# ---- multicycle_controller ----
File: src/rtl/multicycle_controller.sv
// ============================================================================
// multicycle_controller -- FETCH/DECODE/EXEC/MEM/WB sequencer for RV32I core
// Revision: 1.0
// ============================================================================
`default_nettype none

module multicycle_controller #(
    parameter int CNT_W = 32
) (
    input  logic             clk,
    input  logic             reset,
    input  logic [6:0]       Opcode,
    input  logic             run,
    input  logic             imem_ready,
    input  logic             dmem_ready,
    output logic             imem_req,
    output logic             dmem_req,
    output logic             IRWrite,
    output logic             PCWrite,
    output logic             ALUSrc,
    output logic             MemtoReg,
    output logic             RegWrite,
    output logic             MemRead,
    output logic             MemWrite,
    output logic [1:0]       ALUOp,
    output logic             Branch,
    output logic             illegal,
    output logic             instr_done,
    output logic [CNT_W-1:0] retired
);

    localparam logic [2:0] S_FETCH  = 3'd0;
    localparam logic [2:0] S_DECODE = 3'd1;
    localparam logic [2:0] S_EXEC   = 3'd2;
    localparam logic [2:0] S_MEM    = 3'd3;
    localparam logic [2:0] S_WB     = 3'd4;

    localparam logic [6:0] OP_R  = 7'b0110011;
    localparam logic [6:0] OP_I  = 7'b0010011;
    localparam logic [6:0] OP_LW = 7'b0000011;
    localparam logic [6:0] OP_SW = 7'b0100011;
    localparam logic [6:0] OP_BR = 7'b1100011;

    logic [2:0]       state_q, state_d;
    logic [6:0]       op_q;
    logic [CNT_W-1:0] retired_q;

    logic       w_legal;
    logic       w_lw, w_sw, w_br;
    logic       w_alusrc;
    logic [1:0] w_aluop;

    assign w_legal = (Opcode == OP_R) || (Opcode == OP_I) || (Opcode == OP_LW)
                  || (Opcode == OP_SW) || (Opcode == OP_BR);

    // EXEC, MEM and WB all decode from the opcode captured on entry to EXEC
    assign w_lw     = (op_q == OP_LW);
    assign w_sw     = (op_q == OP_SW);
    assign w_br     = (op_q == OP_BR);
    assign w_alusrc = w_lw || w_sw || (op_q == OP_I);
    assign w_aluop  = w_br            ? 2'b01 :
                      (op_q == OP_R)  ? 2'b10 :
                      (op_q == OP_I)  ? 2'b11 : 2'b00;

    always_ff @(posedge clk) begin
        if (!reset) begin
            state_q <= S_FETCH;
        end else begin
            state_q <= state_d;
        end
    end

    always_ff @(posedge clk) begin
        if (!reset) begin
            op_q      <= '0;
            retired_q <= '0;
        end else begin
            if (state_q == S_DECODE && w_legal) begin
                op_q <= Opcode;
            end
            if (instr_done) begin
                retired_q <= retired_q + CNT_W'(1);
            end
        end
    end

    always_comb begin
        state_d = state_q;
        case (state_q)
            S_FETCH:  if (run && imem_ready) state_d = S_DECODE;
            S_DECODE: state_d = w_legal ? S_EXEC : S_FETCH;
            S_EXEC: begin
                if (w_br)              state_d = S_FETCH;
                else if (w_lw || w_sw) state_d = S_MEM;
                else                   state_d = S_WB;
            end
            S_MEM:    if (dmem_ready) state_d = w_sw ? S_FETCH : S_WB;
            S_WB:     state_d = S_FETCH;
            default:  state_d = S_FETCH;
        endcase
    end

    always_comb begin
        imem_req   = 1'b0;
        dmem_req   = 1'b0;
        IRWrite    = 1'b0;
        PCWrite    = 1'b0;
        ALUSrc     = 1'b0;
        MemtoReg   = 1'b0;
        RegWrite   = 1'b0;
        MemRead    = 1'b0;
        MemWrite   = 1'b0;
        ALUOp      = 2'b00;
        Branch     = 1'b0;
        illegal    = 1'b0;
        instr_done = 1'b0;
        case (state_q)
            S_FETCH: begin
                imem_req = run;
                IRWrite  = run && imem_ready;
                PCWrite  = run && imem_ready;
            end
            S_DECODE: illegal = !w_legal;
            S_EXEC: begin
                ALUSrc     = w_alusrc;
                ALUOp      = w_aluop;
                Branch     = w_br;
                instr_done = w_br;
            end
            S_MEM: begin
                ALUSrc     = w_alusrc;
                ALUOp      = w_aluop;
                dmem_req   = 1'b1;
                MemRead    = w_lw;
                MemWrite   = w_sw;
                instr_done = w_sw && dmem_ready;
            end
            S_WB: begin
                ALUSrc     = w_alusrc;
                ALUOp      = w_aluop;
                RegWrite   = 1'b1;
                MemtoReg   = w_lw;
                instr_done = 1'b1;
            end
            default: ;
        endcase
        // Reset must silence the datapath immediately, whatever state we are in
        if (!reset) begin
            imem_req   = 1'b0;
            dmem_req   = 1'b0;
            IRWrite    = 1'b0;
            PCWrite    = 1'b0;
            ALUSrc     = 1'b0;
            MemtoReg   = 1'b0;
            RegWrite   = 1'b0;
            MemRead    = 1'b0;
            MemWrite   = 1'b0;
            ALUOp      = 2'b00;
            Branch     = 1'b0;
            illegal    = 1'b0;
            instr_done = 1'b0;
        end
    end

    assign retired = retired_q;

endmodule

`default_nettype wire

File: config.mk
export PLATFORM = sky130hd
export DESIGN_NAME = multicycle_controller
export DESIGN_NICKNAME = d
export VERILOG_FILES = /design/src/rtl/multicycle_controller.sv
export SDC_FILE = /design/constraint.sdc
export NUM_CORES = 1
export LEC_CHECK = 0
export ABC_AREA = 0
export CAP_MARGIN = 20
export CORE_MARGIN = 5
export CORE_UTILIZATION = 48
export DETAILED_ROUTE_END_ITERATION = 16
export GPL_TIMING_DRIVEN = 0
export PLACE_DENSITY = 0.84
export SYNTH_ARGS = -nofsm -noshare
export SYNTH_HDL_FRONTEND = slang
export SYNTH_SLANG_ARGS = --single-unit
File: constraint.sdc
create_clock -name clk -period 2.91 [get_ports clk]
set_input_delay 0.4365 -clock clk [delete_from_list [all_inputs] [get_ports clk]]
set_output_delay 0.4365 -clock clk [all_outputs]
set_load 0.05 [all_outputs]
# ---- coax_rx_fifo ----
$ cat config.mk
export PLATFORM = sky130hd
export DESIGN_NAME = coax_rx_fifo
export DESIGN_NICKNAME = d
export VERILOG_FILES = /design/src/rtl/coax_pkg.sv /design/src/rtl/coax_fifo.sv /design/src/rtl/coax_rx_fifo.sv
export SDC_FILE = /design/constraint.sdc
export NUM_CORES = 1
export LEC_CHECK = 0
export CORE_MARGIN = 4
export CORE_UTILIZATION = 40
export DETAILED_ROUTE_END_ITERATION = 10
export GPL_TIMING_DRIVEN = 0
export PLACE_DENSITY = 0.64
export SYNTH_ARGS = -nofsm -noshare
export SYNTH_HDL_FRONTEND = slang
export SYNTH_SLANG_ARGS = --single-unit
$ cat constraint.sdc
create_clock -name clk -period 5.9 [get_ports clk]
set_input_delay 1.18 -clock clk [delete_from_list [all_inputs] [get_ports clk]]
set_output_delay 1.18 -clock clk [all_outputs]
set_load 0.05 [all_outputs]
$ cat src/rtl/coax_pkg.sv
// -----------------------------------------------------------------------------
// coax_pkg
//   Shared definitions for the coax receive path: receiver error codes,
//   receive-FIFO entry layout and the coax_rx_fifo FSM state encodings.
// -----------------------------------------------------------------------------
package coax_pkg;

    localparam int unsigned DATA_W  = 10;
    localparam int unsigned ENTRY_W = 12;
    localparam int unsigned STAT_W  = 16;

    // FIFO entry field positions: {error, first, data[9:0]}
    localparam int unsigned ERR_BIT   = 11;
    localparam int unsigned FIRST_BIT = 10;
    localparam int unsigned DATA_MSB  = 9;
    localparam int unsigned DATA_LSB  = 0;

    // coax_rx error codes, carried in the data field of an error entry
    localparam logic [DATA_W-1:0] ERR_LOSS_OF_MID_BIT = 10'h001;
    localparam logic [DATA_W-1:0] ERR_PARITY          = 10'h002;
    localparam logic [DATA_W-1:0] ERR_END_SEQ         = 10'h004;
    localparam logic [DATA_W-1:0] ERR_OVERFLOW        = 10'h008;

    // coax_rx_fifo FSM states
    localparam int unsigned STATE_W = 3;
    localparam logic [2:0] ST_IDLE     = 3'd0;
    localparam logic [2:0] ST_ACK_HIGH = 3'd1;
    localparam logic [2:0] ST_ACK_WAIT = 3'd2;
    localparam logic [2:0] ST_ERR_PUSH = 3'd3;
    localparam logic [2:0] ST_ERR_RST  = 3'd4;
    localparam logic [2:0] ST_ERR_WAIT = 3'd5;

    typedef struct packed {
        logic              err;
        logic              first;
        logic [DATA_W-1:0] data;
    } fifo_entry_t;

endpackage

$ cat src/rtl/coax_fifo.sv
// -----------------------------------------------------------------------------
// coax_fifo
//   Generic synchronous show-ahead FIFO. The head entry is presented on
//   rdata_o whenever the FIFO is not empty; pop_i advances past it.
// Ports
//   clk, reset   clock, synchronous active-high reset
//   push_i       write wdata_i (ignored while full, even with a same-cycle pop)
//   pop_i        discard head entry (ignored while empty)
//   flush_i      empty the FIFO; overrides same-cycle push and pop
//   wdata_i      entry to write
//   rdata_o      head entry (undefined while empty)
//   count_o      occupancy 0..DEPTH
//   full_o       count_o == DEPTH
//   empty_o      count_o == 0
// -----------------------------------------------------------------------------
module coax_fifo #(
    parameter int unsigned WIDTH = 12,
    parameter int unsigned DEPTH = 16
) (
    input  logic                     clk,
    input  logic                     reset,
    input  logic                     push_i,
    input  logic                     pop_i,
    input  logic                     flush_i,
    input  logic [WIDTH-1:0]         wdata_i,
    output logic [WIDTH-1:0]         rdata_o,
    output logic [$clog2(DEPTH):0]   count_o,
    output logic                     full_o,
    output logic                     empty_o
);

    localparam int unsigned PTR_W = $clog2(DEPTH);
    localparam int unsigned CNT_W = PTR_W + 1;

    logic [WIDTH-1:0] mem_q [DEPTH];
    logic [PTR_W-1:0] wr_ptr_q, wr_ptr_d;
    logic [PTR_W-1:0] rd_ptr_q, rd_ptr_d;
    logic [CNT_W-1:0] count_q, count_d;
    logic             full_q, empty_q;
    logic             do_push_c, do_pop_c;

    assign do_push_c = push_i && !full_q;
    assign do_pop_c  = pop_i && !empty_q;

    // Pointer / occupancy update; pointers wrap naturally since DEPTH is 2^n
    always_comb begin
        wr_ptr_d = wr_ptr_q;
        rd_ptr_d = rd_ptr_q;
        count_d  = count_q;
        if (flush_i) begin
            wr_ptr_d = '0;
            rd_ptr_d = '0;
            count_d  = '0;
        end else begin
            if (do_push_c) wr_ptr_d = wr_ptr_q + PTR_W'(1);
            if (do_pop_c)  rd_ptr_d = rd_ptr_q + PTR_W'(1);
            case ({do_push_c, do_pop_c})
                2'b10:   count_d = count_q + CNT_W'(1);
                2'b01:   count_d = count_q - CNT_W'(1);
                default: count_d = count_q;
            endcase
        end
    end

    always_ff @(posedge clk) begin
        if (reset) begin
            wr_ptr_q <= '0;
            rd_ptr_q <= '0;
            count_q  <= '0;
            full_q   <= 1'b0;
            empty_q  <= 1'b1;
        end else begin
            wr_ptr_q <= wr_ptr_d;
            rd_ptr_q <= rd_ptr_d;
            count_q  <= count_d;
            full_q   <= (count_d == CNT_W'(DEPTH));
            empty_q  <= (count_d == '0);
        end
    end

    // Storage needs no reset: contents are only observed while not empty
    always_ff @(posedge clk) begin
        if (do_push_c && !flush_i) mem_q[wr_ptr_q] <= wdata_i;
    end

    assign rdata_o = mem_q[rd_ptr_q];
    assign count_o = count_q;
    assign full_o  = full_q;
    assign empty_o = empty_q;

endmodule

$ cat src/rtl/coax_rx_fifo.sv
// -----------------------------------------------------------------------------
// coax_rx_fifo
//   Drains coax_rx words and error codes through the data_available/read
//   handshake into a show-ahead FIFO. The first word of each message is tagged;
//   after an error an error entry is pushed and coax_rx gets a one-cycle reset.
// Ports
//   clk, reset          clock, synchronous active-high reset
//   rx_data             coax_rx data word or error code
//   rx_data_available   coax_rx word ready
//   rx_active           coax_rx receiving a message (rise marks a new message)
//   rx_error            coax_rx in (sticky) error state
//   rx_read             one-cycle read strobe; its falling edge acks the word
//   rx_reset            one-cycle reset pulse to coax_rx after an error
//   flush               discard all FIFO contents
//   fifo_read           pop strobe
//   fifo_data           head entry {error, first, data[9:0]}
//   fifo_empty/full     occupancy flags
//   fifo_count          occupancy 0..DEPTH
//   word_count          data entries pushed (saturating)
//   error_count         error entries pushed (saturating)
// Configuration
//   COAX_RX_FIFO_STATS_EN  build the statistics counters; otherwise
//                          word_count/error_count are tied to 0.
// -----------------------------------------------------------------------------
module coax_rx_fifo
    import coax_pkg::*;
#(
    parameter int unsigned DEPTH = 16
) (
    input  logic                    clk,
    input  logic                    reset,
    input  logic [DATA_W-1:0]       rx_data,
    input  logic                    rx_data_available,
    input  logic                    rx_active,
    input  logic                    rx_error,
    output logic                    rx_read,
    output logic                    rx_reset,
    input  logic                    flush,
    input  logic                    fifo_read,
    output logic [ENTRY_W-1:0]      fifo_data,
    output logic                    fifo_empty,
    output logic                    fifo_full,
    output logic [$clog2(DEPTH):0]  fifo_count,
    output logic [STAT_W-1:0]       word_count,
    output logic [STAT_W-1:0]       error_count
);

    logic [STATE_W-1:0] state_q, state_d;
    logic               rx_read_q, rx_read_d;
    logic               rx_reset_q, rx_reset_d;
    logic [DATA_W-1:0]  code_q, code_d;
    logic               first_pending_q, first_pending_d;
    logic               rx_active_q;

    logic               push_c;
    logic               data_push_c;
    logic               err_entry_c;
    logic               rx_active_rise_c;
    fifo_entry_t        push_entry_c;

    assign rx_active_rise_c = rx_active && !rx_active_q;

    // Handshake / error-recovery FSM
    always_comb begin
        state_d      = state_q;
        rx_read_d    = 1'b0;
        rx_reset_d   = 1'b0;
        code_d       = code_q;
        push_c       = 1'b0;
        data_push_c  = 1'b0;
        err_entry_c  = 1'b0;
        push_entry_c = '{err: 1'b0, first: first_pending_q, data: rx_data};

        case (state_q)
            ST_IDLE: begin
                if (rx_error) begin
                    code_d      = rx_data;
                    err_entry_c = 1'b1;
                    state_d     = ST_ERR_PUSH;
                end else if (rx_data_available && !fifo_full) begin
                    push_c      = 1'b1;
                    data_push_c = 1'b1;
                    rx_read_d   = 1'b1;
                    state_d     = ST_ACK_HIGH;
                end
            end
            ST_ACK_HIGH: begin
                state_d = ST_ACK_WAIT;
            end
            // Wait for coax_rx to withdraw the word so it is not captured twice
            ST_ACK_WAIT: begin
                if (!rx_data_available) state_d = ST_IDLE;
            end
            ST_ERR_PUSH: begin
                if (!fifo_full) begin
                    push_c       = 1'b1;
                    push_entry_c = '{err: 1'b1, first: 1'b0, data: code_q};
                    rx_reset_d   = 1'b1;
                    state_d      = ST_ERR_RST;
                end
            end
            ST_ERR_RST: begin
                state_d = ST_ERR_WAIT;
            end
            ST_ERR_WAIT: begin
                if (!rx_error) state_d = ST_IDLE;
            end
            default: begin
                state_d = ST_IDLE;
            end
        endcase
    end

    // First-word tag: a new message rise outranks a same-cycle push, error wins
    always_comb begin
        first_pending_d = first_pending_q;
        if (data_push_c)      first_pending_d = 1'b0;
        if (rx_active_rise_c) first_pending_d = 1'b1;
        if (err_entry_c)      first_pending_d = 1'b0;
    end

    always_ff @(posedge clk) begin
        if (reset) begin
            state_q         <= ST_IDLE;
            rx_read_q       <= 1'b0;
            rx_reset_q      <= 1'b0;
            code_q          <= '0;
            first_pending_q <= 1'b0;
            rx_active_q     <= 1'b0;
        end else begin
            state_q         <= state_d;
            rx_read_q       <= rx_read_d;
            rx_reset_q      <= rx_reset_d;
            code_q          <= code_d;
            first_pending_q <= first_pending_d;
            rx_active_q     <= rx_active;
        end
    end

    assign rx_read  = rx_read_q;
    assign rx_reset = rx_reset_q;

    coax_fifo #(
        .WIDTH (ENTRY_W),
        .DEPTH (DEPTH)
    ) u_fifo (
        .clk     (clk),
        .reset   (reset),
        .push_i  (push_c),
        .pop_i   (fifo_read),
        .flush_i (flush),
        .wdata_i (push_entry_c),
        .rdata_o (fifo_data),
        .count_o (fifo_count),
        .full_o  (fifo_full),
        .empty_o (fifo_empty)
    );

`ifdef COAX_RX_FIFO_STATS_EN
    // Saturating push statistics; a push discarded by flush is not counted
    logic [STAT_W-1:0] word_count_q, word_count_d;
    logic [STAT_W-1:0] error_count_q, error_count_d;

    always_comb begin
        word_count_d  = word_count_q;
        error_count_d = error_count_q;
        if (push_c && !flush) begin
            if (push_entry_c.err) begin
                if (error_count_q != '1) error_count_d = error_count_q + STAT_W'(1);
            end else begin
                if (word_count_q != '1) word_count_d = word_count_q + STAT_W'(1);
            end
        end
    end

    always_ff @(posedge clk) begin
        if (reset) begin
            word_count_q  <= '0;
            error_count_q <= '0;
        end else begin
            word_count_q  <= word_count_d;
            error_count_q <= error_count_d;
        end
    end

    assign word_count  = word_count_q;
    assign error_count = error_count_q;
`else
    assign word_count  = '0;
    assign error_count = '0;
`endif

endmodule

# ---- srt4_otf_converter ----
==> config.mk <==
export PLATFORM = sky130hd
export DESIGN_NAME = srt4_otf_converter
export DESIGN_NICKNAME = d
export VERILOG_FILES = /design/src/rtl/srt4_otf_converter.sv
export SDC_FILE = /design/constraint.sdc
export NUM_CORES = 1
export LEC_CHECK = 0
export ABC_CLOCK_PERIOD_IN_PS = 2300
export CELL_PAD_IN_SITES_DETAIL_PLACEMENT = 2
export CELL_PAD_IN_SITES_GLOBAL_PLACEMENT = 2
export CORE_UTILIZATION = 39
export DETAILED_ROUTE_END_ITERATION = 8
export PLACE_DENSITY = 0.83
export SYNTH_ARGS = -nofsm -noshare
export SYNTH_HDL_FRONTEND = slang
export SYNTH_SLANG_ARGS = --single-unit
export TNS_END_PERCENT = 1
==> constraint.sdc <==
create_clock -name clk -period 2.3 [get_ports clk]
set_input_delay 0.23 -clock clk [delete_from_list [all_inputs] [get_ports clk]]
set_output_delay 0.23 -clock clk [all_outputs]
set_load 0.005 [all_outputs]
==> src/rtl/srt4_otf_converter.sv <==
// -----------------------------------------------------------------------------
// srt4_otf_converter
//   On-the-fly quotient converter for a radix-4 SRT divider. It accepts one
//   signed quotient digit in {-2..2} per handshake. It keeps two registers,
//   Q and QM = Q-1, so the two's-complement quotient is built without a
//   carry-propagate adder. When the last digit arrives, the sign of the final
//   remainder picks Q or QM as the result.
//
//   Optional feature macro: SRT4_OTF_ERRCHK_EN
//     defined   : codes 3'b011 and 3'b100 are flagged on the sticky err output
//                 and are converted as digit 0.
//     undefined : err is constant 0 and illegal codes must not be driven.
// -----------------------------------------------------------------------------
module srt4_otf_converter #(
    parameter int NDIGITS = 8
) (
    input  logic               clk,
    input  logic               rst_n,
    input  logic               start,
    input  logic               q_valid,
    output logic               q_ready,
    input  logic [2:0]         q_digit,
    input  logic               rem_neg,
    output logic               quo_valid,
    input  logic               quo_ready,
    output logic [2*NDIGITS:0] quo,
    output logic               err
);

    localparam int QW = 2 * NDIGITS + 1;
    localparam int CW = (NDIGITS > 1) ? $clog2(NDIGITS) : 1;

    typedef enum logic [1:0] {
        ST_IDLE = 2'd0,
        ST_CONV = 2'd1,
        ST_DONE = 2'd2
    } state_e;

`ifdef SRT4_OTF_ERRCHK_EN
    // Codes outside the digit set {-2..2}.
    function automatic logic is_illegal(input logic [2:0] d);
        return (d == 3'b011) || (d == 3'b100);
    endfunction

    // An illegal code is converted as the digit 0.
    function automatic logic [2:0] eff_digit(input logic [2:0] d);
        return is_illegal(d) ? 3'b000 : d;
    endfunction
`else
    // Without checking, the raw code is converted as it is.
    function automatic logic [2:0] eff_digit(input logic [2:0] d);
        return d;
    endfunction
`endif

    state_e          state_q, state_d;
    logic [QW-1:0]   q_q, q_d;
    logic [QW-1:0]   qm_q, qm_d;
    logic [CW-1:0]   cnt_q, cnt_d;
    logic [QW-1:0]   quo_q, quo_d;
    logic            err_q, err_d;
    logic            q_ready_q, q_ready_d;
    logic            quo_valid_q, quo_valid_d;

    logic [2:0]      digit_s;
    logic            accept_s;
    logic            last_s;
    logic            illegal_s;
    logic            qm_from_q_s;
    logic [1:0]      app_q_s;
    logic [1:0]      app_qm_s;
    logic [QW-1:0]   q_nxt_s;
    logic [QW-1:0]   qm_nxt_s;

    // Digit decode and the next Q/QM values for an accepted digit.
    always_comb begin
        digit_s     = eff_digit(q_digit);
`ifdef SRT4_OTF_ERRCHK_EN
        illegal_s   = is_illegal(q_digit);
`else
        illegal_s   = 1'b0;
`endif
        accept_s    = q_valid && q_ready_q;
        last_s      = (cnt_q == CW'(NDIGITS - 1));
        // For a digit q, 4+q and q give the same two low bits, and so do
        // 3+q and q-1, whatever the sign. Only the source register depends on
        // the sign.
        app_q_s     = digit_s[1:0];
        app_qm_s    = digit_s[1:0] - 2'd1;
        qm_from_q_s = !digit_s[2] && (digit_s[1:0] != 2'b00);
        if (digit_s[2]) begin
            q_nxt_s = {qm_q[QW-3:0], app_q_s};
        end else begin
            q_nxt_s = {q_q[QW-3:0], app_q_s};
        end
        if (qm_from_q_s) begin
            qm_nxt_s = {q_q[QW-3:0], app_qm_s};
        end else begin
            qm_nxt_s = {qm_q[QW-3:0], app_qm_s};
        end
    end

    // Next-state and datapath update; start overrides everything else.
    always_comb begin
        state_d = state_q;
        q_d     = q_q;
        qm_d    = qm_q;
        cnt_d   = cnt_q;
        quo_d   = quo_q;
        err_d   = err_q;
        if (start) begin
            state_d = ST_CONV;
            q_d     = {QW{1'b0}};
            qm_d    = {QW{1'b1}};
            cnt_d   = {CW{1'b0}};
            err_d   = 1'b0;
        end else begin
            case (state_q)
                ST_IDLE: begin
                    state_d = ST_IDLE;
                end
                ST_CONV: begin
                    if (accept_s) begin
                        q_d   = q_nxt_s;
                        qm_d  = qm_nxt_s;
                        err_d = err_q | illegal_s;
                        if (last_s) begin
                            state_d = ST_DONE;
                            cnt_d   = {CW{1'b0}};
                            // A negative final remainder means the true
                            // quotient is one less: take QM.
                            quo_d   = rem_neg ? qm_nxt_s : q_nxt_s;
                        end else begin
                            state_d = ST_CONV;
                            cnt_d   = cnt_q + CW'(1);
                        end
                    end else begin
                        state_d = ST_CONV;
                    end
                end
                ST_DONE: begin
                    if (quo_ready) begin
                        state_d = ST_IDLE;
                    end else begin
                        state_d = ST_DONE;
                    end
                end
                default: begin
                    state_d = ST_IDLE;
                end
            endcase
        end
        q_ready_d   = (state_d == ST_CONV);
        quo_valid_d = (state_d == ST_DONE);
    end

    // State, datapath and registered handshake outputs.
    always_ff @(posedge clk or negedge rst_n) begin
        if (!rst_n) begin
            state_q     <= ST_IDLE;
            q_q         <= {QW{1'b0}};
            qm_q        <= {QW{1'b1}};
            cnt_q       <= {CW{1'b0}};
            quo_q       <= {QW{1'b0}};
            err_q       <= 1'b0;
            q_ready_q   <= 1'b0;
            quo_valid_q <= 1'b0;
        end else begin
            state_q     <= state_d;
            q_q         <= q_d;
            qm_q        <= qm_d;
            cnt_q       <= cnt_d;
            quo_q       <= quo_d;
            err_q       <= err_d;
            q_ready_q   <= q_ready_d;
            quo_valid_q <= quo_valid_d;
        end
    end

    assign q_ready   = q_ready_q;
    assign quo_valid = quo_valid_q;
    assign quo       = quo_q;
    assign err       = err_q;

endmodule
==> multicycle_controller/clock_wires.png <==
Bar = 20 um.
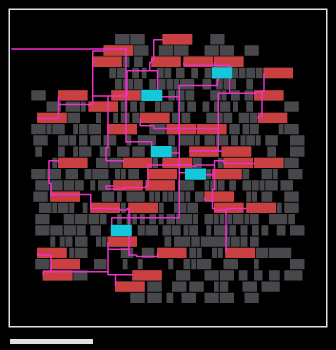
[clock wires] magenta | length: 499 um
[clock-net drivers] cyan | count: 5
[flip-flops] red | count: 42
routed clock nets: 6
clock latency reported for the late side of the worst-skew pair: 0.29 ns
Power Clock: 351 uW
part of the total power dissipated in the clock network: 35.9%

==> results.cfg, multicycle_controller <==
; generated from flow reports
[logic_synthesis]
synthFlopType = sky130_fd_sc_hd__dfxtp_1
synthesis.yosys.warnings = 0
fp_nets = 272
netlist.top_cell.by_instances = sky130_fd_sc_hd__dfxtp_1
synthDominantAreaCellType = sky130_fd_sc_hd__dfxtp_1
synth.top_cell.area_share_pct = 39.7

[run_status]
outcome = finished clean

[critical_path]
crit_chain = clkdlybuf4s50_1 -> nand2b_1 -> a2111oi_1 -> nor2_1 -> clkdlybuf4s50_1
setup.reg_to_reg.worst_slack_ns = 0.62
cp-end-kind = primary output
crit_fanout = 3
arrival_ns = 2.36
cp_data_required_time_ns = 2.47
critical_path.slowest_cell = sky130_fd_sc_hd__clkdlybuf4s50_1

[cells_and_area]
layout.cells.most_common_list = sky130_fd_sc_hd__clkdlybuf4s50_1 (47), sky130_fd_sc_hd__dfxtp_1 (42), sky130_fd_sc_hd__nor2_1 (32)
design.final.nets = 334
num-fill-cells = 393
seqCellArea_um2 = 841
layout.clock_buffers = 7
nonClockInverterCount = 9

[detailed_routing]
drt_iter0_markers = 152
detail_route.first_pass.iterations = 4
post_drt_wl_per_cell_um = 13.9
viasPerCell = 5.66
ant_nets = 0

[grt]
met1_use_gr_pct = 21.7
grt_usage_pct = 17.6

[clock_tree]
cts_tree = done
cts.reportedPaths.clkPinSlew_ns = 0.07

[power]
power_sequential_uw = 576
internal_power_uw = 762
cellPowerDensity_nw_per_um2 = 347
swShare_pct = 22.0
share_seq_of_total_power_pct = 59.0

[final_timing]
setup-tns-final_ns = 0
setup_violations = 0
hold_viol = 0
worstMarginPinSlew_ns = 0.639

[floorplan]
die_w_um = 76.4
io_pins = 58
rows = 24

[min_path]
min_delay_path_depth = 2

[placement]
detailed_place_hpwl_um = 3890
multicycle_controller: worst paths after layout:
kind / start / endpoint
setup / recovery: Opcode[4] / illegal
hold / removal: op_q[0] / op_q[0]
setup reg to reg: retired[3] / retired[21]
hold reg to reg: op_q[0] / op_q[0]
multicycle_controller: repair_timing:
action                     in CTS  in global routing
setup endpoints to repair       6                  9
cloned                          0                  0
hold buffers                    0                  0
buffers inserted                0                  0
resized                        10                 12
multicycle_controller: sequential cells by signal, summed over array words and instances, names as in the netlist:
name     count
retired     32
state_q      3
op_q         7
multicycle_controller: kinds of logic after synthesis:
kind of cell | after synthesis | share of synthesized area [%]
simple gates | 117 | 29.1
compound gates | 61 | 18.9
flops | 42 | 39.7
buf+inv | 21 | 4.67
xor+xnor | 16 | 6.62
fa+ha+maj | 2 | 1.06
multicycle_controller: through the flow:
step                      util [%]  hold WS (ns)  instance area, um2  setup slack, ns
after global routing          65.1         0.498                2820          -0.0167
final                         65.1         0.473                2820            0.118
after CTS                     65.1         0.478                2820          0.00120
after detailed placement      63.6         0.462                2750           -0.349
after floorplan                  -         0.440                2120           0.0903
after global placement        63.6         0.453                2750           -0.364
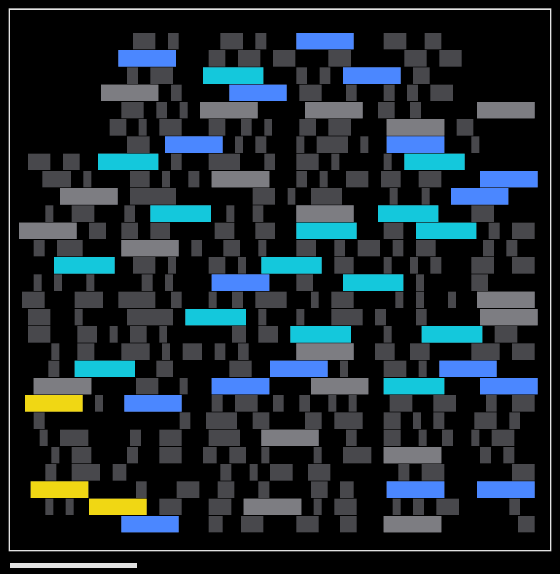
(srt4_otf_converter/ff_map.png)
Bar = 20 um. Other sequential cells in the stronger gray, the rest of the logic in the fainter gray.
[`qm_q`] cyan | flops: 15
[`cnt_q`] yellow | flops: 3
[`quo`] blue | flops: 17 | where: spread over the die
not colored: 19
register share of the cell area: 43.6%
sequential cell area in the final layout: 1370 um2
fin util: 48.4%
sequential-cell power consumption: 1060 uW

==> srt4_otf_converter/clock_wires.png <==
Bar = 20 um.
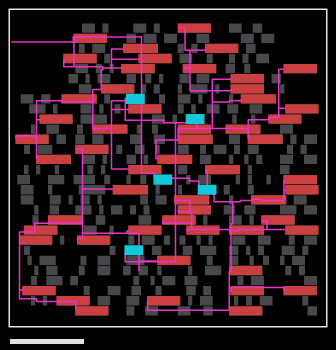
[clock wires] magenta | length: 728 um
[clock-net drivers] cyan | count: 5
[flip-flops] red | count: 54
flops lie: spread over the die
routed clock nets: 6
part of the total power dissipated in the clock network: 30.1%
worst-case clock skew: 0.0103 ns
Power Clock: 573 uW
clock latency reported for the late side of the worst-skew pair: 0.32 ns

==> results.cfg, srt4_otf_converter <==
; generated from flow reports
[power]
p_total_uw = 1910

[cells_and_area]
areaGrowthSynthToFinish_pct = 16.6
design.final.nets = 302
finalNonFillerCells = 366

[critical_path]
critical_path.slowest_cell = sky130_fd_sc_hd__dfrtp_1
reg2reg_to = qm_q[7]
crit_chain = inv_1 -> ha_1 -> nand3_2 -> buf_12 -> o311ai_1
worst_r2r_startpoint = state_q[1]

[floorplan]
die-area_um2 = 7250
die_height_um = 85.2
die_w_um = 85.2

[clock_tree]
cts_tree = done
cts.sink_count = 54
ctsLongestPathBuffers = 2

[placement]
pre_cts_slack_ns = 0.198

[detailed_routing]
post_drt_wl_per_cell_um = 20.3
detail_route.first_pass.iterations = 4

[final_timing]
setup-tns-final_ns = 0
worstMarginPinSlew_ns = 0.705

[logic_synthesis]
fp_nets = 276

[run_status]
outcome = finished clean

[flow_run]
max_cap_viol_count = 0

[min_path]
min-delay-path-class = input port to async pin
## srt4_otf_converter: per-layer routing
layer / share of wire, % / GRT usage, % / vias up
li1: - / - / 985
met1: 45 / 28.6 / 1131
met2: 52 / 39.1 / 22
met3: 1.8 / 3.02 / 7
met4: 1.2 / 6.32 / 0
met5: 0 / 0 / -
## srt4_otf_converter: power breakdown
group          total, uW  switching [uW]  internal (uW)
Clock                573             330            243
Sequential          1060            48.4           1010
Combinational        274             162            113
Total               1910             540           1370
## srt4_otf_converter: stage by stage
step / util, % / hold WS (ns)
after floorplan: - / -0.0656
after global placement: 46.9 / 0.411
after detailed placement: 46.9 / 0.415
after CTS: 48.4 / 0.0648
after global routing: 48.4 / 0.0842
final: 48.4 / 0.0240
## srt4_otf_converter: layout make-up
cell class / count / area (um2)
Fill cell: 695 / 3350
Sequential cell: 54 / 1370
Clock inverter: 2 / 12.5
Timing Repair Buffer: 41 / 395
Inverter: 5 / 18.8
Clock buffer: 6 / 82.6
Tap cell: 77 / 96.3
Multi-Input combinational cell: 181 / 1170
## srt4_otf_converter: sequential cells by signal, summed over array words and instances (netlist names)
register and cells:
cnt_q 3, q_q 15, state_q 2, quo_valid 1, quo 17, qm_q 15
q_ready 1
==> coax_rx_fifo/layers.png <==
Bar = 50 um. Only two layers are drawn.
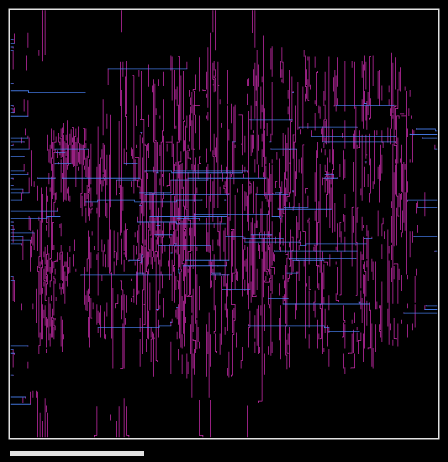
[M2] magenta | wire length: 9800 um
[M3] blue | wire length: 1210 um
via count: 4818
routed wire length: 20300 um
Wirelength per Cell: 22.2 um
Total GRT Usage: 15.9%

==> coax_rx_fifo/clock_wires.png <==
Bar = 50 um.
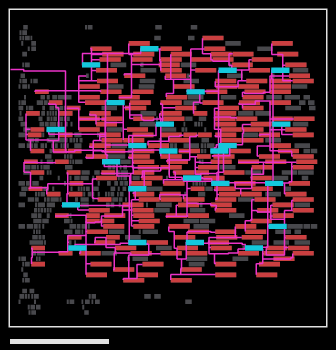
[clock wires] magenta | length: 2650 um
[clock-net drivers] cyan | count: 24
[flip-flops] red | count: 228
routed clock nets: 25
worst-case clock skew: 0.00769 ns
clock latency reported for the late side of the worst-skew pair: 0.51 ns
part of the total power dissipated in the clock network: 40.4%
Power Clock: 1450 uW

==> results.cfg, coax_rx_fifo <==
; generated from flow reports
[cells_and_area]
num-fill-cells = 1864
combinational_gates = 256
areaGrowthSynthToFinish_pct = 18.2
nonClockInverterCount = 9

[grt]
groute.layer.met2.usage_pct = 26.1
grt_busiest_layer = met2

[floorplan]
die-area_um2 = 25500
core_area_um2 = 22600
die_height_um = 160

[logic_synthesis]
post_synth_main_area_contributors = sky130_fd_sc_hd__edfxtp_1 (63%), sky130_fd_sc_hd__mux4_2 (15%), sky130_fd_sc_hd__dfxtp_1 (7.8%)
synthesis.yosys.warnings = 0
synth-edff-count = 192
synth_chip_area_um2 = 9200
synthFlopType = sky130_fd_sc_hd__edfxtp_1
synth.top_cell.area_share_pct = 62.7
synthDominantAreaCellType = sky130_fd_sc_hd__edfxtp_1

[placement]
routability_driven_placement_congestion_ratio = 0.808
placedInstanceArea_um2 = 10100
numPortBuffers = 37

[flow_run]
max_cap_viol_count = 0

[power]
p_sw_uw = 831
power.combinational.fraction_pct = 9.2
power.largest_group = sequential cells
ir_drop_mv = 0.203
p_total_uw = 3590

[final_timing]
max-slew-margin-rel_pct = 25.7

[critical_path]
setup.reg_to_reg.worst_slack_ns = 2.58
reg2reg_to = u_fifo.empty_o
critical_path.slowest_cell = sky130_fd_sc_hd__clkbuf_1
arrival_ns = 3.82

[detailed_routing]
post_route_m1_wl_um = 8850
met3_length_um = 1210
drt_drc_violations_left = 0
viasPerCell = 5.27
ant_nets = 0
drt_iter0_markers = 323

[run_status]
outcome = finished clean

[clock_tree]
ctsLongestPathBuffers = 3
-- coax_rx_fifo: how the worst max path moves through the flow --
| stage | start | to | slack, ns | cells after the start |
|---|---|---|---|---|
| 3_3_place_gp | flip-flop | fifo_data[9] | 1.45 | 5 |
| 4_1_cts | flip-flop | fifo_data[4] | 0.83 | 5 |
| 2_1_floorplan | rx_error | u_fifo.empty_o | 2.13 | 10 |
| 6_report | flip-flop | fifo_data[4] | 0.90 | 5 |
| 3_5_place_dp | rx_data_available | u_fifo.mem_q[6][5] | 1.33 | 5 |
| 5_1_grt | flip-flop | fifo_data[9] | 0.71 | 5 |
-- coax_rx_fifo: kinds of logic after synthesis --
logic type      share of synthesized area (%)
compound gates                           2.01
xor+xnor                                0.762
buf+inv                                  3.85
flops                                    70.5
mux                                      16.2
other cells                            0.0408
simple gates                             5.15
fa+ha+maj                                1.44
-- coax_rx_fifo: registers in the layout, indices dropped and copies added (netlist names), 3 cells and up, named ones only --
name,count
u_fifo.rd_ptr_q,4
u_fifo.mem_q,192
u_fifo.count_o,5
u_fifo.wr_ptr_q,4
code_q,10
state_q,3

==> layout pictures side by side <==
Cells colored by class.
Fill, decap, tap and diode cells in gray.
(a)
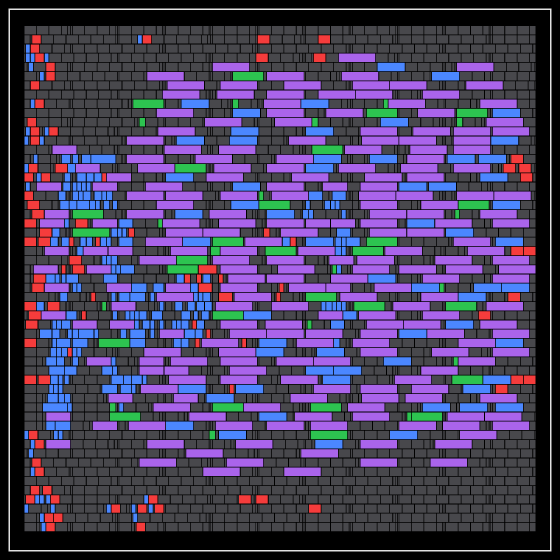
(b)
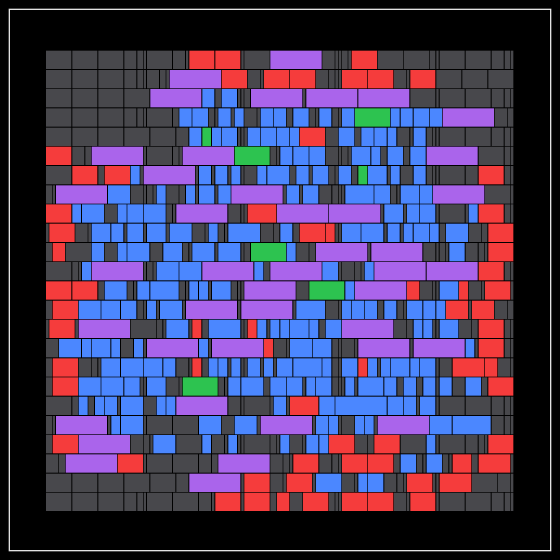
(c)
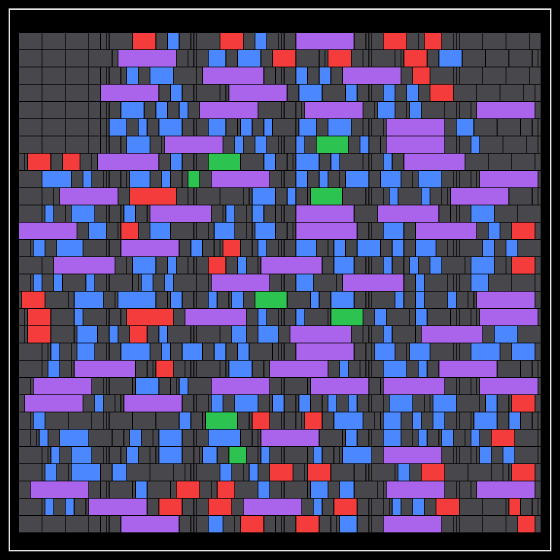
(b): multicycle_controller
(c): srt4_otf_converter
(a): coax_rx_fifo
- fewest sequential cells: (b)
- highest utilization: (b)


# ---- pdm_demodulator ----
$ cat config.mk
export PLATFORM = sky130hd
export DESIGN_NAME = pdm_demodulator
export DESIGN_NICKNAME = d
export VERILOG_FILES = /design/src/rtl/pdm_demodulator.sv
export SDC_FILE = /design/constraint.sdc
export NUM_CORES = 1
export LEC_CHECK = 0
export CELL_PAD_IN_SITES_DETAIL_PLACEMENT = 0
export CELL_PAD_IN_SITES_GLOBAL_PLACEMENT = 2
export CORE_MARGIN = 2
export CORE_UTILIZATION = 34
export DETAILED_ROUTE_END_ITERATION = 10
export PLACE_DENSITY_LB_ADDON = 0.3
export SYNTH_ARGS = -nofsm -noshare
export SYNTH_HDL_FRONTEND = slang
export SYNTH_SLANG_ARGS = --single-unit
$ cat constraint.sdc
create_clock -name CLK100MHZ -period 6.1 [get_ports CLK100MHZ]
set_input_delay 1.22 -clock CLK100MHZ [delete_from_list [all_inputs] [get_ports CLK100MHZ]]
set_output_delay 1.22 -clock CLK100MHZ [all_outputs]
set_load 0.01 [all_outputs]
$ cat src/rtl/pdm_demodulator.sv
// PDM receiver: bit-clock generator, input sampler and 2nd-order CIC decimator.
// Define PDM_SYNC_EN to insert a 2-flop synchroniser on pdm_in for asynchronous sources.
module pdm_demodulator #(
  parameter int CLK_DIV = 40,
  parameter int DECIM   = 64,
  parameter int OUT_W   = 10
) (
  input  logic             CLK100MHZ,
  input  logic             ck_rst,
  input  logic             pdm_in,
  output logic             pdm_clk,
  output logic [OUT_W-1:0] sample,
  output logic             sample_valid,
  output logic             clip
);
  localparam int LD = $clog2(DECIM);
  localparam int W  = 2*LD + 1;
  localparam int SH = 2*LD - OUT_W;
  localparam int DW = $clog2(CLK_DIV);

  logic [DW-1:0]    div_cnt_q, div_cnt_d;
  logic [LD-1:0]    dec_cnt_q;
  logic [W-1:0]     i1_q, i2_q, d1_q, d2_q;
  logic [W-1:0]     i1_d, i2_d, c1, c2, y;
  logic             warm_q, pdm_clk_q, valid_q, clip_q;
  logic [OUT_W-1:0] sample_q;
  logic             bit_stb, fire, x, sat;

`ifdef PDM_SYNC_EN
  logic [1:0] sync_q;
  always_ff @(posedge CLK100MHZ) begin
    if (ck_rst) sync_q <= '0;
    else        sync_q <= {sync_q[0], pdm_in};
  end
  assign x = sync_q[1];
`else
  assign x = pdm_in;
`endif

  assign bit_stb   = (div_cnt_q == DW'(CLK_DIV-1));
  assign div_cnt_d = bit_stb ? '0 : div_cnt_q + DW'(1);
  assign fire      = bit_stb && (dec_cnt_q == LD'(DECIM-1));

  // Integrators wrap freely; the combs cancel the wrap exactly.
  assign i1_d = i1_q + W'(x);
  assign i2_d = i2_q + i1_d;
  assign c1   = i2_d - d1_q;
  assign c2   = c1 - d2_q;
  assign y    = c2 >> SH;
  assign sat  = |y[W-1:OUT_W];

  always_ff @(posedge CLK100MHZ) begin
    if (ck_rst) begin
      div_cnt_q <= '0;
      dec_cnt_q <= '0;
      i1_q      <= '0;
      i2_q      <= '0;
      d1_q      <= '0;
      d2_q      <= '0;
      warm_q    <= 1'b0;
      pdm_clk_q <= 1'b0;
      valid_q   <= 1'b0;
      clip_q    <= 1'b0;
      sample_q  <= '0;
    end else begin
      div_cnt_q <= div_cnt_d;
      pdm_clk_q <= (div_cnt_d >= DW'(CLK_DIV/2));
      valid_q   <= 1'b0;
      if (bit_stb) begin
        dec_cnt_q <= dec_cnt_q + LD'(1);
        i1_q      <= i1_d;
        i2_q      <= i2_d;
      end
      // First firing after reset only primes the comb delays.
      if (fire) begin
        d1_q   <= i2_d;
        d2_q   <= c1;
        warm_q <= 1'b1;
        if (warm_q) begin
          valid_q  <= 1'b1;
          sample_q <= sat ? '1 : y[OUT_W-1:0];
          clip_q   <= sat;
        end
      end
    end
  end

  assign pdm_clk      = pdm_clk_q;
  assign sample       = sample_q;
  assign sample_valid = valid_q;
  assign clip         = clip_q;
endmodule

# ---- ifetch_align_ctrl ----
**src/rtl/ifetch_align_ctrl.sv**
```systemverilog
// Fetch sequencer for an RV32IC core: issues word reads, buffers halfwords and
// presents one aligned 16- or 32-bit instruction per handshake, with redirect flush.
module ifetch_align_ctrl #(
    parameter int                ADDR_W  = 32,
    parameter logic [ADDR_W-1:0] BOOT_PC = '0
) (
    input  logic              clk,
    input  logic              rst_n,
    output logic              mem_req,
    output logic [ADDR_W-1:0] mem_addr,
    input  logic              mem_rvalid,
    input  logic [31:0]       mem_rdata,
    input  logic              redirect_valid,
    input  logic [ADDR_W-1:0] redirect_pc,
    output logic              inst_valid,
    input  logic              inst_ready,
    output logic [31:0]       inst,
    output logic [ADDR_W-1:0] inst_pc,
    output logic              inst_is_c
);

    localparam logic [ADDR_W-1:0] WORD_MASK = ~ADDR_W'(3);
    localparam logic [ADDR_W-1:0] HALF_MASK = ~ADDR_W'(1);

    typedef enum logic [1:0] {
        S_BOOT,
        S_RUN,
        S_FLUSH
    } state_t;

    state_t            state_reg;
    logic [15:0]       slot_reg [4];
    logic [15:0]       slot_next [4];
    logic [2:0]        hw_cnt_reg;
    logic              outstanding_reg;
    logic              skip_lo_reg;
    logic [ADDR_W-1:0] fetch_pc_reg;
    logic [ADDR_W-1:0] pc_reg;
    logic [ADDR_W-1:0] addr_reg;

    logic        run;
    logic        redir;
    logic        slot0_is_c;
    logic        avail;
    logic        consume;
    logic        resp;
    logic [1:0]  pop_n;
    logic [1:0]  push_n;
    logic [2:0]  base;
    logic [2:0]  cnt_next;
    logic [15:0] push_hw0;
    logic [15:0] push_hw1;

    assign run        = (state_reg == S_RUN);
    assign redir      = redirect_valid && (state_reg != S_BOOT);
    assign slot0_is_c = (slot_reg[0][1:0] != 2'b11);
    assign avail      = ((hw_cnt_reg >= 3'd1) && slot0_is_c) || (hw_cnt_reg >= 3'd2);

    assign inst_valid = run && !redir && avail;
    assign consume    = inst_valid && inst_ready;

    // A pending read reserves two halfword slots, so a response can never overflow the buffer.
    assign mem_req  = run && !redir && !outstanding_reg
                      && (({1'b0, hw_cnt_reg} + {2'b00, outstanding_reg, 1'b0}) <= 4'd2);
    assign mem_addr = mem_req ? fetch_pc_reg : addr_reg;

    assign resp     = run && !redir && mem_rvalid && outstanding_reg;
    assign pop_n    = consume ? (slot0_is_c ? 2'd1 : 2'd2) : 2'd0;
    assign push_n   = resp ? (skip_lo_reg ? 2'd1 : 2'd2) : 2'd0;
    assign push_hw0 = skip_lo_reg ? mem_rdata[31:16] : mem_rdata[15:0];
    assign push_hw1 = mem_rdata[31:16];
    assign base     = hw_cnt_reg - {1'b0, pop_n};
    assign cnt_next = base + {1'b0, push_n};

    assign inst      = !inst_valid ? 32'h0
                     : slot0_is_c  ? {16'h0, slot_reg[0]}
                     :               {slot_reg[1], slot_reg[0]};
    assign inst_pc   = inst_valid ? pc_reg : '0;
    assign inst_is_c = inst_valid && slot0_is_c;

    // Pop shifts the FIFO down first; incoming halfwords then land just above what remains.
    genvar gi;
    generate
        for (gi = 0; gi < 4; gi++) begin : g_slot
            logic [15:0] popped;
            if (gi < 2) begin : g_lo
                assign popped = (pop_n == 2'd2) ? slot_reg[gi+2]
                              : (pop_n == 2'd1) ? slot_reg[gi+1]
                              :                   slot_reg[gi];
            end else if (gi == 2) begin : g_mid
                assign popped = (pop_n == 2'd1) ? slot_reg[3] : slot_reg[2];
            end else begin : g_top
                assign popped = slot_reg[3];
            end
            assign slot_next[gi] = ((push_n != 2'd0) && (base == 3'(gi)))         ? push_hw0
                                 : ((push_n == 2'd2) && (base + 3'd1 == 3'(gi)))  ? push_hw1
                                 :                                                  popped;
        end
    endgenerate

    always_ff @(posedge clk or negedge rst_n) begin
        if (!rst_n) begin
            state_reg       <= S_BOOT;
            hw_cnt_reg      <= 3'd0;
            outstanding_reg <= 1'b0;
            fetch_pc_reg    <= BOOT_PC & WORD_MASK;
            skip_lo_reg     <= BOOT_PC[1];
            pc_reg          <= BOOT_PC & HALF_MASK;
            addr_reg        <= '0;
            slot_reg        <= '{default: 16'h0};
        end else begin
            slot_reg <= slot_next;
            case (state_reg)
                S_BOOT: begin
                    // Any response still in flight from before reset must be ignored.
                    outstanding_reg <= 1'b0;
                    state_reg       <= S_RUN;
                end
                default: begin
                    if (redir) begin
                        hw_cnt_reg   <= 3'd0;
                        pc_reg       <= redirect_pc & HALF_MASK;
                        fetch_pc_reg <= redirect_pc & WORD_MASK;
                        skip_lo_reg  <= redirect_pc[1];
                        if (outstanding_reg && !mem_rvalid) begin
                            state_reg <= S_FLUSH;
                        end else begin
                            outstanding_reg <= 1'b0;
                            state_reg       <= S_RUN;
                        end
                    end else if (state_reg == S_FLUSH) begin
                        if (mem_rvalid) begin
                            outstanding_reg <= 1'b0;
                            state_reg       <= S_RUN;
                        end
                    end else begin
                        hw_cnt_reg <= cnt_next;
                        if (consume) begin
                            pc_reg <= pc_reg + (slot0_is_c ? ADDR_W'(2) : ADDR_W'(4));
                        end
                        if (mem_req) begin
                            addr_reg        <= fetch_pc_reg;
                            fetch_pc_reg    <= fetch_pc_reg + ADDR_W'(4);
                            outstanding_reg <= 1'b1;
                        end
                        if (resp) begin
                            outstanding_reg <= 1'b0;
                            skip_lo_reg     <= 1'b0;
                        end
                    end
                end
            endcase
        end
    end

endmodule

```
**config.mk**
```make
export PLATFORM = sky130hd
export DESIGN_NAME = ifetch_align_ctrl
export DESIGN_NICKNAME = d
export VERILOG_FILES = /design/src/rtl/ifetch_align_ctrl.sv
export SDC_FILE = /design/constraint.sdc
export NUM_CORES = 1
export LEC_CHECK = 0
export ABC_AREA = 1
export CORE_ASPECT_RATIO = 0.9
export CORE_MARGIN = 5
export CORE_UTILIZATION = 45
export DETAILED_ROUTE_END_ITERATION = 8
export GPL_ROUTABILITY_DRIVEN = 1
export HOLD_SLACK_MARGIN = 0.06
export PLACE_DENSITY = 0.68
export SYNTH_ARGS = -nofsm -noshare
export SYNTH_HDL_FRONTEND = slang
export SYNTH_SLANG_ARGS = --single-unit
```
**constraint.sdc**
```tcl
create_clock -name clk -period 5.3 [get_ports clk]
set_input_delay 0.795 -clock clk [delete_from_list [all_inputs] [get_ports clk]]
set_output_delay 0.795 -clock clk [all_outputs]
set_load 0.005 [all_outputs]
```
==> pdm_demodulator/clock_nets.png <==
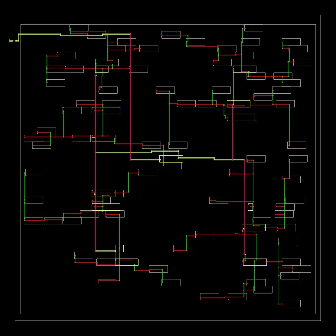
clock latency reported for the late side of the worst-skew pair: 0.34 ns
number of clock sinks seen by CTS: 78

==> results.cfg, pdm_demodulator <==
; generated from flow reports
[power]
powerComb_uw = 16.0
power.largest_group = the clock network
power_sequential_uw = 513

[critical_path]
critical_path.slowest_cell = sky130_fd_sc_hd__or4_1
setup.reg_to_reg.worst_slack_ns = 1.08

[run_status]
outcome = finished clean

[logic_synthesis]
yosys_cells = 569
postSynth.asyncResetShare_pct = 0
synthDominantAreaCellType = sky130_fd_sc_hd__dfxtp_1

[floorplan]
tap_cells = 176
rows = 42
io_pins = 16

[final_timing]
timing.final.max_slew_violations = 0
layout_worst_path_cycle_share_pct = 93.2
worstMarginPinSlew_ns = 0.751

[clock_tree]
ctsLongestPathBuffers = 2

[grt]
grt_antenna_before_repair = 0
pin_count_of_the_biggest_net_entering_global_routing = 64
first_global_vias = 3780

[placement]
pre_cts_slack_ns = -0.485
numPortBuffers = 15

[cells_and_area]
num-fill-cells = 1336
combGateArea_um2 = 2970

[flow_run]
warning_count = 33
==> pdm_demodulator: flip-flops by register name, indices dropped and copies added (netlist names), 6 cells and up <==
signal,cells
d1_q,13
i2_q,13
d2_q,13
sample,10
i1_q,13
div_cnt_q,6
dec_cnt_q,6
==> pdm_demodulator: worst max-delay path, delay by kind of cell <==
| kind | cells | cell delay, ns |
|---|---|---|
| compound gates | 9 | 1.91 |
| xor+xnor | 3 | 0.61 |
| fa+ha+maj | 4 | 1.01 |
| buf+inv | 3 | 0.38 |
| simple gates | 5 | 0.82 |
==> pdm_demodulator: cells by family after synthesis <==
| kind of cell | after synthesis | share of synthesized area (%) |
|---|---|---|
| AND/OR/NAND/NOR | 214 | 20.8 |
| flip-flops | 78 | 33.7 |
| adder cells (fa/ha/maj) | 46 | 12.7 |
| buffers and inverters | 58 | 4.73 |
| XOR/XNOR | 59 | 12.1 |
| AND-OR/OR-AND | 114 | 15.9 |
==> pdm_demodulator: repair_timing <==
item	in CTS	in global routing
pin swaps	1	4
setup endpoints to repair	11	11
resized	2	18
==> ifetch_align_ctrl/clock_wires.png <==
Bar = 50 um.
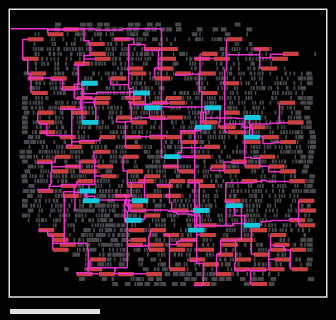
[clock wires] magenta | length: 2430 um
[clock-net drivers] cyan | count: 17
[flip-flops] red | count: 164
flops lie: spread over the die
routed clock nets: 18
worst-case clock skew: 0.0167 ns
part of the total power dissipated in the clock network: 23.5%

==> results.cfg, ifetch_align_ctrl <==
; generated from flow reports
[logic_synthesis]
post_synth_mux_area_share_pct = 0
synth_cell_type_count = 38
ys_top_cells_by_count = sky130_fd_sc_hd__nand2_1 (602), sky130_fd_sc_hd__nor2_1 (278), sky130_fd_sc_hd__inv_1 (179)
synthesis.area_um2 = 11100
topCombFamilyByArea = simple AND/OR/NAND/NOR gates
yosys_cells = 1757

[power]
cellPowerDensity_nw_per_um2 = 398
internal_power_uw = 3190

[floorplan]
core_area_um2 = 24300
die_height_um = 159
die-area_um2 = 27900

[flow_run]
max_cap_viol_count = 0

[final_timing]
fin_ws_ns = 0.898
timing.final.max_slew_violations = 0
setup_violations = 0

[cells_and_area]
seq_share_pct = 30.5
num-fill-cells = 2480
nonClockInverterCount = 190
areaGrowthSynthToFinish_pct = 21.2
biggestCellCategory = combinational gates
layout.clock_buffers = 18
finalNonFillerCells = 2199

[clock_tree]
count_of_buffers_added_by_post_cts_timing_repair_for_setup = 0
cts.sink_count = 164
postCtsResizedCells = 0

[critical_path]
worst_path_dominant_cell_family = simple AND/OR/NAND/NOR gates

[detailed_routing]
post_route_m1_wl_um = 16000
met3_length_um = 2560
drt_iter0_markers = 1039
viasPerCell = 5.40

[grt]
grt.met3_usage_pct = 3.92

[run_status]
outcome = finished clean

[min_path]
min-delay-path-class = input port to async pin

[placement]
placedInstanceArea_um2 = 12900
==> ifetch_align_ctrl: path summary, 6_finish.rpt <==
| check | from | end | slack (ns) | depth (start not counted) |
|---|---|---|---|---|
| max in group asynchronous | rst_n | addr_reg[14] | 3.63 | 2 |
| worst min register to register | addr_reg[30] | addr_reg[30] | 0.47 | 2 |
| min in group clk | addr_reg[30] | addr_reg[30] | 0.47 | 2 |
| worst max-delay path | redirect_valid | slot_reg[23] | 0.90 | 20 |
| worst max register to register | slot_reg[48] | slot_reg[23] | 1.29 | 19 |
| worst min-delay path | rst_n | addr_reg[29] | 0.39 | 1 |
==> ifetch_align_ctrl: cells in the final DEF, fill, tap and decap left out, drive strengths merged, types with 2 or more instances in the layout <==
| master | n |
|---|---|
| inv | 193 |
| o31ai | 2 |
| nand3 | 160 |
| fa | 3 |
| nor2 | 282 |
| clkbuf | 18 |
| a21oi | 51 |
| ha | 10 |
| clkdlybuf4s50 | 164 |
| nor3 | 3 |
| o21ai | 130 |
| clkinvlp | 2 |
| nand2 | 609 |
| a31oi | 9 |
| xor2 | 13 |
| o211ai | 3 |
| clkinv | 8 |
| dfrtp | 164 |
| nand4 | 41 |
| buf | 17 |
| nand3b | 2 |
| xnor2 | 2 |

==> layout pictures side by side <==
Where the registers sit.
Plate I
Bar = 20 um. Other sequential cells in the stronger gray, the rest of the logic in the fainter gray.
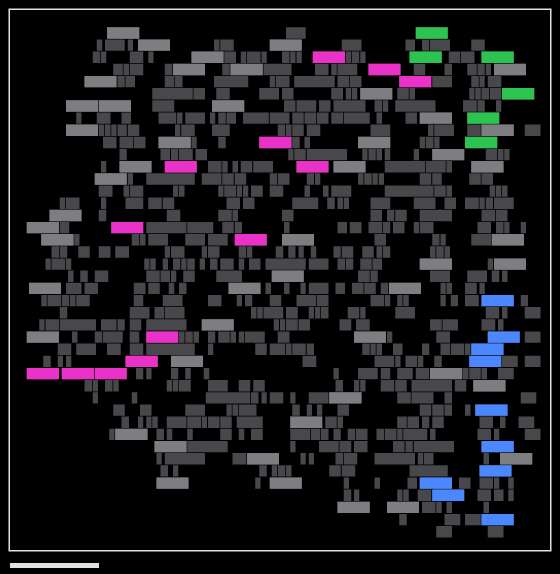
Plate II
Bar = 50 um. Other sequential cells in the stronger gray, the rest of the logic in the fainter gray.
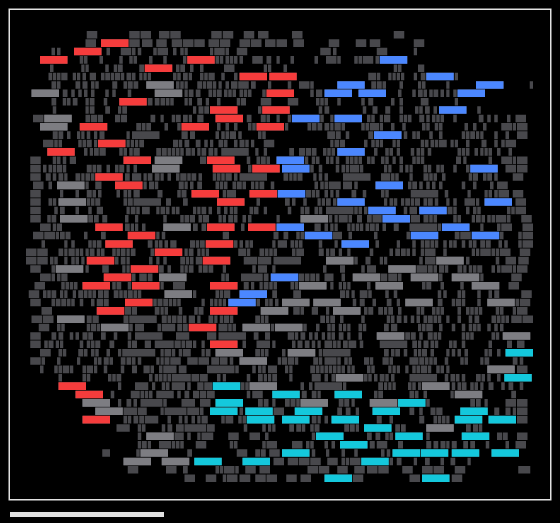
Plate I: pdm_demodulator
Plate II: ifetch_align_ctrl

Key to Plate I:
[`div_cnt_q`] green | flops: 6 | where: upper right
[`i2_q`] magenta | flops: 13
[`sample`] blue | flops: 10 | where: lower right
not colored: 49


# ---- serial_to_parallel8 ----
==> serial_to_parallel8/clock_nets.png <==
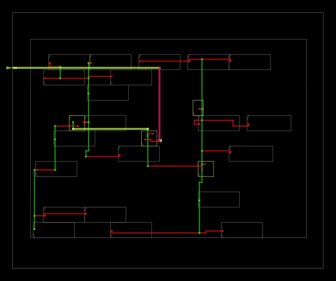

$ cat src/rtl/sipo8_pkg.sv
// Shared constants, FSM state encoding and write-position helper for the
// serial-to-parallel converter.
package sipo8_pkg;

  localparam int WORD_W = 8;
  localparam int IDX_W  = 3;

  typedef enum logic [0:0] {
    COLLECT = 1'b0,
    PARITY  = 1'b1
  } state_e;

  // Physical bit of the collect register written by logical bit index idx.
  function automatic logic [IDX_W-1:0] write_pos(input logic               lsb_first,
                                                  input logic [IDX_W-1:0] idx);
    return lsb_first ? idx : IDX_W'(WORD_W - 1) - idx;
  endfunction

endpackage

$ cat src/rtl/demux1by8.sv
// Combinational 1-to-8 decoder: routes d onto y[{s2,s1,s0}], all other
// outputs low. Used to generate per-bit write strobes.
module demux1by8 (
  input  logic       d,
  input  logic       s2,
  input  logic       s1,
  input  logic       s0,
  output logic [7:0] y
);

  // NOTE: assign a default to every always_comb output before any
  // conditional write, otherwise unassigned paths infer latches.
  always_comb begin
    y               = '0;
    y[{s2, s1, s0}] = d;
  end

endmodule

$ cat src/rtl/serial_to_parallel8.sv
// Serial-to-parallel 8-bit converter with one-word output buffer, abort and
// sticky overflow. Define SIPO8_PARITY_EN to add a trailing even-parity bit.
module serial_to_parallel8
  import sipo8_pkg::*;
#(
  parameter bit LSB_FIRST = 1'b1
) (
  input  logic              clk,
  input  logic              rst,
  input  logic              din,
  input  logic              din_valid,
  input  logic              abort,
  output logic [WORD_W-1:0] dout,
  output logic              dout_valid,
  input  logic              dout_ready,
  output logic [IDX_W-1:0]  bit_idx,
  output logic              overflow,
  output logic              parity_err
);

  state_e              state_q, state_d;
  logic [IDX_W-1:0]    idx_q, idx_d;
  logic [WORD_W-1:0]   collect_q, collect_d;
  logic [WORD_W-1:0]   strobe;
  logic [IDX_W-1:0]    pos;
  logic                accept_bit;
  logic                word_done;
  logic [WORD_W-1:0]   word_d;
  logic                load_word;
  logic                drop_word;

  // A data bit is only written while collecting; abort masks it entirely.
  assign accept_bit = din_valid && !abort && (state_q == COLLECT);
  assign pos        = write_pos(LSB_FIRST, idx_q);

  demux1by8 u_demux (
    .d  (accept_bit),
    .s2 (pos[2]),
    .s1 (pos[1]),
    .s0 (pos[0]),
    .y  (strobe)
  );

  always_comb begin
    collect_d = collect_q;
    for (int i = 0; i < WORD_W; i++) begin
      if (strobe[i]) collect_d[i] = din;
    end
    if (abort) collect_d = '0;
  end

`ifdef SIPO8_PARITY_EN
  logic perr_d;
  logic perr_q;
`endif

  always_comb begin
    state_d   = state_q;
    idx_d     = idx_q;
    word_done = 1'b0;
    word_d    = collect_d;
`ifdef SIPO8_PARITY_EN
    perr_d    = 1'b0;
`endif
    case (state_q)
      COLLECT: begin
        if (accept_bit) begin
          idx_d = idx_q + IDX_W'(1);
`ifdef SIPO8_PARITY_EN
          if (idx_q == IDX_W'(WORD_W - 1)) state_d = PARITY;
`else
          if (idx_q == IDX_W'(WORD_W - 1)) word_done = 1'b1;
`endif
        end
      end
`ifdef SIPO8_PARITY_EN
      PARITY: begin
        // bit_idx already wrapped to 0 when bit 7 was taken.
        if (din_valid && !abort) begin
          word_done = 1'b1;
          word_d    = collect_q;
          perr_d    = (^collect_q) ^ din;
          state_d   = COLLECT;
        end
      end
`endif
      default: state_d = COLLECT;
    endcase
    if (abort) begin
      state_d   = COLLECT;
      idx_d     = '0;
      word_done = 1'b0;
    end
  end

  // A full buffer only accepts a new word if it is drained in the same cycle.
  assign load_word = word_done && (!dout_valid || dout_ready);
  assign drop_word = word_done && dout_valid && !dout_ready;

  // NOTE: sequential state uses non-blocking assignments so every register
  // samples pre-edge values regardless of statement order.
  always_ff @(posedge clk) begin
    if (rst) begin
      state_q    <= COLLECT;
      idx_q      <= '0;
      collect_q  <= '0;
      dout       <= '0;
      dout_valid <= 1'b0;
      overflow   <= 1'b0;
    end else begin
      state_q   <= state_d;
      idx_q     <= idx_d;
      collect_q <= collect_d;
      if (load_word) begin
        dout       <= word_d;
        dout_valid <= 1'b1;
      end else if (dout_valid && dout_ready) begin
        dout_valid <= 1'b0;
      end
      if (drop_word) overflow <= 1'b1;
    end
  end

`ifdef SIPO8_PARITY_EN
  always_ff @(posedge clk) begin
    if (rst) begin
      perr_q <= 1'b0;
    end else if (load_word) begin
      perr_q <= perr_d;
    end
  end

  assign parity_err = perr_q;
`else
  assign parity_err = 1'b0;
`endif

  assign bit_idx = idx_q;

endmodule
$ cat config.mk
export PLATFORM = sky130hd
export DESIGN_NAME = serial_to_parallel8
export DESIGN_NICKNAME = d
export VERILOG_FILES = /design/src/rtl/sipo8_pkg.sv /design/src/rtl/demux1by8.sv /design/src/rtl/serial_to_parallel8.sv
export SDC_FILE = /design/constraint.sdc
export NUM_CORES = 1
export LEC_CHECK = 0
export CORE_ASPECT_RATIO = 0.8
export CORE_MARGIN = 3
export CORE_UTILIZATION = 46
export CTS_BUF_LIST = sky130_fd_sc_hd__clkbuf_4 sky130_fd_sc_hd__clkbuf_8
export DETAILED_ROUTE_END_ITERATION = 8
export HOLD_SLACK_MARGIN = 0.05
export PLACE_DENSITY = 0.77
export SLEW_MARGIN = 20
export SYNTH_ARGS = -nofsm -noshare
export SYNTH_HDL_FRONTEND = slang
export SYNTH_SLANG_ARGS = --single-unit
$ cat constraint.sdc
create_clock -name clk -period 1.4 [get_ports clk]
set_input_delay 0.28 -clock clk [delete_from_list [all_inputs] [get_ports clk]]
set_output_delay 0.28 -clock clk [all_outputs]
set_load 0.02 [all_outputs]
# ---- led_frame_write_arbiter ----
File: config.mk
export PLATFORM = sky130hd
export DESIGN_NAME = led_frame_write_arbiter
export DESIGN_NICKNAME = d
export VERILOG_FILES = /design/src/rtl/led_frame_write_arbiter_pkg.sv /design/src/rtl/led_frame_write_arbiter_rr.sv /design/src/rtl/led_frame_write_arbiter.sv
export SDC_FILE = /design/constraint.sdc
export NUM_CORES = 1
export LEC_CHECK = 0
export CORE_MARGIN = 2
export CORE_UTILIZATION = 38
export DETAILED_ROUTE_END_ITERATION = 12
export PLACE_DENSITY = 0.93
export SYNTH_ARGS = -nofsm -noshare
export SYNTH_HDL_FRONTEND = slang
export SYNTH_HIERARCHICAL = 1
export SYNTH_SLANG_ARGS = --single-unit
File: constraint.sdc
create_clock -name clk_in -period 6.4 [get_ports clk_in]
set_input_delay 1.28 -clock clk_in [delete_from_list [all_inputs] [get_ports clk_in]]
set_output_delay 1.28 -clock clk_in [all_outputs]
set_load 0.05 [all_outputs]
File: src/rtl/led_frame_write_arbiter_pkg.sv
// Shared types for the LED frame write arbiter: frame geometry default,
// write request bundle, swap FSM states and the back-bank address helper.
package led_frame_write_arbiter_pkg;

  localparam int unsigned FRAME_WORDS_DEFAULT = 2048;
  localparam int unsigned ADDR_W_DEFAULT = 11;

  typedef struct packed {
    logic [31:0] addr;
    logic [31:0] data;
    logic [3:0]  strb;
  } frame_wr_req_t;

  typedef enum logic {
    FILL,
    PENDING
  } swap_state_t;

  // Byte address of a word in the back bank; bank is the front index.
  function automatic logic [31:0] byte_addr(
    input logic        bank,
    input logic [31:0] addr,
    input logic [31:0] words
  );
    logic [31:0] base;
    base = bank ? 32'd0 : words;
    return (base + addr) << 2;
  endfunction

endpackage

File: src/rtl/led_frame_write_arbiter_rr.sv
// Two-input round-robin grant with enable and pointer register.
// Ports: clk/reset, en gates all grants, valid per requester, grant one-hot.
module led_rr_arbiter2 (
  input  logic       clk,
  input  logic       reset,
  input  logic       en,
  input  logic [1:0] valid,
  output logic [1:0] grant
);

  // ptr=0: req0 has priority, ptr=1: req1 has priority
  logic ptr;

  always_comb begin
    grant = '0;
    if (en) begin
      grant[0] = valid[0] & (~valid[1] | ~ptr);
      grant[1] = valid[1] & (~valid[0] | ptr);
    end
  end

  always_ff @(posedge clk) begin
    if (reset) begin
      ptr <= 1'b0;
    end else if (grant[0]) begin
      ptr <= 1'b1;
    end else if (grant[1]) begin
      ptr <= 1'b0;
    end
  end

endmodule

File: src/rtl/led_frame_write_arbiter.sv
// Shares frame RAM port A between two writers and double-buffers the frame.
// Ports: req0/req1 valid-ready writers, swap/frame_done, RAM port A, status.
module led_frame_write_arbiter
  import led_frame_write_arbiter_pkg::*;
#(
  parameter int unsigned FRAME_WORDS = FRAME_WORDS_DEFAULT,
  parameter int unsigned ADDR_W      = ADDR_W_DEFAULT
) (
  input  logic              clk_in,
  input  logic              reset_in,
  input  logic              req0_valid_in,
  output logic              req0_ready_out,
  input  logic [ADDR_W-1:0] req0_addr_in,
  input  logic [31:0]       req0_data_in,
  input  logic [3:0]        req0_strb_in,
  input  logic              req1_valid_in,
  output logic              req1_ready_out,
  input  logic [ADDR_W-1:0] req1_addr_in,
  input  logic [31:0]       req1_data_in,
  input  logic [3:0]        req1_strb_in,
  input  logic              swap_req_in,
  input  logic              frame_done_in,
  output logic              bank_out,
  output logic              swap_pending_out,
  output logic [3:0]        ram_wen_out,
  output logic [31:0]       ram_addr_out,
  output logic [31:0]       ram_data_out,
  output logic [15:0]       drop_count_out
);

  localparam logic [31:0] WORDS = 32'(FRAME_WORDS);

  swap_state_t   state;
  logic          en;
  logic [1:0]    grant;
  logic          hs;
  logic          in_range;
  frame_wr_req_t sel;
  logic [3:0]    wen_q;

  // Writers are held off while a swap is pending and in the cycle
  // the swap request lands, so no write can straddle a bank toggle.
  assign en = !reset_in && (state == FILL) && !swap_req_in;

  led_rr_arbiter2 u_arb (
    .clk   (clk_in),
    .reset (reset_in),
    .en    (en),
    .valid ({req1_valid_in, req0_valid_in}),
    .grant (grant)
  );

  assign req0_ready_out = grant[0];
  assign req1_ready_out = grant[1];

  always_comb begin
    sel.addr = 32'(req0_addr_in);
    sel.data = req0_data_in;
    sel.strb = req0_strb_in;
    if (grant[1]) begin
      sel.addr = 32'(req1_addr_in);
      sel.data = req1_data_in;
      sel.strb = req1_strb_in;
    end
  end

  assign hs       = |grant;
  assign in_range = sel.addr < WORDS;

  // A write registered just before reset must never reach the RAM.
  assign ram_wen_out      = reset_in ? 4'h0 : wen_q;
  assign swap_pending_out = (state == PENDING);

  always_ff @(posedge clk_in) begin
    if (reset_in) begin
      state          <= FILL;
      bank_out       <= 1'b0;
      wen_q          <= '0;
      ram_addr_out   <= '0;
      ram_data_out   <= '0;
      drop_count_out <= '0;
    end else begin
      wen_q <= '0;
      if (hs && in_range) begin
        wen_q        <= sel.strb;
        ram_addr_out <= byte_addr(bank_out, sel.addr, WORDS);
        ram_data_out <= sel.data;
      end
      if (hs && !in_range && drop_count_out != 16'hFFFF) begin
        drop_count_out <= drop_count_out + 16'd1;
      end
      unique case (state)
        FILL: begin
          if (swap_req_in) begin
            state <= PENDING;
          end
        end
        PENDING: begin
          if (frame_done_in) begin
            state    <= FILL;
            bank_out <= ~bank_out;
          end
        end
        default: state <= FILL;
      endcase
    end
  end

endmodule

# ---- pe_rr_arbiter ----
### src/rtl/pe_rr_arbiter.sv
// Registered round-robin arbiter cell: N requests in, one-hot locked grant out, cascadable via Request_OUT/Grant_IN.
// Latency: request to grant 1 cycle; release forces one idle bubble before the next grant.
// Backpressure: Grant_IN low blocks new grants and preempts the owner; optional PE_HOLD_LIMIT_EN caps hold at HOLD_MAX cycles.
module pe_rr_arbiter #(
    parameter int N        = 4,
    parameter int HOLD_MAX = 16,
    localparam int IDX_W   = $clog2(N)
) (
    input  logic             Clock_IN,
    input  logic             Reset_IN,
    input  logic             Grant_IN,
    input  logic [N-1:0]     Request_IN,
    output logic             Request_OUT,
    output logic [N-1:0]     Grant_OUT,
    output logic [IDX_W-1:0] Grant_Index,
    output logic             Grant_Valid
);

    typedef enum logic {IDLE, GRANT} state_t;

    state_t           state_q, state_d;
    logic [IDX_W-1:0] ptr_q, ptr_d;
    logic [IDX_W-1:0] idx_q, idx_d;
    logic [N-1:0]     gnt_q, gnt_d;
    logic             vld_q, vld_d;
    logic             win_found;
    logic [IDX_W-1:0] win_idx;
    logic [IDX_W-1:0] ptr_inc;
    logic             hold_expired;

    if (N < 2 || N > 32 || HOLD_MAX < 1) begin : g_bad_param
        $error("pe_rr_arbiter: illegal parameter value");
    end

`ifdef PE_HOLD_LIMIT_EN
    localparam int CNT_W = $clog2(HOLD_MAX + 1);
    logic [CNT_W-1:0] hold_q, hold_d;
    assign hold_expired = (hold_q == CNT_W'(HOLD_MAX - 1));
`else
    assign hold_expired = 1'b0;
`endif

    assign Request_OUT = |Request_IN;
    assign Grant_OUT   = gnt_q;
    assign Grant_Index = idx_q;
    assign Grant_Valid = vld_q;

    // Explicit wrap so non-power-of-2 N returns to line 0.
    assign ptr_inc = (idx_q == IDX_W'(N - 1)) ? '0 : idx_q + IDX_W'(1);

    // First asserted request at or above the pointer, wrapping around.
    always_comb begin
        int j;
        j         = 0;
        win_found = 1'b0;
        win_idx   = '0;
        for (int k = 0; k < N; k++) begin
            j = int'(ptr_q) + k;
            if (j >= N) j = j - N;
            if (!win_found && Request_IN[j]) begin
                win_found = 1'b1;
                win_idx   = IDX_W'(j);
            end
        end
    end

    always_comb begin
        state_d = state_q;
        ptr_d   = ptr_q;
        idx_d   = idx_q;
        gnt_d   = gnt_q;
        vld_d   = vld_q;
`ifdef PE_HOLD_LIMIT_EN
        hold_d  = hold_q;
`endif
        case (state_q)
            IDLE: begin
                gnt_d = '0;
                idx_d = '0;
                vld_d = 1'b0;
                if (Grant_IN && win_found) begin
                    state_d = GRANT;
                    gnt_d   = {{(N-1){1'b0}}, 1'b1} << win_idx;
                    idx_d   = win_idx;
                    vld_d   = 1'b1;
`ifdef PE_HOLD_LIMIT_EN
                    hold_d  = '0;
`endif
                end
            end
            GRANT: begin
`ifdef PE_HOLD_LIMIT_EN
                hold_d = hold_q + CNT_W'(1);
`endif
                // Release outranks preemption so a dropped owner still advances the pointer.
                if (!Request_IN[idx_q] || hold_expired) begin
                    state_d = IDLE;
                    ptr_d   = ptr_inc;
                    gnt_d   = '0;
                    idx_d   = '0;
                    vld_d   = 1'b0;
                end else if (!Grant_IN) begin
                    state_d = IDLE;
                    ptr_d   = idx_q;
                    gnt_d   = '0;
                    idx_d   = '0;
                    vld_d   = 1'b0;
                end
            end
            default: state_d = IDLE;
        endcase
    end

    always_ff @(posedge Clock_IN or posedge Reset_IN) begin
        if (Reset_IN) begin
            state_q <= IDLE;
            ptr_q   <= '0;
            idx_q   <= '0;
            gnt_q   <= '0;
            vld_q   <= 1'b0;
`ifdef PE_HOLD_LIMIT_EN
            hold_q  <= '0;
`endif
        end else begin
            state_q <= state_d;
            ptr_q   <= ptr_d;
            idx_q   <= idx_d;
            gnt_q   <= gnt_d;
            vld_q   <= vld_d;
`ifdef PE_HOLD_LIMIT_EN
            hold_q  <= hold_d;
`endif
        end
    end

endmodule
### config.mk
export PLATFORM = sky130hd
export DESIGN_NAME = pe_rr_arbiter
export DESIGN_NICKNAME = d
export VERILOG_FILES = /design/src/rtl/pe_rr_arbiter.sv
export SDC_FILE = /design/constraint.sdc
export NUM_CORES = 1
export LEC_CHECK = 0
export ABC_CLOCK_PERIOD_IN_PS = 3190
export CORE_UTILIZATION = 40
export CTS_CLUSTER_DIAMETER = 120
export DETAILED_ROUTE_END_ITERATION = 16
export PLACE_DENSITY = 0.67
export SLEW_MARGIN = 30
export SYNTH_ARGS = -nofsm -noshare
export SYNTH_HDL_FRONTEND = slang
export SYNTH_SLANG_ARGS = --single-unit
### constraint.sdc
create_clock -name Clock_IN -period 3.19 [get_ports Clock_IN]
set_input_delay 0.638 -clock Clock_IN [delete_from_list [all_inputs] [get_ports Clock_IN]]
set_output_delay 0.638 -clock Clock_IN [all_outputs]
set_load 0.02 [all_outputs]
# ---- instr_fifo_q ----
**src/rtl/instr_fifo_q.sv**
```systemverilog
// instr_fifo_q: fetch-to-issue instruction queue with occupancy count, optional fall-through, flush and exception lock
// Ports: clk_i/rst_i (async active-high reset), flush_i;
//   fetch side: fetch_valid_i/fetch_ready_o, curr_pc_i, instruction_i, pred_target_i, pred_taken_i, except_raised_i, except_code_i;
//   issue side: issue_valid_o/issue_ready_i, issue_pc_o, issue_instr_o, issue_pred_target_o, issue_pred_taken_o,
//   issue_except_raised_o, issue_except_code_o; status: count_o, except_lock_o.
module instr_fifo_q #(
    parameter int DEPTH        = 4,
    parameter int XLEN         = 64,
    parameter int ILEN         = 32,
    parameter int EXCW         = 4,
    parameter int FALL_THROUGH = 0
) (
    input  logic                       clk_i,
    input  logic                       rst_i,
    input  logic                       flush_i,
    input  logic                       fetch_valid_i,
    output logic                       fetch_ready_o,
    input  logic [XLEN-1:0]            curr_pc_i,
    input  logic [ILEN-1:0]            instruction_i,
    input  logic [XLEN-1:0]            pred_target_i,
    input  logic                       pred_taken_i,
    input  logic                       except_raised_i,
    input  logic [EXCW-1:0]            except_code_i,
    output logic                       issue_valid_o,
    input  logic                       issue_ready_i,
    output logic [XLEN-1:0]            issue_pc_o,
    output logic [ILEN-1:0]            issue_instr_o,
    output logic [XLEN-1:0]            issue_pred_target_o,
    output logic                       issue_pred_taken_o,
    output logic                       issue_except_raised_o,
    output logic [EXCW-1:0]            issue_except_code_o,
    output logic [$clog2(DEPTH+1)-1:0] count_o,
    output logic                       except_lock_o
);
    localparam int PW = $clog2(DEPTH);
    localparam int CW = $clog2(DEPTH+1);
    localparam int EW = 2*XLEN + ILEN + 2 + EXCW;

    logic [EW-1:0] mem [DEPTH];
    logic [PW-1:0] head, tail;
    logic [CW-1:0] count;
    logic          lock;
    logic          full, empty, push, pop, ft_pass, wr, rd;
    logic [EW-1:0] din, dout;

    assign full  = count == CW'(DEPTH);
    assign empty = count == '0;
    // Ready never looks at issue_ready_i, so issue cannot combinationally stall fetch.
    assign fetch_ready_o = !rst_i & !full & !lock & !flush_i;
    assign push = fetch_valid_i & fetch_ready_o;
    // Fall-through: an empty queue presents the incoming instruction directly.
    assign ft_pass = (FALL_THROUGH != 0) & empty & push;
    assign issue_valid_o = (!empty & !flush_i & !rst_i) | ft_pass;
    assign pop = issue_valid_o & issue_ready_i;
    // A fall-through instruction consumed in the same cycle is never written.
    assign wr = push & !(ft_pass & issue_ready_i);
    assign rd = pop & !empty;
    assign din = {curr_pc_i, instruction_i, pred_target_i, pred_taken_i, except_raised_i, except_code_i};
    assign dout = ft_pass ? din : mem[head];
    assign {issue_pc_o, issue_instr_o, issue_pred_target_o, issue_pred_taken_o,
            issue_except_raised_o, issue_except_code_o} = dout;
    assign count_o = count;
    assign except_lock_o = lock;

    always_ff @(posedge clk_i or posedge rst_i) begin
        if (rst_i) begin
            head  <= '0;
            tail  <= '0;
            count <= '0;
            lock  <= 1'b0;
        end else if (flush_i) begin
            head  <= '0;
            tail  <= '0;
            count <= '0;
            lock  <= 1'b0;
        end else begin
            if (wr) tail <= tail + PW'(1);
            if (rd) head <= head + PW'(1);
            count <= (wr & !rd) ? count + CW'(1) : (!wr & rd) ? count - CW'(1) : count;
            if (push & except_raised_i) lock <= 1'b1;
        end
    end

    // Storage is cleared only by reset; flush leaves stale contents behind.
    always_ff @(posedge clk_i or posedge rst_i) begin
        if (rst_i) begin
            for (int i = 0; i < DEPTH; i++) mem[i] <= '0;
        end else if (wr) begin
            mem[tail] <= din;
        end
    end
endmodule

```
**config.mk**
```make
export PLATFORM = sky130hd
export DESIGN_NAME = instr_fifo_q
export DESIGN_NICKNAME = d
export VERILOG_FILES = /design/src/rtl/instr_fifo_q.sv
export SDC_FILE = /design/constraint.sdc
export NUM_CORES = 1
export LEC_CHECK = 0
export CAP_MARGIN = 20
export CORE_ASPECT_RATIO = 1.2
export CORE_MARGIN = 2
export CORE_UTILIZATION = 63
export CTS_BUF_LIST = sky130_fd_sc_hd__clkbuf_4 sky130_fd_sc_hd__clkbuf_8
export CTS_CLUSTER_SIZE = 30
export DETAILED_ROUTE_END_ITERATION = 6
export PLACE_DENSITY = 0.88
export SYNTH_ARGS = -nofsm -noshare
export SYNTH_HDL_FRONTEND = slang
export SYNTH_SLANG_ARGS = --single-unit
```
**constraint.sdc**
```tcl
create_clock -name clk_i -period 63.9 [get_ports clk_i]
set_input_delay 6.39 -clock clk_i [delete_from_list [all_inputs] [get_ports clk_i]]
set_output_delay 6.39 -clock clk_i [all_outputs]
set_load 0.03 [all_outputs]
```
==> instr_fifo_q/layers.png <==
Bar = 50 um. Only two layers are drawn.
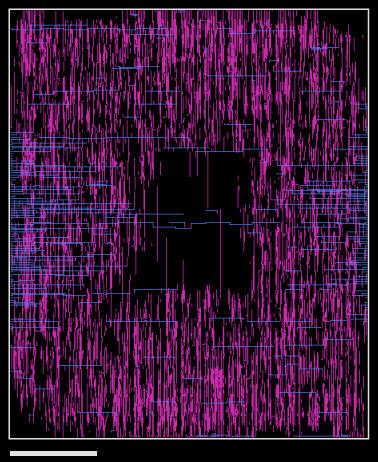
[M3] blue | wire length: 4440 um
[M2] magenta | wire length: 33.5 mm
via count: 16400
Total GRT Usage: 26.9%

==> instr_fifo_q/ff_map.png <==
Bar = 50 um. Other sequential cells in the stronger gray, the rest of the logic in the fainter gray.
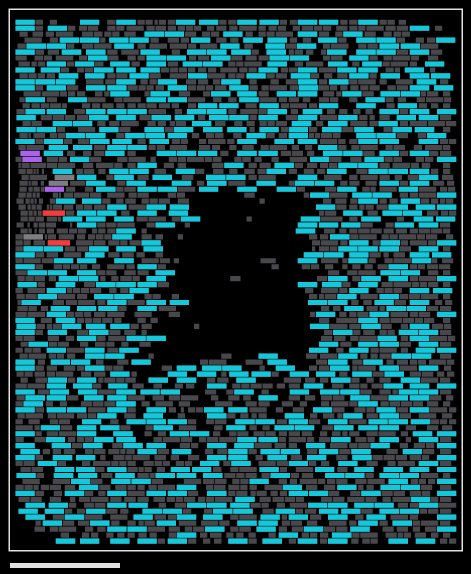
[`count_o`] purple | flops: 3
[`head`] red | flops: 2
[`mem`] cyan | flops: 664 | where: spread over the die
not colored: 3
sequential-cell power consumption: 560 uW
fin util: 75.2%
register share of the cell area: 46.4%
sequential cell area in the final layout: 16800 um2

==> results.cfg, instr_fifo_q <==
; generated from flow reports
[final_timing]
hold_viol = 0
clock.fmax_ghz = 0.0688

[clock_tree]
cts.sink_count = 672
cts_tree = done
cts.htree.levels = 3

[critical_path]
cp-end-kind = primary output
critical_path.slowest_cell = sky130_fd_sc_hd__clkdlybuf4s50_1
worstSetupStartpointType = input port

[logic_synthesis]
yosys_cells = 1668
synth.yosys.seq_area_share_pct = 54.6
ys_top_cells_by_count = sky130_fd_sc_hd__dfrtp_1 (672), sky130_fd_sc_hd__mux2_2 (353), sky130_fd_sc_hd__mux2_4 (300)

[power]
p_clk_share_pct = 29.3
cellPowerDensity_nw_per_um2 = 35.7

[run_status]
outcome = finished clean

[min_path]
hold_end = mem[449]

[placement]
pre_cts_slack_ns = 49.38
detailed_place_hpwl_um = 39800

[floorplan]
floorplan.core_util_pct = 63.9

[cells_and_area]
finalNonFillerCells = 2746

[detailed_routing]
viasPerCell = 5.98
instr_fifo_q: power groups by stage:
stage               registers (uW)  logic (uW)  clock network, uW
finish                         560         356                380
global route                   569         374                409
CTS                            559         359                389
detailed placement             565         357                  0
global placement               556         347                  0
floorplan                      549         247                  0
instr_fifo_q: worst max-delay path by stage:
stage	cells past startpoint	slack [ns]	endpoint	start
after floorplan	1	38.67	count_o[0]	rst_i
after global placement	4	49.41	fetch_ready_o	flush_i
after detailed placement	4	49.38	fetch_ready_o	flush_i
after CTS	4	49.36	fetch_ready_o	flush_i
after global routing	4	49.30	fetch_ready_o	flush_i
final	4	49.36	fetch_ready_o	flush_i
instr_fifo_q: kinds of logic (layout without fill, tap and decap cells):
logic type                 after synthesis  count (layout)  synth area share [%]
AOI/OAI and AO/OA                       11              11                 0.256
xor gates and xnor gates                 2               2                0.0568
adders and majority gates                5               5                 0.227
buffers and inverters                  121             561                  4.17
DFF                                    672             672                  54.6
muxes                                  832             832                  40.1
other                                    0               8                     0
and+or+nand+nor                         25              25                 0.589
instr_fifo_q: registers in the layout (all words and copies together), names as in the netlist:
name and flops:
head 2, except_lock_o 1, mem 664, tail 2
count_o 3
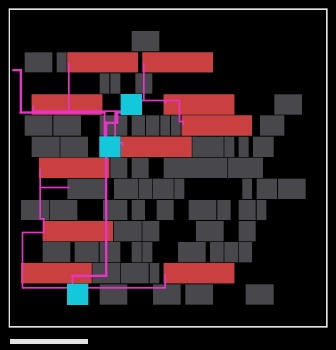
(pe_rr_arbiter/clock_wires.png)
Bar = 10 um.
[flip-flops] red | count: 10
[clock wires] magenta | length: 137 um
[clock-net drivers] cyan | count: 3
routed clock nets: 4
Power Clock: 115 uW
part of the total power dissipated in the clock network: 21.9%
clock latency reported for the late side of the worst-skew pair: 0.27 ns
worst-case clock skew: 0.00256 ns

==> results.cfg, pe_rr_arbiter <==
; generated from flow reports
[logic_synthesis]
aoi_share_pct = 23.5
synth_cell_type_count = 24
synthDominantAreaCellType = sky130_fd_sc_hd__dfrtp_1
post_synth_inst_count = 60
synth-edff-count = 0
share_of_the_synthesized_netlist_area_taken_by_xor_and_xnor_gates_pct = 0
synth.yosys.seq_area_share_pct = 41.7
ys_top_cells_by_count = sky130_fd_sc_hd__dfrtp_1 (10), sky130_fd_sc_hd__nand2_1 (8), sky130_fd_sc_hd__o21ai_0 (5)
topCombFamilyByArea = AND-OR/OR-AND gates

[final_timing]
setup_violations = 0
final_period_minus_worst_setup_slack_ns = 2.69
max-slew-margin-rel_pct = 68.3
hold_viol = 0
fin_ws_ns = 0.505

[cells_and_area]
n_sequential_cell = 10
sh_comb_area_pct = 41.1
num-fill-cells = 123
stdcell_area_um2 = 769
fin_util_pct = 57.0
finalNonFillerCells = 90
clock_cell_area_share_pct = 4.72
layout.clock_buffers = 4

[floorplan]
io_pins = 15
floorplan.core_util_pct = 44.5
die_w_um = 40.8
die_height_um = 40.8
die-area_um2 = 1660

[clock_tree]
count_of_buffers_added_by_post_cts_timing_repair_for_setup = 0
clockRootBuffer = sky130_fd_sc_hd__clkbuf_4
ctsLongestPathBuffers = 2
cts_inserted_buffers = 3

[grt]
overflow = 0
first_global_vias = 470
pin_count_of_the_biggest_net_entering_global_routing = 11
grt_busiest_layer = met2
groute.layer.met2.usage_pct = 28.2

[detailed_routing]
met3_length_um = 56
maxUsedRoutingLayer = met4
drt_iter0_markers = 13
ant_nets = 0

[critical_path]
worst_r2r_startpoint = Grant_Index[0]
critPathKind = input port to primary output
cp-end-kind = primary output
crit_fanout = 6
worst_setup_path_endpoint = Request_OUT

[flow_run]
warning_count = 26

[min_path]
hp-start = Grant_Valid

[run_status]
outcome = finished clean
[pe_rr_arbiter: cell usage in the layout, fill, tap and decap left out, types with 2 or more instances in the layout]
cell type,instances
sky130_fd_sc_hd__a32o_1,4
sky130_fd_sc_hd__inv_1,2
sky130_fd_sc_hd__nand3b_1,2
sky130_fd_sc_hd__clkdlybuf4s50_1,14
sky130_fd_sc_hd__mux2i_1,2
sky130_fd_sc_hd__o21ai_0,5
sky130_fd_sc_hd__nor2_1,3
sky130_fd_sc_hd__a21oi_1,3
sky130_fd_sc_hd__dfrtp_1,10
sky130_fd_sc_hd__nand2b_1,4
sky130_fd_sc_hd__clkbuf_4,3
sky130_fd_sc_hd__nand2_1,8
sky130_fd_sc_hd__nor2b_1,3
[pe_rr_arbiter: power breakdown]
part	internal (uW)	switching [uW]
clock network	69.4	45.4
registers	159	47.2
logic	104	97.7
total	333	190
[pe_rr_arbiter: critical path, cell delays in order]
cell and delay (ns):
sky130_fd_sc_hd__clkdlybuf4s50_1 0.59, sky130_fd_sc_hd__nor2_1 0.11, sky130_fd_sc_hd__nand2_1 0.10, sky130_fd_sc_hd__clkdlybuf4s50_1 0.61
==> led_frame_write_arbiter/layers.png <==
Bar = 20 um. Only two layers are drawn.
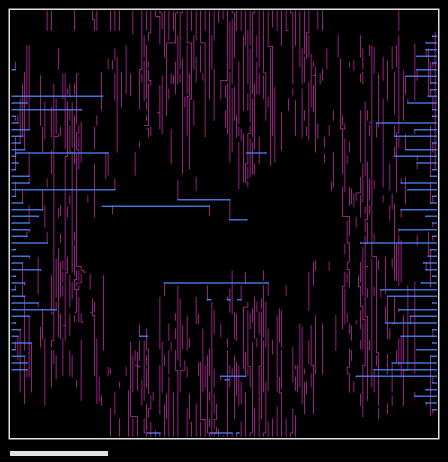
[M2] magenta | wire length: 3640 um
[M3] blue | wire length: 501 um
Wirelength per Cell: 14.4 um
Total GRT Usage: 18.4%
routed wire length: 7050 um
via count: 2394

==> results.cfg, led_frame_write_arbiter <==
; generated from flow reports
[run_status]
outcome = finished clean

[min_path]
hp-start = swap_pending_out

[power]
power_sequential_uw = 345
internal_power_uw = 555
p_clk_share_pct = 26.3
swShare_pct = 32.2
cellPowerDensity_nw_per_um2 = 198
ir_drop_mv = 0.0942
power.largest_group = sequential cells
power.combinational.fraction_pct = 31.5
powerComb_uw = 258

[placement]
dpl.cell_count = 484
placedInstanceArea_um2 = 4020
numPortBuffers = 151

[grt]
grt.met3_usage_pct = 4.93
groute.layer.met2.usage_pct = 34.1
met1_use_gr_pct = 20.0

[logic_synthesis]
synthFlopType = sky130_fd_sc_hd__dfxtp_1
synthesis.yosys.warnings = 6
synth.yosys.seq_area_share_pct = 38.7
netlist.top_cell.by_instances = sky130_fd_sc_hd__dfxtp_1
synth.top_cell.area_share_pct = 38.7
yosys_cells = 273

[cells_and_area]
final_layout_size_suffix_gt1_share_pct = 3.16
stdcell_area_um2 = 4120
areaGrowthSynthToFinish_pct = 56.4

[critical_path]
crit_fanout = 56
rr_worst_depth = 7
arrival_ns = 3.36

[floorplan]
floorplan.core_util_pct = 39.0
core_area_um2 = 6760
die_w_um = 87.3

[final_timing]
fin_hold_ws_ns = 0.543
timing.clock.skew_ns = 0.00691

[clock_tree]
cts_hold_buf = 0
cts_tree = done
postCtsResizedCells = 0
count_of_buffers_added_by_post_cts_timing_repair_for_setup = 0

[detailed_routing]
ant_nets = 0
met3_length_um = 501
led_frame_write_arbiter: logic make-up after synthesis:
family	after synthesis	share of synthesized area, %
other	1	0.142
multiplexers	43	16.3
AND-OR/OR-AND	55	14.9
AND/OR/NAND/NOR	63	14.5
flip-flops	51	38.7
buffers and inverters	60	15.4
led_frame_write_arbiter: critical path: stages:
cell and delay (ns):
sky130_fd_sc_hd__buf_2 0.41, sky130_fd_sc_hd__nor3_1 0.52, sky130_fd_sc_hd__nand2_1 0.18, sky130_fd_sc_hd__a21oi_4 0.15
sky130_fd_sc_hd__clkdlybuf4s50_1 0.82
led_frame_write_arbiter: cell usage in the layout, fill, tap and decap left out, drive strengths merged, types with 4 or more instances in the layout:
master,instances
mux2i,43
conb,36
a21oi,9
buf,4
dfxtp,51
nor2b,47
clkdlybuf4s50,150
clkbuf,6
nand2,6
a211oi,43
nand3b,5
led_frame_write_arbiter: layout make-up:
class,count,share of cell area (%)
timing repair buffer,154,37.1
clock inverter,1,0.728
inverter,2,0.182
tap,80,2.43
clock buffer,6,1.76
sequential,51,24.8
multi-input combinational,197,33.1
==> serial_to_parallel8/layers.png <==
Bar = 20 um. Only two layers are drawn.
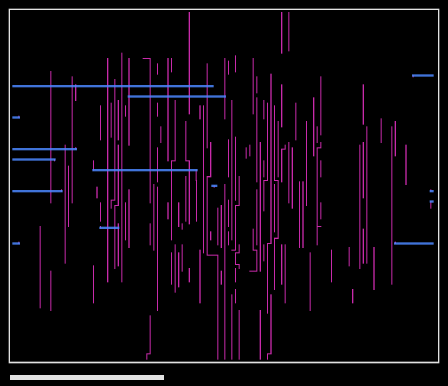
[M2] magenta | wire length: 947 um
[M3] blue | wire length: 82.8 um
routed wire length: 1940 um
Total GRT Usage: 16.9%
via count: 635
Wirelength per Cell: 15.7 um

About serial_to_parallel8/clock_nets.png:
worst-case clock skew: 0.00290 ns
clock latency reported for the late side of the worst-skew pair: 0.30 ns

==> results.cfg, serial_to_parallel8 <==
; generated from flow reports
[cells_and_area]
combGateArea_um2 = 505
sh_comb_area_pct = 42.4
biggestCellCategory = combinational gates
buffers_excl_clock = 25
finalNonFillerCells = 123
non_clock_buffer_area_share_pct = 17.5
seqCellArea_um2 = 423

[logic_synthesis]
synth_chip_area_um2 = 900
postSynth.asyncResetShare_pct = 0
post_synth_inst_count = 83
synth-edff-count = 0
yosys_cells = 83
synthDominantAreaCellType = sky130_fd_sc_hd__dfxtp_1
synth.yosys.seq_area_share_pct = 46.7

[critical_path]
crit_fanout = 8
critical-path-max-stage-delay_ns = 0.49
crit_path_frequent_cell = sky130_fd_sc_hd__ha_4
crit_chain = ha_4 -> ha_4 -> nand3b_1 -> or3_4 -> o2bb2ai_4
worst_setup_path_endpoint = dout[2]

[grt]
grt_pass1_wl_um = 3170
pin_count_of_the_biggest_net_entering_global_routing = 13
met1_use_gr_pct = 21.2
first_global_vias = 615
grt_antenna_before_repair = 0

[clock_tree]
postCtsResizedCells = 28
clockRootBuffer = sky130_fd_sc_hd__clkbuf_4
count_of_buffers_added_by_post_cts_timing_repair_for_setup = 0
cts_tree = done

[flow_run]
warning_count = 28

[run_status]
outcome = complete, but fails checks
violations = negative setup slack

[final_timing]
setup_violations = 8
fin_hold_ws_ns = 0.468
fin_ws_ns = -0.0523
clock.fmax_ghz = 0.689
hold_viol = 0

[power]
static-leakage-power_uw = 0.000500
p_total_uw = 977
swShare_pct = 23.5

[floorplan]
rows = 13
floorplan.core_util_pct = 51.7
core_area_um2 = 1740
io_pins = 20

[placement]
dpl.cell_count = 118

[detailed_routing]
post_route_m1_wl_um = 892
met3_length_um = 82

[min_path]
min-delay-path-class = flip-flop to flip-flop
## serial_to_parallel8: cell usage in the layout, fill, tap and decap left out, types with 3 or more instances in the layout
master,count
sky130_fd_sc_hd__mux2i_1,9
sky130_fd_sc_hd__buf_4,7
sky130_fd_sc_hd__clkbuf_4,3
sky130_fd_sc_hd__nor2_1,12
sky130_fd_sc_hd__clkdlybuf4s50_1,5
sky130_fd_sc_hd__and4bb_2,3
sky130_fd_sc_hd__dfxtp_1,19
sky130_fd_sc_hd__nand4b_1,3
sky130_fd_sc_hd__dlygate4sd2_1,11
sky130_fd_sc_hd__o2bb2ai_2,6
## serial_to_parallel8: logic make-up (layout without fill, tap and decap cells)
kind of cell | Yosys count | after routing | synth area share, %
and+or+nand+nor | 26 | 26 | 19.1
DFF | 21 | 21 | 46.7
AOI/OAI and AO/OA | 11 | 11 | 10.6
buffers and inverters | 11 | 29 | 8.34
muxes | 10 | 10 | 11.1
adders and majority gates | 2 | 2 | 2.78
other | 1 | 1 | 0.417
xor gates and xnor gates | 1 | 1 | 0.974

# ---- t05_tree_build_ctrl ----
### config.mk
export PLATFORM = sky130hd
export DESIGN_NAME = t05_tree_build_ctrl
export DESIGN_NICKNAME = d
export VERILOG_FILES = /design/src/rtl/t05_tree_build_ctrl.sv
export SDC_FILE = /design/constraint.sdc
export NUM_CORES = 1
export LEC_CHECK = 0
export CORE_UTILIZATION = 45
export CTS_CLUSTER_DIAMETER = 150
export DETAILED_ROUTE_END_ITERATION = 8
export PLACE_DENSITY = 0.81
export SLEW_MARGIN = 40
export SYNTH_ARGS = -nofsm -noshare
export SYNTH_HDL_FRONTEND = slang
export SYNTH_SLANG_ARGS = --single-unit
### constraint.sdc
create_clock -name clk -period 2.05 [get_ports clk]
set_input_delay 0.41 -clock clk [delete_from_list [all_inputs] [get_ports clk]]
set_output_delay 0.41 -clock clk [all_outputs]
set_load 0.05 [all_outputs]
### src/rtl/t05_tree_build_ctrl.sv
// Huffman tree build sequencer: repeatedly scans with the least-value finder,
// writes a merged node and wipes both merged entries until one live entry remains.
module t05_tree_build_ctrl #(
    parameter int unsigned MAX_NODES    = 128,
    parameter int unsigned SCAN_TIMEOUT = 512
) (
    input  logic        clk,
    input  logic        nrst,
    input  logic        start,
    input  logic [8:0]  sym_count,
    input  logic        scan_fin,
    input  logic [8:0]  least1,
    input  logic [8:0]  least2,
    input  logic [63:0] sum,
    input  logic        mem_ack,
    output logic        scan_clr,
    output logic        scan_en,
    output logic        mem_req,
    output logic [1:0]  mem_op,
    output logic [8:0]  mem_addr,
    output logic [81:0] mem_data,
    output logic [7:0]  node_idx,
    output logic [8:0]  root_idx,
    output logic        busy,
    output logic        done,
    output logic        err
);
    localparam int unsigned TW = $clog2(SCAN_TIMEOUT + 1);

    typedef enum logic [3:0] {
        S_IDLE, S_CLEAR, S_SCAN, S_LATCH, S_WR_NODE,
        S_WIPE1, S_WIPE2, S_NEXT, S_DONE, S_ERR
    } state_t;

    state_t         state, state_nx;
    logic [8:0]     live;
    logic [8:0]     l1, l2;
    logic [63:0]    s;
    logic [TW-1:0]  tcnt;

    always_ff @(posedge clk) begin
        if (!nrst) begin
            state    <= S_IDLE;
            live     <= '0;
            node_idx <= '0;
            root_idx <= '0;
            l1       <= '0;
            l2       <= '0;
            s        <= '0;
            tcnt     <= '0;
        end else begin
            state <= state_nx;
            case (state)
                S_IDLE, S_DONE, S_ERR: begin
                    if (start) begin
                        root_idx <= '0;
                        if (sym_count >= 9'd2 && sym_count <= 9'd256) begin
                            live     <= sym_count;
                            node_idx <= '0;
                        end
                    end
                end
                S_CLEAR: tcnt <= '0;
                S_SCAN:  tcnt <= tcnt + 1'b1;
                S_LATCH: begin
                    l1 <= least1;
                    l2 <= least2;
                    s  <= sum;
                end
                S_NEXT: begin
                    node_idx <= node_idx + 1'b1;
                    live     <= live - 1'b1;
                    if (live == 9'd2) root_idx <= {1'b1, node_idx};
                end
                default: ;
            endcase
        end
    end

    always_comb begin
        state_nx = state;
        scan_clr = 1'b0;
        scan_en  = 1'b0;
        mem_req  = 1'b0;
        mem_op   = '0;
        mem_addr = '0;
        mem_data = '0;
        busy     = 1'b1;
        done     = 1'b0;
        err      = 1'b0;
        case (state)
            S_IDLE, S_DONE, S_ERR: begin
                busy = 1'b0;
                done = (state == S_DONE);
                err  = (state == S_ERR);
                if (start) begin
                    if (sym_count == 9'd0 || sym_count > 9'd256) state_nx = S_ERR;
                    else if (sym_count == 9'd1)                  state_nx = S_DONE;
                    else                                         state_nx = S_CLEAR;
                end
            end
            S_CLEAR: begin
                scan_clr = 1'b1;
                state_nx = S_SCAN;
            end
            S_SCAN: begin
                scan_en = 1'b1;
                if (scan_fin)                               state_nx = S_LATCH;
                else if (tcnt == TW'(SCAN_TIMEOUT - 1))     state_nx = S_ERR;
            end
            // identical indices mean the finder saw fewer than two live entries
            S_LATCH: state_nx = (least1 == least2) ? S_ERR : S_WR_NODE;
            S_WR_NODE: begin
                mem_req  = 1'b1;
                mem_op   = 2'b00;
                mem_addr = {1'b1, node_idx};
                mem_data = {l1, l2, s};
                if (mem_ack) state_nx = S_WIPE1;
            end
            S_WIPE1: begin
                mem_req  = 1'b1;
                mem_op   = 2'b01;
                mem_addr = l1;
                if (mem_ack) state_nx = S_WIPE2;
            end
            S_WIPE2: begin
                mem_req  = 1'b1;
                mem_op   = 2'b01;
                mem_addr = l2;
                if (mem_ack) state_nx = S_NEXT;
            end
            S_NEXT: begin
                if (live == 9'd2)                          state_nx = S_DONE;
                else if (node_idx == 8'(MAX_NODES - 1))    state_nx = S_ERR;
                else                                       state_nx = S_CLEAR;
            end
            default: state_nx = S_IDLE;
        endcase
    end
endmodule

# ---- axi_sram_slave ----
### src/rtl/axi_slave_pkg.sv
// Shared types and constants for the AXI-to-SRAM slave.
// Holds the FSM encoding, AXI response/burst codes and the channel widths.
package axi_slave_pkg;

  localparam int ID_W   = 8;
  localparam int DATA_W = 32;
  localparam int LEN_W  = 4;
  localparam int SIZE_W = 3;
  localparam int ADDR_W = 14;

  localparam logic [1:0] OKAY      = 2'b00;
  localparam logic [1:0] SLVERR    = 2'b10;
  localparam logic [1:0] BURST_INC = 2'b01;

  typedef enum logic [2:0] {
    IDLE,
    RD_ADDR,
    RD_DATA,
    WR_DATA,
    WR_RESP
  } state_t;

endpackage

### src/rtl/axi_sram_slave.sv
// AXI3-style slave in front of a single-port synchronous SRAM (16K x 32).
// One transaction at a time; writes win address collisions; reads take 2 cycles per beat.
module axi_sram_slave
  import axi_slave_pkg::*;
(
  input  logic              clk,
  input  logic              rst,

  input  logic [ID_W-1:0]   AWID,
  input  logic [31:0]       AWADDR,
  input  logic [LEN_W-1:0]  AWLEN,
  input  logic [SIZE_W-1:0] AWSIZE,
  input  logic [1:0]        AWBURST,
  input  logic              AWVALID,
  output logic              AWREADY,

  input  logic [DATA_W-1:0] WDATA,
  input  logic [3:0]        WSTRB,
  input  logic              WLAST,
  input  logic              WVALID,
  output logic              WREADY,

  output logic [ID_W-1:0]   BID,
  output logic [1:0]        BRESP,
  output logic              BVALID,
  input  logic              BREADY,

  input  logic [ID_W-1:0]   ARID,
  input  logic [31:0]       ARADDR,
  input  logic [LEN_W-1:0]  ARLEN,
  input  logic [SIZE_W-1:0] ARSIZE,
  input  logic [1:0]        ARBURST,
  input  logic              ARVALID,
  output logic              ARREADY,

  output logic [ID_W-1:0]   RID,
  output logic [DATA_W-1:0] RDATA,
  output logic [1:0]        RRESP,
  output logic              RLAST,
  output logic              RVALID,
  input  logic              RREADY,

  output logic              sram_cs,
  output logic              sram_oe,
  output logic [3:0]        sram_web,
  output logic [ADDR_W-1:0] sram_addr,
  output logic [DATA_W-1:0] sram_di,
  input  logic [DATA_W-1:0] sram_do
);

  state_t             state, state_nxt;
  logic [ID_W-1:0]    id_q;
  logic [ADDR_W-1:0]  addr_q;
  logic [LEN_W-1:0]   len_q;
  logic [LEN_W-1:0]   cnt_q;
  logic               burst_err_q;
  logic               prot_err_q;

  logic last_beat;
  logic aw_hs, ar_hs, w_hs, r_hs;

  assign last_beat = (cnt_q == len_q);
  assign aw_hs     = (state == IDLE) && AWVALID;
  assign ar_hs     = (state == IDLE) && ARVALID && !AWVALID;
  assign w_hs      = (state == WR_DATA) && WVALID;
  assign r_hs      = (state == RD_DATA) && RREADY;

  // Size, upper address bits and byte offset play no part in a 32-bit word SRAM.
  logic unused_bits;
  assign unused_bits = ^{AWADDR[31:16], AWADDR[1:0], AWSIZE,
                         ARADDR[31:16], ARADDR[1:0], ARSIZE};

  // NOTE: every register here is clocked state, so only non-blocking assignments;
  // the async reset puts the whole context back to zero so an abandoned burst leaves nothing behind.
  always_ff @(posedge clk or posedge rst) begin
    if (rst) begin
      state       <= IDLE;
      id_q        <= '0;
      addr_q      <= '0;
      len_q       <= '0;
      cnt_q       <= '0;
      burst_err_q <= 1'b0;
      prot_err_q  <= 1'b0;
    end else begin
      state <= state_nxt;
      if (aw_hs) begin
        id_q        <= AWID;
        addr_q      <= AWADDR[15:2];
        len_q       <= AWLEN;
        cnt_q       <= '0;
        burst_err_q <= (AWBURST != BURST_INC);
        prot_err_q  <= 1'b0;
      end else if (ar_hs) begin
        id_q        <= ARID;
        addr_q      <= ARADDR[15:2];
        len_q       <= ARLEN;
        cnt_q       <= '0;
        burst_err_q <= (ARBURST != BURST_INC);
        prot_err_q  <= 1'b0;
      end else if (w_hs) begin
        addr_q <= addr_q + ADDR_W'(1);
        cnt_q  <= cnt_q + LEN_W'(1);
        if (WLAST != last_beat) prot_err_q <= 1'b1;
      end else if (r_hs && !last_beat) begin
        addr_q <= addr_q + ADDR_W'(1);
        cnt_q  <= cnt_q + LEN_W'(1);
      end
    end
  end

  // Write bursts end on the beat count alone; WLAST only feeds the error flag.
  always_comb begin
    state_nxt = state;
    case (state)
      IDLE: begin
        if (AWVALID)      state_nxt = WR_DATA;
        else if (ARVALID) state_nxt = RD_ADDR;
      end
      RD_ADDR: state_nxt = RD_DATA;
      RD_DATA: if (RREADY) state_nxt = last_beat ? IDLE : RD_ADDR;
      WR_DATA: if (WVALID && last_beat) state_nxt = WR_RESP;
      WR_RESP: if (BREADY) state_nxt = IDLE;
      default: state_nxt = IDLE;
    endcase
  end

  // NOTE: each output gets a default before the case so no path leaves it unassigned (no latches).
  always_comb begin
    AWREADY   = 1'b0;
    ARREADY   = 1'b0;
    WREADY    = 1'b0;
    BVALID    = 1'b0;
    BID       = '0;
    BRESP     = OKAY;
    RVALID    = 1'b0;
    RID       = '0;
    RDATA     = '0;
    RRESP     = OKAY;
    RLAST     = 1'b0;
    sram_cs   = 1'b0;
    sram_oe   = 1'b0;
    sram_web  = 4'b1111;
    sram_addr = '0;
    sram_di   = '0;
    case (state)
      IDLE: begin
        AWREADY = 1'b1;
        ARREADY = !AWVALID;
      end
      RD_ADDR: begin
        sram_cs   = 1'b1;
        sram_oe   = 1'b1;
        sram_addr = addr_q;
      end
      RD_DATA: begin
        sram_cs   = 1'b1;
        sram_oe   = 1'b1;
        sram_addr = addr_q;
        RVALID    = 1'b1;
        RDATA     = sram_do;
        RID       = id_q;
        RLAST     = last_beat;
        RRESP     = burst_err_q ? SLVERR : OKAY;
      end
      WR_DATA: begin
        WREADY = 1'b1;
        if (WVALID) begin
          sram_cs   = 1'b1;
          sram_web  = ~WSTRB;
          sram_di   = WDATA;
          sram_addr = addr_q;
        end
      end
      WR_RESP: begin
        BVALID = 1'b1;
        BID    = id_q;
        BRESP  = (burst_err_q || prot_err_q) ? SLVERR : OKAY;
      end
      default: ;
    endcase
  end

endmodule

### config.mk
export PLATFORM = sky130hd
export DESIGN_NAME = axi_sram_slave
export DESIGN_NICKNAME = d
export VERILOG_FILES = /design/src/rtl/axi_slave_pkg.sv /design/src/rtl/axi_sram_slave.sv
export SDC_FILE = /design/constraint.sdc
export NUM_CORES = 1
export LEC_CHECK = 0
export ABC_AREA = 0
export CAP_MARGIN = 20
export CELL_PAD_IN_SITES_DETAIL_PLACEMENT = 0
export CELL_PAD_IN_SITES_GLOBAL_PLACEMENT = 1
export CORE_AREA = 2 2 111 113
export CTS_CLUSTER_DIAMETER = 80
export DETAILED_ROUTE_END_ITERATION = 8
export DIE_AREA = 0 0 113 115
export DONT_BUFFER_PORTS = 1
export PLACE_DENSITY_LB_ADDON = 0.1
export SLEW_MARGIN = 20
export SYNTH_ARGS = -nofsm -noshare
export SYNTH_HDL_FRONTEND = slang
export SYNTH_SLANG_ARGS = --single-unit
export TNS_END_PERCENT = 10
### constraint.sdc
create_clock -name clk -period 2.48 [get_ports clk]
set_input_delay 0.744 -clock clk [delete_from_list [all_inputs] [get_ports clk]]
set_output_delay 0.744 -clock clk [all_outputs]
set_load 0.005 [all_outputs]

==> notes/layouts.md <==
Pictures saved along the way, in no particular order.

Cells colored by class.
Fill, decap, tap and diode cells in gray.
picture 1
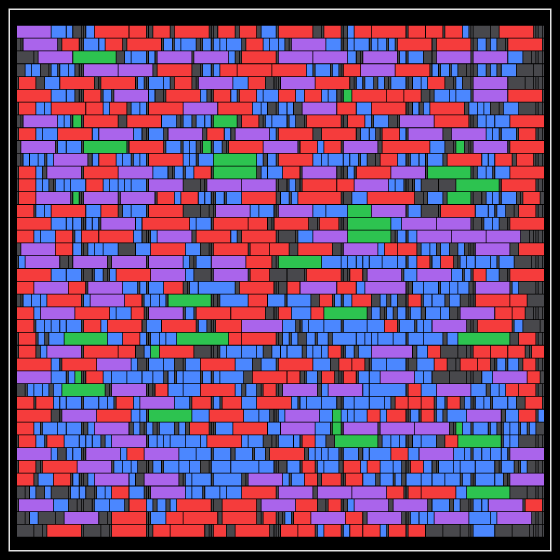
picture 2
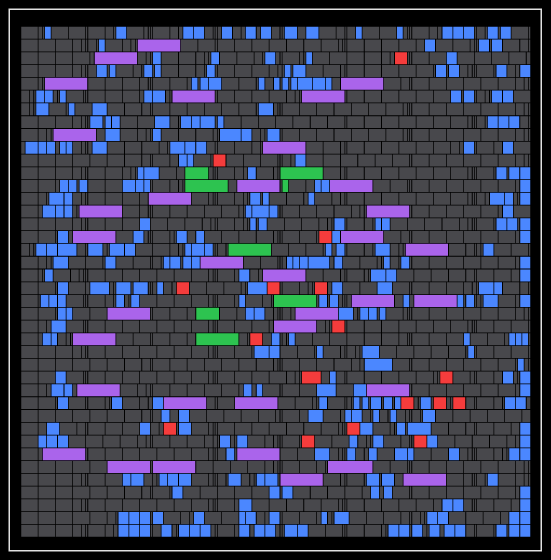
t05_tree_build_ctrl is picture 1.
axi_sram_slave is picture 2.

==> axi_sram_slave/layers.png <==
Bar = 20 um. Only two layers are drawn.
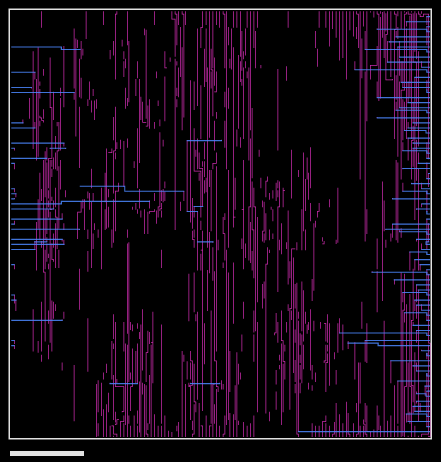
[M2] magenta | wire length: 6020 um
[M3] blue | wire length: 831 um
Total GRT Usage: 16.8%
via count: 2833

==> axi_sram_slave/ff_map.png <==
Bar = 20 um. Other sequential cells in the stronger gray, the rest of the logic in the fainter gray.
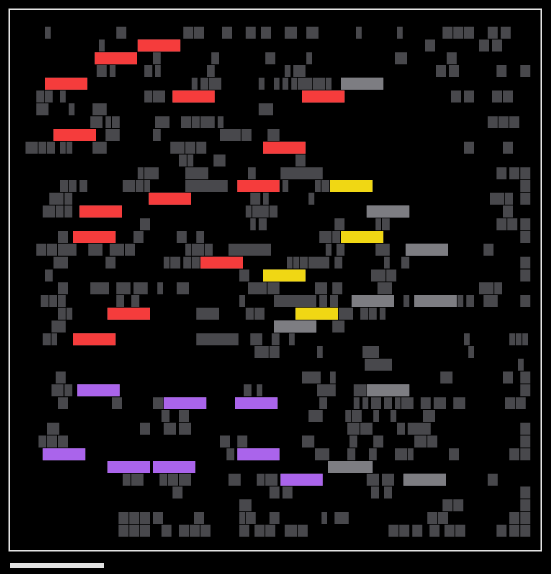
[`id_q`] purple | flops: 8
[`cnt_q`] yellow | flops: 4 | where: center
[`addr_q`] red | flops: 14
not colored: 9
register share of the cell area: 26.5%
sequential cell area in the final layout: 877 um2
fin util: 28.0%

==> results.cfg, axi_sram_slave <==
; generated from flow reports
[logic_synthesis]
share_of_the_synthesized_netlist_area_taken_by_xor_and_xnor_gates_pct = 4.06
post_synth_main_area_contributors = sky130_fd_sc_hd__dfrtp_1 (29%), sky130_fd_sc_hd__and2_1 (18%), sky130_fd_sc_hd__a21oi_1 (4.6%)
synthDominantAreaCellType = sky130_fd_sc_hd__dfrtp_1
netlist.top_cell.by_instances = sky130_fd_sc_hd__and2_1
synth-edff-count = 0
synthFlopType = sky130_fd_sc_hd__dfrtp_1
synth.top_cell.area_share_pct = 29.0

[clock_tree]
postCtsResizedCells = 0
cts.sink_count = 35
cts_inserted_buffers = 5
cts.htree.levels = 2

[run_status]
outcome = complete, but fails checks
violations = design-rule violations

[grt]
first_global_vias = 2809
overflow = 0

[power]
swShare_pct = 46.3

[final_timing]
final_period_minus_worst_setup_slack_ns = 2.37
fin_hold_ws_ns = 0.467
hold_viol = 0

[cells_and_area]
stdcell_area_um2 = 3300
final_layout_size_suffix_gt1_share_pct = 8.57

[critical_path]
setup.reg_to_reg.worst_slack_ns = 0.39
critical-path-max-stage-delay_ns = 0.41
worst_path_dominant_cell_family = buffers and inverters
worstSetupStartpointType = flip-flop
critical_path.slowest_cell = sky130_fd_sc_hd__dfrtp_1

[detailed_routing]
drt_drc_violations_left = 19

[floorplan]
die-area_um2 = 13000

[placement]
dpl.cell_count = 524
==> axi_sram_slave: layer usage <==
layer / track usage, % / vias up / share of wire, %
met1: 21.0 / 1377 / 41
met2: 30.1 / 126 / 52
met3: 4.22 / 2 / 7.1
met4: 2.68 / 0 / 0.31
met5: 0 / - / 0
li1: - / 1328 / -
==> axi_sram_slave: sequential cells by signal, summed over array words and instances (netlist names) <==
name,count
addr_q,14
id_q,8
cnt_q,4
len_q,4
state,3
burst_err_q,1
prot_err_q,1
==> axi_sram_slave: final cells by class <==
cell class	count	area, um2
inverter	7	27.5
clock buffer	8	156
multi-input combinational	318	1930
timing repair buffer	17	131
tap	147	184
sequential	35	877
fill	1291	8510
==> axi_sram_slave: layout by cell type (no fill, tap or decap), types with 10 or more instances in the layout <==
cell                      instances
sky130_fd_sc_hd__dfrtp_1         34
sky130_fd_sc_hd__nand2_1         30
sky130_fd_sc_hd__and3_1          15
sky130_fd_sc_hd__a21oi_1         28
sky130_fd_sc_hd__nor2_1          23
sky130_fd_sc_hd__o21ai_0         26
sky130_fd_sc_hd__and2_1          89
sky130_fd_sc_hd__a22oi_1         10
sky130_fd_sc_hd__buf_4           16
==> t05_tree_build_ctrl/clock_wires.png <==
Bar = 20 um.
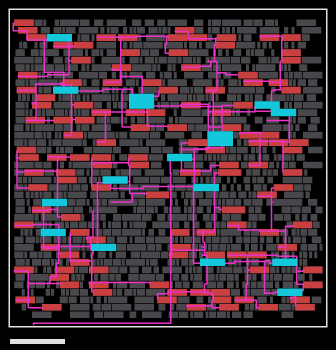
[clock wires] magenta | length: 1620 um
[flip-flops] red | count: 122
[clock-net drivers] cyan | count: 17
flops lie: spread over the die
routed clock nets: 18
clock latency reported for the late side of the worst-skew pair: 0.42 ns
part of the total power dissipated in the clock network: 35.8%
worst-case clock skew: 0.00643 ns

==> t05_tree_build_ctrl/layers.png <==
Bar = 20 um. Only two layers are drawn.
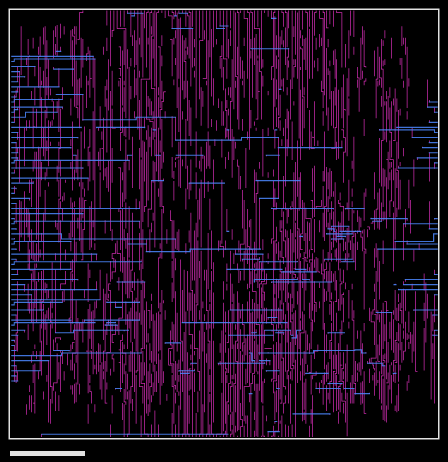
[M2] magenta | wire length: 10300 um
[M3] blue | wire length: 1500 um
routed wire length: 20300 um
Total GRT Usage: 29.9%
via count: 6353

==> results.cfg, t05_tree_build_ctrl <==
; generated from flow reports
[floorplan]
die_w_um = 115

[run_status]
outcome = complete, but fails checks
violations = negative setup slack

[placement]
detailed_place_hpwl_um = 12800

[critical_path]
critPathKind = flip-flop to primary output
reg2reg_to = tcnt[6]

[logic_synthesis]
ys_top_cells_by_count = sky130_fd_sc_hd__nand2_1 (180), sky130_fd_sc_hd__dfxtp_1 (122), sky130_fd_sc_hd__a21oi_1 (117)
synth-edff-count = 0
post_synth_inst_count = 759
fp_nets = 859
postSynth.asyncResetShare_pct = 0
synthesis.yosys.warnings = 0
synthesis.area_um2 = 5720
yosys_cells = 759

[detailed_routing]
maxUsedRoutingLayer = met4
viasPerCell = 5.37

[power]
power.combinational.fraction_pct = 30.8
ir_drop_mv = 0.649
power.largest_group = the clock network
power_sequential_uw = 2710
power_clock_uw = 2920

[grt]
first_global_vias = 6036
grt_pass1_wl_um = 30500
pin_count_of_the_biggest_net_entering_global_routing = 58

[final_timing]
setup-tns-final_ns = -10.41
worstMarginPinSlew_ns = 0.514
fin_ws_ns = -0.149
setup_violations = 93

[min_path]
min-delay-path-class = flip-flop to flip-flop

[clock_tree]
cts_inserted_buffers = 17
postCtsResizedCells = 92

[cells_and_area]
num-fill-cells = 668
t05_tree_build_ctrl: worst max-delay path, stage by stage (launching register included):
cell and delay, ns:
sky130_fd_sc_hd__dfxtp_4 0.34, sky130_fd_sc_hd__buf_4 0.13, sky130_fd_sc_hd__buf_6 0.12, sky130_fd_sc_hd__or4b_4 0.57, sky130_fd_sc_hd__clkinv_4 0.08, sky130_fd_sc_hd__buf_12 0.13
t05_tree_build_ctrl: registers in the layout (all words and copies together) (netlist names):
signal,flops
s,64
tcnt,10
l1,9
l2,9
live,9
root_idx,9
node_idx,8
state,4
t05_tree_build_ctrl: final cells by class:
type | count | area, um2 | area share, %
clock buffer | 23 | 478 | 4.58
tap | 168 | 210 | 2.02
timing repair buffer | 276 | 3750 | 36.0
clock inverter | 9 | 95.1 | 0.912
multi-input combinational | 573 | 3390 | 32.5
inverter | 11 | 47.5 | 0.456
sequential | 122 | 2450 | 23.5
t05_tree_build_ctrl: stage by stage:
stage / total power [uW] / hold slack (ns) / instance area (um2)
CTS: 7820 / 0.449 / 10100
detailed placement: 4670 / 0.442 / 9160
floorplan: 3850 / 0.432 / 5770
global placement: 4620 / 0.436 / 9160
finish: 8140 / 0.452 / 10400
global route: 8470 / 0.469 / 10400

# ---- iomem_ctrl_flat ----
==> iomem_ctrl_flat/clock_nets.png <==
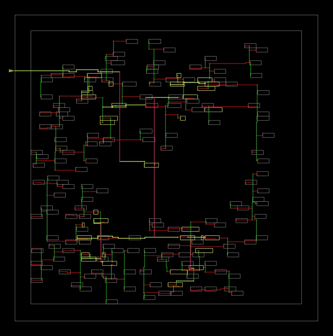

==> src/rtl/iomem_ctrl_pkg.sv <==
// Shared types and defaults for the iomem sequencer/decoder.
// State encoding, default map, error word, counter width helper.
package iomem_ctrl_pkg;

  localparam logic [1:0] ST_IDLE = 2'd0;
  localparam logic [1:0] ST_BUSY = 2'd1;
  localparam logic [1:0] ST_RESP = 2'd2;

  localparam logic [7:0]  BASE_PAGE_DEF = 8'h03;
  localparam logic [31:0] ERR_DATA_DEF  = 32'hDEAD_BEEF;
  localparam int          TIMEOUT_DEF   = 16;
  localparam int          CNT_W_DEF     = $clog2(TIMEOUT_DEF);

  typedef struct packed {
    logic [31:0] addr;
    logic [31:0] wdata;
    logic [3:0]  wstrb;
  } iomem_req_t;

  function automatic int cnt_width(input int t);
    return (t <= 2) ? 1 : $clog2(t);
  endfunction

endpackage

==> src/rtl/iomem_ctrl_if.sv <==
// iomem bus bundle: SoC master side (m_*) and peripheral slot side (s_*).
// slave = controller view, master = SoC + peripherals view.
interface iomem_ctrl_if #(
  parameter int NUM_SLAVES = 4
);

  logic                    m_valid;
  logic                    m_ready;
  logic [3:0]              m_wstrb;
  logic [31:0]             m_addr;
  logic [31:0]             m_wdata;
  logic [31:0]             m_rdata;

  logic [NUM_SLAVES-1:0]   s_valid;
  logic [NUM_SLAVES-1:0]   s_ready;
  logic [3:0]              s_wstrb;
  logic [31:0]             s_addr;
  logic [31:0]             s_wdata;
  logic [32*NUM_SLAVES-1:0] s_rdata;

  modport slave (
    input  m_valid, m_wstrb, m_addr, m_wdata,
    input  s_ready, s_rdata,
    output m_ready, m_rdata,
    output s_valid, s_wstrb, s_addr, s_wdata
  );

  modport master (
    output m_valid, m_wstrb, m_addr, m_wdata,
    output s_ready, s_rdata,
    input  m_ready, m_rdata,
    input  s_valid, s_wstrb, s_addr, s_wdata
  );

endinterface

==> src/rtl/iomem_ctrl_decode.sv <==
// Combinational page decoder: page in, hit + slot index out.
// Ports: page[7:0] in; hit, idx[2:0] out.
module iomem_decode
  import iomem_ctrl_pkg::*;
#(
  parameter logic [7:0] BASE_PAGE  = BASE_PAGE_DEF,
  parameter int         NUM_SLAVES = 4
) (
  input  logic [7:0] page,
  output logic       hit,
  output logic [2:0] idx
);

  logic [7:0] off;

  assign off = page - BASE_PAGE;
  // page >= BASE guards against 8-bit wrap of off
  assign hit = (page >= BASE_PAGE) && (off < 8'(NUM_SLAVES));
  assign idx = off[2:0];

endmodule

==> src/rtl/iomem_ctrl.sv <==
// iomem sequencer: registers a request, routes it to one slot, bounds wait.
// Ports: clk, reset, bus (slave modport), err_count[7:0], err_addr[31:0].
module iomem_ctrl
  import iomem_ctrl_pkg::*;
#(
  parameter int          NUM_SLAVES = 4,
  parameter logic [7:0]  BASE_PAGE  = BASE_PAGE_DEF,
  parameter int          TIMEOUT    = TIMEOUT_DEF,
  parameter logic [31:0] ERR_DATA   = ERR_DATA_DEF
) (
  input  logic         clk,
  input  logic         reset,
  iomem_ctrl_if.slave  bus,
  output logic [7:0]   err_count,
  output logic [31:0]  err_addr
);

  localparam int CW = cnt_width(TIMEOUT);
  localparam logic [CW-1:0] CNT_LAST = CW'(TIMEOUT - 1);

  logic [1:0]            state;
  logic [CW-1:0]         cnt;
  iomem_req_t            req;
  logic                  hit;
  logic [2:0]            idx;
  logic [NUM_SLAVES-1:0] oh;
  logic                  sel_rdy;
  logic [31:0]           sel_rdata;
  logic [7:0]            err_inc;

  iomem_decode #(
    .BASE_PAGE  (BASE_PAGE),
    .NUM_SLAVES (NUM_SLAVES)
  ) u_dec (
    .page (bus.m_addr[31:24]),
    .hit  (hit),
    .idx  (idx)
  );

  always_comb begin
    oh = '0;
    for (int i = 0; i < NUM_SLAVES; i++)
      oh[i] = (idx == 3'(i));
  end

  // s_valid is one-hot, so it doubles as the slot select;
  // other slots' ready/rdata are masked out here.
  assign sel_rdy = |(bus.s_ready & bus.s_valid);

  always_comb begin
    sel_rdata = '0;
    for (int i = 0; i < NUM_SLAVES; i++)
      if (bus.s_valid[i])
        sel_rdata = bus.s_rdata[32*i +: 32];
  end

  assign err_inc = (err_count == 8'hFF) ? err_count
                                        : err_count + 8'd1;

  assign bus.s_addr  = req.addr;
  assign bus.s_wdata = req.wdata;
  assign bus.s_wstrb = req.wstrb;

  always_ff @(posedge clk) begin
    if (reset) begin
      state       <= ST_IDLE;
      cnt         <= '0;
      req         <= '0;
      err_count   <= '0;
      err_addr    <= '0;
      bus.m_ready <= 1'b0;
      bus.m_rdata <= '0;
      bus.s_valid <= '0;
    end else begin
      bus.m_ready <= 1'b0;
      case (state)
        ST_IDLE: begin
          // m_ready high means the SoC still holds the
          // finished request's m_valid this cycle
          if (bus.m_valid && !bus.m_ready) begin
            req.addr  <= bus.m_addr;
            req.wdata <= bus.m_wdata;
            req.wstrb <= bus.m_wstrb;
            cnt       <= '0;
            if (hit) begin
              bus.s_valid <= oh;
              state       <= ST_BUSY;
            end else begin
              bus.m_rdata <= ERR_DATA;
              err_addr    <= bus.m_addr;
              err_count   <= err_inc;
              state       <= ST_RESP;
            end
          end
        end
        ST_BUSY: begin
          if (sel_rdy) begin
            bus.m_rdata <= sel_rdata;
            bus.s_valid <= '0;
            state       <= ST_RESP;
          end else if (cnt == CNT_LAST) begin
            bus.m_rdata <= ERR_DATA;
            bus.s_valid <= '0;
            err_addr    <= req.addr;
            err_count   <= err_inc;
            state       <= ST_RESP;
          end else begin
            cnt <= cnt + 1'b1;
          end
        end
        ST_RESP: begin
          bus.m_ready <= 1'b1;
          state       <= ST_IDLE;
        end
        default: state <= ST_IDLE;
      endcase
    end
  end

endmodule

==> src/flat_wrapper.sv <==
// flat-port wrapper written by rule: the top's interface ports become plain ports
module iomem_ctrl_flat import iomem_ctrl_pkg::*;
#(
  parameter int          NUM_SLAVES = 4,
  parameter logic [7:0]  BASE_PAGE  = BASE_PAGE_DEF,
  parameter int          TIMEOUT    = TIMEOUT_DEF,
  parameter logic [31:0] ERR_DATA   = ERR_DATA_DEF
)
  (clk, reset, err_count, err_addr, bus_m_valid, bus_m_wstrb, bus_m_addr, bus_m_wdata, bus_s_ready, bus_s_rdata, bus_m_ready, bus_m_rdata, bus_s_valid, bus_s_wstrb, bus_s_addr, bus_s_wdata);
  iomem_ctrl_if #(.NUM_SLAVES(NUM_SLAVES)) bus_i ();
  input  logic clk;
  input  logic reset;
  output logic [7:0] err_count;
  output logic [31:0] err_addr;
  input wire logic [$bits(bus_i.m_valid)-1:0] bus_m_valid;
  input wire logic [$bits(bus_i.m_wstrb)-1:0] bus_m_wstrb;
  input wire logic [$bits(bus_i.m_addr)-1:0] bus_m_addr;
  input wire logic [$bits(bus_i.m_wdata)-1:0] bus_m_wdata;
  input wire logic [$bits(bus_i.s_ready)-1:0] bus_s_ready;
  input wire logic [$bits(bus_i.s_rdata)-1:0] bus_s_rdata;
  output wire logic [$bits(bus_i.m_ready)-1:0] bus_m_ready;
  output wire logic [$bits(bus_i.m_rdata)-1:0] bus_m_rdata;
  output wire logic [$bits(bus_i.s_valid)-1:0] bus_s_valid;
  output wire logic [$bits(bus_i.s_wstrb)-1:0] bus_s_wstrb;
  output wire logic [$bits(bus_i.s_addr)-1:0] bus_s_addr;
  output wire logic [$bits(bus_i.s_wdata)-1:0] bus_s_wdata;
  assign bus_i.m_valid = bus_m_valid;
  assign bus_i.m_wstrb = bus_m_wstrb;
  assign bus_i.m_addr = bus_m_addr;
  assign bus_i.m_wdata = bus_m_wdata;
  assign bus_i.s_ready = bus_s_ready;
  assign bus_i.s_rdata = bus_s_rdata;
  assign bus_m_ready = bus_i.m_ready;
  assign bus_m_rdata = bus_i.m_rdata;
  assign bus_s_valid = bus_i.s_valid;
  assign bus_s_wstrb = bus_i.s_wstrb;
  assign bus_s_addr = bus_i.s_addr;
  assign bus_s_wdata = bus_i.s_wdata;
  iomem_ctrl #(.NUM_SLAVES(NUM_SLAVES), .BASE_PAGE(BASE_PAGE), .TIMEOUT(TIMEOUT), .ERR_DATA(ERR_DATA)) u_core (.clk(clk), .reset(reset), .bus(bus_i), .err_count(err_count), .err_addr(err_addr));
endmodule
==> config.mk <==
export PLATFORM = sky130hd
export DESIGN_NAME = iomem_ctrl_flat
export DESIGN_NICKNAME = d
export VERILOG_FILES = /design/src/rtl/iomem_ctrl_pkg.sv /design/src/rtl/iomem_ctrl_if.sv /design/src/rtl/iomem_ctrl_decode.sv /design/src/rtl/iomem_ctrl.sv /design/src/flat_wrapper.sv
export SDC_FILE = /design/constraint.sdc
export NUM_CORES = 1
export LEC_CHECK = 0
export ABC_AREA = 1
export CAP_MARGIN = 10
export CORE_AREA = 10 10 183 185
export CTS_BUF_LIST = sky130_fd_sc_hd__clkbuf_8 sky130_fd_sc_hd__clkbuf_16
export CTS_CLUSTER_SIZE = 30
export DETAILED_ROUTE_END_ITERATION = 10
export DIE_AREA = 0 0 193 195
export PLACE_DENSITY = 0.53
export RECOVER_POWER = 50
export SYNTH_ARGS = -nofsm -noshare
export SYNTH_HDL_FRONTEND = slang
export SYNTH_SLANG_ARGS = --single-unit
==> constraint.sdc <==
create_clock -name clk -period 1.7 [get_ports clk]
set_clock_uncertainty 0.1 [all_clocks]
set_input_delay 0.34 -clock clk [delete_from_list [all_inputs] [get_ports clk]]
set_output_delay 0.34 -clock clk [all_outputs]
set_load 0.005 [all_outputs]
# ---- cp0_req_unit ----
===== config.mk =====
export PLATFORM = sky130hd
export DESIGN_NAME = cp0_req_unit
export DESIGN_NICKNAME = d
export VERILOG_FILES = /design/src/rtl/cp0_req_unit.sv
export SDC_FILE = /design/constraint.sdc
export NUM_CORES = 1
export LEC_CHECK = 0
export CORE_MARGIN = 3
export CORE_UTILIZATION = 30
export DETAILED_ROUTE_END_ITERATION = 6
export GPL_TIMING_DRIVEN = 1
export MAX_ROUTING_LAYER = met4
export PLACE_DENSITY = 0.67
export SLEW_MARGIN = 25
export SYNTH_ARGS = -nofsm -noshare
export SYNTH_HDL_FRONTEND = slang
export SYNTH_SLANG_ARGS = --single-unit
export TNS_END_PERCENT = 30

===== constraint.sdc =====
create_clock -name clk -period 2.35 [get_ports clk]
set_clock_uncertainty 0.15 [all_clocks]
set_input_delay 0.47 -clock clk [delete_from_list [all_inputs] [get_ports clk]]
set_output_delay 0.47 -clock clk [all_outputs]
set_load 0.005 [all_outputs]

===== src/rtl/cp0_req_unit.sv =====
// cp0_req_unit: M-stage CP0 (SR/Cause/EPC/PRId) with same-cycle exception/interrupt request
module cp0_req_unit #(
    parameter logic [31:0] PRID_VAL = 32'h2021_0001,
    parameter logic [31:0] RESET_PC = 32'h0000_3000
) (
    input  logic        clk,
    input  logic        reset,
    input  logic        M_Valid,
    input  logic [31:0] M_PC,
    input  logic        M_BD,
    input  logic [4:0]  M_ExcCode,
    input  logic [5:0]  HWInt,
    input  logic        CP0_WE,
    input  logic [4:0]  CP0_Addr,
    input  logic [31:0] CP0_WD,
    input  logic        EXLClr,
    output logic [31:0] CP0_RD,
    output logic [31:0] EPC_O,
    output logic        Req
);
    logic [5:0]  im;
    logic        exl;
    logic        ie;
    logic        bd;
    logic [5:0]  ip;
    logic [4:0]  exc_code;
    logic [31:0] epc;
    logic        int_req;
    logic        exc_req;
    logic [31:0] sr;
    logic [31:0] cause;
    always_comb begin
        int_req = |(HWInt & im) & ie & ~exl;
        exc_req = (M_ExcCode != 5'd0) & ~exl;
        Req     = M_Valid & (int_req | exc_req);
        sr      = {16'b0, im, 8'b0, exl, ie};
        cause   = {bd, 15'b0, ip, 3'b0, exc_code, 2'b0};
        EPC_O   = epc;
        CP0_RD  = CP0_Addr == 5'd12 ? sr :
                  CP0_Addr == 5'd13 ? cause :
                  CP0_Addr == 5'd14 ? epc :
                  CP0_Addr == 5'd15 ? PRID_VAL : 32'd0;
    end
    // A taken request masks any mtc0/eret issued by the squashed instruction
    always_ff @(posedge clk or negedge reset) begin
        if (!reset) begin
            im       <= '0;
            exl      <= 1'b0;
            ie       <= 1'b0;
            bd       <= 1'b0;
            ip       <= '0;
            exc_code <= '0;
            epc      <= RESET_PC;
        end else begin
            ip <= HWInt;
            if (Req) begin
                exl      <= 1'b1;
                bd       <= M_BD;
                exc_code <= int_req ? 5'd0 : M_ExcCode;
                epc      <= M_BD ? M_PC - 32'd4 : M_PC;
            end else begin
                if (CP0_WE && CP0_Addr == 5'd12) begin
                    im  <= CP0_WD[15:10];
                    exl <= CP0_WD[1];
                    ie  <= CP0_WD[0];
                end
                if (CP0_WE && CP0_Addr == 5'd14)
                    epc <= {CP0_WD[31:2], 2'b00};
                if (EXLClr)
                    exl <= 1'b0;
            end
        end
    end
endmodule


# ---- dl11_fifo_regs ----
`config.mk`:
```
export PLATFORM = sky130hd
export DESIGN_NAME = dl11_fifo_regs
export DESIGN_NICKNAME = d
export VERILOG_FILES = /design/src/rtl/dl11_fifo_regs.sv
export SDC_FILE = /design/constraint.sdc
export NUM_CORES = 1
export LEC_CHECK = 0
export CAP_MARGIN = 30
export CORE_MARGIN = 1.5
export CORE_UTILIZATION = 59
export DETAILED_ROUTE_END_ITERATION = 8
export PLACE_DENSITY = 0.79
export SLEW_MARGIN = 10
export SYNTH_ARGS = -nofsm -noshare
export SYNTH_HDL_FRONTEND = slang
export SYNTH_SLANG_ARGS = --single-unit
```
`constraint.sdc`:
```
create_clock -name clk -period 4.6 [get_ports clk]
set_input_delay 1.38 -clock clk [delete_from_list [all_inputs] [get_ports clk]]
set_output_delay 1.38 -clock clk [all_outputs]
set_load 0.01 [all_outputs]
```
`src/rtl/dl11_fifo_regs.sv`:
```
// DL11 serial register block with RX/TX FIFOs, overrun flag and edge-qualified bus access.
// Optional loopback (XCSR MAINT) is compiled in with DL11_LOOPBACK_EN.

module dl11_fifo #(
  parameter int AW = 4
) (
  input  logic       clk,
  input  logic       reset,
  input  logic       push,
  input  logic [7:0] din,
  input  logic       pop,
  output logic [7:0] head,
  output logic       empty,
  output logic       full,
  output logic       push_ok
);
  logic [7:0]    mem [0:(1<<AW)-1];
  logic [AW-1:0] wp, rp;
  logic [AW:0]   cnt;
  logic          pop_ok;

  assign empty   = (cnt == '0);
  assign full    = cnt[AW];
  assign pop_ok  = pop && !empty;
  // a pop in the same cycle frees the slot, so a push into a full FIFO still lands
  assign push_ok = push && (!full || pop_ok);
  assign head    = mem[rp];

  always_ff @(posedge clk) begin
    if (push_ok) mem[wp] <= din;
  end

  always_ff @(posedge clk or negedge reset) begin
    if (!reset) begin
      wp  <= '0;
      rp  <= '0;
      cnt <= '0;
    end else begin
      if (push_ok) wp <= wp + 1'b1;
      if (pop_ok)  rp <= rp + 1'b1;
      cnt <= cnt + {{AW{1'b0}}, push_ok} - {{AW{1'b0}}, pop_ok};
    end
  end
endmodule

module dl11_fifo_regs #(
  parameter logic [12:0] BASE_ADDR = 13'o17560,
  parameter logic [7:0]  VECTOR    = 8'o60,
  parameter int          FIFO_AW   = 4,
  parameter int          DATA_BITS = 8
) (
  input  logic        clk,
  input  logic        reset,
  input  logic [12:0] iopage_addr,
  input  logic [15:0] data_in,
  output logic [15:0] data_out,
  output logic        decode,
  input  logic        iopage_rd,
  input  logic        iopage_wr,
  input  logic        iopage_byte_op,
  output logic        interrupt,
  output logic [7:0]  vector,
  output logic        ld_tx_data,
  output logic [7:0]  tx_data,
  input  logic        tx_empty,
  output logic        uld_rx_data,
  input  logic [7:0]  rx_data,
  input  logic        rx_empty
);
  localparam logic [7:0] CMASK = (DATA_BITS == 7) ? 8'h7f : 8'hff;

  typedef enum logic [1:0] {RX_IDLE, RX_CAPT, RX_PUSH} rx_state_t;
  typedef enum logic [1:0] {TX_IDLE, TX_LOAD, TX_BUSY} tx_state_t;

  rx_state_t   rx_st, rx_nxt;
  tx_state_t   tx_st, tx_nxt;
  logic [12:0] off;
  logic [1:0]  sel;
  logic        rd_q, wr_q, rd_evt, wr_evt;
  logic        rx_ie, tx_ie, ovr, maint;
  logic [7:0]  rx_latch, xbuf_last;
  logic        rx_push_uart, lb_push, tx_pop, rbuf_pop;
  logic        rxf_push, rxf_push_ok, rxf_empty, rxf_full;
  logic [7:0]  rxf_din, rxf_head;
  logic        txf_push, txf_push_ok, txf_empty, txf_full;
  logic [7:0]  txf_head;
  logic        rx_int, tx_int;
  logic        unused_ok;

  assign off    = iopage_addr - BASE_ADDR;
  assign decode = (off[12:3] == '0);
  assign sel    = off[2:1];
  assign rd_evt = iopage_rd && decode && !rd_q;
  // odd-byte writes are decoded but have no effect
  assign wr_evt = iopage_wr && decode && !wr_q && !(iopage_byte_op && iopage_addr[0]);

  assign rbuf_pop = rd_evt && (sel == 2'd1) && !rxf_empty;
  assign txf_push = wr_evt && (sel == 2'd3);
  assign rxf_push = rx_push_uart || lb_push;
  assign rxf_din  = rx_push_uart ? (rx_latch & CMASK) : txf_head;

  dl11_fifo #(.AW(FIFO_AW)) u_rxf (
    .clk(clk), .reset(reset), .push(rxf_push), .din(rxf_din), .pop(rbuf_pop),
    .head(rxf_head), .empty(rxf_empty), .full(rxf_full), .push_ok(rxf_push_ok)
  );

  dl11_fifo #(.AW(FIFO_AW)) u_txf (
    .clk(clk), .reset(reset), .push(txf_push), .din(data_in[7:0] & CMASK), .pop(tx_pop),
    .head(txf_head), .empty(txf_empty), .full(txf_full), .push_ok(txf_push_ok)
  );

  always_ff @(posedge clk or negedge reset) begin
    if (!reset) begin
      rd_q      <= 1'b0;
      wr_q      <= 1'b0;
      rx_ie     <= 1'b0;
      tx_ie     <= 1'b0;
      ovr       <= 1'b0;
      xbuf_last <= '0;
      rx_latch  <= '0;
      rx_st     <= RX_IDLE;
      tx_st     <= TX_IDLE;
    end else begin
      rd_q  <= iopage_rd;
      wr_q  <= iopage_wr;
      rx_st <= rx_nxt;
      tx_st <= tx_nxt;
      if (rx_st == RX_CAPT) rx_latch <= rx_data;
      if (wr_evt && sel == 2'd0) rx_ie <= data_in[6];
      if (wr_evt && sel == 2'd2) tx_ie <= data_in[6];
      if (txf_push) xbuf_last <= data_in[7:0] & CMASK;
      // a dropped character wins over a simultaneous clear
      if (rxf_push && !rxf_push_ok) ovr <= 1'b1;
      else if (rbuf_pop)            ovr <= 1'b0;
    end
  end

`ifdef DL11_LOOPBACK_EN
  always_ff @(posedge clk or negedge reset) begin
    if (!reset)                     maint <= 1'b0;
    else if (wr_evt && sel == 2'd2) maint <= data_in[2];
  end
`else
  assign maint = 1'b0;
`endif

  always_comb begin
    rx_nxt       = rx_st;
    uld_rx_data  = 1'b0;
    rx_push_uart = 1'b0;
    case (rx_st)
      RX_IDLE: if (!rx_empty) rx_nxt = RX_CAPT;
      RX_CAPT: begin
        uld_rx_data = 1'b1;
        if (rx_empty) rx_nxt = RX_PUSH;
      end
      RX_PUSH: begin
        rx_push_uart = 1'b1;
        rx_nxt       = RX_IDLE;
      end
      default: rx_nxt = RX_IDLE;
    endcase
  end

  always_comb begin
    tx_nxt     = tx_st;
    ld_tx_data = 1'b0;
    tx_pop     = 1'b0;
    lb_push    = 1'b0;
    case (tx_st)
      TX_IDLE: if (!txf_empty) tx_nxt = TX_LOAD;
      TX_LOAD: begin
`ifdef DL11_LOOPBACK_EN
        // loopback: IDLE->LOAD->pop gives one char per 2 clks; uart RX push has priority
        if (maint) begin
          if (!rx_push_uart) begin
            lb_push = 1'b1;
            tx_pop  = 1'b1;
            tx_nxt  = TX_IDLE;
          end
        end else begin
          ld_tx_data = 1'b1;
          if (!tx_empty) begin
            tx_pop = 1'b1;
            tx_nxt = TX_BUSY;
          end
        end
`else
        ld_tx_data = 1'b1;
        if (!tx_empty) begin
          tx_pop = 1'b1;
          tx_nxt = TX_BUSY;
        end
`endif
      end
      TX_BUSY: if (tx_empty) tx_nxt = TX_IDLE;
      default: tx_nxt = TX_IDLE;
    endcase
  end

  assign tx_data = txf_head;

  always_comb begin
    data_out = '0;
    if (iopage_rd && decode) begin
      case (sel)
        2'd0: data_out = {8'h00, !rxf_empty, rx_ie, 6'b0};
        2'd1: data_out = {ovr, ovr, 6'b0, rxf_empty ? 8'h00 : rxf_head};
        2'd2: data_out = {8'h00, !txf_full, tx_ie, 3'b0, maint, 2'b0};
        default: data_out = {8'h00, xbuf_last};
      endcase
    end
  end

  assign rx_int    = rx_ie && !rxf_empty;
  assign tx_int    = tx_ie && !txf_full;
  assign interrupt = rx_int || tx_int;
  assign vector    = rx_int ? VECTOR : (tx_int ? VECTOR + 8'd4 : 8'h00);

  assign unused_ok = ^{data_in[15:8], off[0], rxf_full, txf_push_ok};
endmodule

```
# ---- mem_access_flat ----
==> src/rtl/mem_access_if.sv <==
// mem_access_if: byte-serial memory bus between the MEM stage and memory
interface mem_access_if;
   logic        req;
   logic        wr;
   logic [31:0] addr;
   logic [7:0]  dout;
   logic [7:0]  din;
   logic        ack;
   modport master (output req, wr, addr, dout, input din, ack);
   modport slave (input req, wr, addr, dout, output din, ack);
endinterface

==> src/rtl/mem_access.sv <==
// mem_access: MEM stage executing loads/stores one byte at a time over an 8-bit bus
module mem_access (
   input  logic         clk,
   input  logic         rst,
   input  logic [5:0]   stall,
   input  logic [4:0]   ex_exec_in,
   input  logic [31:0]  ex_alu_in,
   input  logic [31:0]  ex_rs2_in,
   input  logic [4:0]   ex_rdest_in,
   input  logic         ex_we_in,
   mem_access_if.master bus,
   output logic         mem_stall_req,
   output logic [31:0]  mem_wdata_out,
   output logic [4:0]   mem_rdest_out,
   output logic         mem_we_out
);
   localparam logic [4:0] LB = 5'h10, LH = 5'h11, LW = 5'h12, LBU = 5'h13,
                          LHU = 5'h14, SB = 5'h15, SH = 5'h16, SW = 5'h17;
   typedef enum logic [1:0] {IDLE, ACCESS, DONE} state_t;
   state_t state, state_nxt;
   logic [4:0] op, rdest;
   logic [31:0] base, sdata, asm, asm_nxt, ld;
   logic we, ex_mem, store, last;
   logic [1:0] idx, last_idx;
   logic unused;
   assign unused = ^{stall[5], stall[3:0]};
   assign ex_mem = ex_exec_in inside {LB, LH, LW, LBU, LHU, SB, SH, SW};
   assign store = op inside {SB, SH, SW};
   assign last_idx = op inside {LW, SW} ? 2'd3 : op inside {LH, LHU, SH} ? 2'd1 : 2'd0;
   assign last = idx == last_idx;
   // merge the arriving byte so the final byte can be written back on its own ack edge
   assign asm_nxt = (asm & ~(32'hFF << {idx, 3'b0})) | ({24'b0, bus.din} << {idx, 3'b0});
   assign ld = op == LB  ? {{24{asm_nxt[7]}}, asm_nxt[7:0]}
             : op == LH  ? {{16{asm_nxt[15]}}, asm_nxt[15:0]}
             : op == LBU ? {24'b0, asm_nxt[7:0]}
             : op == LHU ? {16'b0, asm_nxt[15:0]}
             : asm_nxt;
   assign bus.req = state == ACCESS;
   assign bus.wr = bus.req && store;
   assign bus.addr = base + {30'b0, idx};
   assign bus.dout = 8'(sdata >> {idx, 3'b0});
   assign mem_stall_req = state == ACCESS || (state == IDLE && ex_mem);
   always_comb
      state_nxt = state == IDLE   ? (ex_mem && !stall[4] ? ACCESS : IDLE)
                : state == ACCESS ? (bus.ack && last ? DONE : ACCESS)
                : IDLE;
   always_ff @(posedge clk)
      if (rst) begin
         state <= IDLE;
         op <= '0;
         base <= '0;
         sdata <= '0;
         rdest <= '0;
         we <= 1'b0;
         idx <= '0;
         asm <= '0;
         mem_wdata_out <= '0;
         mem_rdest_out <= '0;
         mem_we_out <= 1'b0;
      end else begin
         state <= state_nxt;
         if (state == IDLE && !stall[4]) begin
            if (ex_mem) begin
               op <= ex_exec_in;
               base <= ex_alu_in;
               sdata <= ex_rs2_in;
               rdest <= ex_rdest_in;
               we <= ex_we_in;
               idx <= '0;
               asm <= '0;
            end
            mem_wdata_out <= ex_mem ? 32'd0 : ex_alu_in;
            mem_rdest_out <= ex_mem ? 5'd0 : ex_rdest_in;
            mem_we_out <= !ex_mem && ex_we_in;
         end else if (state == ACCESS && bus.ack) begin
            if (!store) asm <= asm_nxt;
            idx <= idx + 2'd1;
            if (last) begin
               mem_wdata_out <= store ? 32'd0 : ld;
               mem_rdest_out <= rdest;
               mem_we_out <= we && !store;
            end
         end else if (state != IDLE) begin
            mem_wdata_out <= '0;
            mem_rdest_out <= '0;
            mem_we_out <= 1'b0;
         end
      end
endmodule

==> src/flat_wrapper.sv <==
// flat-port wrapper written by rule: the top's interface ports become plain ports
module mem_access_flat 
  (clk, rst, stall, ex_exec_in, ex_alu_in, ex_rs2_in, ex_rdest_in, ex_we_in, mem_stall_req, mem_wdata_out, mem_rdest_out, mem_we_out, bus_req, bus_wr, bus_addr, bus_dout, bus_din, bus_ack);
  mem_access_if bus_i ();
  input  logic clk;
  input  logic rst;
  input  logic [5:0] stall;
  input  logic [4:0] ex_exec_in;
  input  logic [31:0] ex_alu_in;
  input  logic [31:0] ex_rs2_in;
  input  logic [4:0] ex_rdest_in;
  input  logic ex_we_in;
  output logic mem_stall_req;
  output logic [31:0] mem_wdata_out;
  output logic [4:0] mem_rdest_out;
  output logic mem_we_out;
  output wire logic [$bits(bus_i.req)-1:0] bus_req;
  output wire logic [$bits(bus_i.wr)-1:0] bus_wr;
  output wire logic [$bits(bus_i.addr)-1:0] bus_addr;
  output wire logic [$bits(bus_i.dout)-1:0] bus_dout;
  input wire logic [$bits(bus_i.din)-1:0] bus_din;
  input wire logic [$bits(bus_i.ack)-1:0] bus_ack;
  assign bus_req = bus_i.req;
  assign bus_wr = bus_i.wr;
  assign bus_addr = bus_i.addr;
  assign bus_dout = bus_i.dout;
  assign bus_i.din = bus_din;
  assign bus_i.ack = bus_ack;
  mem_access u_core (.clk(clk), .rst(rst), .stall(stall), .ex_exec_in(ex_exec_in), .ex_alu_in(ex_alu_in), .ex_rs2_in(ex_rs2_in), .ex_rdest_in(ex_rdest_in), .ex_we_in(ex_we_in), .bus(bus_i), .mem_stall_req(mem_stall_req), .mem_wdata_out(mem_wdata_out), .mem_rdest_out(mem_rdest_out), .mem_we_out(mem_we_out));
endmodule
==> config.mk <==
export PLATFORM = sky130hd
export DESIGN_NAME = mem_access_flat
export DESIGN_NICKNAME = d
export VERILOG_FILES = /design/src/rtl/mem_access_if.sv /design/src/rtl/mem_access.sv /design/src/flat_wrapper.sv
export SDC_FILE = /design/constraint.sdc
export NUM_CORES = 1
export LEC_CHECK = 0
export ABC_AREA = 1
export CORE_ASPECT_RATIO = 0.75
export CORE_MARGIN = 8
export CORE_UTILIZATION = 35
export CTS_BUF_LIST = sky130_fd_sc_hd__clkbuf_2 sky130_fd_sc_hd__clkbuf_4 sky130_fd_sc_hd__clkbuf_8
export DETAILED_ROUTE_END_ITERATION = 10
export HOLD_SLACK_MARGIN = 0.1
export SYNTH_ARGS = -nofsm -noshare
export SYNTH_HDL_FRONTEND = slang
export SYNTH_SLANG_ARGS = --single-unit
==> constraint.sdc <==
create_clock -name clk -period 6.85 [get_ports clk]
set_clock_uncertainty 0.2 [all_clocks]
set_input_delay 1.7125 -clock clk [delete_from_list [all_inputs] [get_ports clk]]
set_output_delay 1.7125 -clock clk [all_outputs]
set_load 0.01 [all_outputs]
==> cp0_req_unit/class_map.png <==
Fill, decap, tap and diode cells in gray.
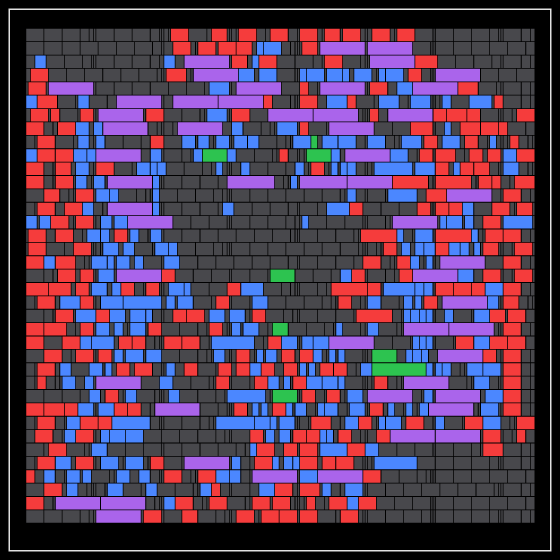
[remaining logic cells] blue | cells: 267 | share of their area: 34%
[sequential cells] purple | cells: 52 | share of their area: 23%
[clock drivers and dummy loads] green | cells: 8 | share of their area: 2.0%
[remaining buffers and delay cells] red | cells: 247 | share of their area: 40%
register share of the cell area: 22.6%
Core Box Area: 10400 um2
fin util: 55.4%

==> cp0_req_unit/layers.png <==
Bar = 20 um. Only two layers are drawn.
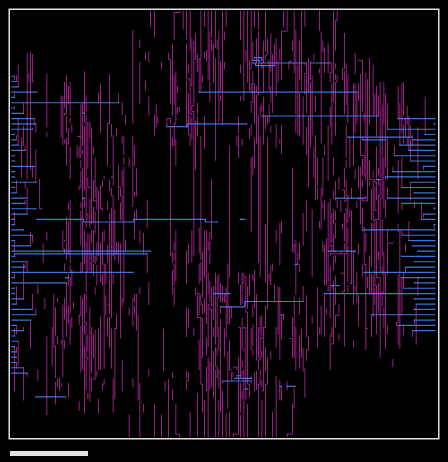
[M2] magenta | wire length: 5730 um
[M3] blue | wire length: 862 um
routed wire length: 11900 um
Wirelength per Cell: 16.7 um
Total GRT Usage: 20.5%

==> results.cfg, cp0_req_unit <==
; generated from flow reports
[run_status]
outcome = finished clean

[critical_path]
cp_num_buf_inv = 5
worstSetupStartpointType = input port
critical_path.slowest_cell = sky130_fd_sc_hd__nand4b_1
crit_chain = clkbuf_2 -> nand4b_1 -> nor2_4 -> buf_12 -> buf_6 -> buf_4 -> and2_1 -> dlygate4sd2_1
crit_fanout = 3

[power]
static-leakage-power_uw = 0.00249
power.combinational.fraction_pct = 35.0

[clock_tree]
cts_hold_buf = 1
cts_tree = done

[logic_synthesis]
topCombFamilyByArea = simple AND/OR/NAND/NOR gates
synth-edff-count = 0
post_synth_main_area_contributors = sky130_fd_sc_hd__dfrtp_1 (39%), sky130_fd_sc_hd__xnor2_1 (7.3%), sky130_fd_sc_hd__a211oi_1 (4.4%)
ys_top_cells_by_count = sky130_fd_sc_hd__dfrtp_1 (50), sky130_fd_sc_hd__nand2_1 (34), sky130_fd_sc_hd__xnor2_1 (27)
synthesis.area_um2 = 3230
fp_nets = 424

[floorplan]
io_pins = 151
die-area_um2 = 12100
die_height_um = 110
rows = 37

[cells_and_area]
layout.cells.most_common_list = sky130_fd_sc_hd__clkdlybuf4s50_1 (102), sky130_fd_sc_hd__buf_4 (81), sky130_fd_sc_hd__dfrtp_1 (50)
sh_comb_area_pct = 32.6
stdcell_area_um2 = 5770
design.final.nets = 660
number_of_flip_flops_in_the_largest_register = 32
lay_top_count = sky130_fd_sc_hd__clkdlybuf4s50_1

[min_path]
min-delay-path-class = input port to flip-flop

[grt]
grt_antenna_before_repair = 0

[detailed_routing]
ant_nets = 0
detail_route.first_pass.iterations = 7

[final_timing]
worstMarginPinSlew_ns = 0.422
-- cp0_req_unit: metrics by stage --
| step | setup slack, ns | cells |
|---|---|---|
| 2_1_floorplan | 0.0355 | 337 |
| 3_3_place_gp | -0.472 | 684 |
| 3_5_place_dp | -0.526 | 684 |
| 4_1_cts | -0.0502 | 706 |
| 5_1_grt | -0.0131 | 710 |
| 6_report | 0.0560 | 710 |
-- cp0_req_unit: worst paths after layout --
kind | startpoint | slack, ns | end | depth (start not counted)
min in group asynchronous | reset | 0.45 | EPC_O[31] | 2
max | CP0_Addr[4] | 0.06 | CP0_RD[17] | 8
min | HWInt[1] | 0.16 | ip[1] | 1
min reg2reg | exc_code[4] | 0.34 | exc_code[4] | 2
max in group asynchronous | reset | 0.98 | exc_code[2] | 3
max reg2reg | im[5] | 0.17 | im[5] | 7
-- cp0_req_unit: per-layer routing --
metal	vias up	wire, um	GRT usage, %
met3	15	861	4.64
met4	0	195	4.99
met1	1612	5080	24.6
met2	147	5730	34.8
met5	-	0	-
li1	1684	-	-
-- cp0_req_unit: cells by family after synthesis --
group,count (synthesis)
xor+xnor,28
mux,19
compound gates,74
buf+inv,27
simple gates,136
fa+ha+maj,1
flops,52
==> mem_access_flat/class_map.png <==
Fill, decap, tap and diode cells in gray.
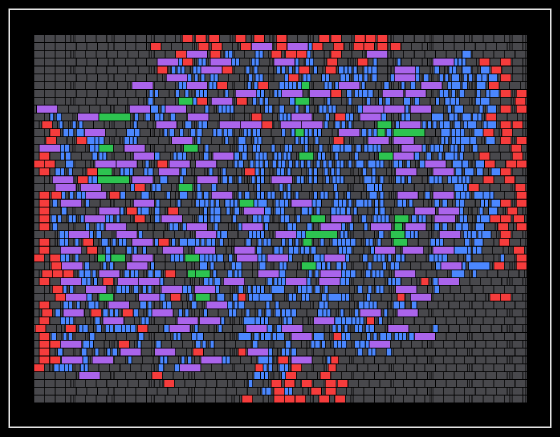
[clock drivers and dummy loads] green | cells: 31 | share of their area: 4.7%
[sequential cells] purple | cells: 149 | share of their area: 31%
[remaining logic cells] blue | cells: 978 | share of their area: 46%
[remaining buffers and delay cells] red | cells: 176 | share of their area: 18%
register share of the cell area: 30.0%
Core Rows: 47
cell area after layout: 9960 um2
fin util: 45.5%
Core Box Area: 21900 um2

==> results.cfg, mem_access_flat <==
; generated from flow reports
[clock_tree]
worstSkewPairLatency_ns = 0.45
cts_inserted_buffers = 17
clockRootBuffer = sky130_fd_sc_hd__clkbuf_8
cts.sink_count = 149

[detailed_routing]
post_drt_wl_per_cell_um = 15.9
viasPerCell = 4.88
maxUsedRoutingLayer = met5
route.final.wire_length_um = 25900
met3_length_um = 2030
post_route_m1_wl_um = 12600
vias = 7948

[logic_synthesis]
synth_chip_area_um2 = 7710
numSynthFlops = 149
synthFlopType = sky130_fd_sc_hd__dfxtp_1
synth_cell_type_count = 34
ys_top_cells_by_count = sky130_fd_sc_hd__nand2_1 (339), sky130_fd_sc_hd__nor2_1 (206), sky130_fd_sc_hd__dfxtp_1 (149)
yosys_cells = 1199

[final_timing]
clock.fmax_ghz = 0.193
fin_ws_ns = 1.68
unrepaired_setup_endpoints_after_global_routing = false
final_period_minus_worst_setup_slack_ns = 5.17
setup_violations = 0

[critical_path]
critical-path-max-stage-delay_ns = 0.57
cp-end-kind = primary output
arrival_ns = 3.26
cp_data_required_time_ns = 4.94
reg2reg_to = u_core.mem_wdata_out[9]
timing.critical_path.depth = 12
cp-startpoint = u_core.idx[1]
critPathKind = flip-flop to primary output

[power]
static-leakage-power_uw = 0.00412
cellPowerDensity_nw_per_um2 = 205
ir_drop_mv = 0.111

[min_path]
hold_end = u_core.we
hp-start = u_core.we

[placement]
numPortBuffers = 167
detailed_place_hpwl_um = 18700

[grt]
grt.met3_usage_pct = 5.78
grt_pass1_wl_um = 40500

[run_status]
outcome = finished clean

[cells_and_area]
final_layout_size_suffix_gt1_share_pct = 4.95
lay_top_count = sky130_fd_sc_hd__nand2_1
areaGrowthSynthToFinish_pct = 29.1

[flow_run]
max_cap_viol_count = 0

[floorplan]
die-area_um2 = 27100
[mem_access_flat: metrics by stage]
stage	total power [uW]	cell area, um2
finish	2050	9960
CTS	2060	9950
global placement	1290	9500
floorplan	1120	7710
detailed placement	1290	9500
global route	2140	9950
[mem_access_flat: logic make-up after synthesis]
family                     share of synthesized area [%]
DFF                                                 38.7
buffers and inverters                               8.42
and+or+nand+nor                                     33.5
xor gates and xnor gates                            3.41
adders and majority gates                           1.23
AOI/OAI and AO/OA                                   14.8
[mem_access_flat: tightest hold or removal path, cell delays in order, from the launching register on]
cell                      delay [ns]
sky130_fd_sc_hd__dfxtp_1        0.30
sky130_fd_sc_hd__inv_1          0.05
sky130_fd_sc_hd__a21oi_1        0.06
[mem_access_flat: final cells by class]
type                       instances  area, um2  share of cell area [%]
inverter                          87        327                    3.28
clock buffer                      24        305                    3.07
tap                              294        368                    3.69
antenna                            1       2.50                  0.0251
multi-input combinational        891       4090                    41.1
clock inverter                     7        145                    1.46
sequential                       149       2980                    30.0
timing repair buffer             176       1740                    17.5
[mem_access_flat: power breakdown]
part	internal [uW]	switching, uW	leakage [uW]	total, uW
clock	442	335	0.000227	777
combinational	156	177	0.00267	333
sequential	907	28.7	0.00122	936
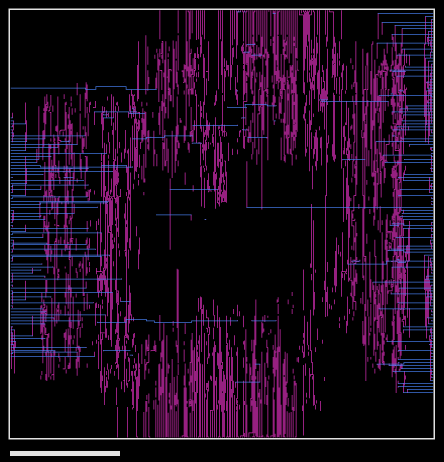
(iomem_ctrl_flat/layers.png)
Bar = 50 um. Only two layers are drawn.
[M2] magenta | wire length: 15500 um
[M3] blue | wire length: 3220 um
via count: 8209
Total GRT Usage: 15.9%
routed wire length: 32500 um
Wirelength per Cell: 17.9 um

==> iomem_ctrl_flat/class_map.png <==
Fill, decap, tap and diode cells in gray.
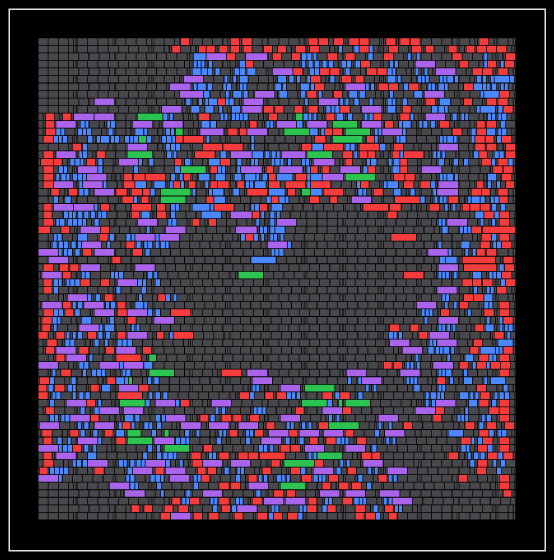
[sequential cells] purple | cells: 151 | share of their area: 25%
[remaining buffers and delay cells] red | cells: 426 | share of their area: 36%
[remaining logic cells] blue | cells: 814 | share of their area: 33%
[clock drivers and dummy loads] green | cells: 32 | share of their area: 5.5%
fin util: 41.9%
cell area after layout: 12600 um2
register share of the cell area: 24.2%
Core Rows: 64
Core Box Area: 30000 um2

## Picture notes: iomem_ctrl_flat/clock_nets.png
number of clock sinks seen by CTS: 151
layout sequential cell count: 151
Power Clock: 4370 uW
clock latency reported for the late side of the worst-skew pair: 0.43 ns
clock buffer count: 18

==> results.cfg, iomem_ctrl_flat <==
; generated from flow reports
[run_status]
outcome = finished clean

[logic_synthesis]
share_of_the_synthesized_netlist_area_taken_by_xor_and_xnor_gates_pct = 0.743
numSynthFlops = 151
topCombFamilyByArea = simple AND/OR/NAND/NOR gates
simple_gate_area_share_pct = 26.7
postSynth.asyncResetShare_pct = 0
aoi_share_pct = 20.5

[critical_path]
worst_path_dominant_cell_family = buffers and inverters
critPathKind = input port to flip-flop

[clock_tree]
cts.reportedPaths.clkPinSlew_ns = 0.07
clockRootBuffer = sky130_fd_sc_hd__clkbuf_16
ctsLongestPathBuffers = 2
cts.htree.levels = 4

[final_timing]
setup_violations = 0
worstMarginPinSlew_ns = 0.402
fin_ws_ns = 0.0136
final_period_minus_worst_setup_slack_ns = 1.69
setup-tns-final_ns = 0
hold_viol = 0
unrepaired_setup_endpoints_after_global_routing = true

[placement]
routability_driven_placement_congestion_ratio = 0.831
detailed_place_hpwl_um = 23000
numPortBuffers = 347

[cells_and_area]
lay_top_count = sky130_fd_sc_hd__nor2_1
layout.cells.most_common_list = sky130_fd_sc_hd__nor2_1 (212), sky130_fd_sc_hd__clkdlybuf4s50_1 (200), sky130_fd_sc_hd__dlygate4sd2_1 (145)
areaGrowthSynthToFinish_pct = 78.1

[detailed_routing]
post_route_m1_wl_um = 13400
drt_iter0_markers = 402
detail_route.first_pass.iterations = 5

[grt]
groute.layer.met2.usage_pct = 26.0
met1_use_gr_pct = 18.6
grt.met3_usage_pct = 7.11

[power]
p_total_uw = 10500
-- iomem_ctrl_flat: repair_timing --
action                     4_1_cts  5_1_grt
cloned                           3        7
gates resized                  163      111
setup endpoints to repair      145       89
pin swaps                        0       45
setup buffers                    4        7
-- iomem_ctrl_flat: path summary, 6_finish.rpt --
check,end,start,depth (start not counted)
max,u_core.bus.m_rdata[17],bus_m_addr[24],9
min,u_core.bus.s_addr[28],bus_m_addr[28],3
max reg2reg,u_core.bus.m_rdata[17],u_core.state[0],9
min reg2reg,u_core.bus.m_rdata[22],u_core.bus.m_rdata[22],2
-- iomem_ctrl_flat: final cells by class --
| cell class | instances | area [um2] |
|---|---|---|
| clock inverter | 14 | 231 |
| inverter | 74 | 282 |
| sequential | 151 | 3050 |
| antenna | 1 | 2.50 |
| fill | 3091 | 17400 |
| multi-input combinational | 740 | 3750 |
| tap | 396 | 495 |
| clock buffer | 18 | 439 |
| timing repair buffer | 426 | 4340 |
-- iomem_ctrl_flat: where the power goes --
part / leakage [uW] / internal [uW] / switching [uW]
Sequential: 0.00126 / 3820 / 147
Clock: 0.000321 / 2780 / 1590
Combinational: 0.00413 / 1190 / 1030
Total: 0.00570 / 7780 / 2760
==> dl11_fifo_regs/layers.png <==
Bar = 50 um. Only two layers are drawn.
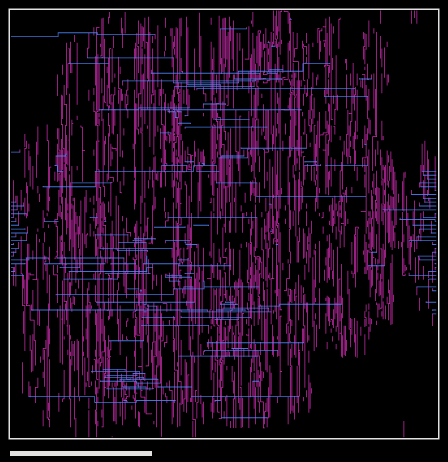
[M3] blue | wire length: 2010 um
[M2] magenta | wire length: 12800 um
Total GRT Usage: 24.2%
routed wire length: 26500 um
via count: 6916
Wirelength per Cell: 22.9 um

==> results.cfg, dl11_fifo_regs <==
; generated from flow reports
[clock_tree]
cts.sink_count = 307
cts.reportedPaths.clkPinSlew_ns = 0.06
postCtsResizedCells = 41
ctsLongestPathBuffers = 3
cts_hold_buf = 0

[critical_path]
cp_num_buf_inv = 4
rr_worst_depth = 16
worstSetupStartpointType = input port
arrival_ns = 3.16
critical-path-max-stage-delay_ns = 0.30

[final_timing]
hold_viol = 0
final_period_minus_worst_setup_slack_ns = 4.54
worstMarginPinSlew_ns = 0.806

[placement]
placedInstanceArea_um2 = 14200
detailed_place_hpwl_um = 17700

[min_path]
min-delay-path-class = flip-flop to flip-flop
hold_end = tx_st[0]

[detailed_routing]
met3_length_um = 2010
post_route_m1_wl_um = 11100
detail_route.first_pass.iterations = 5
drt_drc_violations_left = 0

[logic_synthesis]
synth.yosys.seq_area_share_pct = 69.2
synthesis.area_um2 = 13000
postSynth.asyncResetShare_pct = 16.6
synthFlopType = sky130_fd_sc_hd__edfxtp_1
fa_ha_area_share_pct = 2.53
yosys_cells = 733

[floorplan]
die_w_um = 151
floorplan.core_util_pct = 59.7
core_area_um2 = 21700
rows = 54
io_pins = 80
die-area_um2 = 22900

[cells_and_area]
biggestRegsByFlops = u_rxf.mem (128), u_txf.mem (128)
final_layout_size_suffix_gt1_share_pct = 27.1

[grt]
met1_use_gr_pct = 34.8
grt_antenna_before_repair = 0

[run_status]
outcome = finished clean
-- dl11_fifo_regs: final cells by class --
class,instances,area (um2)
sequential,307,8970
fill,1359,6620
multi-input combinational,352,3640
timing repair buffer,131,1090
clock buffer,34,744
tap,280,350
clock inverter,19,160
inverter,31,116
-- dl11_fifo_regs: power by group --
group / total (uW) / internal (uW) / leakage (uW) / switching [uW]
clock network: 2280 / 1310 / 0.000433 / 965
logic: 1840 / 816 / 0.00193 / 1020
registers: 3710 / 3450 / 0.00292 / 252
total: 7830 / 5580 / 0.00528 / 2240
-- dl11_fifo_regs: through the flow --
stage	hold slack, ns	utilization, %	cells
floorplan	0.417	-	743
global placement	0.427	65.4	1100
detailed placement	0.447	65.4	1100
CTS	0.455	69.5	1154
global route	0.480	69.5	1154
finish	0.451	69.5	1154
-- dl11_fifo_regs: worst max-delay path by stage --
stage	depth (start not counted)	to	slack, ns	start
after detailed placement	8	data_out[1]	-0.65	iopage_addr[4]
after global routing	9	data_out[4]	-0.03	iopage_addr[5]
after global placement	8	data_out[1]	-0.64	iopage_addr[4]
after CTS	5	tx_data[0]	0.02	u_txf.rp[0]
after floorplan	7	data_out[15]	0.22	iopage_addr[4]
final	9	data_out[4]	0.06	iopage_addr[5]

==> notes/layouts.md <==
Pictures saved along the way, in no particular order.

The clock network.
image #1
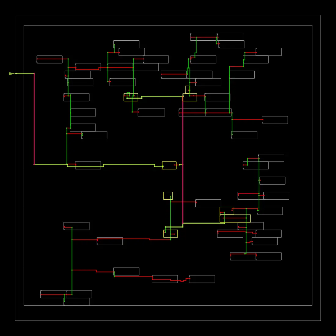
image #2
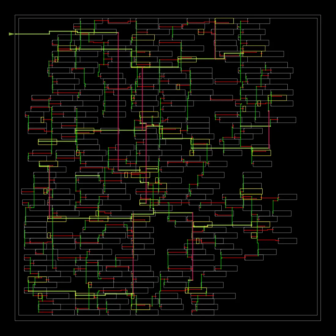
image #3
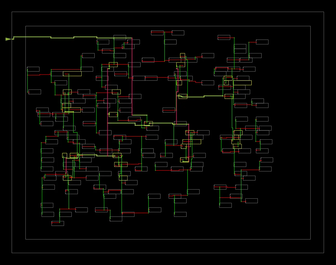
cp0_req_unit -> image #1
mem_access_flat -> image #3
dl11_fifo_regs -> image #2


# ---- dense_layer_mc ----
**src/rtl/dense_layer_mc.sv**
```systemverilog
// Fully-connected classifier stage: streams IN_SIZE features, MACs them against a weight ROM for all classes, adds saturating bias, then argmax.
// Latency: done pulses NUM_CLASSES+1 clocks after the clock edge that accepts the last feature.
// Backpressure: feat_ready is high only in COMPUTE; feat_valid low stalls the MAC indefinitely; start is only honoured in IDLE.
// ROM contents come in as parameter images, so the block elaborates without external files.
// W_INIT entry c*IN_SIZE+i holds weight(class c, feature i); B_INIT entry c holds bias(class c).
module dense_layer_mc #(
  parameter int IN_SIZE     = 169,
  parameter int NUM_CLASSES = 4,
  parameter int FEAT_W      = 16,
  parameter int WGT_W       = 8,
  parameter int BIAS_W      = 16,
  parameter int ACC_W       = 32,
  parameter logic [NUM_CLASSES*IN_SIZE*WGT_W-1:0] W_INIT = '0,
  parameter logic [NUM_CLASSES*BIAS_W-1:0]        B_INIT = '0
) (
  input  logic                           clk,
  input  logic                           reset,
  input  logic                           start,
  input  logic                           feat_valid,
  input  logic signed [FEAT_W-1:0]       feat_in,
  output logic                           feat_ready,
  output logic                           busy,
  output logic                           done,
  output logic [NUM_CLASSES*ACC_W-1:0]   scores,
  output logic [$clog2(NUM_CLASSES)-1:0] class_idx,
  output logic signed [ACC_W-1:0]        max_score
);

  localparam int CNT_W = (IN_SIZE > 1) ? $clog2(IN_SIZE) : 1;
  localparam int IDX_W = $clog2(NUM_CLASSES);
  localparam int PRD_W = FEAT_W + WGT_W;
  localparam logic signed [ACC_W-1:0] SMAX = {1'b0, {(ACC_W-1){1'b1}}};
  localparam logic signed [ACC_W-1:0] SMIN = {1'b1, {(ACC_W-1){1'b0}}};

  typedef enum logic [1:0] {S_IDLE, S_COMPUTE, S_BIAS, S_ARGMAX} state_t;

  state_t                  r_state;
  state_t                  w_next;
  logic                    r_feat_ready;
  logic                    r_done;
  logic [CNT_W-1:0]        r_cnt;
  logic [IDX_W-1:0]        r_idx;
  logic signed [ACC_W-1:0] r_acc   [NUM_CLASSES];
  logic signed [ACC_W-1:0] r_score [NUM_CLASSES];
  logic signed [ACC_W-1:0] r_run_max;
  logic [IDX_W-1:0]        r_run_idx;
  logic [IDX_W-1:0]        r_class_idx;
  logic signed [ACC_W-1:0] r_max_score;

  logic                    w_accept;
  logic                    w_last_feat;
  logic                    w_last_cls;
  logic                    w_take;
  logic signed [ACC_W-1:0] w_cur;
  logic signed [WGT_W-1:0] w_wgt  [NUM_CLASSES];
  logic signed [BIAS_W-1:0] w_bias [NUM_CLASSES];
  logic signed [PRD_W-1:0] w_prod [NUM_CLASSES];
  logic signed [ACC_W:0]   w_sum  [NUM_CLASSES];
  logic signed [ACC_W-1:0] w_sat  [NUM_CLASSES];

  assign w_accept    = (r_state == S_COMPUTE) && feat_valid && r_feat_ready;
  assign w_last_feat = (r_cnt == CNT_W'(IN_SIZE - 1));
  assign w_last_cls  = (r_idx == IDX_W'(NUM_CLASSES - 1));

  // State register.
  always_ff @(posedge clk or posedge reset) begin
    if (reset) r_state <= S_IDLE;
    else       r_state <= w_next;
  end

  // Next-state logic: start only matters in IDLE, the MAC phase ends on the last accepted feature.
  always_comb begin
    w_next = r_state;
    case (r_state)
      S_IDLE:    if (start) w_next = S_COMPUTE;
      S_COMPUTE: if (w_accept && w_last_feat) w_next = S_BIAS;
      S_BIAS:    w_next = S_ARGMAX;
      S_ARGMAX:  if (w_last_cls) w_next = S_IDLE;
      default:   w_next = S_IDLE;
    endcase
  end

  // Outputs decoded from state and held result registers.
  always_comb begin
    busy       = (r_state != S_IDLE);
    feat_ready = r_feat_ready;
    done       = r_done;
    class_idx  = r_class_idx;
    max_score  = r_max_score;
    scores     = '0;
    for (int c = 0; c < NUM_CLASSES; c++) scores[c*ACC_W +: ACC_W] = r_score[c];
  end

  // ROM lookup, per-class product, and saturating bias add; the sum is one bit wider to expose overflow.
  always_comb begin
    for (int c = 0; c < NUM_CLASSES; c++) begin
      w_wgt[c]  = W_INIT[(c*IN_SIZE + int'(r_cnt))*WGT_W +: WGT_W];
      w_bias[c] = B_INIT[c*BIAS_W +: BIAS_W];
      w_prod[c] = feat_in * w_wgt[c];
      w_sum[c]  = (ACC_W+1)'(r_acc[c]) + (ACC_W+1)'(w_bias[c]);
      if (w_sum[c][ACC_W] != w_sum[c][ACC_W-1]) w_sat[c] = w_sum[c][ACC_W] ? SMIN : SMAX;
      else                                      w_sat[c] = w_sum[c][ACC_W-1:0];
    end
  end

  // Argmax step: class 0 seeds the running max; later classes win only when strictly greater.
  always_comb begin
    w_cur  = r_score[r_idx];
    w_take = (r_idx == '0) || (w_cur > r_run_max);
  end

  // Datapath: accumulators, counters, scores, argmax tracking and the done pulse.
  always_ff @(posedge clk or posedge reset) begin
    if (reset) begin
      r_feat_ready <= 1'b0;
      r_done       <= 1'b0;
      r_cnt        <= '0;
      r_idx        <= '0;
      r_run_max    <= '0;
      r_run_idx    <= '0;
      r_class_idx  <= '0;
      r_max_score  <= '0;
      for (int c = 0; c < NUM_CLASSES; c++) begin
        r_acc[c]   <= '0;
        r_score[c] <= '0;
      end
    end else begin
      r_done <= 1'b0;
      case (r_state)
        S_IDLE: begin
          if (start) begin
            r_cnt        <= '0;
            r_feat_ready <= 1'b1;
            for (int c = 0; c < NUM_CLASSES; c++) r_acc[c] <= '0;
          end
        end
        S_COMPUTE: begin
          if (w_accept) begin
            r_cnt <= r_cnt + CNT_W'(1);
            for (int c = 0; c < NUM_CLASSES; c++) r_acc[c] <= r_acc[c] + ACC_W'(w_prod[c]);
            if (w_last_feat) r_feat_ready <= 1'b0;
          end
        end
        S_BIAS: begin
          r_idx <= '0;
          for (int c = 0; c < NUM_CLASSES; c++) r_score[c] <= w_sat[c];
        end
        S_ARGMAX: begin
          r_idx <= r_idx + IDX_W'(1);
          if (w_take) begin
            r_run_max <= w_cur;
            r_run_idx <= r_idx;
          end
          if (w_last_cls) begin
            r_class_idx <= w_take ? r_idx : r_run_idx;
            r_max_score <= w_take ? w_cur : r_run_max;
            r_done      <= 1'b1;
          end
        end
        default: ;
      endcase
    end
  end

endmodule
```
**config.mk**
```make
export PLATFORM = sky130hd
export DESIGN_NAME = dense_layer_mc
export DESIGN_NICKNAME = d
export VERILOG_FILES = /design/src/rtl/dense_layer_mc.sv
export SDC_FILE = /design/constraint.sdc
export NUM_CORES = 1
export LEC_CHECK = 0
export CORE_ASPECT_RATIO = 0.9
export CORE_MARGIN = 4
export CORE_UTILIZATION = 46
export CTS_CLUSTER_DIAMETER = 80
export DETAILED_ROUTE_END_ITERATION = 8
export PLACE_DENSITY = 0.76
export SLEW_MARGIN = 10
export SYNTH_ARGS = -nofsm -noshare
export SYNTH_HDL_FRONTEND = slang
export SYNTH_SLANG_ARGS = --single-unit
export TNS_END_PERCENT = 20
```
**constraint.sdc**
```tcl
create_clock -name clk -period 5.45 [get_ports clk]
set_clock_uncertainty 0.05 [all_clocks]
set_input_delay 1.635 -clock clk [delete_from_list [all_inputs] [get_ports clk]]
set_output_delay 1.635 -clock clk [all_outputs]
set_load 0.05 [all_outputs]
```
# ---- full_adder ----
[src/rtl/full_adder_pkg.sv]
// Shared constants for the ripple-carry full adder.
package full_adder_pkg;

  // Operand width used when no WIDTH override is given.
  localparam int unsigned FA_WIDTH_DEFAULT = 1;

  // Bit value loaded into every registered output while rst is high.
  localparam logic FA_RST_VAL = 1'b0;

endpackage : full_adder_pkg

[src/rtl/full_adder_fa_cell.sv]
// One-bit full adder cell: the link of the ripple chain.
module fa_cell (
  input  logic a,
  input  logic b,
  input  logic ci,
  output logic s,
  output logic co
);

  logic p;

  // Propagate term shared by sum and carry.
  assign p  = a ^ b;
  assign s  = p ^ ci;
  assign co = (a & b) | (p & ci);

endmodule : fa_cell

[src/rtl/full_adder.sv]
// Parameterised ripple-carry adder with combinational results and a
// one-cycle registered copy. The first five ports keep the legacy
// positional order (S, C_out, A, B, C_in) so old instances bind unchanged.
module full_adder
  import full_adder_pkg::*;
#(
  parameter int unsigned WIDTH = FA_WIDTH_DEFAULT
) (
  output logic [WIDTH-1:0] S,
  output logic             C_out,
  input  logic [WIDTH-1:0] A,
  input  logic [WIDTH-1:0] B,
  input  logic             C_in,
  input  logic             clk,
  input  logic             rst,
  output logic             ovf,
  output logic [WIDTH-1:0] S_q,
  output logic             C_out_q,
  output logic             ovf_q
);

  // carry[i] is the carry into bit i; carry[WIDTH] leaves the MSB.
  logic [WIDTH:0] carry;

  assign carry[0] = C_in;

  // Ripple chain from bit 0 upward.
  for (genvar i = 0; i < int'(WIDTH); i++) begin : g_cell
    fa_cell u_cell (
      .a  (A[i]),
      .b  (B[i]),
      .ci (carry[i]),
      .s  (S[i]),
      .co (carry[i+1])
    );
  end

  assign C_out = carry[WIDTH];

  // Signed overflow: carry into the sign bit disagrees with carry out.
  assign ovf = carry[WIDTH-1] ^ carry[WIDTH];

  // Registered copy of the results; synchronous reset wins over capture.
  always_ff @(posedge clk) begin
    if (rst) begin
      S_q     <= {WIDTH{FA_RST_VAL}};
      C_out_q <= FA_RST_VAL;
      ovf_q   <= FA_RST_VAL;
    end else begin
      S_q     <= S;
      C_out_q <= C_out;
      ovf_q   <= ovf;
    end
  end

endmodule : full_adder

[config.mk]
export PLATFORM = sky130hd
export DESIGN_NAME = full_adder
export DESIGN_NICKNAME = d
export VERILOG_FILES = /design/src/rtl/full_adder_pkg.sv /design/src/rtl/full_adder_fa_cell.sv /design/src/rtl/full_adder.sv
export SDC_FILE = /design/constraint.sdc
export NUM_CORES = 1
export LEC_CHECK = 0
export CORE_AREA = 2 2 39 41
export CTS_BUF_LIST = sky130_fd_sc_hd__clkbuf_4
export DETAILED_ROUTE_END_ITERATION = 7
export DIE_AREA = 0 0 41 43
export PLACE_DENSITY_LB_ADDON = 0.08
export SLEW_MARGIN = 25
export SYNTH_ARGS = -nofsm -noshare
export SYNTH_HDL_FRONTEND = slang
export SYNTH_SLANG_ARGS = --single-unit
[constraint.sdc]
create_clock -name clk -period 3.57 [get_ports clk]
set_input_delay 1.071 -clock clk [delete_from_list [all_inputs] [get_ports clk]]
set_output_delay 1.071 -clock clk [all_outputs]
set_load 0.02 [all_outputs]
# ---- demux_stream_scheduler_flat ----
===== src/rtl/demux_stream_scheduler_pkg.sv =====
// Shared types and constants for the 4-channel packet demux scheduler.
// Holds the channel count, the select width, the FSM state type and a one-hot helper.
package demux_sched_pkg;

  localparam int NUM_CH = 4;
  localparam int SEL_W  = 2;

  typedef enum logic {
    IDLE = 1'b0,
    XFER = 1'b1
  } state_t;

  typedef logic [SEL_W-1:0] sel_t;

  function automatic logic [NUM_CH-1:0] onehot(input sel_t s);
    return NUM_CH'(1) << s;
  endfunction

endpackage


===== src/rtl/demux_stream_scheduler_if.sv =====
// Stream bundle between the upstream source, the scheduler and the four sinks.
// The master modport is the testbench side; the slave modport is the scheduler side.
interface demux_stream_scheduler_if #(
  parameter int DATA_W = 8
);
  import demux_sched_pkg::*;

  logic              in_valid;
  logic [DATA_W-1:0] in_data;
  logic              in_last;
  logic              in_ready;
  logic [NUM_CH-1:0] out_valid;
  logic [DATA_W-1:0] out_data;
  logic              out_last;
  logic [NUM_CH-1:0] out_ready;

  modport master (
    output in_valid, in_data, in_last, out_ready,
    input  in_ready, out_valid, out_data, out_last
  );

  modport slave (
    input  in_valid, in_data, in_last, out_ready,
    output in_ready, out_valid, out_data, out_last
  );

endinterface


===== src/rtl/demux_stream_scheduler_rr_arbiter.sv =====
// Combinational round-robin search over four requesters.
// Priority starts at the channel just after ptr and wraps modulo four.
module rr_arbiter_4
  import demux_sched_pkg::*;
(
  input  logic [NUM_CH-1:0] req,
  input  sel_t              ptr,
  output logic              gnt_valid,
  output sel_t              gnt
);

  sel_t w_idx;

  // NOTE: every always_comb output gets a default first so no path leaves it unassigned and a latch is never inferred.
  always_comb begin
    gnt_valid = 1'b0;
    gnt       = '0;
    w_idx     = '0;
    for (int k = 1; k <= NUM_CH; k++) begin
      w_idx = ptr + sel_t'(k);
      if (!gnt_valid && req[w_idx]) begin
        gnt_valid = 1'b1;
        gnt       = w_idx;
      end
    end
  end

endmodule


===== src/rtl/demux_stream_scheduler.sv =====
// Packet scheduler: grants one enabled channel with credit per packet, round-robin,
// and holds the demux select until the last beat; tracks per-channel sink credits.
module demux_stream_scheduler
  import demux_sched_pkg::*;
#(
  parameter  int DATA_W  = 8,
  parameter  int CREDITS = 4,
  localparam int CNT_W   = $clog2(CREDITS + 1)
) (
  input  logic                    clk,
  input  logic                    rst_n,
  input  logic [NUM_CH-1:0]       chan_en,
  input  logic [NUM_CH-1:0]       credit_ret,
  demux_stream_scheduler_if.slave s_if,
  output sel_t                    sel,
  output logic                    busy,
  output logic [NUM_CH*CNT_W-1:0] credit_cnt,
  output logic                    credit_err
);

  localparam logic [CNT_W-1:0] CRED_MAX = CNT_W'(CREDITS);

  state_t            r_state;
  state_t            w_state_nxt;
  sel_t              r_sel;
  sel_t              r_ptr;
  logic [CNT_W-1:0]  r_credit [NUM_CH];
  logic              r_credit_err;

  logic [NUM_CH-1:0] w_req;
  logic              w_gnt_valid;
  sel_t              w_gnt;
  logic              w_grant;
  logic              w_done;
  logic [NUM_CH-1:0] w_cons;
  logic [DATA_W-1:0] w_data;

  for (genvar i = 0; i < NUM_CH; i++) begin : g_chan
    assign w_req[i] = chan_en[i] && (r_credit[i] != '0);
    assign credit_cnt[i*CNT_W +: CNT_W] = r_credit[i];
  end

  rr_arbiter_4 u_arb (
    .req       (w_req),
    .ptr       (r_ptr),
    .gnt_valid (w_gnt_valid),
    .gnt       (w_gnt)
  );

  always_comb begin
    w_state_nxt    = r_state;
    w_grant        = 1'b0;
    w_done         = 1'b0;
    s_if.in_ready  = 1'b0;
    s_if.out_valid = '0;
    unique case (r_state)
      IDLE: begin
        if (s_if.in_valid && w_gnt_valid) begin
          w_grant     = 1'b1;
          w_state_nxt = XFER;
        end
      end
      XFER: begin
        s_if.out_valid = s_if.in_valid ? onehot(r_sel) : '0;
        s_if.in_ready  = s_if.out_ready[r_sel];
        w_done         = s_if.in_valid && s_if.out_ready[r_sel] && s_if.in_last;
        if (w_done) w_state_nxt = IDLE;
      end
      default: w_state_nxt = IDLE;
    endcase
  end

  assign w_cons        = w_done ? onehot(r_sel) : '0;
  assign w_data        = s_if.in_data;
  assign s_if.out_data = w_data;
  assign s_if.out_last = s_if.in_last;

  // NOTE: sequential state uses non-blocking assignments so every register samples pre-edge values.
  always_ff @(posedge clk) begin
    if (!rst_n) begin
      r_state      <= IDLE;
      r_sel        <= '0;
      r_ptr        <= sel_t'(NUM_CH - 1);
      r_credit_err <= 1'b0;
      // NOTE: the credit array is a handful of flops, not a RAM, so it is reset like any other register.
      for (int i = 0; i < NUM_CH; i++) r_credit[i] <= CRED_MAX;
    end else begin
      r_state <= w_state_nxt;
      if (w_grant) begin
        r_sel <= w_gnt;
        r_ptr <= w_gnt;
      end
      // A return and a consume on the same channel cancel out.
      for (int i = 0; i < NUM_CH; i++) begin
        unique case ({credit_ret[i], w_cons[i]})
          2'b10: begin
            if (r_credit[i] == CRED_MAX) r_credit_err <= 1'b1;
            else                         r_credit[i]  <= r_credit[i] + 1'b1;
          end
          2'b01:   r_credit[i] <= r_credit[i] - 1'b1;
          default: ;
        endcase
      end
    end
  end

  assign sel        = r_sel;
  assign busy       = (r_state == XFER);
  assign credit_err = r_credit_err;

endmodule


===== src/flat_wrapper.sv =====
// flat-port wrapper written by rule: the top's interface ports become plain ports
module demux_stream_scheduler_flat import demux_sched_pkg::*;
#(
  parameter  int DATA_W  = 8,
  parameter  int CREDITS = 4,
  localparam int CNT_W   = $clog2(CREDITS + 1)
)
  (clk, rst_n, chan_en, credit_ret, sel, busy, credit_cnt, credit_err, s_if_in_valid, s_if_in_data, s_if_in_last, s_if_out_ready, s_if_in_ready, s_if_out_valid, s_if_out_data, s_if_out_last);
  demux_stream_scheduler_if #(.DATA_W(DATA_W)) s_if_i ();
  input  logic clk;
  input  logic rst_n;
  input  logic [NUM_CH-1:0] chan_en;
  input  logic [NUM_CH-1:0] credit_ret;
  output sel_t sel;
  output logic busy;
  output logic [NUM_CH*CNT_W-1:0] credit_cnt;
  output logic credit_err;
  input wire logic [$bits(s_if_i.in_valid)-1:0] s_if_in_valid;
  input wire logic [$bits(s_if_i.in_data)-1:0] s_if_in_data;
  input wire logic [$bits(s_if_i.in_last)-1:0] s_if_in_last;
  input wire logic [$bits(s_if_i.out_ready)-1:0] s_if_out_ready;
  output wire logic [$bits(s_if_i.in_ready)-1:0] s_if_in_ready;
  output wire logic [$bits(s_if_i.out_valid)-1:0] s_if_out_valid;
  output wire logic [$bits(s_if_i.out_data)-1:0] s_if_out_data;
  output wire logic [$bits(s_if_i.out_last)-1:0] s_if_out_last;
  assign s_if_i.in_valid = s_if_in_valid;
  assign s_if_i.in_data = s_if_in_data;
  assign s_if_i.in_last = s_if_in_last;
  assign s_if_i.out_ready = s_if_out_ready;
  assign s_if_in_ready = s_if_i.in_ready;
  assign s_if_out_valid = s_if_i.out_valid;
  assign s_if_out_data = s_if_i.out_data;
  assign s_if_out_last = s_if_i.out_last;
  demux_stream_scheduler #(.DATA_W(DATA_W), .CREDITS(CREDITS)) u_core (.clk(clk), .rst_n(rst_n), .chan_en(chan_en), .credit_ret(credit_ret), .s_if(s_if_i), .sel(sel), .busy(busy), .credit_cnt(credit_cnt), .credit_err(credit_err));
endmodule

===== config.mk =====
export PLATFORM = sky130hd
export DESIGN_NAME = demux_stream_scheduler_flat
export DESIGN_NICKNAME = d
export VERILOG_FILES = /design/src/rtl/demux_stream_scheduler_pkg.sv /design/src/rtl/demux_stream_scheduler_if.sv /design/src/rtl/demux_stream_scheduler_rr_arbiter.sv /design/src/rtl/demux_stream_scheduler.sv /design/src/flat_wrapper.sv
export SDC_FILE = /design/constraint.sdc
export NUM_CORES = 1
export LEC_CHECK = 0
export CORE_MARGIN = 10
export CORE_UTILIZATION = 47
export CTS_CLUSTER_SIZE = 30
export DETAILED_ROUTE_END_ITERATION = 12
export PLACE_DENSITY_LB_ADDON = 0.2
export SLEW_MARGIN = 30
export SYNTH_ARGS = -nofsm -noshare
export SYNTH_HDL_FRONTEND = slang
export SYNTH_SLANG_ARGS = --single-unit

===== constraint.sdc =====
create_clock -name clk -period 6.65 [get_ports clk]
set_clock_uncertainty 0.05 [all_clocks]
set_input_delay 0.665 -clock clk [delete_from_list [all_inputs] [get_ports clk]]
set_output_delay 0.665 -clock clk [all_outputs]
set_load 0.005 [all_outputs]

==> full_adder/clock_nets.png <==
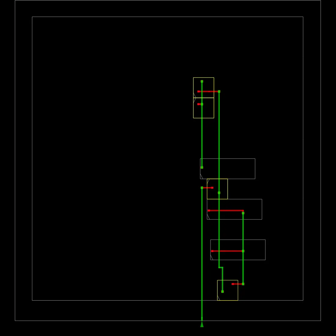
Power Clock: 66.8 uW
layout sequential cell count: 3

==> full_adder/class_map.png <==
Fill, decap, tap and diode cells in gray.
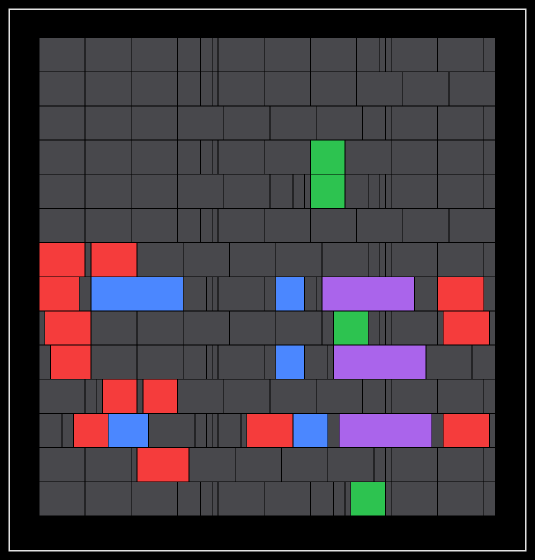
[remaining logic cells] blue | cells: 5 | share of their area: 19%
[remaining buffers and delay cells] red | cells: 13 | share of their area: 47%
[clock drivers and dummy loads] green | cells: 4 | share of their area: 12%
[sequential cells] purple | cells: 3 | share of their area: 23%
register share of the cell area: 21.4%
Core Box Area: 1380 um2
Core Rows: 14

==> results.cfg, full_adder <==
; generated from flow reports
[detailed_routing]
post_drt_wl_per_cell_um = 6.49
detail_route.first_pass.iterations = 1
ant_nets = 0
route.final.wire_length_um = 266
drt_iter0_markers = 0

[logic_synthesis]
topCombFamilyByArea = adder cells
aoi_share_pct = 0
postSynth.asyncResetShare_pct = 0
post_synth_main_area_contributors = sky130_fd_sc_hd__dfxtp_1 (55%), sky130_fd_sc_hd__fa_1 (18%), sky130_fd_sc_hd__nor2b_1 (11%)
synthDominantAreaCellType = sky130_fd_sc_hd__dfxtp_1
synth.avg_cell_area_um2 = 13.6
synth_cell_type_count = 5
share_of_the_synthesized_netlist_area_taken_by_xor_and_xnor_gates_pct = 8.05

[floorplan]
floorplan.core_util_pct = 7.87
die_w_um = 41
die-area_um2 = 1760

[min_path]
min-delay-path-class = input port to flip-flop

[final_timing]
timing.final.max_slew_violations = 0
max-slew-margin-rel_pct = 86.1
final_period_minus_worst_setup_slack_ns = 3.50
layout_worst_path_cycle_share_pct = 98.0
setup_violations = 0
setup-tns-final_ns = 0

[power]
cellPowerDensity_nw_per_um2 = 500
p_sw_uw = 34.1
swShare_pct = 24.3
internal_power_uw = 106
static-leakage-power_uw = 0.000121

[cells_and_area]
stdcell_area_um2 = 280
finalNonFillerCells = 41

[clock_tree]
cts_tree = done

[run_status]
outcome = finished clean

[grt]
grt_pass1_wl_um = 469
full_adder: layer usage:
metal,GRT usage (%),vias to the layer above,wire (um)
met2,5.00,8,139
met4,12.0,0,0
li1,-,58,-
met3,1.57,0,29
met5,0,-,0
met1,4.78,44,97
full_adder: critical path: stages:
cell and delay, ns:
sky130_fd_sc_hd__clkdlybuf4s50_1 0.43, sky130_fd_sc_hd__fa_1 0.46, sky130_fd_sc_hd__xor2_1 0.18, sky130_fd_sc_hd__clkdlybuf4s15_2 0.28
full_adder: state kept, by name (all words and copies together), names as in the netlist:
register and flops:
ovf_q 1, C_out_q 1, S_q 1
full_adder: what timing repair did:
item	4_1_cts	5_1_grt
setup endpoints to repair	3	1
buffers inserted	0	1
hold buffers	0	0
pin swaps	0	1
resized	5	0
full_adder: final cells by class:
cell class	instances	area, um2	area share (%)
well taps	16	20.0	7.14
clock buffers	4	30.0	10.7
multi-input cells	5	48.8	17.4
repair buffers	13	121	43.3
flip-flops and latches	3	60.1	21.4
full_adder: how the worst max path moves through the flow:
stage                to  slack [ns]  start
floorplan           ovf        0.44      A
global placement    ovf       -0.32      A
detailed placement  ovf       -0.33      A
CTS                 ovf        0.02      A
global route        ovf       0.005      A
finish              ovf        0.07      A
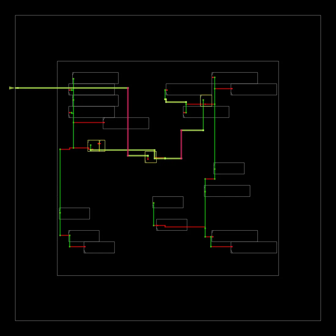
(demux_stream_scheduler_flat/clock_nets.png)
number of clock sinks seen by CTS: 18
total clock buffers created by CTS: 3
layout sequential cell count: 18

==> results.cfg, demux_stream_scheduler_flat <==
; generated from flow reports
[logic_synthesis]
netlist.top_cell.by_instances = sky130_fd_sc_hd__inv_1
synthesis.yosys.warnings = 0

[cells_and_area]
lay_top_count = sky130_fd_sc_hd__clkdlybuf4s50_1
number_of_flip_flops_in_the_largest_register = 12

[critical_path]
cp-end-kind = primary output
arrival_ns = 2.29
worst_setup_path_endpoint = s_if_in_ready

[final_timing]
max-slew-margin-rel_pct = 54.3
timing.final.max_slew_violations = 0
fin_ws_ns = 3.64

[grt]
grt_pass1_wl_um = 5820
pin_count_of_the_biggest_net_entering_global_routing = 16

[power]
power_sequential_uw = 141
share_seq_of_total_power_pct = 50.8
internal_power_uw = 195

[floorplan]
core_area_um2 = 2760

[placement]
placedInstanceArea_um2 = 1670
numPortBuffers = 37

[run_status]
outcome = finished clean

[clock_tree]
cts_hold_buf = 0

[detailed_routing]
viasPerCell = 5.61
-- demux_stream_scheduler_flat: kinds of logic (layout without fill, tap and decap cells) --
logic type	count (synthesis)	in the layout	synth area share, %
flops	18	18	35.6
compound gates	31	31	17.2
mux	3	3	3.15
buf+inv	30	58	11.4
fa+ha+maj	6	6	7.22
simple gates	61	61	23.5
xor+xnor	3	3	1.94
-- demux_stream_scheduler_flat: worst register-to-register path, delay by kind of cell (launching register included) --
kind / cells / cell delay [ns]
AOI/OAI and AO/OA: 1 / 0.14
xor gates and xnor gates: 1 / 0.19
adders and majority gates: 1 / 0.19
DFF: 1 / 0.56
muxes: 1 / 0.62
and+or+nand+nor: 3 / 0.45
-- demux_stream_scheduler_flat: routing by layer --
| metal | up-vias | wire [um] | global-route usage (%) |
|---|---|---|---|
| li1 | 597 | - | - |
| met1 | 538 | 1380 | 14.8 |
| met2 | 44 | 1640 | 21.5 |
| met3 | 4 | 378 | 6.86 |
| met4 | 0 | 23 | 4.35 |
| met5 | - | 0 | 0 |
==> dense_layer_mc/clock_nets.png <==
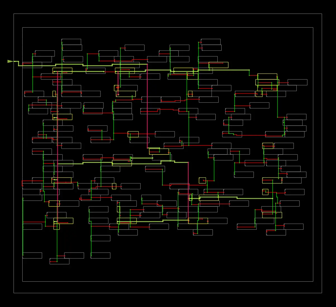
clock latency reported for the late side of the worst-skew pair: 0.43 ns
Power Clock: 1120 uW

==> dense_layer_mc/class_map.png <==
Fill, decap, tap and diode cells in gray.
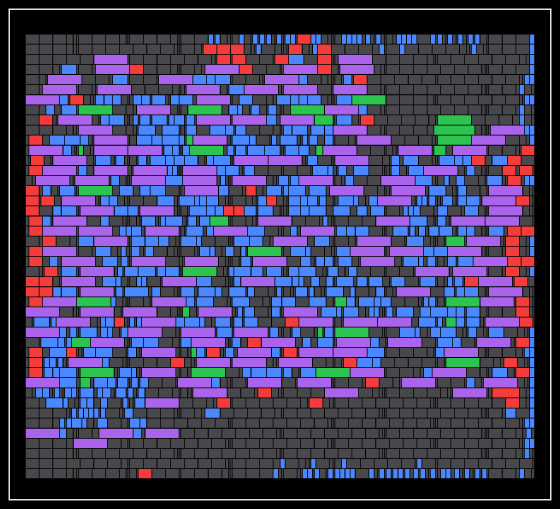
[remaining buffers and delay cells] red | cells: 79 | share of their area: 9.1%
[sequential cells] purple | cells: 146 | share of their area: 42%
[remaining logic cells] blue | cells: 521 | share of their area: 42%
[clock drivers and dummy loads] green | cells: 32 | share of their area: 6.6%
Core Box Area: 16400 um2
cell area after layout: 8890 um2
fin util: 54.2%

==> results.cfg, dense_layer_mc <==
; generated from flow reports
[critical_path]
worst_path_dominant_cell_family = simple AND/OR/NAND/NOR gates
critical-path-max-stage-delay_ns = 1.07
crit_fanout = 37
arrival_ns = 4.85
setup.reg_to_reg.worst_slack_ns = 0.85

[placement]
detailed_place_hpwl_um = 10500
numPortBuffers = 72
routability_driven_placement_congestion_ratio = 0.787

[clock_tree]
count_of_buffers_added_by_post_cts_timing_repair_for_setup = 0
cts.htree.levels = 4

[run_status]
outcome = finished clean

[cells_and_area]
finalNonFillerCells = 985
buffers_excl_clock = 79
clock_cell_area_share_pct = 6.40

[min_path]
min_delay_path_depth = 1

[final_timing]
hold_viol = 0
setup_violations = 0
worstMarginPinSlew_ns = 1.10
clock.fmax_ghz = 0.218

[logic_synthesis]
synthDominantAreaCellType = sky130_fd_sc_hd__dfrtp_1
post_synth_main_area_contributors = sky130_fd_sc_hd__dfrtp_1 (47%), sky130_fd_sc_hd__buf_4 (9.2%), sky130_fd_sc_hd__ha_1 (6.4%)
synth.yosys.seq_area_share_pct = 46.8
netlist.top_cell.by_instances = sky130_fd_sc_hd__dfrtp_1
yosys_cells = 705
synthFlopType = sky130_fd_sc_hd__dfrtp_1

[power]
share_seq_of_total_power_pct = 45.7
ir_drop_mv = 0.232

[floorplan]
die_w_um = 145

[grt]
grt_antenna_before_repair = 0
pin_count_of_the_biggest_net_entering_global_routing = 147

[detailed_routing]
detail_route.first_pass.iterations = 5
vias = 5133
==> dense_layer_mc: routing by layer <==
| layer | up-vias | routed length, um | track usage [%] | share of wire, % |
|---|---|---|---|---|
| met5 | - | 0 | 0 | 0 |
| met4 | 0 | 224 | 5.33 | 1.4 |
| met3 | 18 | 927 | 5.06 | 5.7 |
| met2 | 147 | 7380 | 25.9 | 45 |
| met1 | 2562 | 7740 | 24.5 | 48 |
| li1 | 2406 | - | - | - |
==> dense_layer_mc: power by group through the flow <==
stage / logic (uW) / registers (uW) / clock network [uW]
2_1_floorplan: 214 / 1100 / 0
3_3_place_gp: 170 / 1100 / 0
3_5_place_dp: 170 / 1100 / 0
4_1_cts: 170 / 1080 / 1140
5_1_grt: 178 / 1080 / 1190
6_report: 170 / 1090 / 1120
==> dense_layer_mc: flip-flops by register name (all words and copies together) (netlist names) <==
register and count:
max_score 32, r_acc 32, r_run_max 32, scores 32
r_cnt 8, class_idx 2, r_idx 2, r_run_idx 2
r_state 2, done 1, feat_ready 1
==> dense_layer_mc: kinds of logic after synthesis <==
kind of cell,synth area share [%]
buf+inv,13.5
simple gates,12.0
flops,46.8
compound gates,11.4
mux,9.77
fa+ha+maj,6.41
other cells,0.0480

## Gallery

Signal wires by layer.
shot_01.png
Bar = 50 um. Only two layers are drawn.
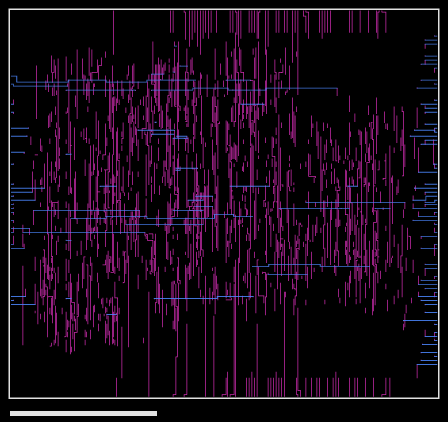
shot_02.png
Bar = 10 um. Only two layers are drawn.
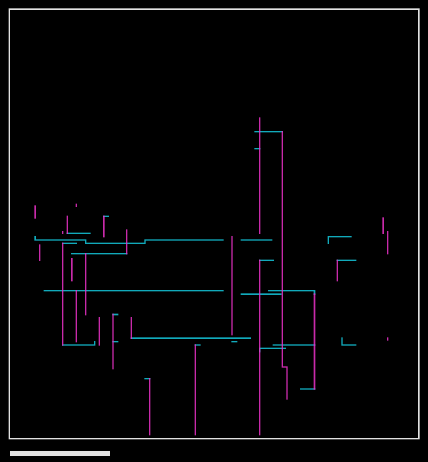
shot_03.png
Bar = 20 um. Only two layers are drawn.
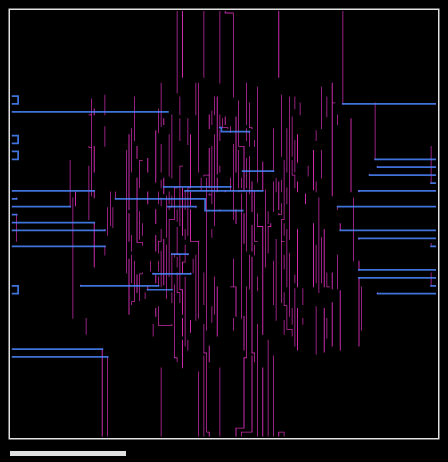
full_adder is shot_02.png.
demux_stream_scheduler_flat is shot_03.png.
dense_layer_mc is shot_01.png.


# ---- if_stage ----
==> if_stage/m1.png <==
Bar = 50 um.
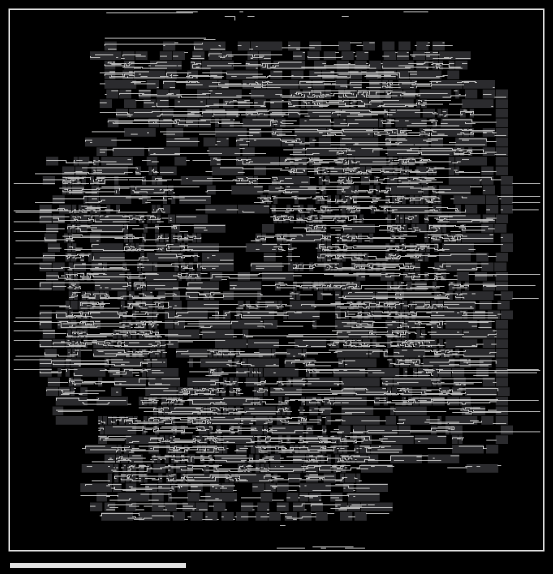

===== src/rtl/if_stage_pkg.sv =====
// Shared constants and helpers for the MIPS instruction-fetch stage.
package if_stage_pkg;

  localparam logic [31:0] RESET_PC_DEFAULT = 32'h0000_0000;
  // sll $0,$0,0
  localparam logic [31:0] NOP_WORD_DEFAULT = 32'h0000_0000;
  localparam logic [5:0]  OP_J             = 6'h02;

  function automatic logic [31:0] jump_target(input logic [31:0] pc4,
                                              input logic [31:0] instr);
    return {pc4[31:28], instr[25:0], 2'b00};
  endfunction

endpackage


===== src/rtl/ifid_reg.sv =====
// IF/ID pipeline register: instruction, PC+4 and valid bit.
// Flush wins over write-enable; a flushed entry is a NOP bubble.
module ifid_reg
  import if_stage_pkg::*;
#(
  parameter logic [31:0] NOP_WORD = NOP_WORD_DEFAULT
) (
  input  logic        clock,
  input  logic        reset,
  input  logic        write_en,
  input  logic        flush,
  input  logic [31:0] fetch_instr,
  input  logic [31:0] fetch_pc4,
  output logic [31:0] instr,
  output logic [31:0] pc4,
  output logic        valid
);

  logic [31:0] instr_q;
  logic [31:0] pc4_q;
  logic        valid_q;

  always_ff @(posedge clock or posedge reset) begin
    if (reset) begin
      instr_q <= NOP_WORD;
      pc4_q   <= 32'h0;
      valid_q <= 1'b0;
    end else if (flush) begin
      instr_q <= NOP_WORD;
      pc4_q   <= 32'h0;
      valid_q <= 1'b0;
    end else if (write_en) begin
      instr_q <= fetch_instr;
      pc4_q   <= fetch_pc4;
      valid_q <= 1'b1;
    end
  end

  assign instr = instr_q;
  assign pc4   = pc4_q;
  assign valid = valid_q;

endmodule


===== src/rtl/if_stage.sv =====
// Instruction-fetch stage: PC register, next-PC selection, IF/ID register and
// wrapping fetch/bubble performance counters.
module if_stage
  import if_stage_pkg::*;
#(
  parameter logic [31:0] RESET_PC = RESET_PC_DEFAULT,
  parameter logic [31:0] NOP_WORD = NOP_WORD_DEFAULT
) (
  input  logic        clock,
  input  logic        reset,
  output logic [31:0] imem_addr,
  input  logic [31:0] imem_data,
  input  logic        PCwrite,
  input  logic        IFID_write,
  input  logic        JumpFlush,
  input  logic        branch_taken,
  input  logic [31:0] branch_target,
  output logic [31:0] IFID_instr,
  output logic [31:0] IFID_PC4,
  output logic        IFID_valid,
  output logic [31:0] PC,
  output logic [31:0] fetch_count,
  output logic [31:0] bubble_count
);

  logic [31:0] pc_q, pc_d;
  logic [31:0] pc_plus4;
  logic [31:0] jump_tgt;
  logic [31:0] fetch_q, fetch_d;
  logic [31:0] bubble_q, bubble_d;
  logic        flush;

  assign pc_plus4 = pc_q + 32'd4;
  assign jump_tgt = jump_target(IFID_PC4, IFID_instr);
  // A redirect squashes the fetched word and overrides any stall.
  assign flush    = branch_taken | JumpFlush;

  always_comb begin
    pc_d     = pc_q;
    fetch_d  = fetch_q;
    bubble_d = bubble_q;
    if (branch_taken) begin
      pc_d = branch_target;
    end else if (JumpFlush) begin
      pc_d = jump_tgt;
    end else if (PCwrite) begin
      pc_d = pc_plus4;
    end
    if (flush) begin
      bubble_d = bubble_q + 32'd1;
    end else if (IFID_write) begin
      fetch_d = fetch_q + 32'd1;
    end
  end

  always_ff @(posedge clock or posedge reset) begin
    if (reset) begin
      pc_q     <= RESET_PC;
      fetch_q  <= 32'h0;
      bubble_q <= 32'h0;
    end else begin
      pc_q     <= pc_d;
      fetch_q  <= fetch_d;
      bubble_q <= bubble_d;
    end
  end

  ifid_reg #(
    .NOP_WORD (NOP_WORD)
  ) u_ifid_reg (
    .clock       (clock),
    .reset       (reset),
    .write_en    (IFID_write),
    .flush       (flush),
    .fetch_instr (imem_data),
    .fetch_pc4   (pc_plus4),
    .instr       (IFID_instr),
    .pc4         (IFID_PC4),
    .valid       (IFID_valid)
  );

  assign imem_addr    = pc_q;
  assign PC           = pc_q;
  assign fetch_count  = fetch_q;
  assign bubble_count = bubble_q;

endmodule


===== config.mk =====
export PLATFORM = sky130hd
export DESIGN_NAME = if_stage
export DESIGN_NICKNAME = d
export VERILOG_FILES = /design/src/rtl/if_stage_pkg.sv /design/src/rtl/ifid_reg.sv /design/src/rtl/if_stage.sv
export SDC_FILE = /design/constraint.sdc
export NUM_CORES = 1
export LEC_CHECK = 0
export ABC_AREA = 1
export CORE_AREA = 8 8 143 145
export CTS_CLUSTER_DIAMETER = 40
export CTS_CLUSTER_SIZE = 14
export DETAILED_ROUTE_END_ITERATION = 10
export DIE_AREA = 0 0 151 153
export PLACE_DENSITY = 0.81
export SLEW_MARGIN = 20
export SYNTH_ARGS = -nofsm -noshare
export SYNTH_HDL_FRONTEND = slang
export SYNTH_SLANG_ARGS = --single-unit

===== constraint.sdc =====
create_clock -name clock -period 6.94 [get_ports clock]
set_input_delay 0.694 -clock clock [delete_from_list [all_inputs] [get_ports clock]]
set_output_delay 0.694 -clock clock [all_outputs]
set_load 0.01 [all_outputs]

# ---- phy_tx_serializer ----
===== config.mk =====
export PLATFORM = sky130hd
export DESIGN_NAME = phy_tx_serializer
export DESIGN_NICKNAME = d
export VERILOG_FILES = /design/src/rtl/phy_tx_serializer_pkg.sv /design/src/rtl/phy_tx_serializer_shift_reg.sv /design/src/rtl/phy_tx_serializer.sv
export SDC_FILE = /design/constraint.sdc
export NUM_CORES = 1
export LEC_CHECK = 0
export ABC_AREA = 1
export CORE_AREA = 8 8 68 70
export CTS_BUF_LIST = sky130_fd_sc_hd__clkbuf_8
export DETAILED_ROUTE_END_ITERATION = 6
export DIE_AREA = 0 0 76 78
export SYNTH_ARGS = -nofsm -noshare
export SYNTH_HDL_FRONTEND = slang
export SYNTH_SLANG_ARGS = --single-unit

===== constraint.sdc =====
create_clock -name clk_32f -period 1.5 [get_ports clk_32f]
set_clock_uncertainty 0.05 [all_clocks]
set_input_delay 0.225 -clock clk_32f [delete_from_list [all_inputs] [get_ports clk_32f]]
set_output_delay 0.225 -clock clk_32f [all_outputs]
set_load 0.03 [all_outputs]

===== src/rtl/phy_tx_serializer_pkg.sv =====
// Shared constants and state encoding for the PHY transmit serializer and its
// matching receiver.
package phy_tx_serializer_pkg;

    localparam logic [7:0]  COMMA_BYTE   = 8'hBC;
    localparam int unsigned N_SYNC_BYTES = 4;
    localparam int unsigned N_LANES      = 4;

    typedef enum logic {
        ST_SYNC   = 1'b0,
        ST_ACTIVE = 1'b1
    } tx_state_e;

endpackage


===== src/rtl/phy_tx_serializer_shift_reg.sv =====
// 8-bit parallel-load shift register, MSB first, synchronous active-low reset.
module tx_shift_reg (
    input  logic       clk,
    input  logic       rst_n,
    input  logic       load,
    input  logic [7:0] din,
    output logic       msb
);

    logic [7:0] sr_q;
    logic [7:0] sr_d;

    always_comb begin
        sr_d = load ? din : {sr_q[6:0], 1'b0};
    end

    always_ff @(posedge clk) begin
        if (!reset_n_sampled()) begin
            sr_q <= '0;
        end else begin
            sr_q <= sr_d;
        end
    end

    function automatic logic reset_n_sampled();
        return rst_n;
    endfunction

    assign msb = sr_q[7];

endmodule


===== src/rtl/phy_tx_serializer.sv =====
// Four-lane byte serializer: sends N_SYNC commas after reset, then round-robins
// one byte slot per lane, substituting COMMA for any lane that has nothing ready.
module phy_tx_serializer
    import phy_tx_serializer_pkg::*;
#(
    parameter logic [7:0]  COMMA  = COMMA_BYTE,
    parameter int unsigned N_SYNC = N_SYNC_BYTES
) (
    input  logic       clk_32f,
    input  logic       reset,
    input  logic [7:0] in0,
    input  logic [7:0] in1,
    input  logic [7:0] in2,
    input  logic [7:0] in3,
    input  logic       valid_in0,
    input  logic       valid_in1,
    input  logic       valid_in2,
    input  logic       valid_in3,
    output logic       ready0,
    output logic       ready1,
    output logic       ready2,
    output logic       ready3,
    output logic       data_out,
    output logic       active,
    output logic       byte_start
);

    localparam int unsigned SW = (N_SYNC < 1) ? 1 : $clog2(N_SYNC + 1);
    localparam int unsigned LW = $clog2(N_LANES);

    tx_state_e            state_q, state_d;
    logic [2:0]           bit_cnt_q, bit_cnt_d;
    logic [LW-1:0]        lane_q, lane_d;
    logic [SW-1:0]        sync_cnt_q, sync_cnt_d;
    logic                 first_q, first_d;
    logic [N_LANES-1:0]   ready_q, ready_d;
    logic                 byte_start_q, byte_start_d;

    logic                 load;
    logic                 serve;
    logic [7:0]           load_byte;
    logic [7:0]           lane_data;
    logic                 lane_valid;

    always_comb begin
        lane_data  = in0;
        lane_valid = valid_in0;
        case (lane_q)
            2'd0: begin lane_data = in0; lane_valid = valid_in0; end
            2'd1: begin lane_data = in1; lane_valid = valid_in1; end
            2'd2: begin lane_data = in2; lane_valid = valid_in2; end
            2'd3: begin lane_data = in3; lane_valid = valid_in3; end
            default: begin lane_data = in0; lane_valid = valid_in0; end
        endcase
    end

    // The first edge out of reset loads immediately; afterwards a byte is
    // loaded every eighth edge, so the bit counter always reads 0 after a load.
    always_comb begin
        load         = first_q || (bit_cnt_q == 3'd7);
        state_d      = state_q;
        bit_cnt_d    = load ? 3'd0 : bit_cnt_q + 3'd1;
        lane_d       = lane_q;
        sync_cnt_d   = sync_cnt_q;
        first_d      = 1'b0;
        ready_d      = '0;
        byte_start_d = load;
        load_byte    = COMMA;
        serve        = 1'b0;

        if (load) begin
            if (state_q == ST_SYNC) begin
                if (sync_cnt_q == SW'(N_SYNC)) begin
                    state_d = ST_ACTIVE;
                    serve   = 1'b1;
                end else begin
                    sync_cnt_d = sync_cnt_q + 1'b1;
                end
            end else begin
                serve = 1'b1;
            end
        end

        // An empty lane still consumes its slot; the pointer always advances.
        if (serve) begin
            lane_d = lane_q + 1'b1;
            if (lane_valid) begin
                load_byte       = lane_data;
                ready_d[lane_q] = 1'b1;
            end
        end
    end

    always_ff @(posedge clk_32f) begin
        if (!reset) begin
            state_q      <= ST_SYNC;
            bit_cnt_q    <= '0;
            lane_q       <= '0;
            sync_cnt_q   <= '0;
            first_q      <= 1'b1;
            ready_q      <= '0;
            byte_start_q <= 1'b0;
        end else begin
            state_q      <= state_d;
            bit_cnt_q    <= bit_cnt_d;
            lane_q       <= lane_d;
            sync_cnt_q   <= sync_cnt_d;
            first_q      <= first_d;
            ready_q      <= ready_d;
            byte_start_q <= byte_start_d;
        end
    end

    tx_shift_reg u_shift (
        .clk   (clk_32f),
        .rst_n (reset),
        .load  (load),
        .din   (load_byte),
        .msb   (data_out)
    );

    assign ready0     = ready_q[0];
    assign ready1     = ready_q[1];
    assign ready2     = ready_q[2];
    assign ready3     = ready_q[3];
    assign active     = (state_q == ST_ACTIVE);
    assign byte_start = byte_start_q;

endmodule


# ---- oneshot_808_ctrl ----
## config.mk

```make
export PLATFORM = sky130hd
export DESIGN_NAME = oneshot_808_ctrl
export DESIGN_NICKNAME = d
export VERILOG_FILES = /design/src/rtl/drum_pkg.sv /design/src/rtl/sample_tick_gen.sv /design/src/rtl/oneshot_808_ctrl.sv
export SDC_FILE = /design/constraint.sdc
export NUM_CORES = 1
export LEC_CHECK = 0
export CAP_MARGIN = 20
export CORE_ASPECT_RATIO = 0.75
export CORE_MARGIN = 3
export CORE_UTILIZATION = 45
export DETAILED_ROUTE_END_ITERATION = 8
export PLACE_DENSITY = 0.67
export SYNTH_ARGS = -nofsm -noshare
export SYNTH_HDL_FRONTEND = slang
export SYNTH_SLANG_ARGS = --single-unit
```

## constraint.sdc

```tcl
create_clock -name mclk -period 11.55 [get_ports mclk]
set_clock_uncertainty 0.15 [all_clocks]
set_input_delay 1.155 -clock mclk [delete_from_list [all_inputs] [get_ports mclk]]
set_output_delay 1.155 -clock mclk [all_outputs]
set_load 0.02 [all_outputs]
```

## src/rtl/drum_pkg.sv

```systemverilog
// drum_pkg: shared types and helpers for the one-shot drum voice controllers.
package drum_pkg;

    typedef enum logic [1:0] {IDLE, HOLD, DECAY} ctrl_state_t;

    localparam int unsigned VOLUME_BITS = 4;
    localparam int unsigned VMAX        = (32'd1 << VOLUME_BITS) - 32'd1;

    // Accented notes start at full scale; unaccented ones a quarter of the range lower.
    function automatic int unsigned vol_init(input logic accent, input int unsigned vbits);
        int unsigned vmax;
        vmax = (32'd1 << vbits) - 32'd1;
        return accent ? vmax : vmax - (vmax + 32'd1) / 32'd4;
    endfunction

    // One exponential sweep step toward target; the step never exceeds the distance.
    function automatic logic [31:0] sweep_step(input logic [31:0] cur, input logic [31:0] target,
                                               input int unsigned shift);
        logic [31:0] d;
        logic [31:0] s;
        d = (cur > target) ? cur - target : target - cur;
        s = ((d >> shift) == 32'd0) ? 32'd1 : d >> shift;
        return (d == 32'd0) ? cur : (cur > target) ? cur - s : cur + s;
    endfunction

endpackage

```

## src/rtl/sample_tick_gen.sv

```systemverilog
// sample_tick_gen: free-running divider producing a one-cycle pulse every MCLK_PER_SAMPLE clocks.
module sample_tick_gen #(
    parameter int MCLK_PER_SAMPLE = 256
) (
    input  logic mclk,
    input  logic rst,
    output logic sample_tick
);
    localparam int CW = (MCLK_PER_SAMPLE > 1) ? $clog2(MCLK_PER_SAMPLE) : 1;

    logic [CW-1:0] cnt_q, cnt_d;
    logic          tick_q;
    logic          wrap;

    assign wrap  = cnt_q == CW'(MCLK_PER_SAMPLE - 1);
    assign cnt_d = wrap ? '0 : cnt_q + 1'b1;

    always_ff @(posedge mclk or posedge rst) begin
        if (rst) begin
            cnt_q  <= '0;
            tick_q <= 1'b0;
        end else begin
            cnt_q  <= cnt_d;
            tick_q <= wrap;
        end
    end

    assign sample_tick = tick_q;
endmodule

```

## src/rtl/oneshot_808_ctrl.sv

```systemverilog
// oneshot_808_ctrl: trigger, exponential pitch sweep and hold/linear-decay volume envelope
// for the 808-style one-shot voice.
module oneshot_808_ctrl
    import drum_pkg::*;
#(
    parameter int FREQ_RES_BITS   = 16,
    parameter int VOLUME_BITS     = 4,
    parameter int MCLK_PER_SAMPLE = 256,
    parameter int HOLD_SAMPLES    = 32,
    parameter int SWEEP_SHIFT     = 5
) (
    input  logic                     mclk,
    input  logic                     rst,
    input  logic                     trig,
    input  logic                     accent,
    input  logic [FREQ_RES_BITS-1:0] f_start,
    input  logic [FREQ_RES_BITS-1:0] f_end,
    input  logic [7:0]               decay_rate,
    output logic [FREQ_RES_BITS-1:0] p_frequency,
    output logic [VOLUME_BITS-1:0]   volume,
    output logic                     player_restart,
    output logic                     busy,
    output logic                     sample_tick
);
    localparam int HW = $clog2(HOLD_SAMPLES + 2);

    ctrl_state_t              state_q, state_d;
    logic [FREQ_RES_BITS-1:0] freq_q, freq_d, fend_q, fend_d;
    logic [VOLUME_BITS-1:0]   vol_q, vol_d;
    logic [7:0]               rate_q, rate_d, dec_q, dec_d;
    logic [HW-1:0]            hold_q, hold_d;
    logic                     restart_q, restart_d, busy_q, busy_d;
    logic                     tick;

    sample_tick_gen #(.MCLK_PER_SAMPLE(MCLK_PER_SAMPLE)) u_tick (
        .mclk        (mclk),
        .rst         (rst),
        .sample_tick (tick)
    );

    always_comb begin
        state_d   = state_q;
        freq_d    = freq_q;
        fend_d    = fend_q;
        rate_d    = rate_q;
        vol_d     = vol_q;
        hold_d    = hold_q;
        dec_d     = dec_q;
        restart_d = 1'b0;
        busy_d    = busy_q;
        if (trig) begin
            // A trigger always wins, even over a coincident tick or the final decrement.
            fend_d    = f_end;
            rate_d    = (decay_rate == 8'd0) ? 8'd1 : decay_rate;
            freq_d    = f_start;
            vol_d     = VOLUME_BITS'(vol_init(accent, VOLUME_BITS));
            restart_d = 1'b1;
            hold_d    = '0;
            dec_d     = '0;
            state_d   = (HOLD_SAMPLES == 0) ? DECAY : HOLD;
            busy_d    = 1'b1;
        end else if (tick && state_q != IDLE) begin
            freq_d = FREQ_RES_BITS'(sweep_step(32'(freq_q), 32'(fend_q), SWEEP_SHIFT));
            if (state_q == HOLD) begin
                hold_d = hold_q + 1'b1;
                if (hold_q == HW'(HOLD_SAMPLES - 1)) begin
                    state_d = DECAY;
                    dec_d   = '0;
                end
            end else if (dec_q == rate_q - 8'd1) begin
                dec_d = '0;
                vol_d = vol_q - 1'b1;
                if (vol_q == VOLUME_BITS'(1)) begin
                    state_d = IDLE;
                    busy_d  = 1'b0;
                end
            end else begin
                dec_d = dec_q + 8'd1;
            end
        end
    end

    always_ff @(posedge mclk or posedge rst) begin
        if (rst) begin
            state_q   <= IDLE;
            freq_q    <= '0;
            fend_q    <= '0;
            rate_q    <= '0;
            vol_q     <= '0;
            hold_q    <= '0;
            dec_q     <= '0;
            restart_q <= 1'b0;
            busy_q    <= 1'b0;
        end else begin
            state_q   <= state_d;
            freq_q    <= freq_d;
            fend_q    <= fend_d;
            rate_q    <= rate_d;
            vol_q     <= vol_d;
            hold_q    <= hold_d;
            dec_q     <= dec_d;
            restart_q <= restart_d;
            busy_q    <= busy_d;
        end
    end

    assign p_frequency    = freq_q;
    assign volume         = vol_q;
    assign player_restart = restart_q;
    assign busy           = busy_q;
    assign sample_tick    = tick;
endmodule

```

# ---- wb_dbg_master ----
[src/rtl/wb_dbg_pkg.sv]
`default_nettype none
// ============================================================================
//  Module      : wb_dbg_pkg
//  Description : Shared state encoding and command/response byte values for
//                the byte-stream Wishbone debug master.
//  Revision    : 1.0 - initial release
// ============================================================================
package wb_dbg_pkg;

    // Controller states. The top owns IDLE..BUS; the transmit serializer owns
    // STAT, TXWAIT and RDATA while the top parks in STAT.
    localparam logic [2:0] ST_IDLE   = 3'd0;
    localparam logic [2:0] ST_ADDR   = 3'd1;
    localparam logic [2:0] ST_DATA   = 3'd2;
    localparam logic [2:0] ST_BUS    = 3'd3;
    localparam logic [2:0] ST_STAT   = 3'd4;
    localparam logic [2:0] ST_TXWAIT = 3'd5;
    localparam logic [2:0] ST_RDATA  = 3'd6;

    // Host command opcodes ('W' and 'R').
    localparam logic [7:0] CMD_WRITE = 8'h57;
    localparam logic [7:0] CMD_READ  = 8'h52;

    // Status bytes returned to the host ('K' and 'E').
    localparam logic [7:0] RSP_OK    = 8'h4B;
    localparam logic [7:0] RSP_ERR   = 8'h45;

    // True for a byte that opens a command.
    function automatic logic is_cmd(input logic [7:0] b);
        return (b == CMD_WRITE) || (b == CMD_READ);
    endfunction

endpackage
`default_nettype wire

[src/rtl/wb_dbg_txser.sv]
`default_nettype none
// ============================================================================
//  Module      : wb_dbg_txser
//  Description : Sends a status byte followed optionally by the four bytes of
//                the read response (MSB first) using the tx_busy handshake.
//                Pulses done for one cycle when the last byte has drained.
//  Revision    : 1.0 - initial release
// ============================================================================
module wb_dbg_txser
    import wb_dbg_pkg::*;
(
    input  logic        clk,
    input  logic        reset,
    input  logic        start,
    input  logic [7:0]  status,
    input  logic [31:0] rsp_data,
    input  logic        send_data,
    input  logic        tx_busy,
    output logic [7:0]  tx_data,
    output logic        tx_wr,
    output logic        done
);

    logic [2:0]  r_state;
    logic [7:0]  r_status;
    logic [31:0] r_shift;
    logic [2:0]  r_left;
    logic        r_skip;

    // Response sequencer: STAT -> TXWAIT -> (RDATA -> TXWAIT) x4 -> idle.
    always_ff @(posedge clk) begin
        if (reset) begin
            r_state  <= ST_IDLE;
            r_status <= 8'h00;
            r_shift  <= 32'h0;
            r_left   <= 3'd0;
            r_skip   <= 1'b0;
            tx_data  <= 8'h00;
            tx_wr    <= 1'b0;
            done     <= 1'b0;
        end else begin
            tx_wr <= 1'b0;
            done  <= 1'b0;
            case (r_state)
                ST_IDLE: begin
                    if (start) begin
                        r_status <= status;
                        r_shift  <= rsp_data;
                        r_left   <= send_data ? 3'd4 : 3'd0;
                        r_state  <= ST_STAT;
                    end
                end
                ST_STAT: begin
                    if (!tx_busy) begin
                        tx_data <= r_status;
                        tx_wr   <= 1'b1;
                        r_skip  <= 1'b1;
                        r_state <= ST_TXWAIT;
                    end
                end
                ST_TXWAIT: begin
                    // The transmitter raises busy only after it has seen
                    // tx_wr, so busy is meaningless during the strobe cycle.
                    if (r_skip) begin
                        r_skip <= 1'b0;
                    end else if (!tx_busy) begin
                        if (r_left != 3'd0) begin
                            r_state <= ST_RDATA;
                        end else begin
                            r_state <= ST_IDLE;
                            done    <= 1'b1;
                        end
                    end
                end
                ST_RDATA: begin
                    tx_data <= r_shift[31:24];
                    tx_wr   <= 1'b1;
                    r_shift <= {r_shift[23:0], 8'h00};
                    r_left  <= r_left - 3'd1;
                    r_skip  <= 1'b1;
                    r_state <= ST_TXWAIT;
                end
                default: r_state <= ST_IDLE;
            endcase
        end
    end

endmodule
`default_nettype wire

[src/rtl/wb_dbg_master.sv]
`default_nettype none
// ============================================================================
//  Module      : wb_dbg_master
//  Description : Byte-stream driven Wishbone initiator. Decodes 'W'/'R'
//                commands from a UART receiver, runs one classic 32-bit bus
//                cycle and returns status (and read data) to a UART
//                transmitter.
//  Options     : WBDBG_TIMEOUT_EN - abort a bus cycle with status 'E' after
//                TIMEOUT_CYCLES cycles without ack/err.
//  Revision    : 1.0 - initial release
// ============================================================================
module wb_dbg_master
    import wb_dbg_pkg::*;
#(
    parameter int TIMEOUT_CYCLES = 1024
) (
    input  logic        clk,
    input  logic        reset,
    input  logic [7:0]  rx_data,
    input  logic        rx_avail,
    output logic [7:0]  tx_data,
    output logic        tx_wr,
    input  logic        tx_busy,
    output logic [31:0] wb_adr_o,
    output logic [31:0] wb_dat_o,
    input  logic [31:0] wb_dat_i,
    output logic [3:0]  wb_sel_o,
    output logic        wb_we_o,
    output logic        wb_cyc_o,
    output logic        wb_stb_o,
    input  logic        wb_ack_i,
    input  logic        wb_err_i
);

    logic [2:0]  r_state;
    logic [1:0]  r_byte_cnt;
    logic        r_is_write;
    logic        r_cyc;
    logic        r_we;
    logic [31:0] r_adr;
    logic [31:0] r_dat;
    logic [31:0] r_rsp;
    logic [7:0]  r_status;
    logic        r_send_data;
    logic        r_start;
    logic        w_tx_done;
    logic        w_timeout;
    logic        w_ack_ok;
    logic        w_bus_end;

`ifdef WBDBG_TIMEOUT_EN
    localparam int                TMO_W     = $clog2(TIMEOUT_CYCLES + 1);
    localparam logic [TMO_W-1:0]  c_tmo_last = TMO_W'(TIMEOUT_CYCLES - 1);

    logic [TMO_W-1:0] r_tmo_cnt;

    // Cycles spent in BUS; held at zero elsewhere so each bus cycle starts at 0.
    always_ff @(posedge clk) begin
        if (reset || (r_state != ST_BUS)) begin
            r_tmo_cnt <= '0;
        end else begin
            r_tmo_cnt <= r_tmo_cnt + 1'b1;
        end
    end

    assign w_timeout = (r_state == ST_BUS) && (r_tmo_cnt == c_tmo_last);
`else
    assign w_timeout = 1'b0;
`endif

    // Ack with err counts as err; a terminal timeout loses to a real ack.
    assign w_ack_ok  = wb_ack_i && !wb_err_i;
    assign w_bus_end = wb_ack_i || wb_err_i || w_timeout;

    assign wb_adr_o = r_adr;
    assign wb_dat_o = r_dat;
    assign wb_sel_o = 4'hF;
    assign wb_we_o  = r_we;
    assign wb_cyc_o = r_cyc;
    assign wb_stb_o = r_cyc;

    // Command decode and bus-cycle control.
    always_ff @(posedge clk) begin
        if (reset) begin
            r_state     <= ST_IDLE;
            r_byte_cnt  <= 2'd0;
            r_is_write  <= 1'b0;
            r_cyc       <= 1'b0;
            r_we        <= 1'b0;
            r_adr       <= 32'h0;
            r_dat       <= 32'h0;
            r_rsp       <= 32'h0;
            r_status    <= 8'h00;
            r_send_data <= 1'b0;
            r_start     <= 1'b0;
        end else begin
            r_start <= 1'b0;
            case (r_state)
                ST_IDLE: begin
                    if (rx_avail && is_cmd(rx_data)) begin
                        r_is_write <= (rx_data == CMD_WRITE);
                        r_byte_cnt <= 2'd0;
                        r_state    <= ST_ADDR;
                    end
                end
                ST_ADDR: begin
                    if (rx_avail) begin
                        r_adr      <= {r_adr[23:0], rx_data};
                        r_byte_cnt <= r_byte_cnt + 2'd1;
                        if (r_byte_cnt == 2'd3) begin
                            if (r_is_write) begin
                                r_state <= ST_DATA;
                            end else begin
                                r_state <= ST_BUS;
                                r_cyc   <= 1'b1;
                                r_we    <= 1'b0;
                            end
                        end
                    end
                end
                ST_DATA: begin
                    if (rx_avail) begin
                        r_dat      <= {r_dat[23:0], rx_data};
                        r_byte_cnt <= r_byte_cnt + 2'd1;
                        if (r_byte_cnt == 2'd3) begin
                            r_state <= ST_BUS;
                            r_cyc   <= 1'b1;
                            r_we    <= 1'b1;
                        end
                    end
                end
                ST_BUS: begin
                    if (w_bus_end) begin
                        r_cyc       <= 1'b0;
                        r_we        <= 1'b0;
                        r_status    <= w_ack_ok ? RSP_OK : RSP_ERR;
                        r_send_data <= w_ack_ok && !r_is_write;
                        r_start     <= 1'b1;
                        r_state     <= ST_STAT;
                        if (w_ack_ok) begin
                            r_rsp <= wb_dat_i;
                        end
                    end
                end
                ST_STAT: begin
                    if (w_tx_done) begin
                        r_state <= ST_IDLE;
                    end
                end
                default: r_state <= ST_IDLE;
            endcase
        end
    end

    wb_dbg_txser u_txser (
        .clk       (clk),
        .reset     (reset),
        .start     (r_start),
        .status    (r_status),
        .rsp_data  (r_rsp),
        .send_data (r_send_data),
        .tx_busy   (tx_busy),
        .tx_data   (tx_data),
        .tx_wr     (tx_wr),
        .done      (w_tx_done)
    );

endmodule
`default_nettype wire

[config.mk]
export PLATFORM = sky130hd
export DESIGN_NAME = wb_dbg_master
export DESIGN_NICKNAME = d
export VERILOG_FILES = /design/src/rtl/wb_dbg_pkg.sv /design/src/rtl/wb_dbg_txser.sv /design/src/rtl/wb_dbg_master.sv
export SDC_FILE = /design/constraint.sdc
export NUM_CORES = 1
export LEC_CHECK = 0
export ABC_AREA = 1
export CAP_MARGIN = 20
export CORE_MARGIN = 2
export CORE_UTILIZATION = 55
export CTS_CLUSTER_DIAMETER = 40
export DETAILED_ROUTE_END_ITERATION = 6
export GPL_TIMING_DRIVEN = 0
export PLACE_DENSITY = 0.85
export SLEW_MARGIN = 15
export SYNTH_ARGS = -nofsm -noshare
export SYNTH_HDL_FRONTEND = slang
export SYNTH_SLANG_ARGS = --single-unit
export TNS_END_PERCENT = 30
[constraint.sdc]
create_clock -name clk -period 2 [get_ports clk]
set_input_delay 0.4 -clock clk [delete_from_list [all_inputs] [get_ports clk]]
set_output_delay 0.4 -clock clk [all_outputs]
set_load 0.05 [all_outputs]
==> phy_tx_serializer/clock_wires.png <==
Bar = 20 um.
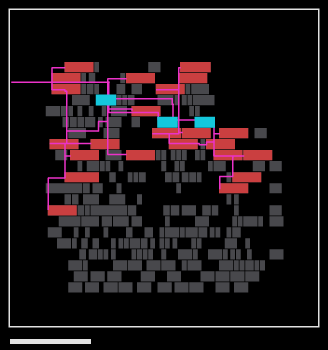
[flip-flops] red | count: 23
[clock-net drivers] cyan | count: 3
[clock wires] magenta | length: 253 um
routed clock nets: 4
clock latency reported for the late side of the worst-skew pair: 0.26 ns
Power Clock: 359 uW
part of the total power dissipated in the clock network: 29.2%

==> phy_tx_serializer/class_map.png <==
Fill, decap, tap and diode cells in gray.
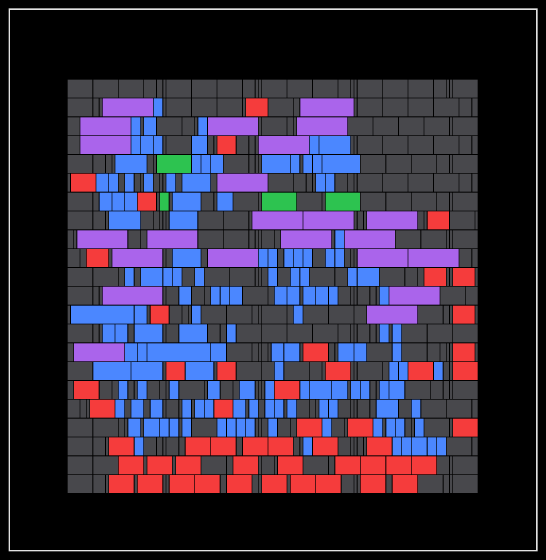
[remaining logic cells] blue | cells: 140 | share of their area: 44%
[remaining buffers and delay cells] red | cells: 50 | share of their area: 27%
[sequential cells] purple | cells: 23 | share of their area: 27%
[clock drivers and dummy loads] green | cells: 4 | share of their area: 2.6%
fin util: 50.9%
Core Box Area: 3550 um2
Core Rows: 22
cell area after layout: 1810 um2
register share of the cell area: 25.7%

==> results.cfg, phy_tx_serializer <==
; generated from flow reports
[critical_path]
crit_fanout = 8
arrival_ns = 1.48
critical_path.slowest_cell = sky130_fd_sc_hd__dfxtp_4
worstSetupStartpointType = flip-flop

[cells_and_area]
clock_cell_area_share_pct = 2.49
layout.cells.most_common_list = sky130_fd_sc_hd__nand2_1 (62), sky130_fd_sc_hd__clkdlybuf4s50_1 (37), sky130_fd_sc_hd__dfxtp_1 (21)
areaGrowthSynthToFinish_pct = 50.1
non_clock_buffer_area_share_pct = 26.4
num-fill-cells = 351
combGateArea_um2 = 686
nonClockInverterCount = 18
buffers_excl_clock = 50
layout.clock_buffers = 3

[logic_synthesis]
fp_nets = 213
yosys_cells = 167
synthDominantAreaCellType = sky130_fd_sc_hd__dfxtp_1

[detailed_routing]
drt_drc_violations_left = 0
vias = 1121
routed_length_on_met2_um = 1540
detail_route.first_pass.iterations = 4

[grt]
grt_antenna_before_repair = 0
first_global_vias = 1196
met1_use_gr_pct = 11.9
grt_busiest_layer = met2

[placement]
routability_driven_placement_congestion_ratio = 0.802
placedInstanceArea_um2 = 1720

[power]
share_seq_of_total_power_pct = 52.4
internal_power_uw = 948
cellPowerDensity_nw_per_um2 = 679
p_sw_uw = 279

[floorplan]
die-area_um2 = 5930
floorplan.core_util_pct = 33.9

[final_timing]
worstMarginPinSlew_ns = 0.311
unrepaired_setup_endpoints_after_global_routing = false
max-slew-margin-rel_pct = 79.3
final_period_minus_worst_setup_slack_ns = 1.38
timing.final.max_slew_violations = 0
hold_viol = 0

[clock_tree]
cts_inserted_buffers = 3
ctsLongestPathBuffers = 2
cts_tree = done

[run_status]
outcome = finished clean
phy_tx_serializer: worst paths after layout:
path | cells after the start | slack (ns) | to | from
min | 1 | 0.35 | bit_cnt_q[0] | bit_cnt_q[0]
max | 9 | 0.12 | u_shift.sr_q[7] | lane_q[1]
max reg2reg | 9 | 0.12 | u_shift.sr_q[7] | lane_q[1]
min reg2reg | 1 | 0.35 | bit_cnt_q[0] | bit_cnt_q[0]
phy_tx_serializer: power groups by stage:
stage | logic (uW) | clock network [uW] | registers (uW)
final | 226 | 359 | 643
after global placement | 218 | 0 | 657
after CTS | 220 | 375 | 644
after detailed placement | 221 | 0 | 658
after floorplan | 86.3 | 0 | 663
after global routing | 251 | 407 | 645
phy_tx_serializer: registers in the layout, indices dropped and copies added, names as in the netlist:
name	flops
active	1
bit_cnt_q	3
ready_q	4
sync_cnt_q	3
u_shift.sr_q	8
first_q	1
byte_start	1
lane_q	2
phy_tx_serializer: logic make-up (layout without fill, tap and decap cells):
logic type / count (synthesis) / in the layout / synth area share, %
and+or+nand+nor: 93 / 93 / 35.5
DFF: 23 / 23 / 38.2
buffers and inverters: 22 / 72 / 8.41
AOI/OAI and AO/OA: 21 / 21 / 9.55
adders and majority gates: 8 / 8 / 8.31
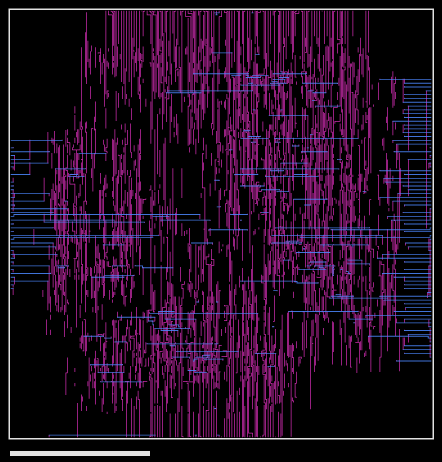
(if_stage/layers.png)
Bar = 50 um. Only two layers are drawn.
[M3] blue | wire length: 2310 um
[M2] magenta | wire length: 14300 um
Wirelength per Cell: 18.6 um
Total GRT Usage: 24.6%
via count: 8332
routed wire length: 28800 um

==> if_stage/clock_wires.png <==
Bar = 50 um.
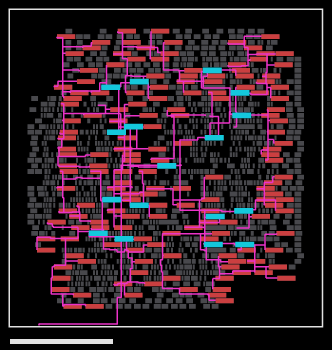
[flip-flops] red | count: 161
[clock wires] magenta | length: 2010 um
[clock-net drivers] cyan | count: 17
flops lie: spread over the die
clock latency reported for the late side of the worst-skew pair: 0.42 ns
Power Clock: 1030 uW
worst-case clock skew: 0.00996 ns

Notes on if_stage/m1.png above:
longest straight run: 36.8 um
share of all routed wire: 40%
met1 Use GR: 30.5%

==> results.cfg, if_stage <==
; generated from flow reports
[floorplan]
die_height_um = 153
floorplan.core_util_pct = 46.9
die-area_um2 = 23100

[power]
p_sw_uw = 740
ir_drop_mv = 0.170
power.combinational.fraction_pct = 19.2
power.largest_group = sequential cells

[clock_tree]
cts.reportedPaths.clkPinSlew_ns = 0.06
cts_inserted_buffers = 17
cts_hold_buf = 0
postCtsResizedCells = 0
cts_tree = done

[critical_path]
worstSetupStartpointType = input port
cp-startpoint = branch_taken
setup.reg_to_reg.worst_slack_ns = 4.87
worst_setup_path_endpoint = PC[14]

[run_status]
outcome = finished clean

[final_timing]
worstMarginPinSlew_ns = 1.03
timing.final.max_slew_violations = 0
setup-tns-final_ns = 0
hold_viol = 0
max-slew-margin-rel_pct = 31.3

[grt]
overflow = 0

[logic_synthesis]
synthesis.yosys.warnings = 0
synth-edff-count = 0
yosys_cells = 1081
fp_nets = 1154

[cells_and_area]
layout.cells.most_common_list = sky130_fd_sc_hd__nand2_1 (347), sky130_fd_sc_hd__clkdlybuf4s50_1 (262), sky130_fd_sc_hd__dfrtp_1 (161)
lay_top_count = sky130_fd_sc_hd__nand2_1
stdcell_area_um2 = 11800

[detailed_routing]
drt_drc_violations_left = 0
-- if_stage: area by class of cell --
class | count | area, um2 | share of cell area, %
inverter | 80 | 305 | 2.58
clock buffer | 22 | 464 | 3.93
clock inverter | 9 | 179 | 1.51
timing repair buffer | 268 | 2690 | 22.7
tap | 234 | 293 | 2.48
multi-input combinational | 776 | 3860 | 32.7
sequential | 161 | 4030 | 34.1
-- if_stage: stage by stage --
stage	util [%]	hold WS (ns)
2_1_floorplan	-	0.509
3_3_place_gp	61.0	0.467
3_5_place_dp	61.0	0.474
4_1_cts	64.5	0.490
5_1_grt	64.7	0.502
6_report	64.7	0.483
-- if_stage: cells by family after synthesis --
logic type	share of synthesized area, %
compound gates	10.7
xor+xnor	5.11
fa+ha+maj	0.438
buf+inv	7.98
flops	47.0
simple gates	28.7
-- if_stage: layer usage --
layer | wire length [um] | vias up
met5 | 27 | -
met4 | 606 | 4
met3 | 2310 | 46
met2 | 14300 | 353
met1 | 11600 | 4007
li1 | - | 3922
-- if_stage: critical path, delay by kind of cell --
family / cells / cell delay [ns]
AND-OR/OR-AND: 1 / 0.06
buffers and inverters: 5 / 1.53
AND/OR/NAND/NOR: 3 / 1.08
==> oneshot_808_ctrl/layers.png <==
Bar = 50 um. Only two layers are drawn.
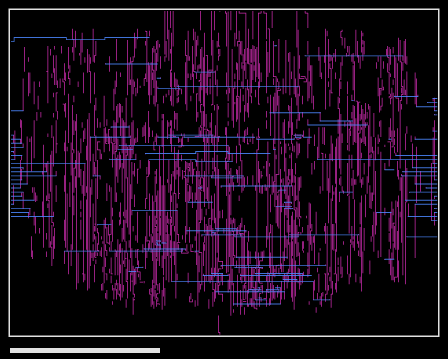
[M2] magenta | wire length: 8290 um
[M3] blue | wire length: 1190 um
via count: 5834
routed wire length: 18900 um
Total GRT Usage: 25.0%

==> oneshot_808_ctrl/ff_map.png <==
Bar = 50 um. Other sequential cells in the stronger gray, the rest of the logic in the fainter gray.
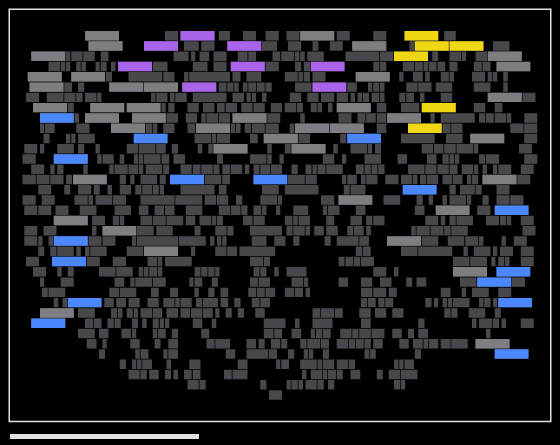
[`fend_q`] blue | flops: 16
[`hold_q`] yellow | flops: 6 | where: upper right
[`rate_q`] purple | flops: 8
not colored: 41
fin util: 55.3%
sequential-cell power consumption: 339 uW
register share of the cell area: 24.0%
sequential cell area in the final layout: 1780 um2

==> results.cfg, oneshot_808_ctrl <==
; generated from flow reports
[run_status]
outcome = finished clean

[grt]
pin_count_of_the_biggest_net_entering_global_routing = 72
grt_busiest_layer = met2

[logic_synthesis]
synthesis.yosys.warnings = 0
synthFlopType = sky130_fd_sc_hd__dfrtp_1

[placement]
dpl.cell_count = 954
pre_cts_slack_ns = 3.70

[floorplan]
die-area_um2 = 15600
die_height_um = 109

[final_timing]
timing.final.max_slew_violations = 0
worstMarginPinSlew_ns = 1.09

[clock_tree]
ctsLongestPathBuffers = 2
postCtsResizedCells = 0
cts.sink_count = 71
cts.reportedPaths.clkPinSlew_ns = 0.06

[power]
static-leakage-power_uw = 0.00333

[critical_path]
rr_worst_depth = 25
## oneshot_808_ctrl: area by class of cell
class	count	area, um2
clock buffers	10	239
clock inverters	6	92.6
fillers	1236	5970
inverters	53	199
multi-input cells	590	4200
flip-flops and latches	71	1780
well taps	171	214
repair buffers	69	678
## oneshot_808_ctrl: logic make-up (layout without fill, tap and decap cells)
family / Yosys count / count (layout) / synth area share [%]
AND/OR/NAND/NOR: 235 / 235 / 18.5
AND-OR/OR-AND: 212 / 212 / 23.3
buffers and inverters: 86 / 138 / 5.74
flip-flops: 71 / 71 / 28.0
adder cells (fa/ha/maj): 58 / 58 / 11.8
XOR/XNOR: 58 / 58 / 8.24
multiplexers: 27 / 27 / 4.40
## oneshot_808_ctrl: where the power goes
group | leakage (uW) | internal (uW) | total, uW | switching, uW
sequential | 0.000867 | 289 | 339 | 50.0
clock | 0.000155 | 196 | 312 | 116
combinational | 0.00230 | 836 | 2030 | 1200
total | 0.00333 | 1320 | 2680 | 1360
## oneshot_808_ctrl: state kept, by name (all words and copies together), names as in the netlist
name	flops
volume	4
rate_q	8
p_frequency	16
u_tick.sample_tick	1
player_restart	1
busy	1
state_q	2
u_tick.cnt_q	8
hold_q	6
fend_q	16
dec_q	8
==> wb_dbg_master/clock_wires.png <==
Bar = 20 um.
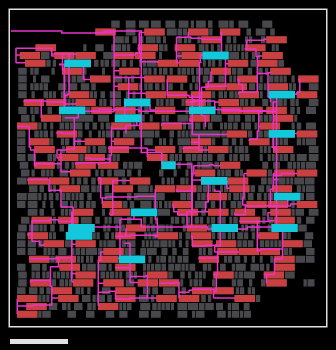
[clock wires] magenta | length: 1730 um
[clock-net drivers] cyan | count: 17
[flip-flops] red | count: 161
routed clock nets: 18
flops lie: spread over the die
worst-case clock skew: 0.00703 ns
part of the total power dissipated in the clock network: 35.2%
clock latency reported for the late side of the worst-skew pair: 0.53 ns
Power Clock: 3270 uW

==> results.cfg, wb_dbg_master <==
; generated from flow reports
[run_status]
outcome = finished clean

[floorplan]
core_area_um2 = 10800
io_pins = 126
rows = 38
tap_cells = 140

[logic_synthesis]
postSynth.asyncResetShare_pct = 0
synthesis.area_um2 = 6140
synth.top_cell.area_share_pct = 52.5
synthesis.yosys.warnings = 0

[detailed_routing]
detail_route.first_pass.iterations = 7
post_route_m1_wl_um = 6850
maxUsedRoutingLayer = met4
route.final.wire_length_um = 16000

[cells_and_area]
biggestCellCategory = flip-flops and latches
design.final.nets = 983
stdcell_area_um2 = 8030
layout.clock_buffers = 21
sh_comb_area_pct = 30.8

[critical_path]
rr_worst_depth = 6
crit_chain = buf_4 -> dlygate4sd2_1
critical-path-max-stage-delay_ns = 0.51
worstSetupStartpointType = flip-flop

[final_timing]
fin_ws_ns = 0.111
unrepaired_setup_endpoints_after_global_routing = false
setup-tns-final_ns = 0
layout_worst_path_cycle_share_pct = 94.4

[power]
static-leakage-power_uw = 0.00361

[placement]
numPortBuffers = 121

[flow_run]
warning_count = 26

[clock_tree]
cts_hold_buf = 0
cts_tree = done

[grt]
grt_pass1_wl_um = 25800

[min_path]
min-delay-path-class = flip-flop to flip-flop
==> wb_dbg_master: where the power goes <==
group / internal (uW) / total (uW) / switching, uW
clock network: 2020 / 3270 / 1250
registers: 3520 / 3750 / 222
logic: 636 / 2280 / 1640
total: 6180 / 9290 / 3120
==> wb_dbg_master: what timing repair did <==
action | CTS | global route
buffers inserted | 0 | 0
setup endpoints to repair | 76 | 0
resized | 76 | 0
==> wb_dbg_master: cells by family after synthesis <==
logic type	Yosys count	share of synthesized area, %
adders and majority gates	3	0.612
DFF	161	52.5
other	1	0.0611
buffers and inverters	87	7.38
and+or+nand+nor	333	21.9
AOI/OAI and AO/OA	206	17.6
==> wb_dbg_master: final timing paths <==
path                                   startpoint           endpoint
worst max-delay path                     wb_cyc_o           wb_stb_o
worst min-delay path            u_txser.r_left[0]  u_txser.r_left[0]
worst min register to register  u_txser.r_left[0]  u_txser.r_left[0]
worst max register to register         r_state[0]          r_rsp[23]
==> wb_dbg_master: critical path, delay by kind of cell, from the launching register on <==
family / cells / cell delay, ns
flip-flops: 1 / 0.34
buffers and inverters: 2 / 0.61


## Gallery

Clock network drawn from the DEF.
panel A
Bar = 50 um.
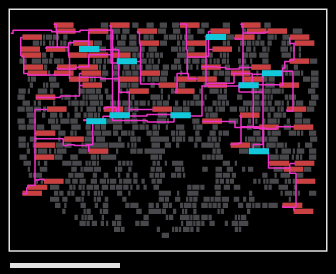
panel B
Bar = 50 um.
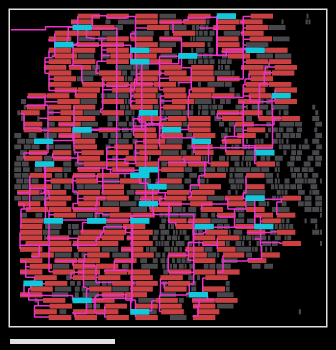
panel C
Bar = 20 um.
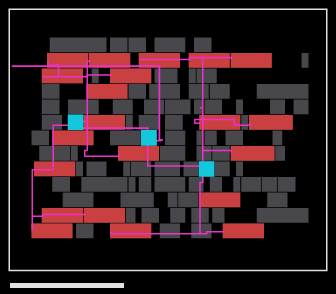
panel D
Bar = 50 um.
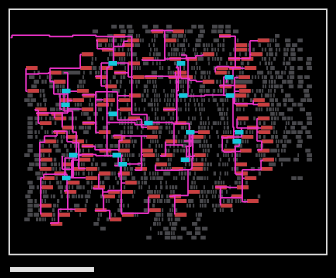
panel E
Bar = 10 um.
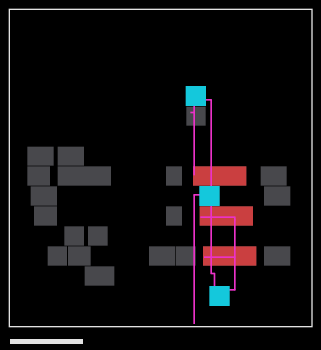
panel F
Bar = 20 um.
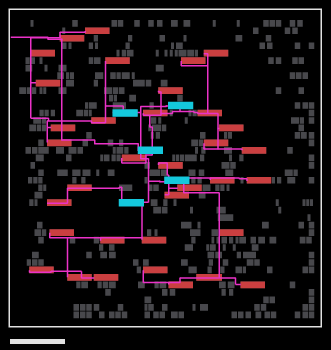
axi_sram_slave -> panel F
serial_to_parallel8 -> panel C
dl11_fifo_regs -> panel B
oneshot_808_ctrl -> panel A
full_adder -> panel E
mem_access_flat -> panel D
- smallest die: panel E
- largest die: panel D


==> screenshots <==
Signal wires by layer.
Plate I
Bar = 20 um. Only two layers are drawn.
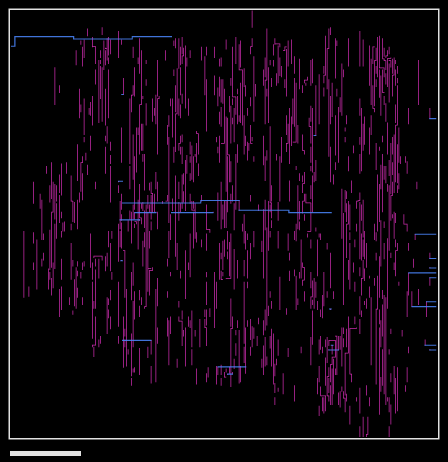
Plate II
Bar = 50 um. Only two layers are drawn.
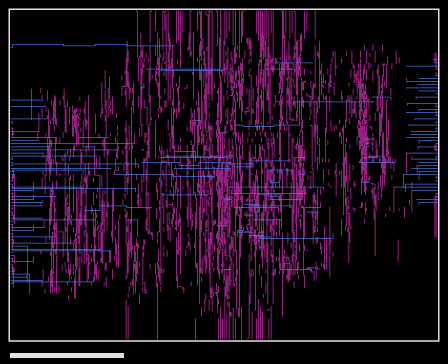
Plate III
Bar = 20 um. Only two layers are drawn.
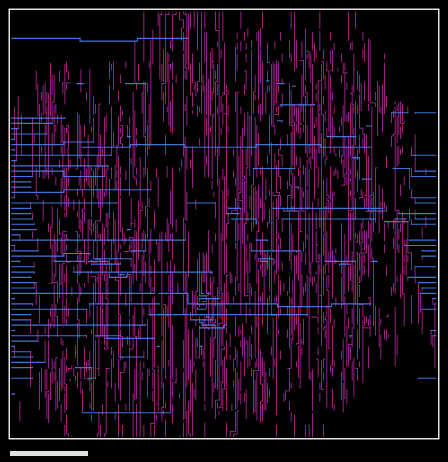
Plate IV
Bar = 20 um. Only two layers are drawn.
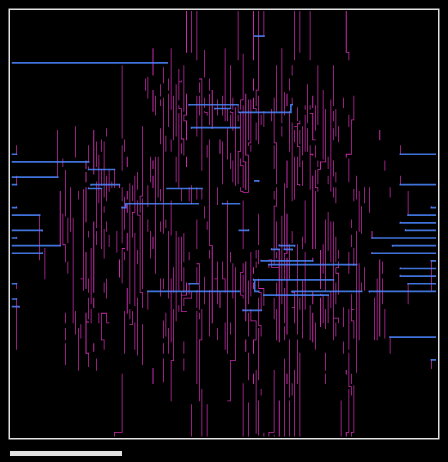
Plate V
Bar = 10 um. Only two layers are drawn.
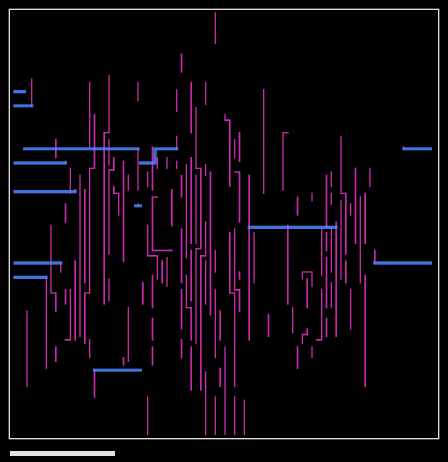
Plate VI
Bar = 50 um. Only two layers are drawn.
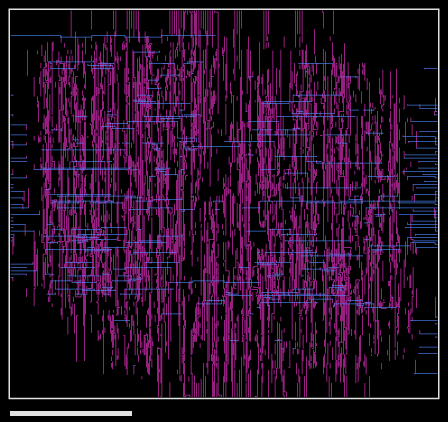
Plate II comes from mem_access_flat.
Plate I comes from pdm_demodulator.
Plate V comes from pe_rr_arbiter.
Plate VI comes from ifetch_align_ctrl.
Plate III comes from wb_dbg_master.
Plate IV comes from multicycle_controller.

Power figures rest on the tool's default switching activity, not on a simulated workload.
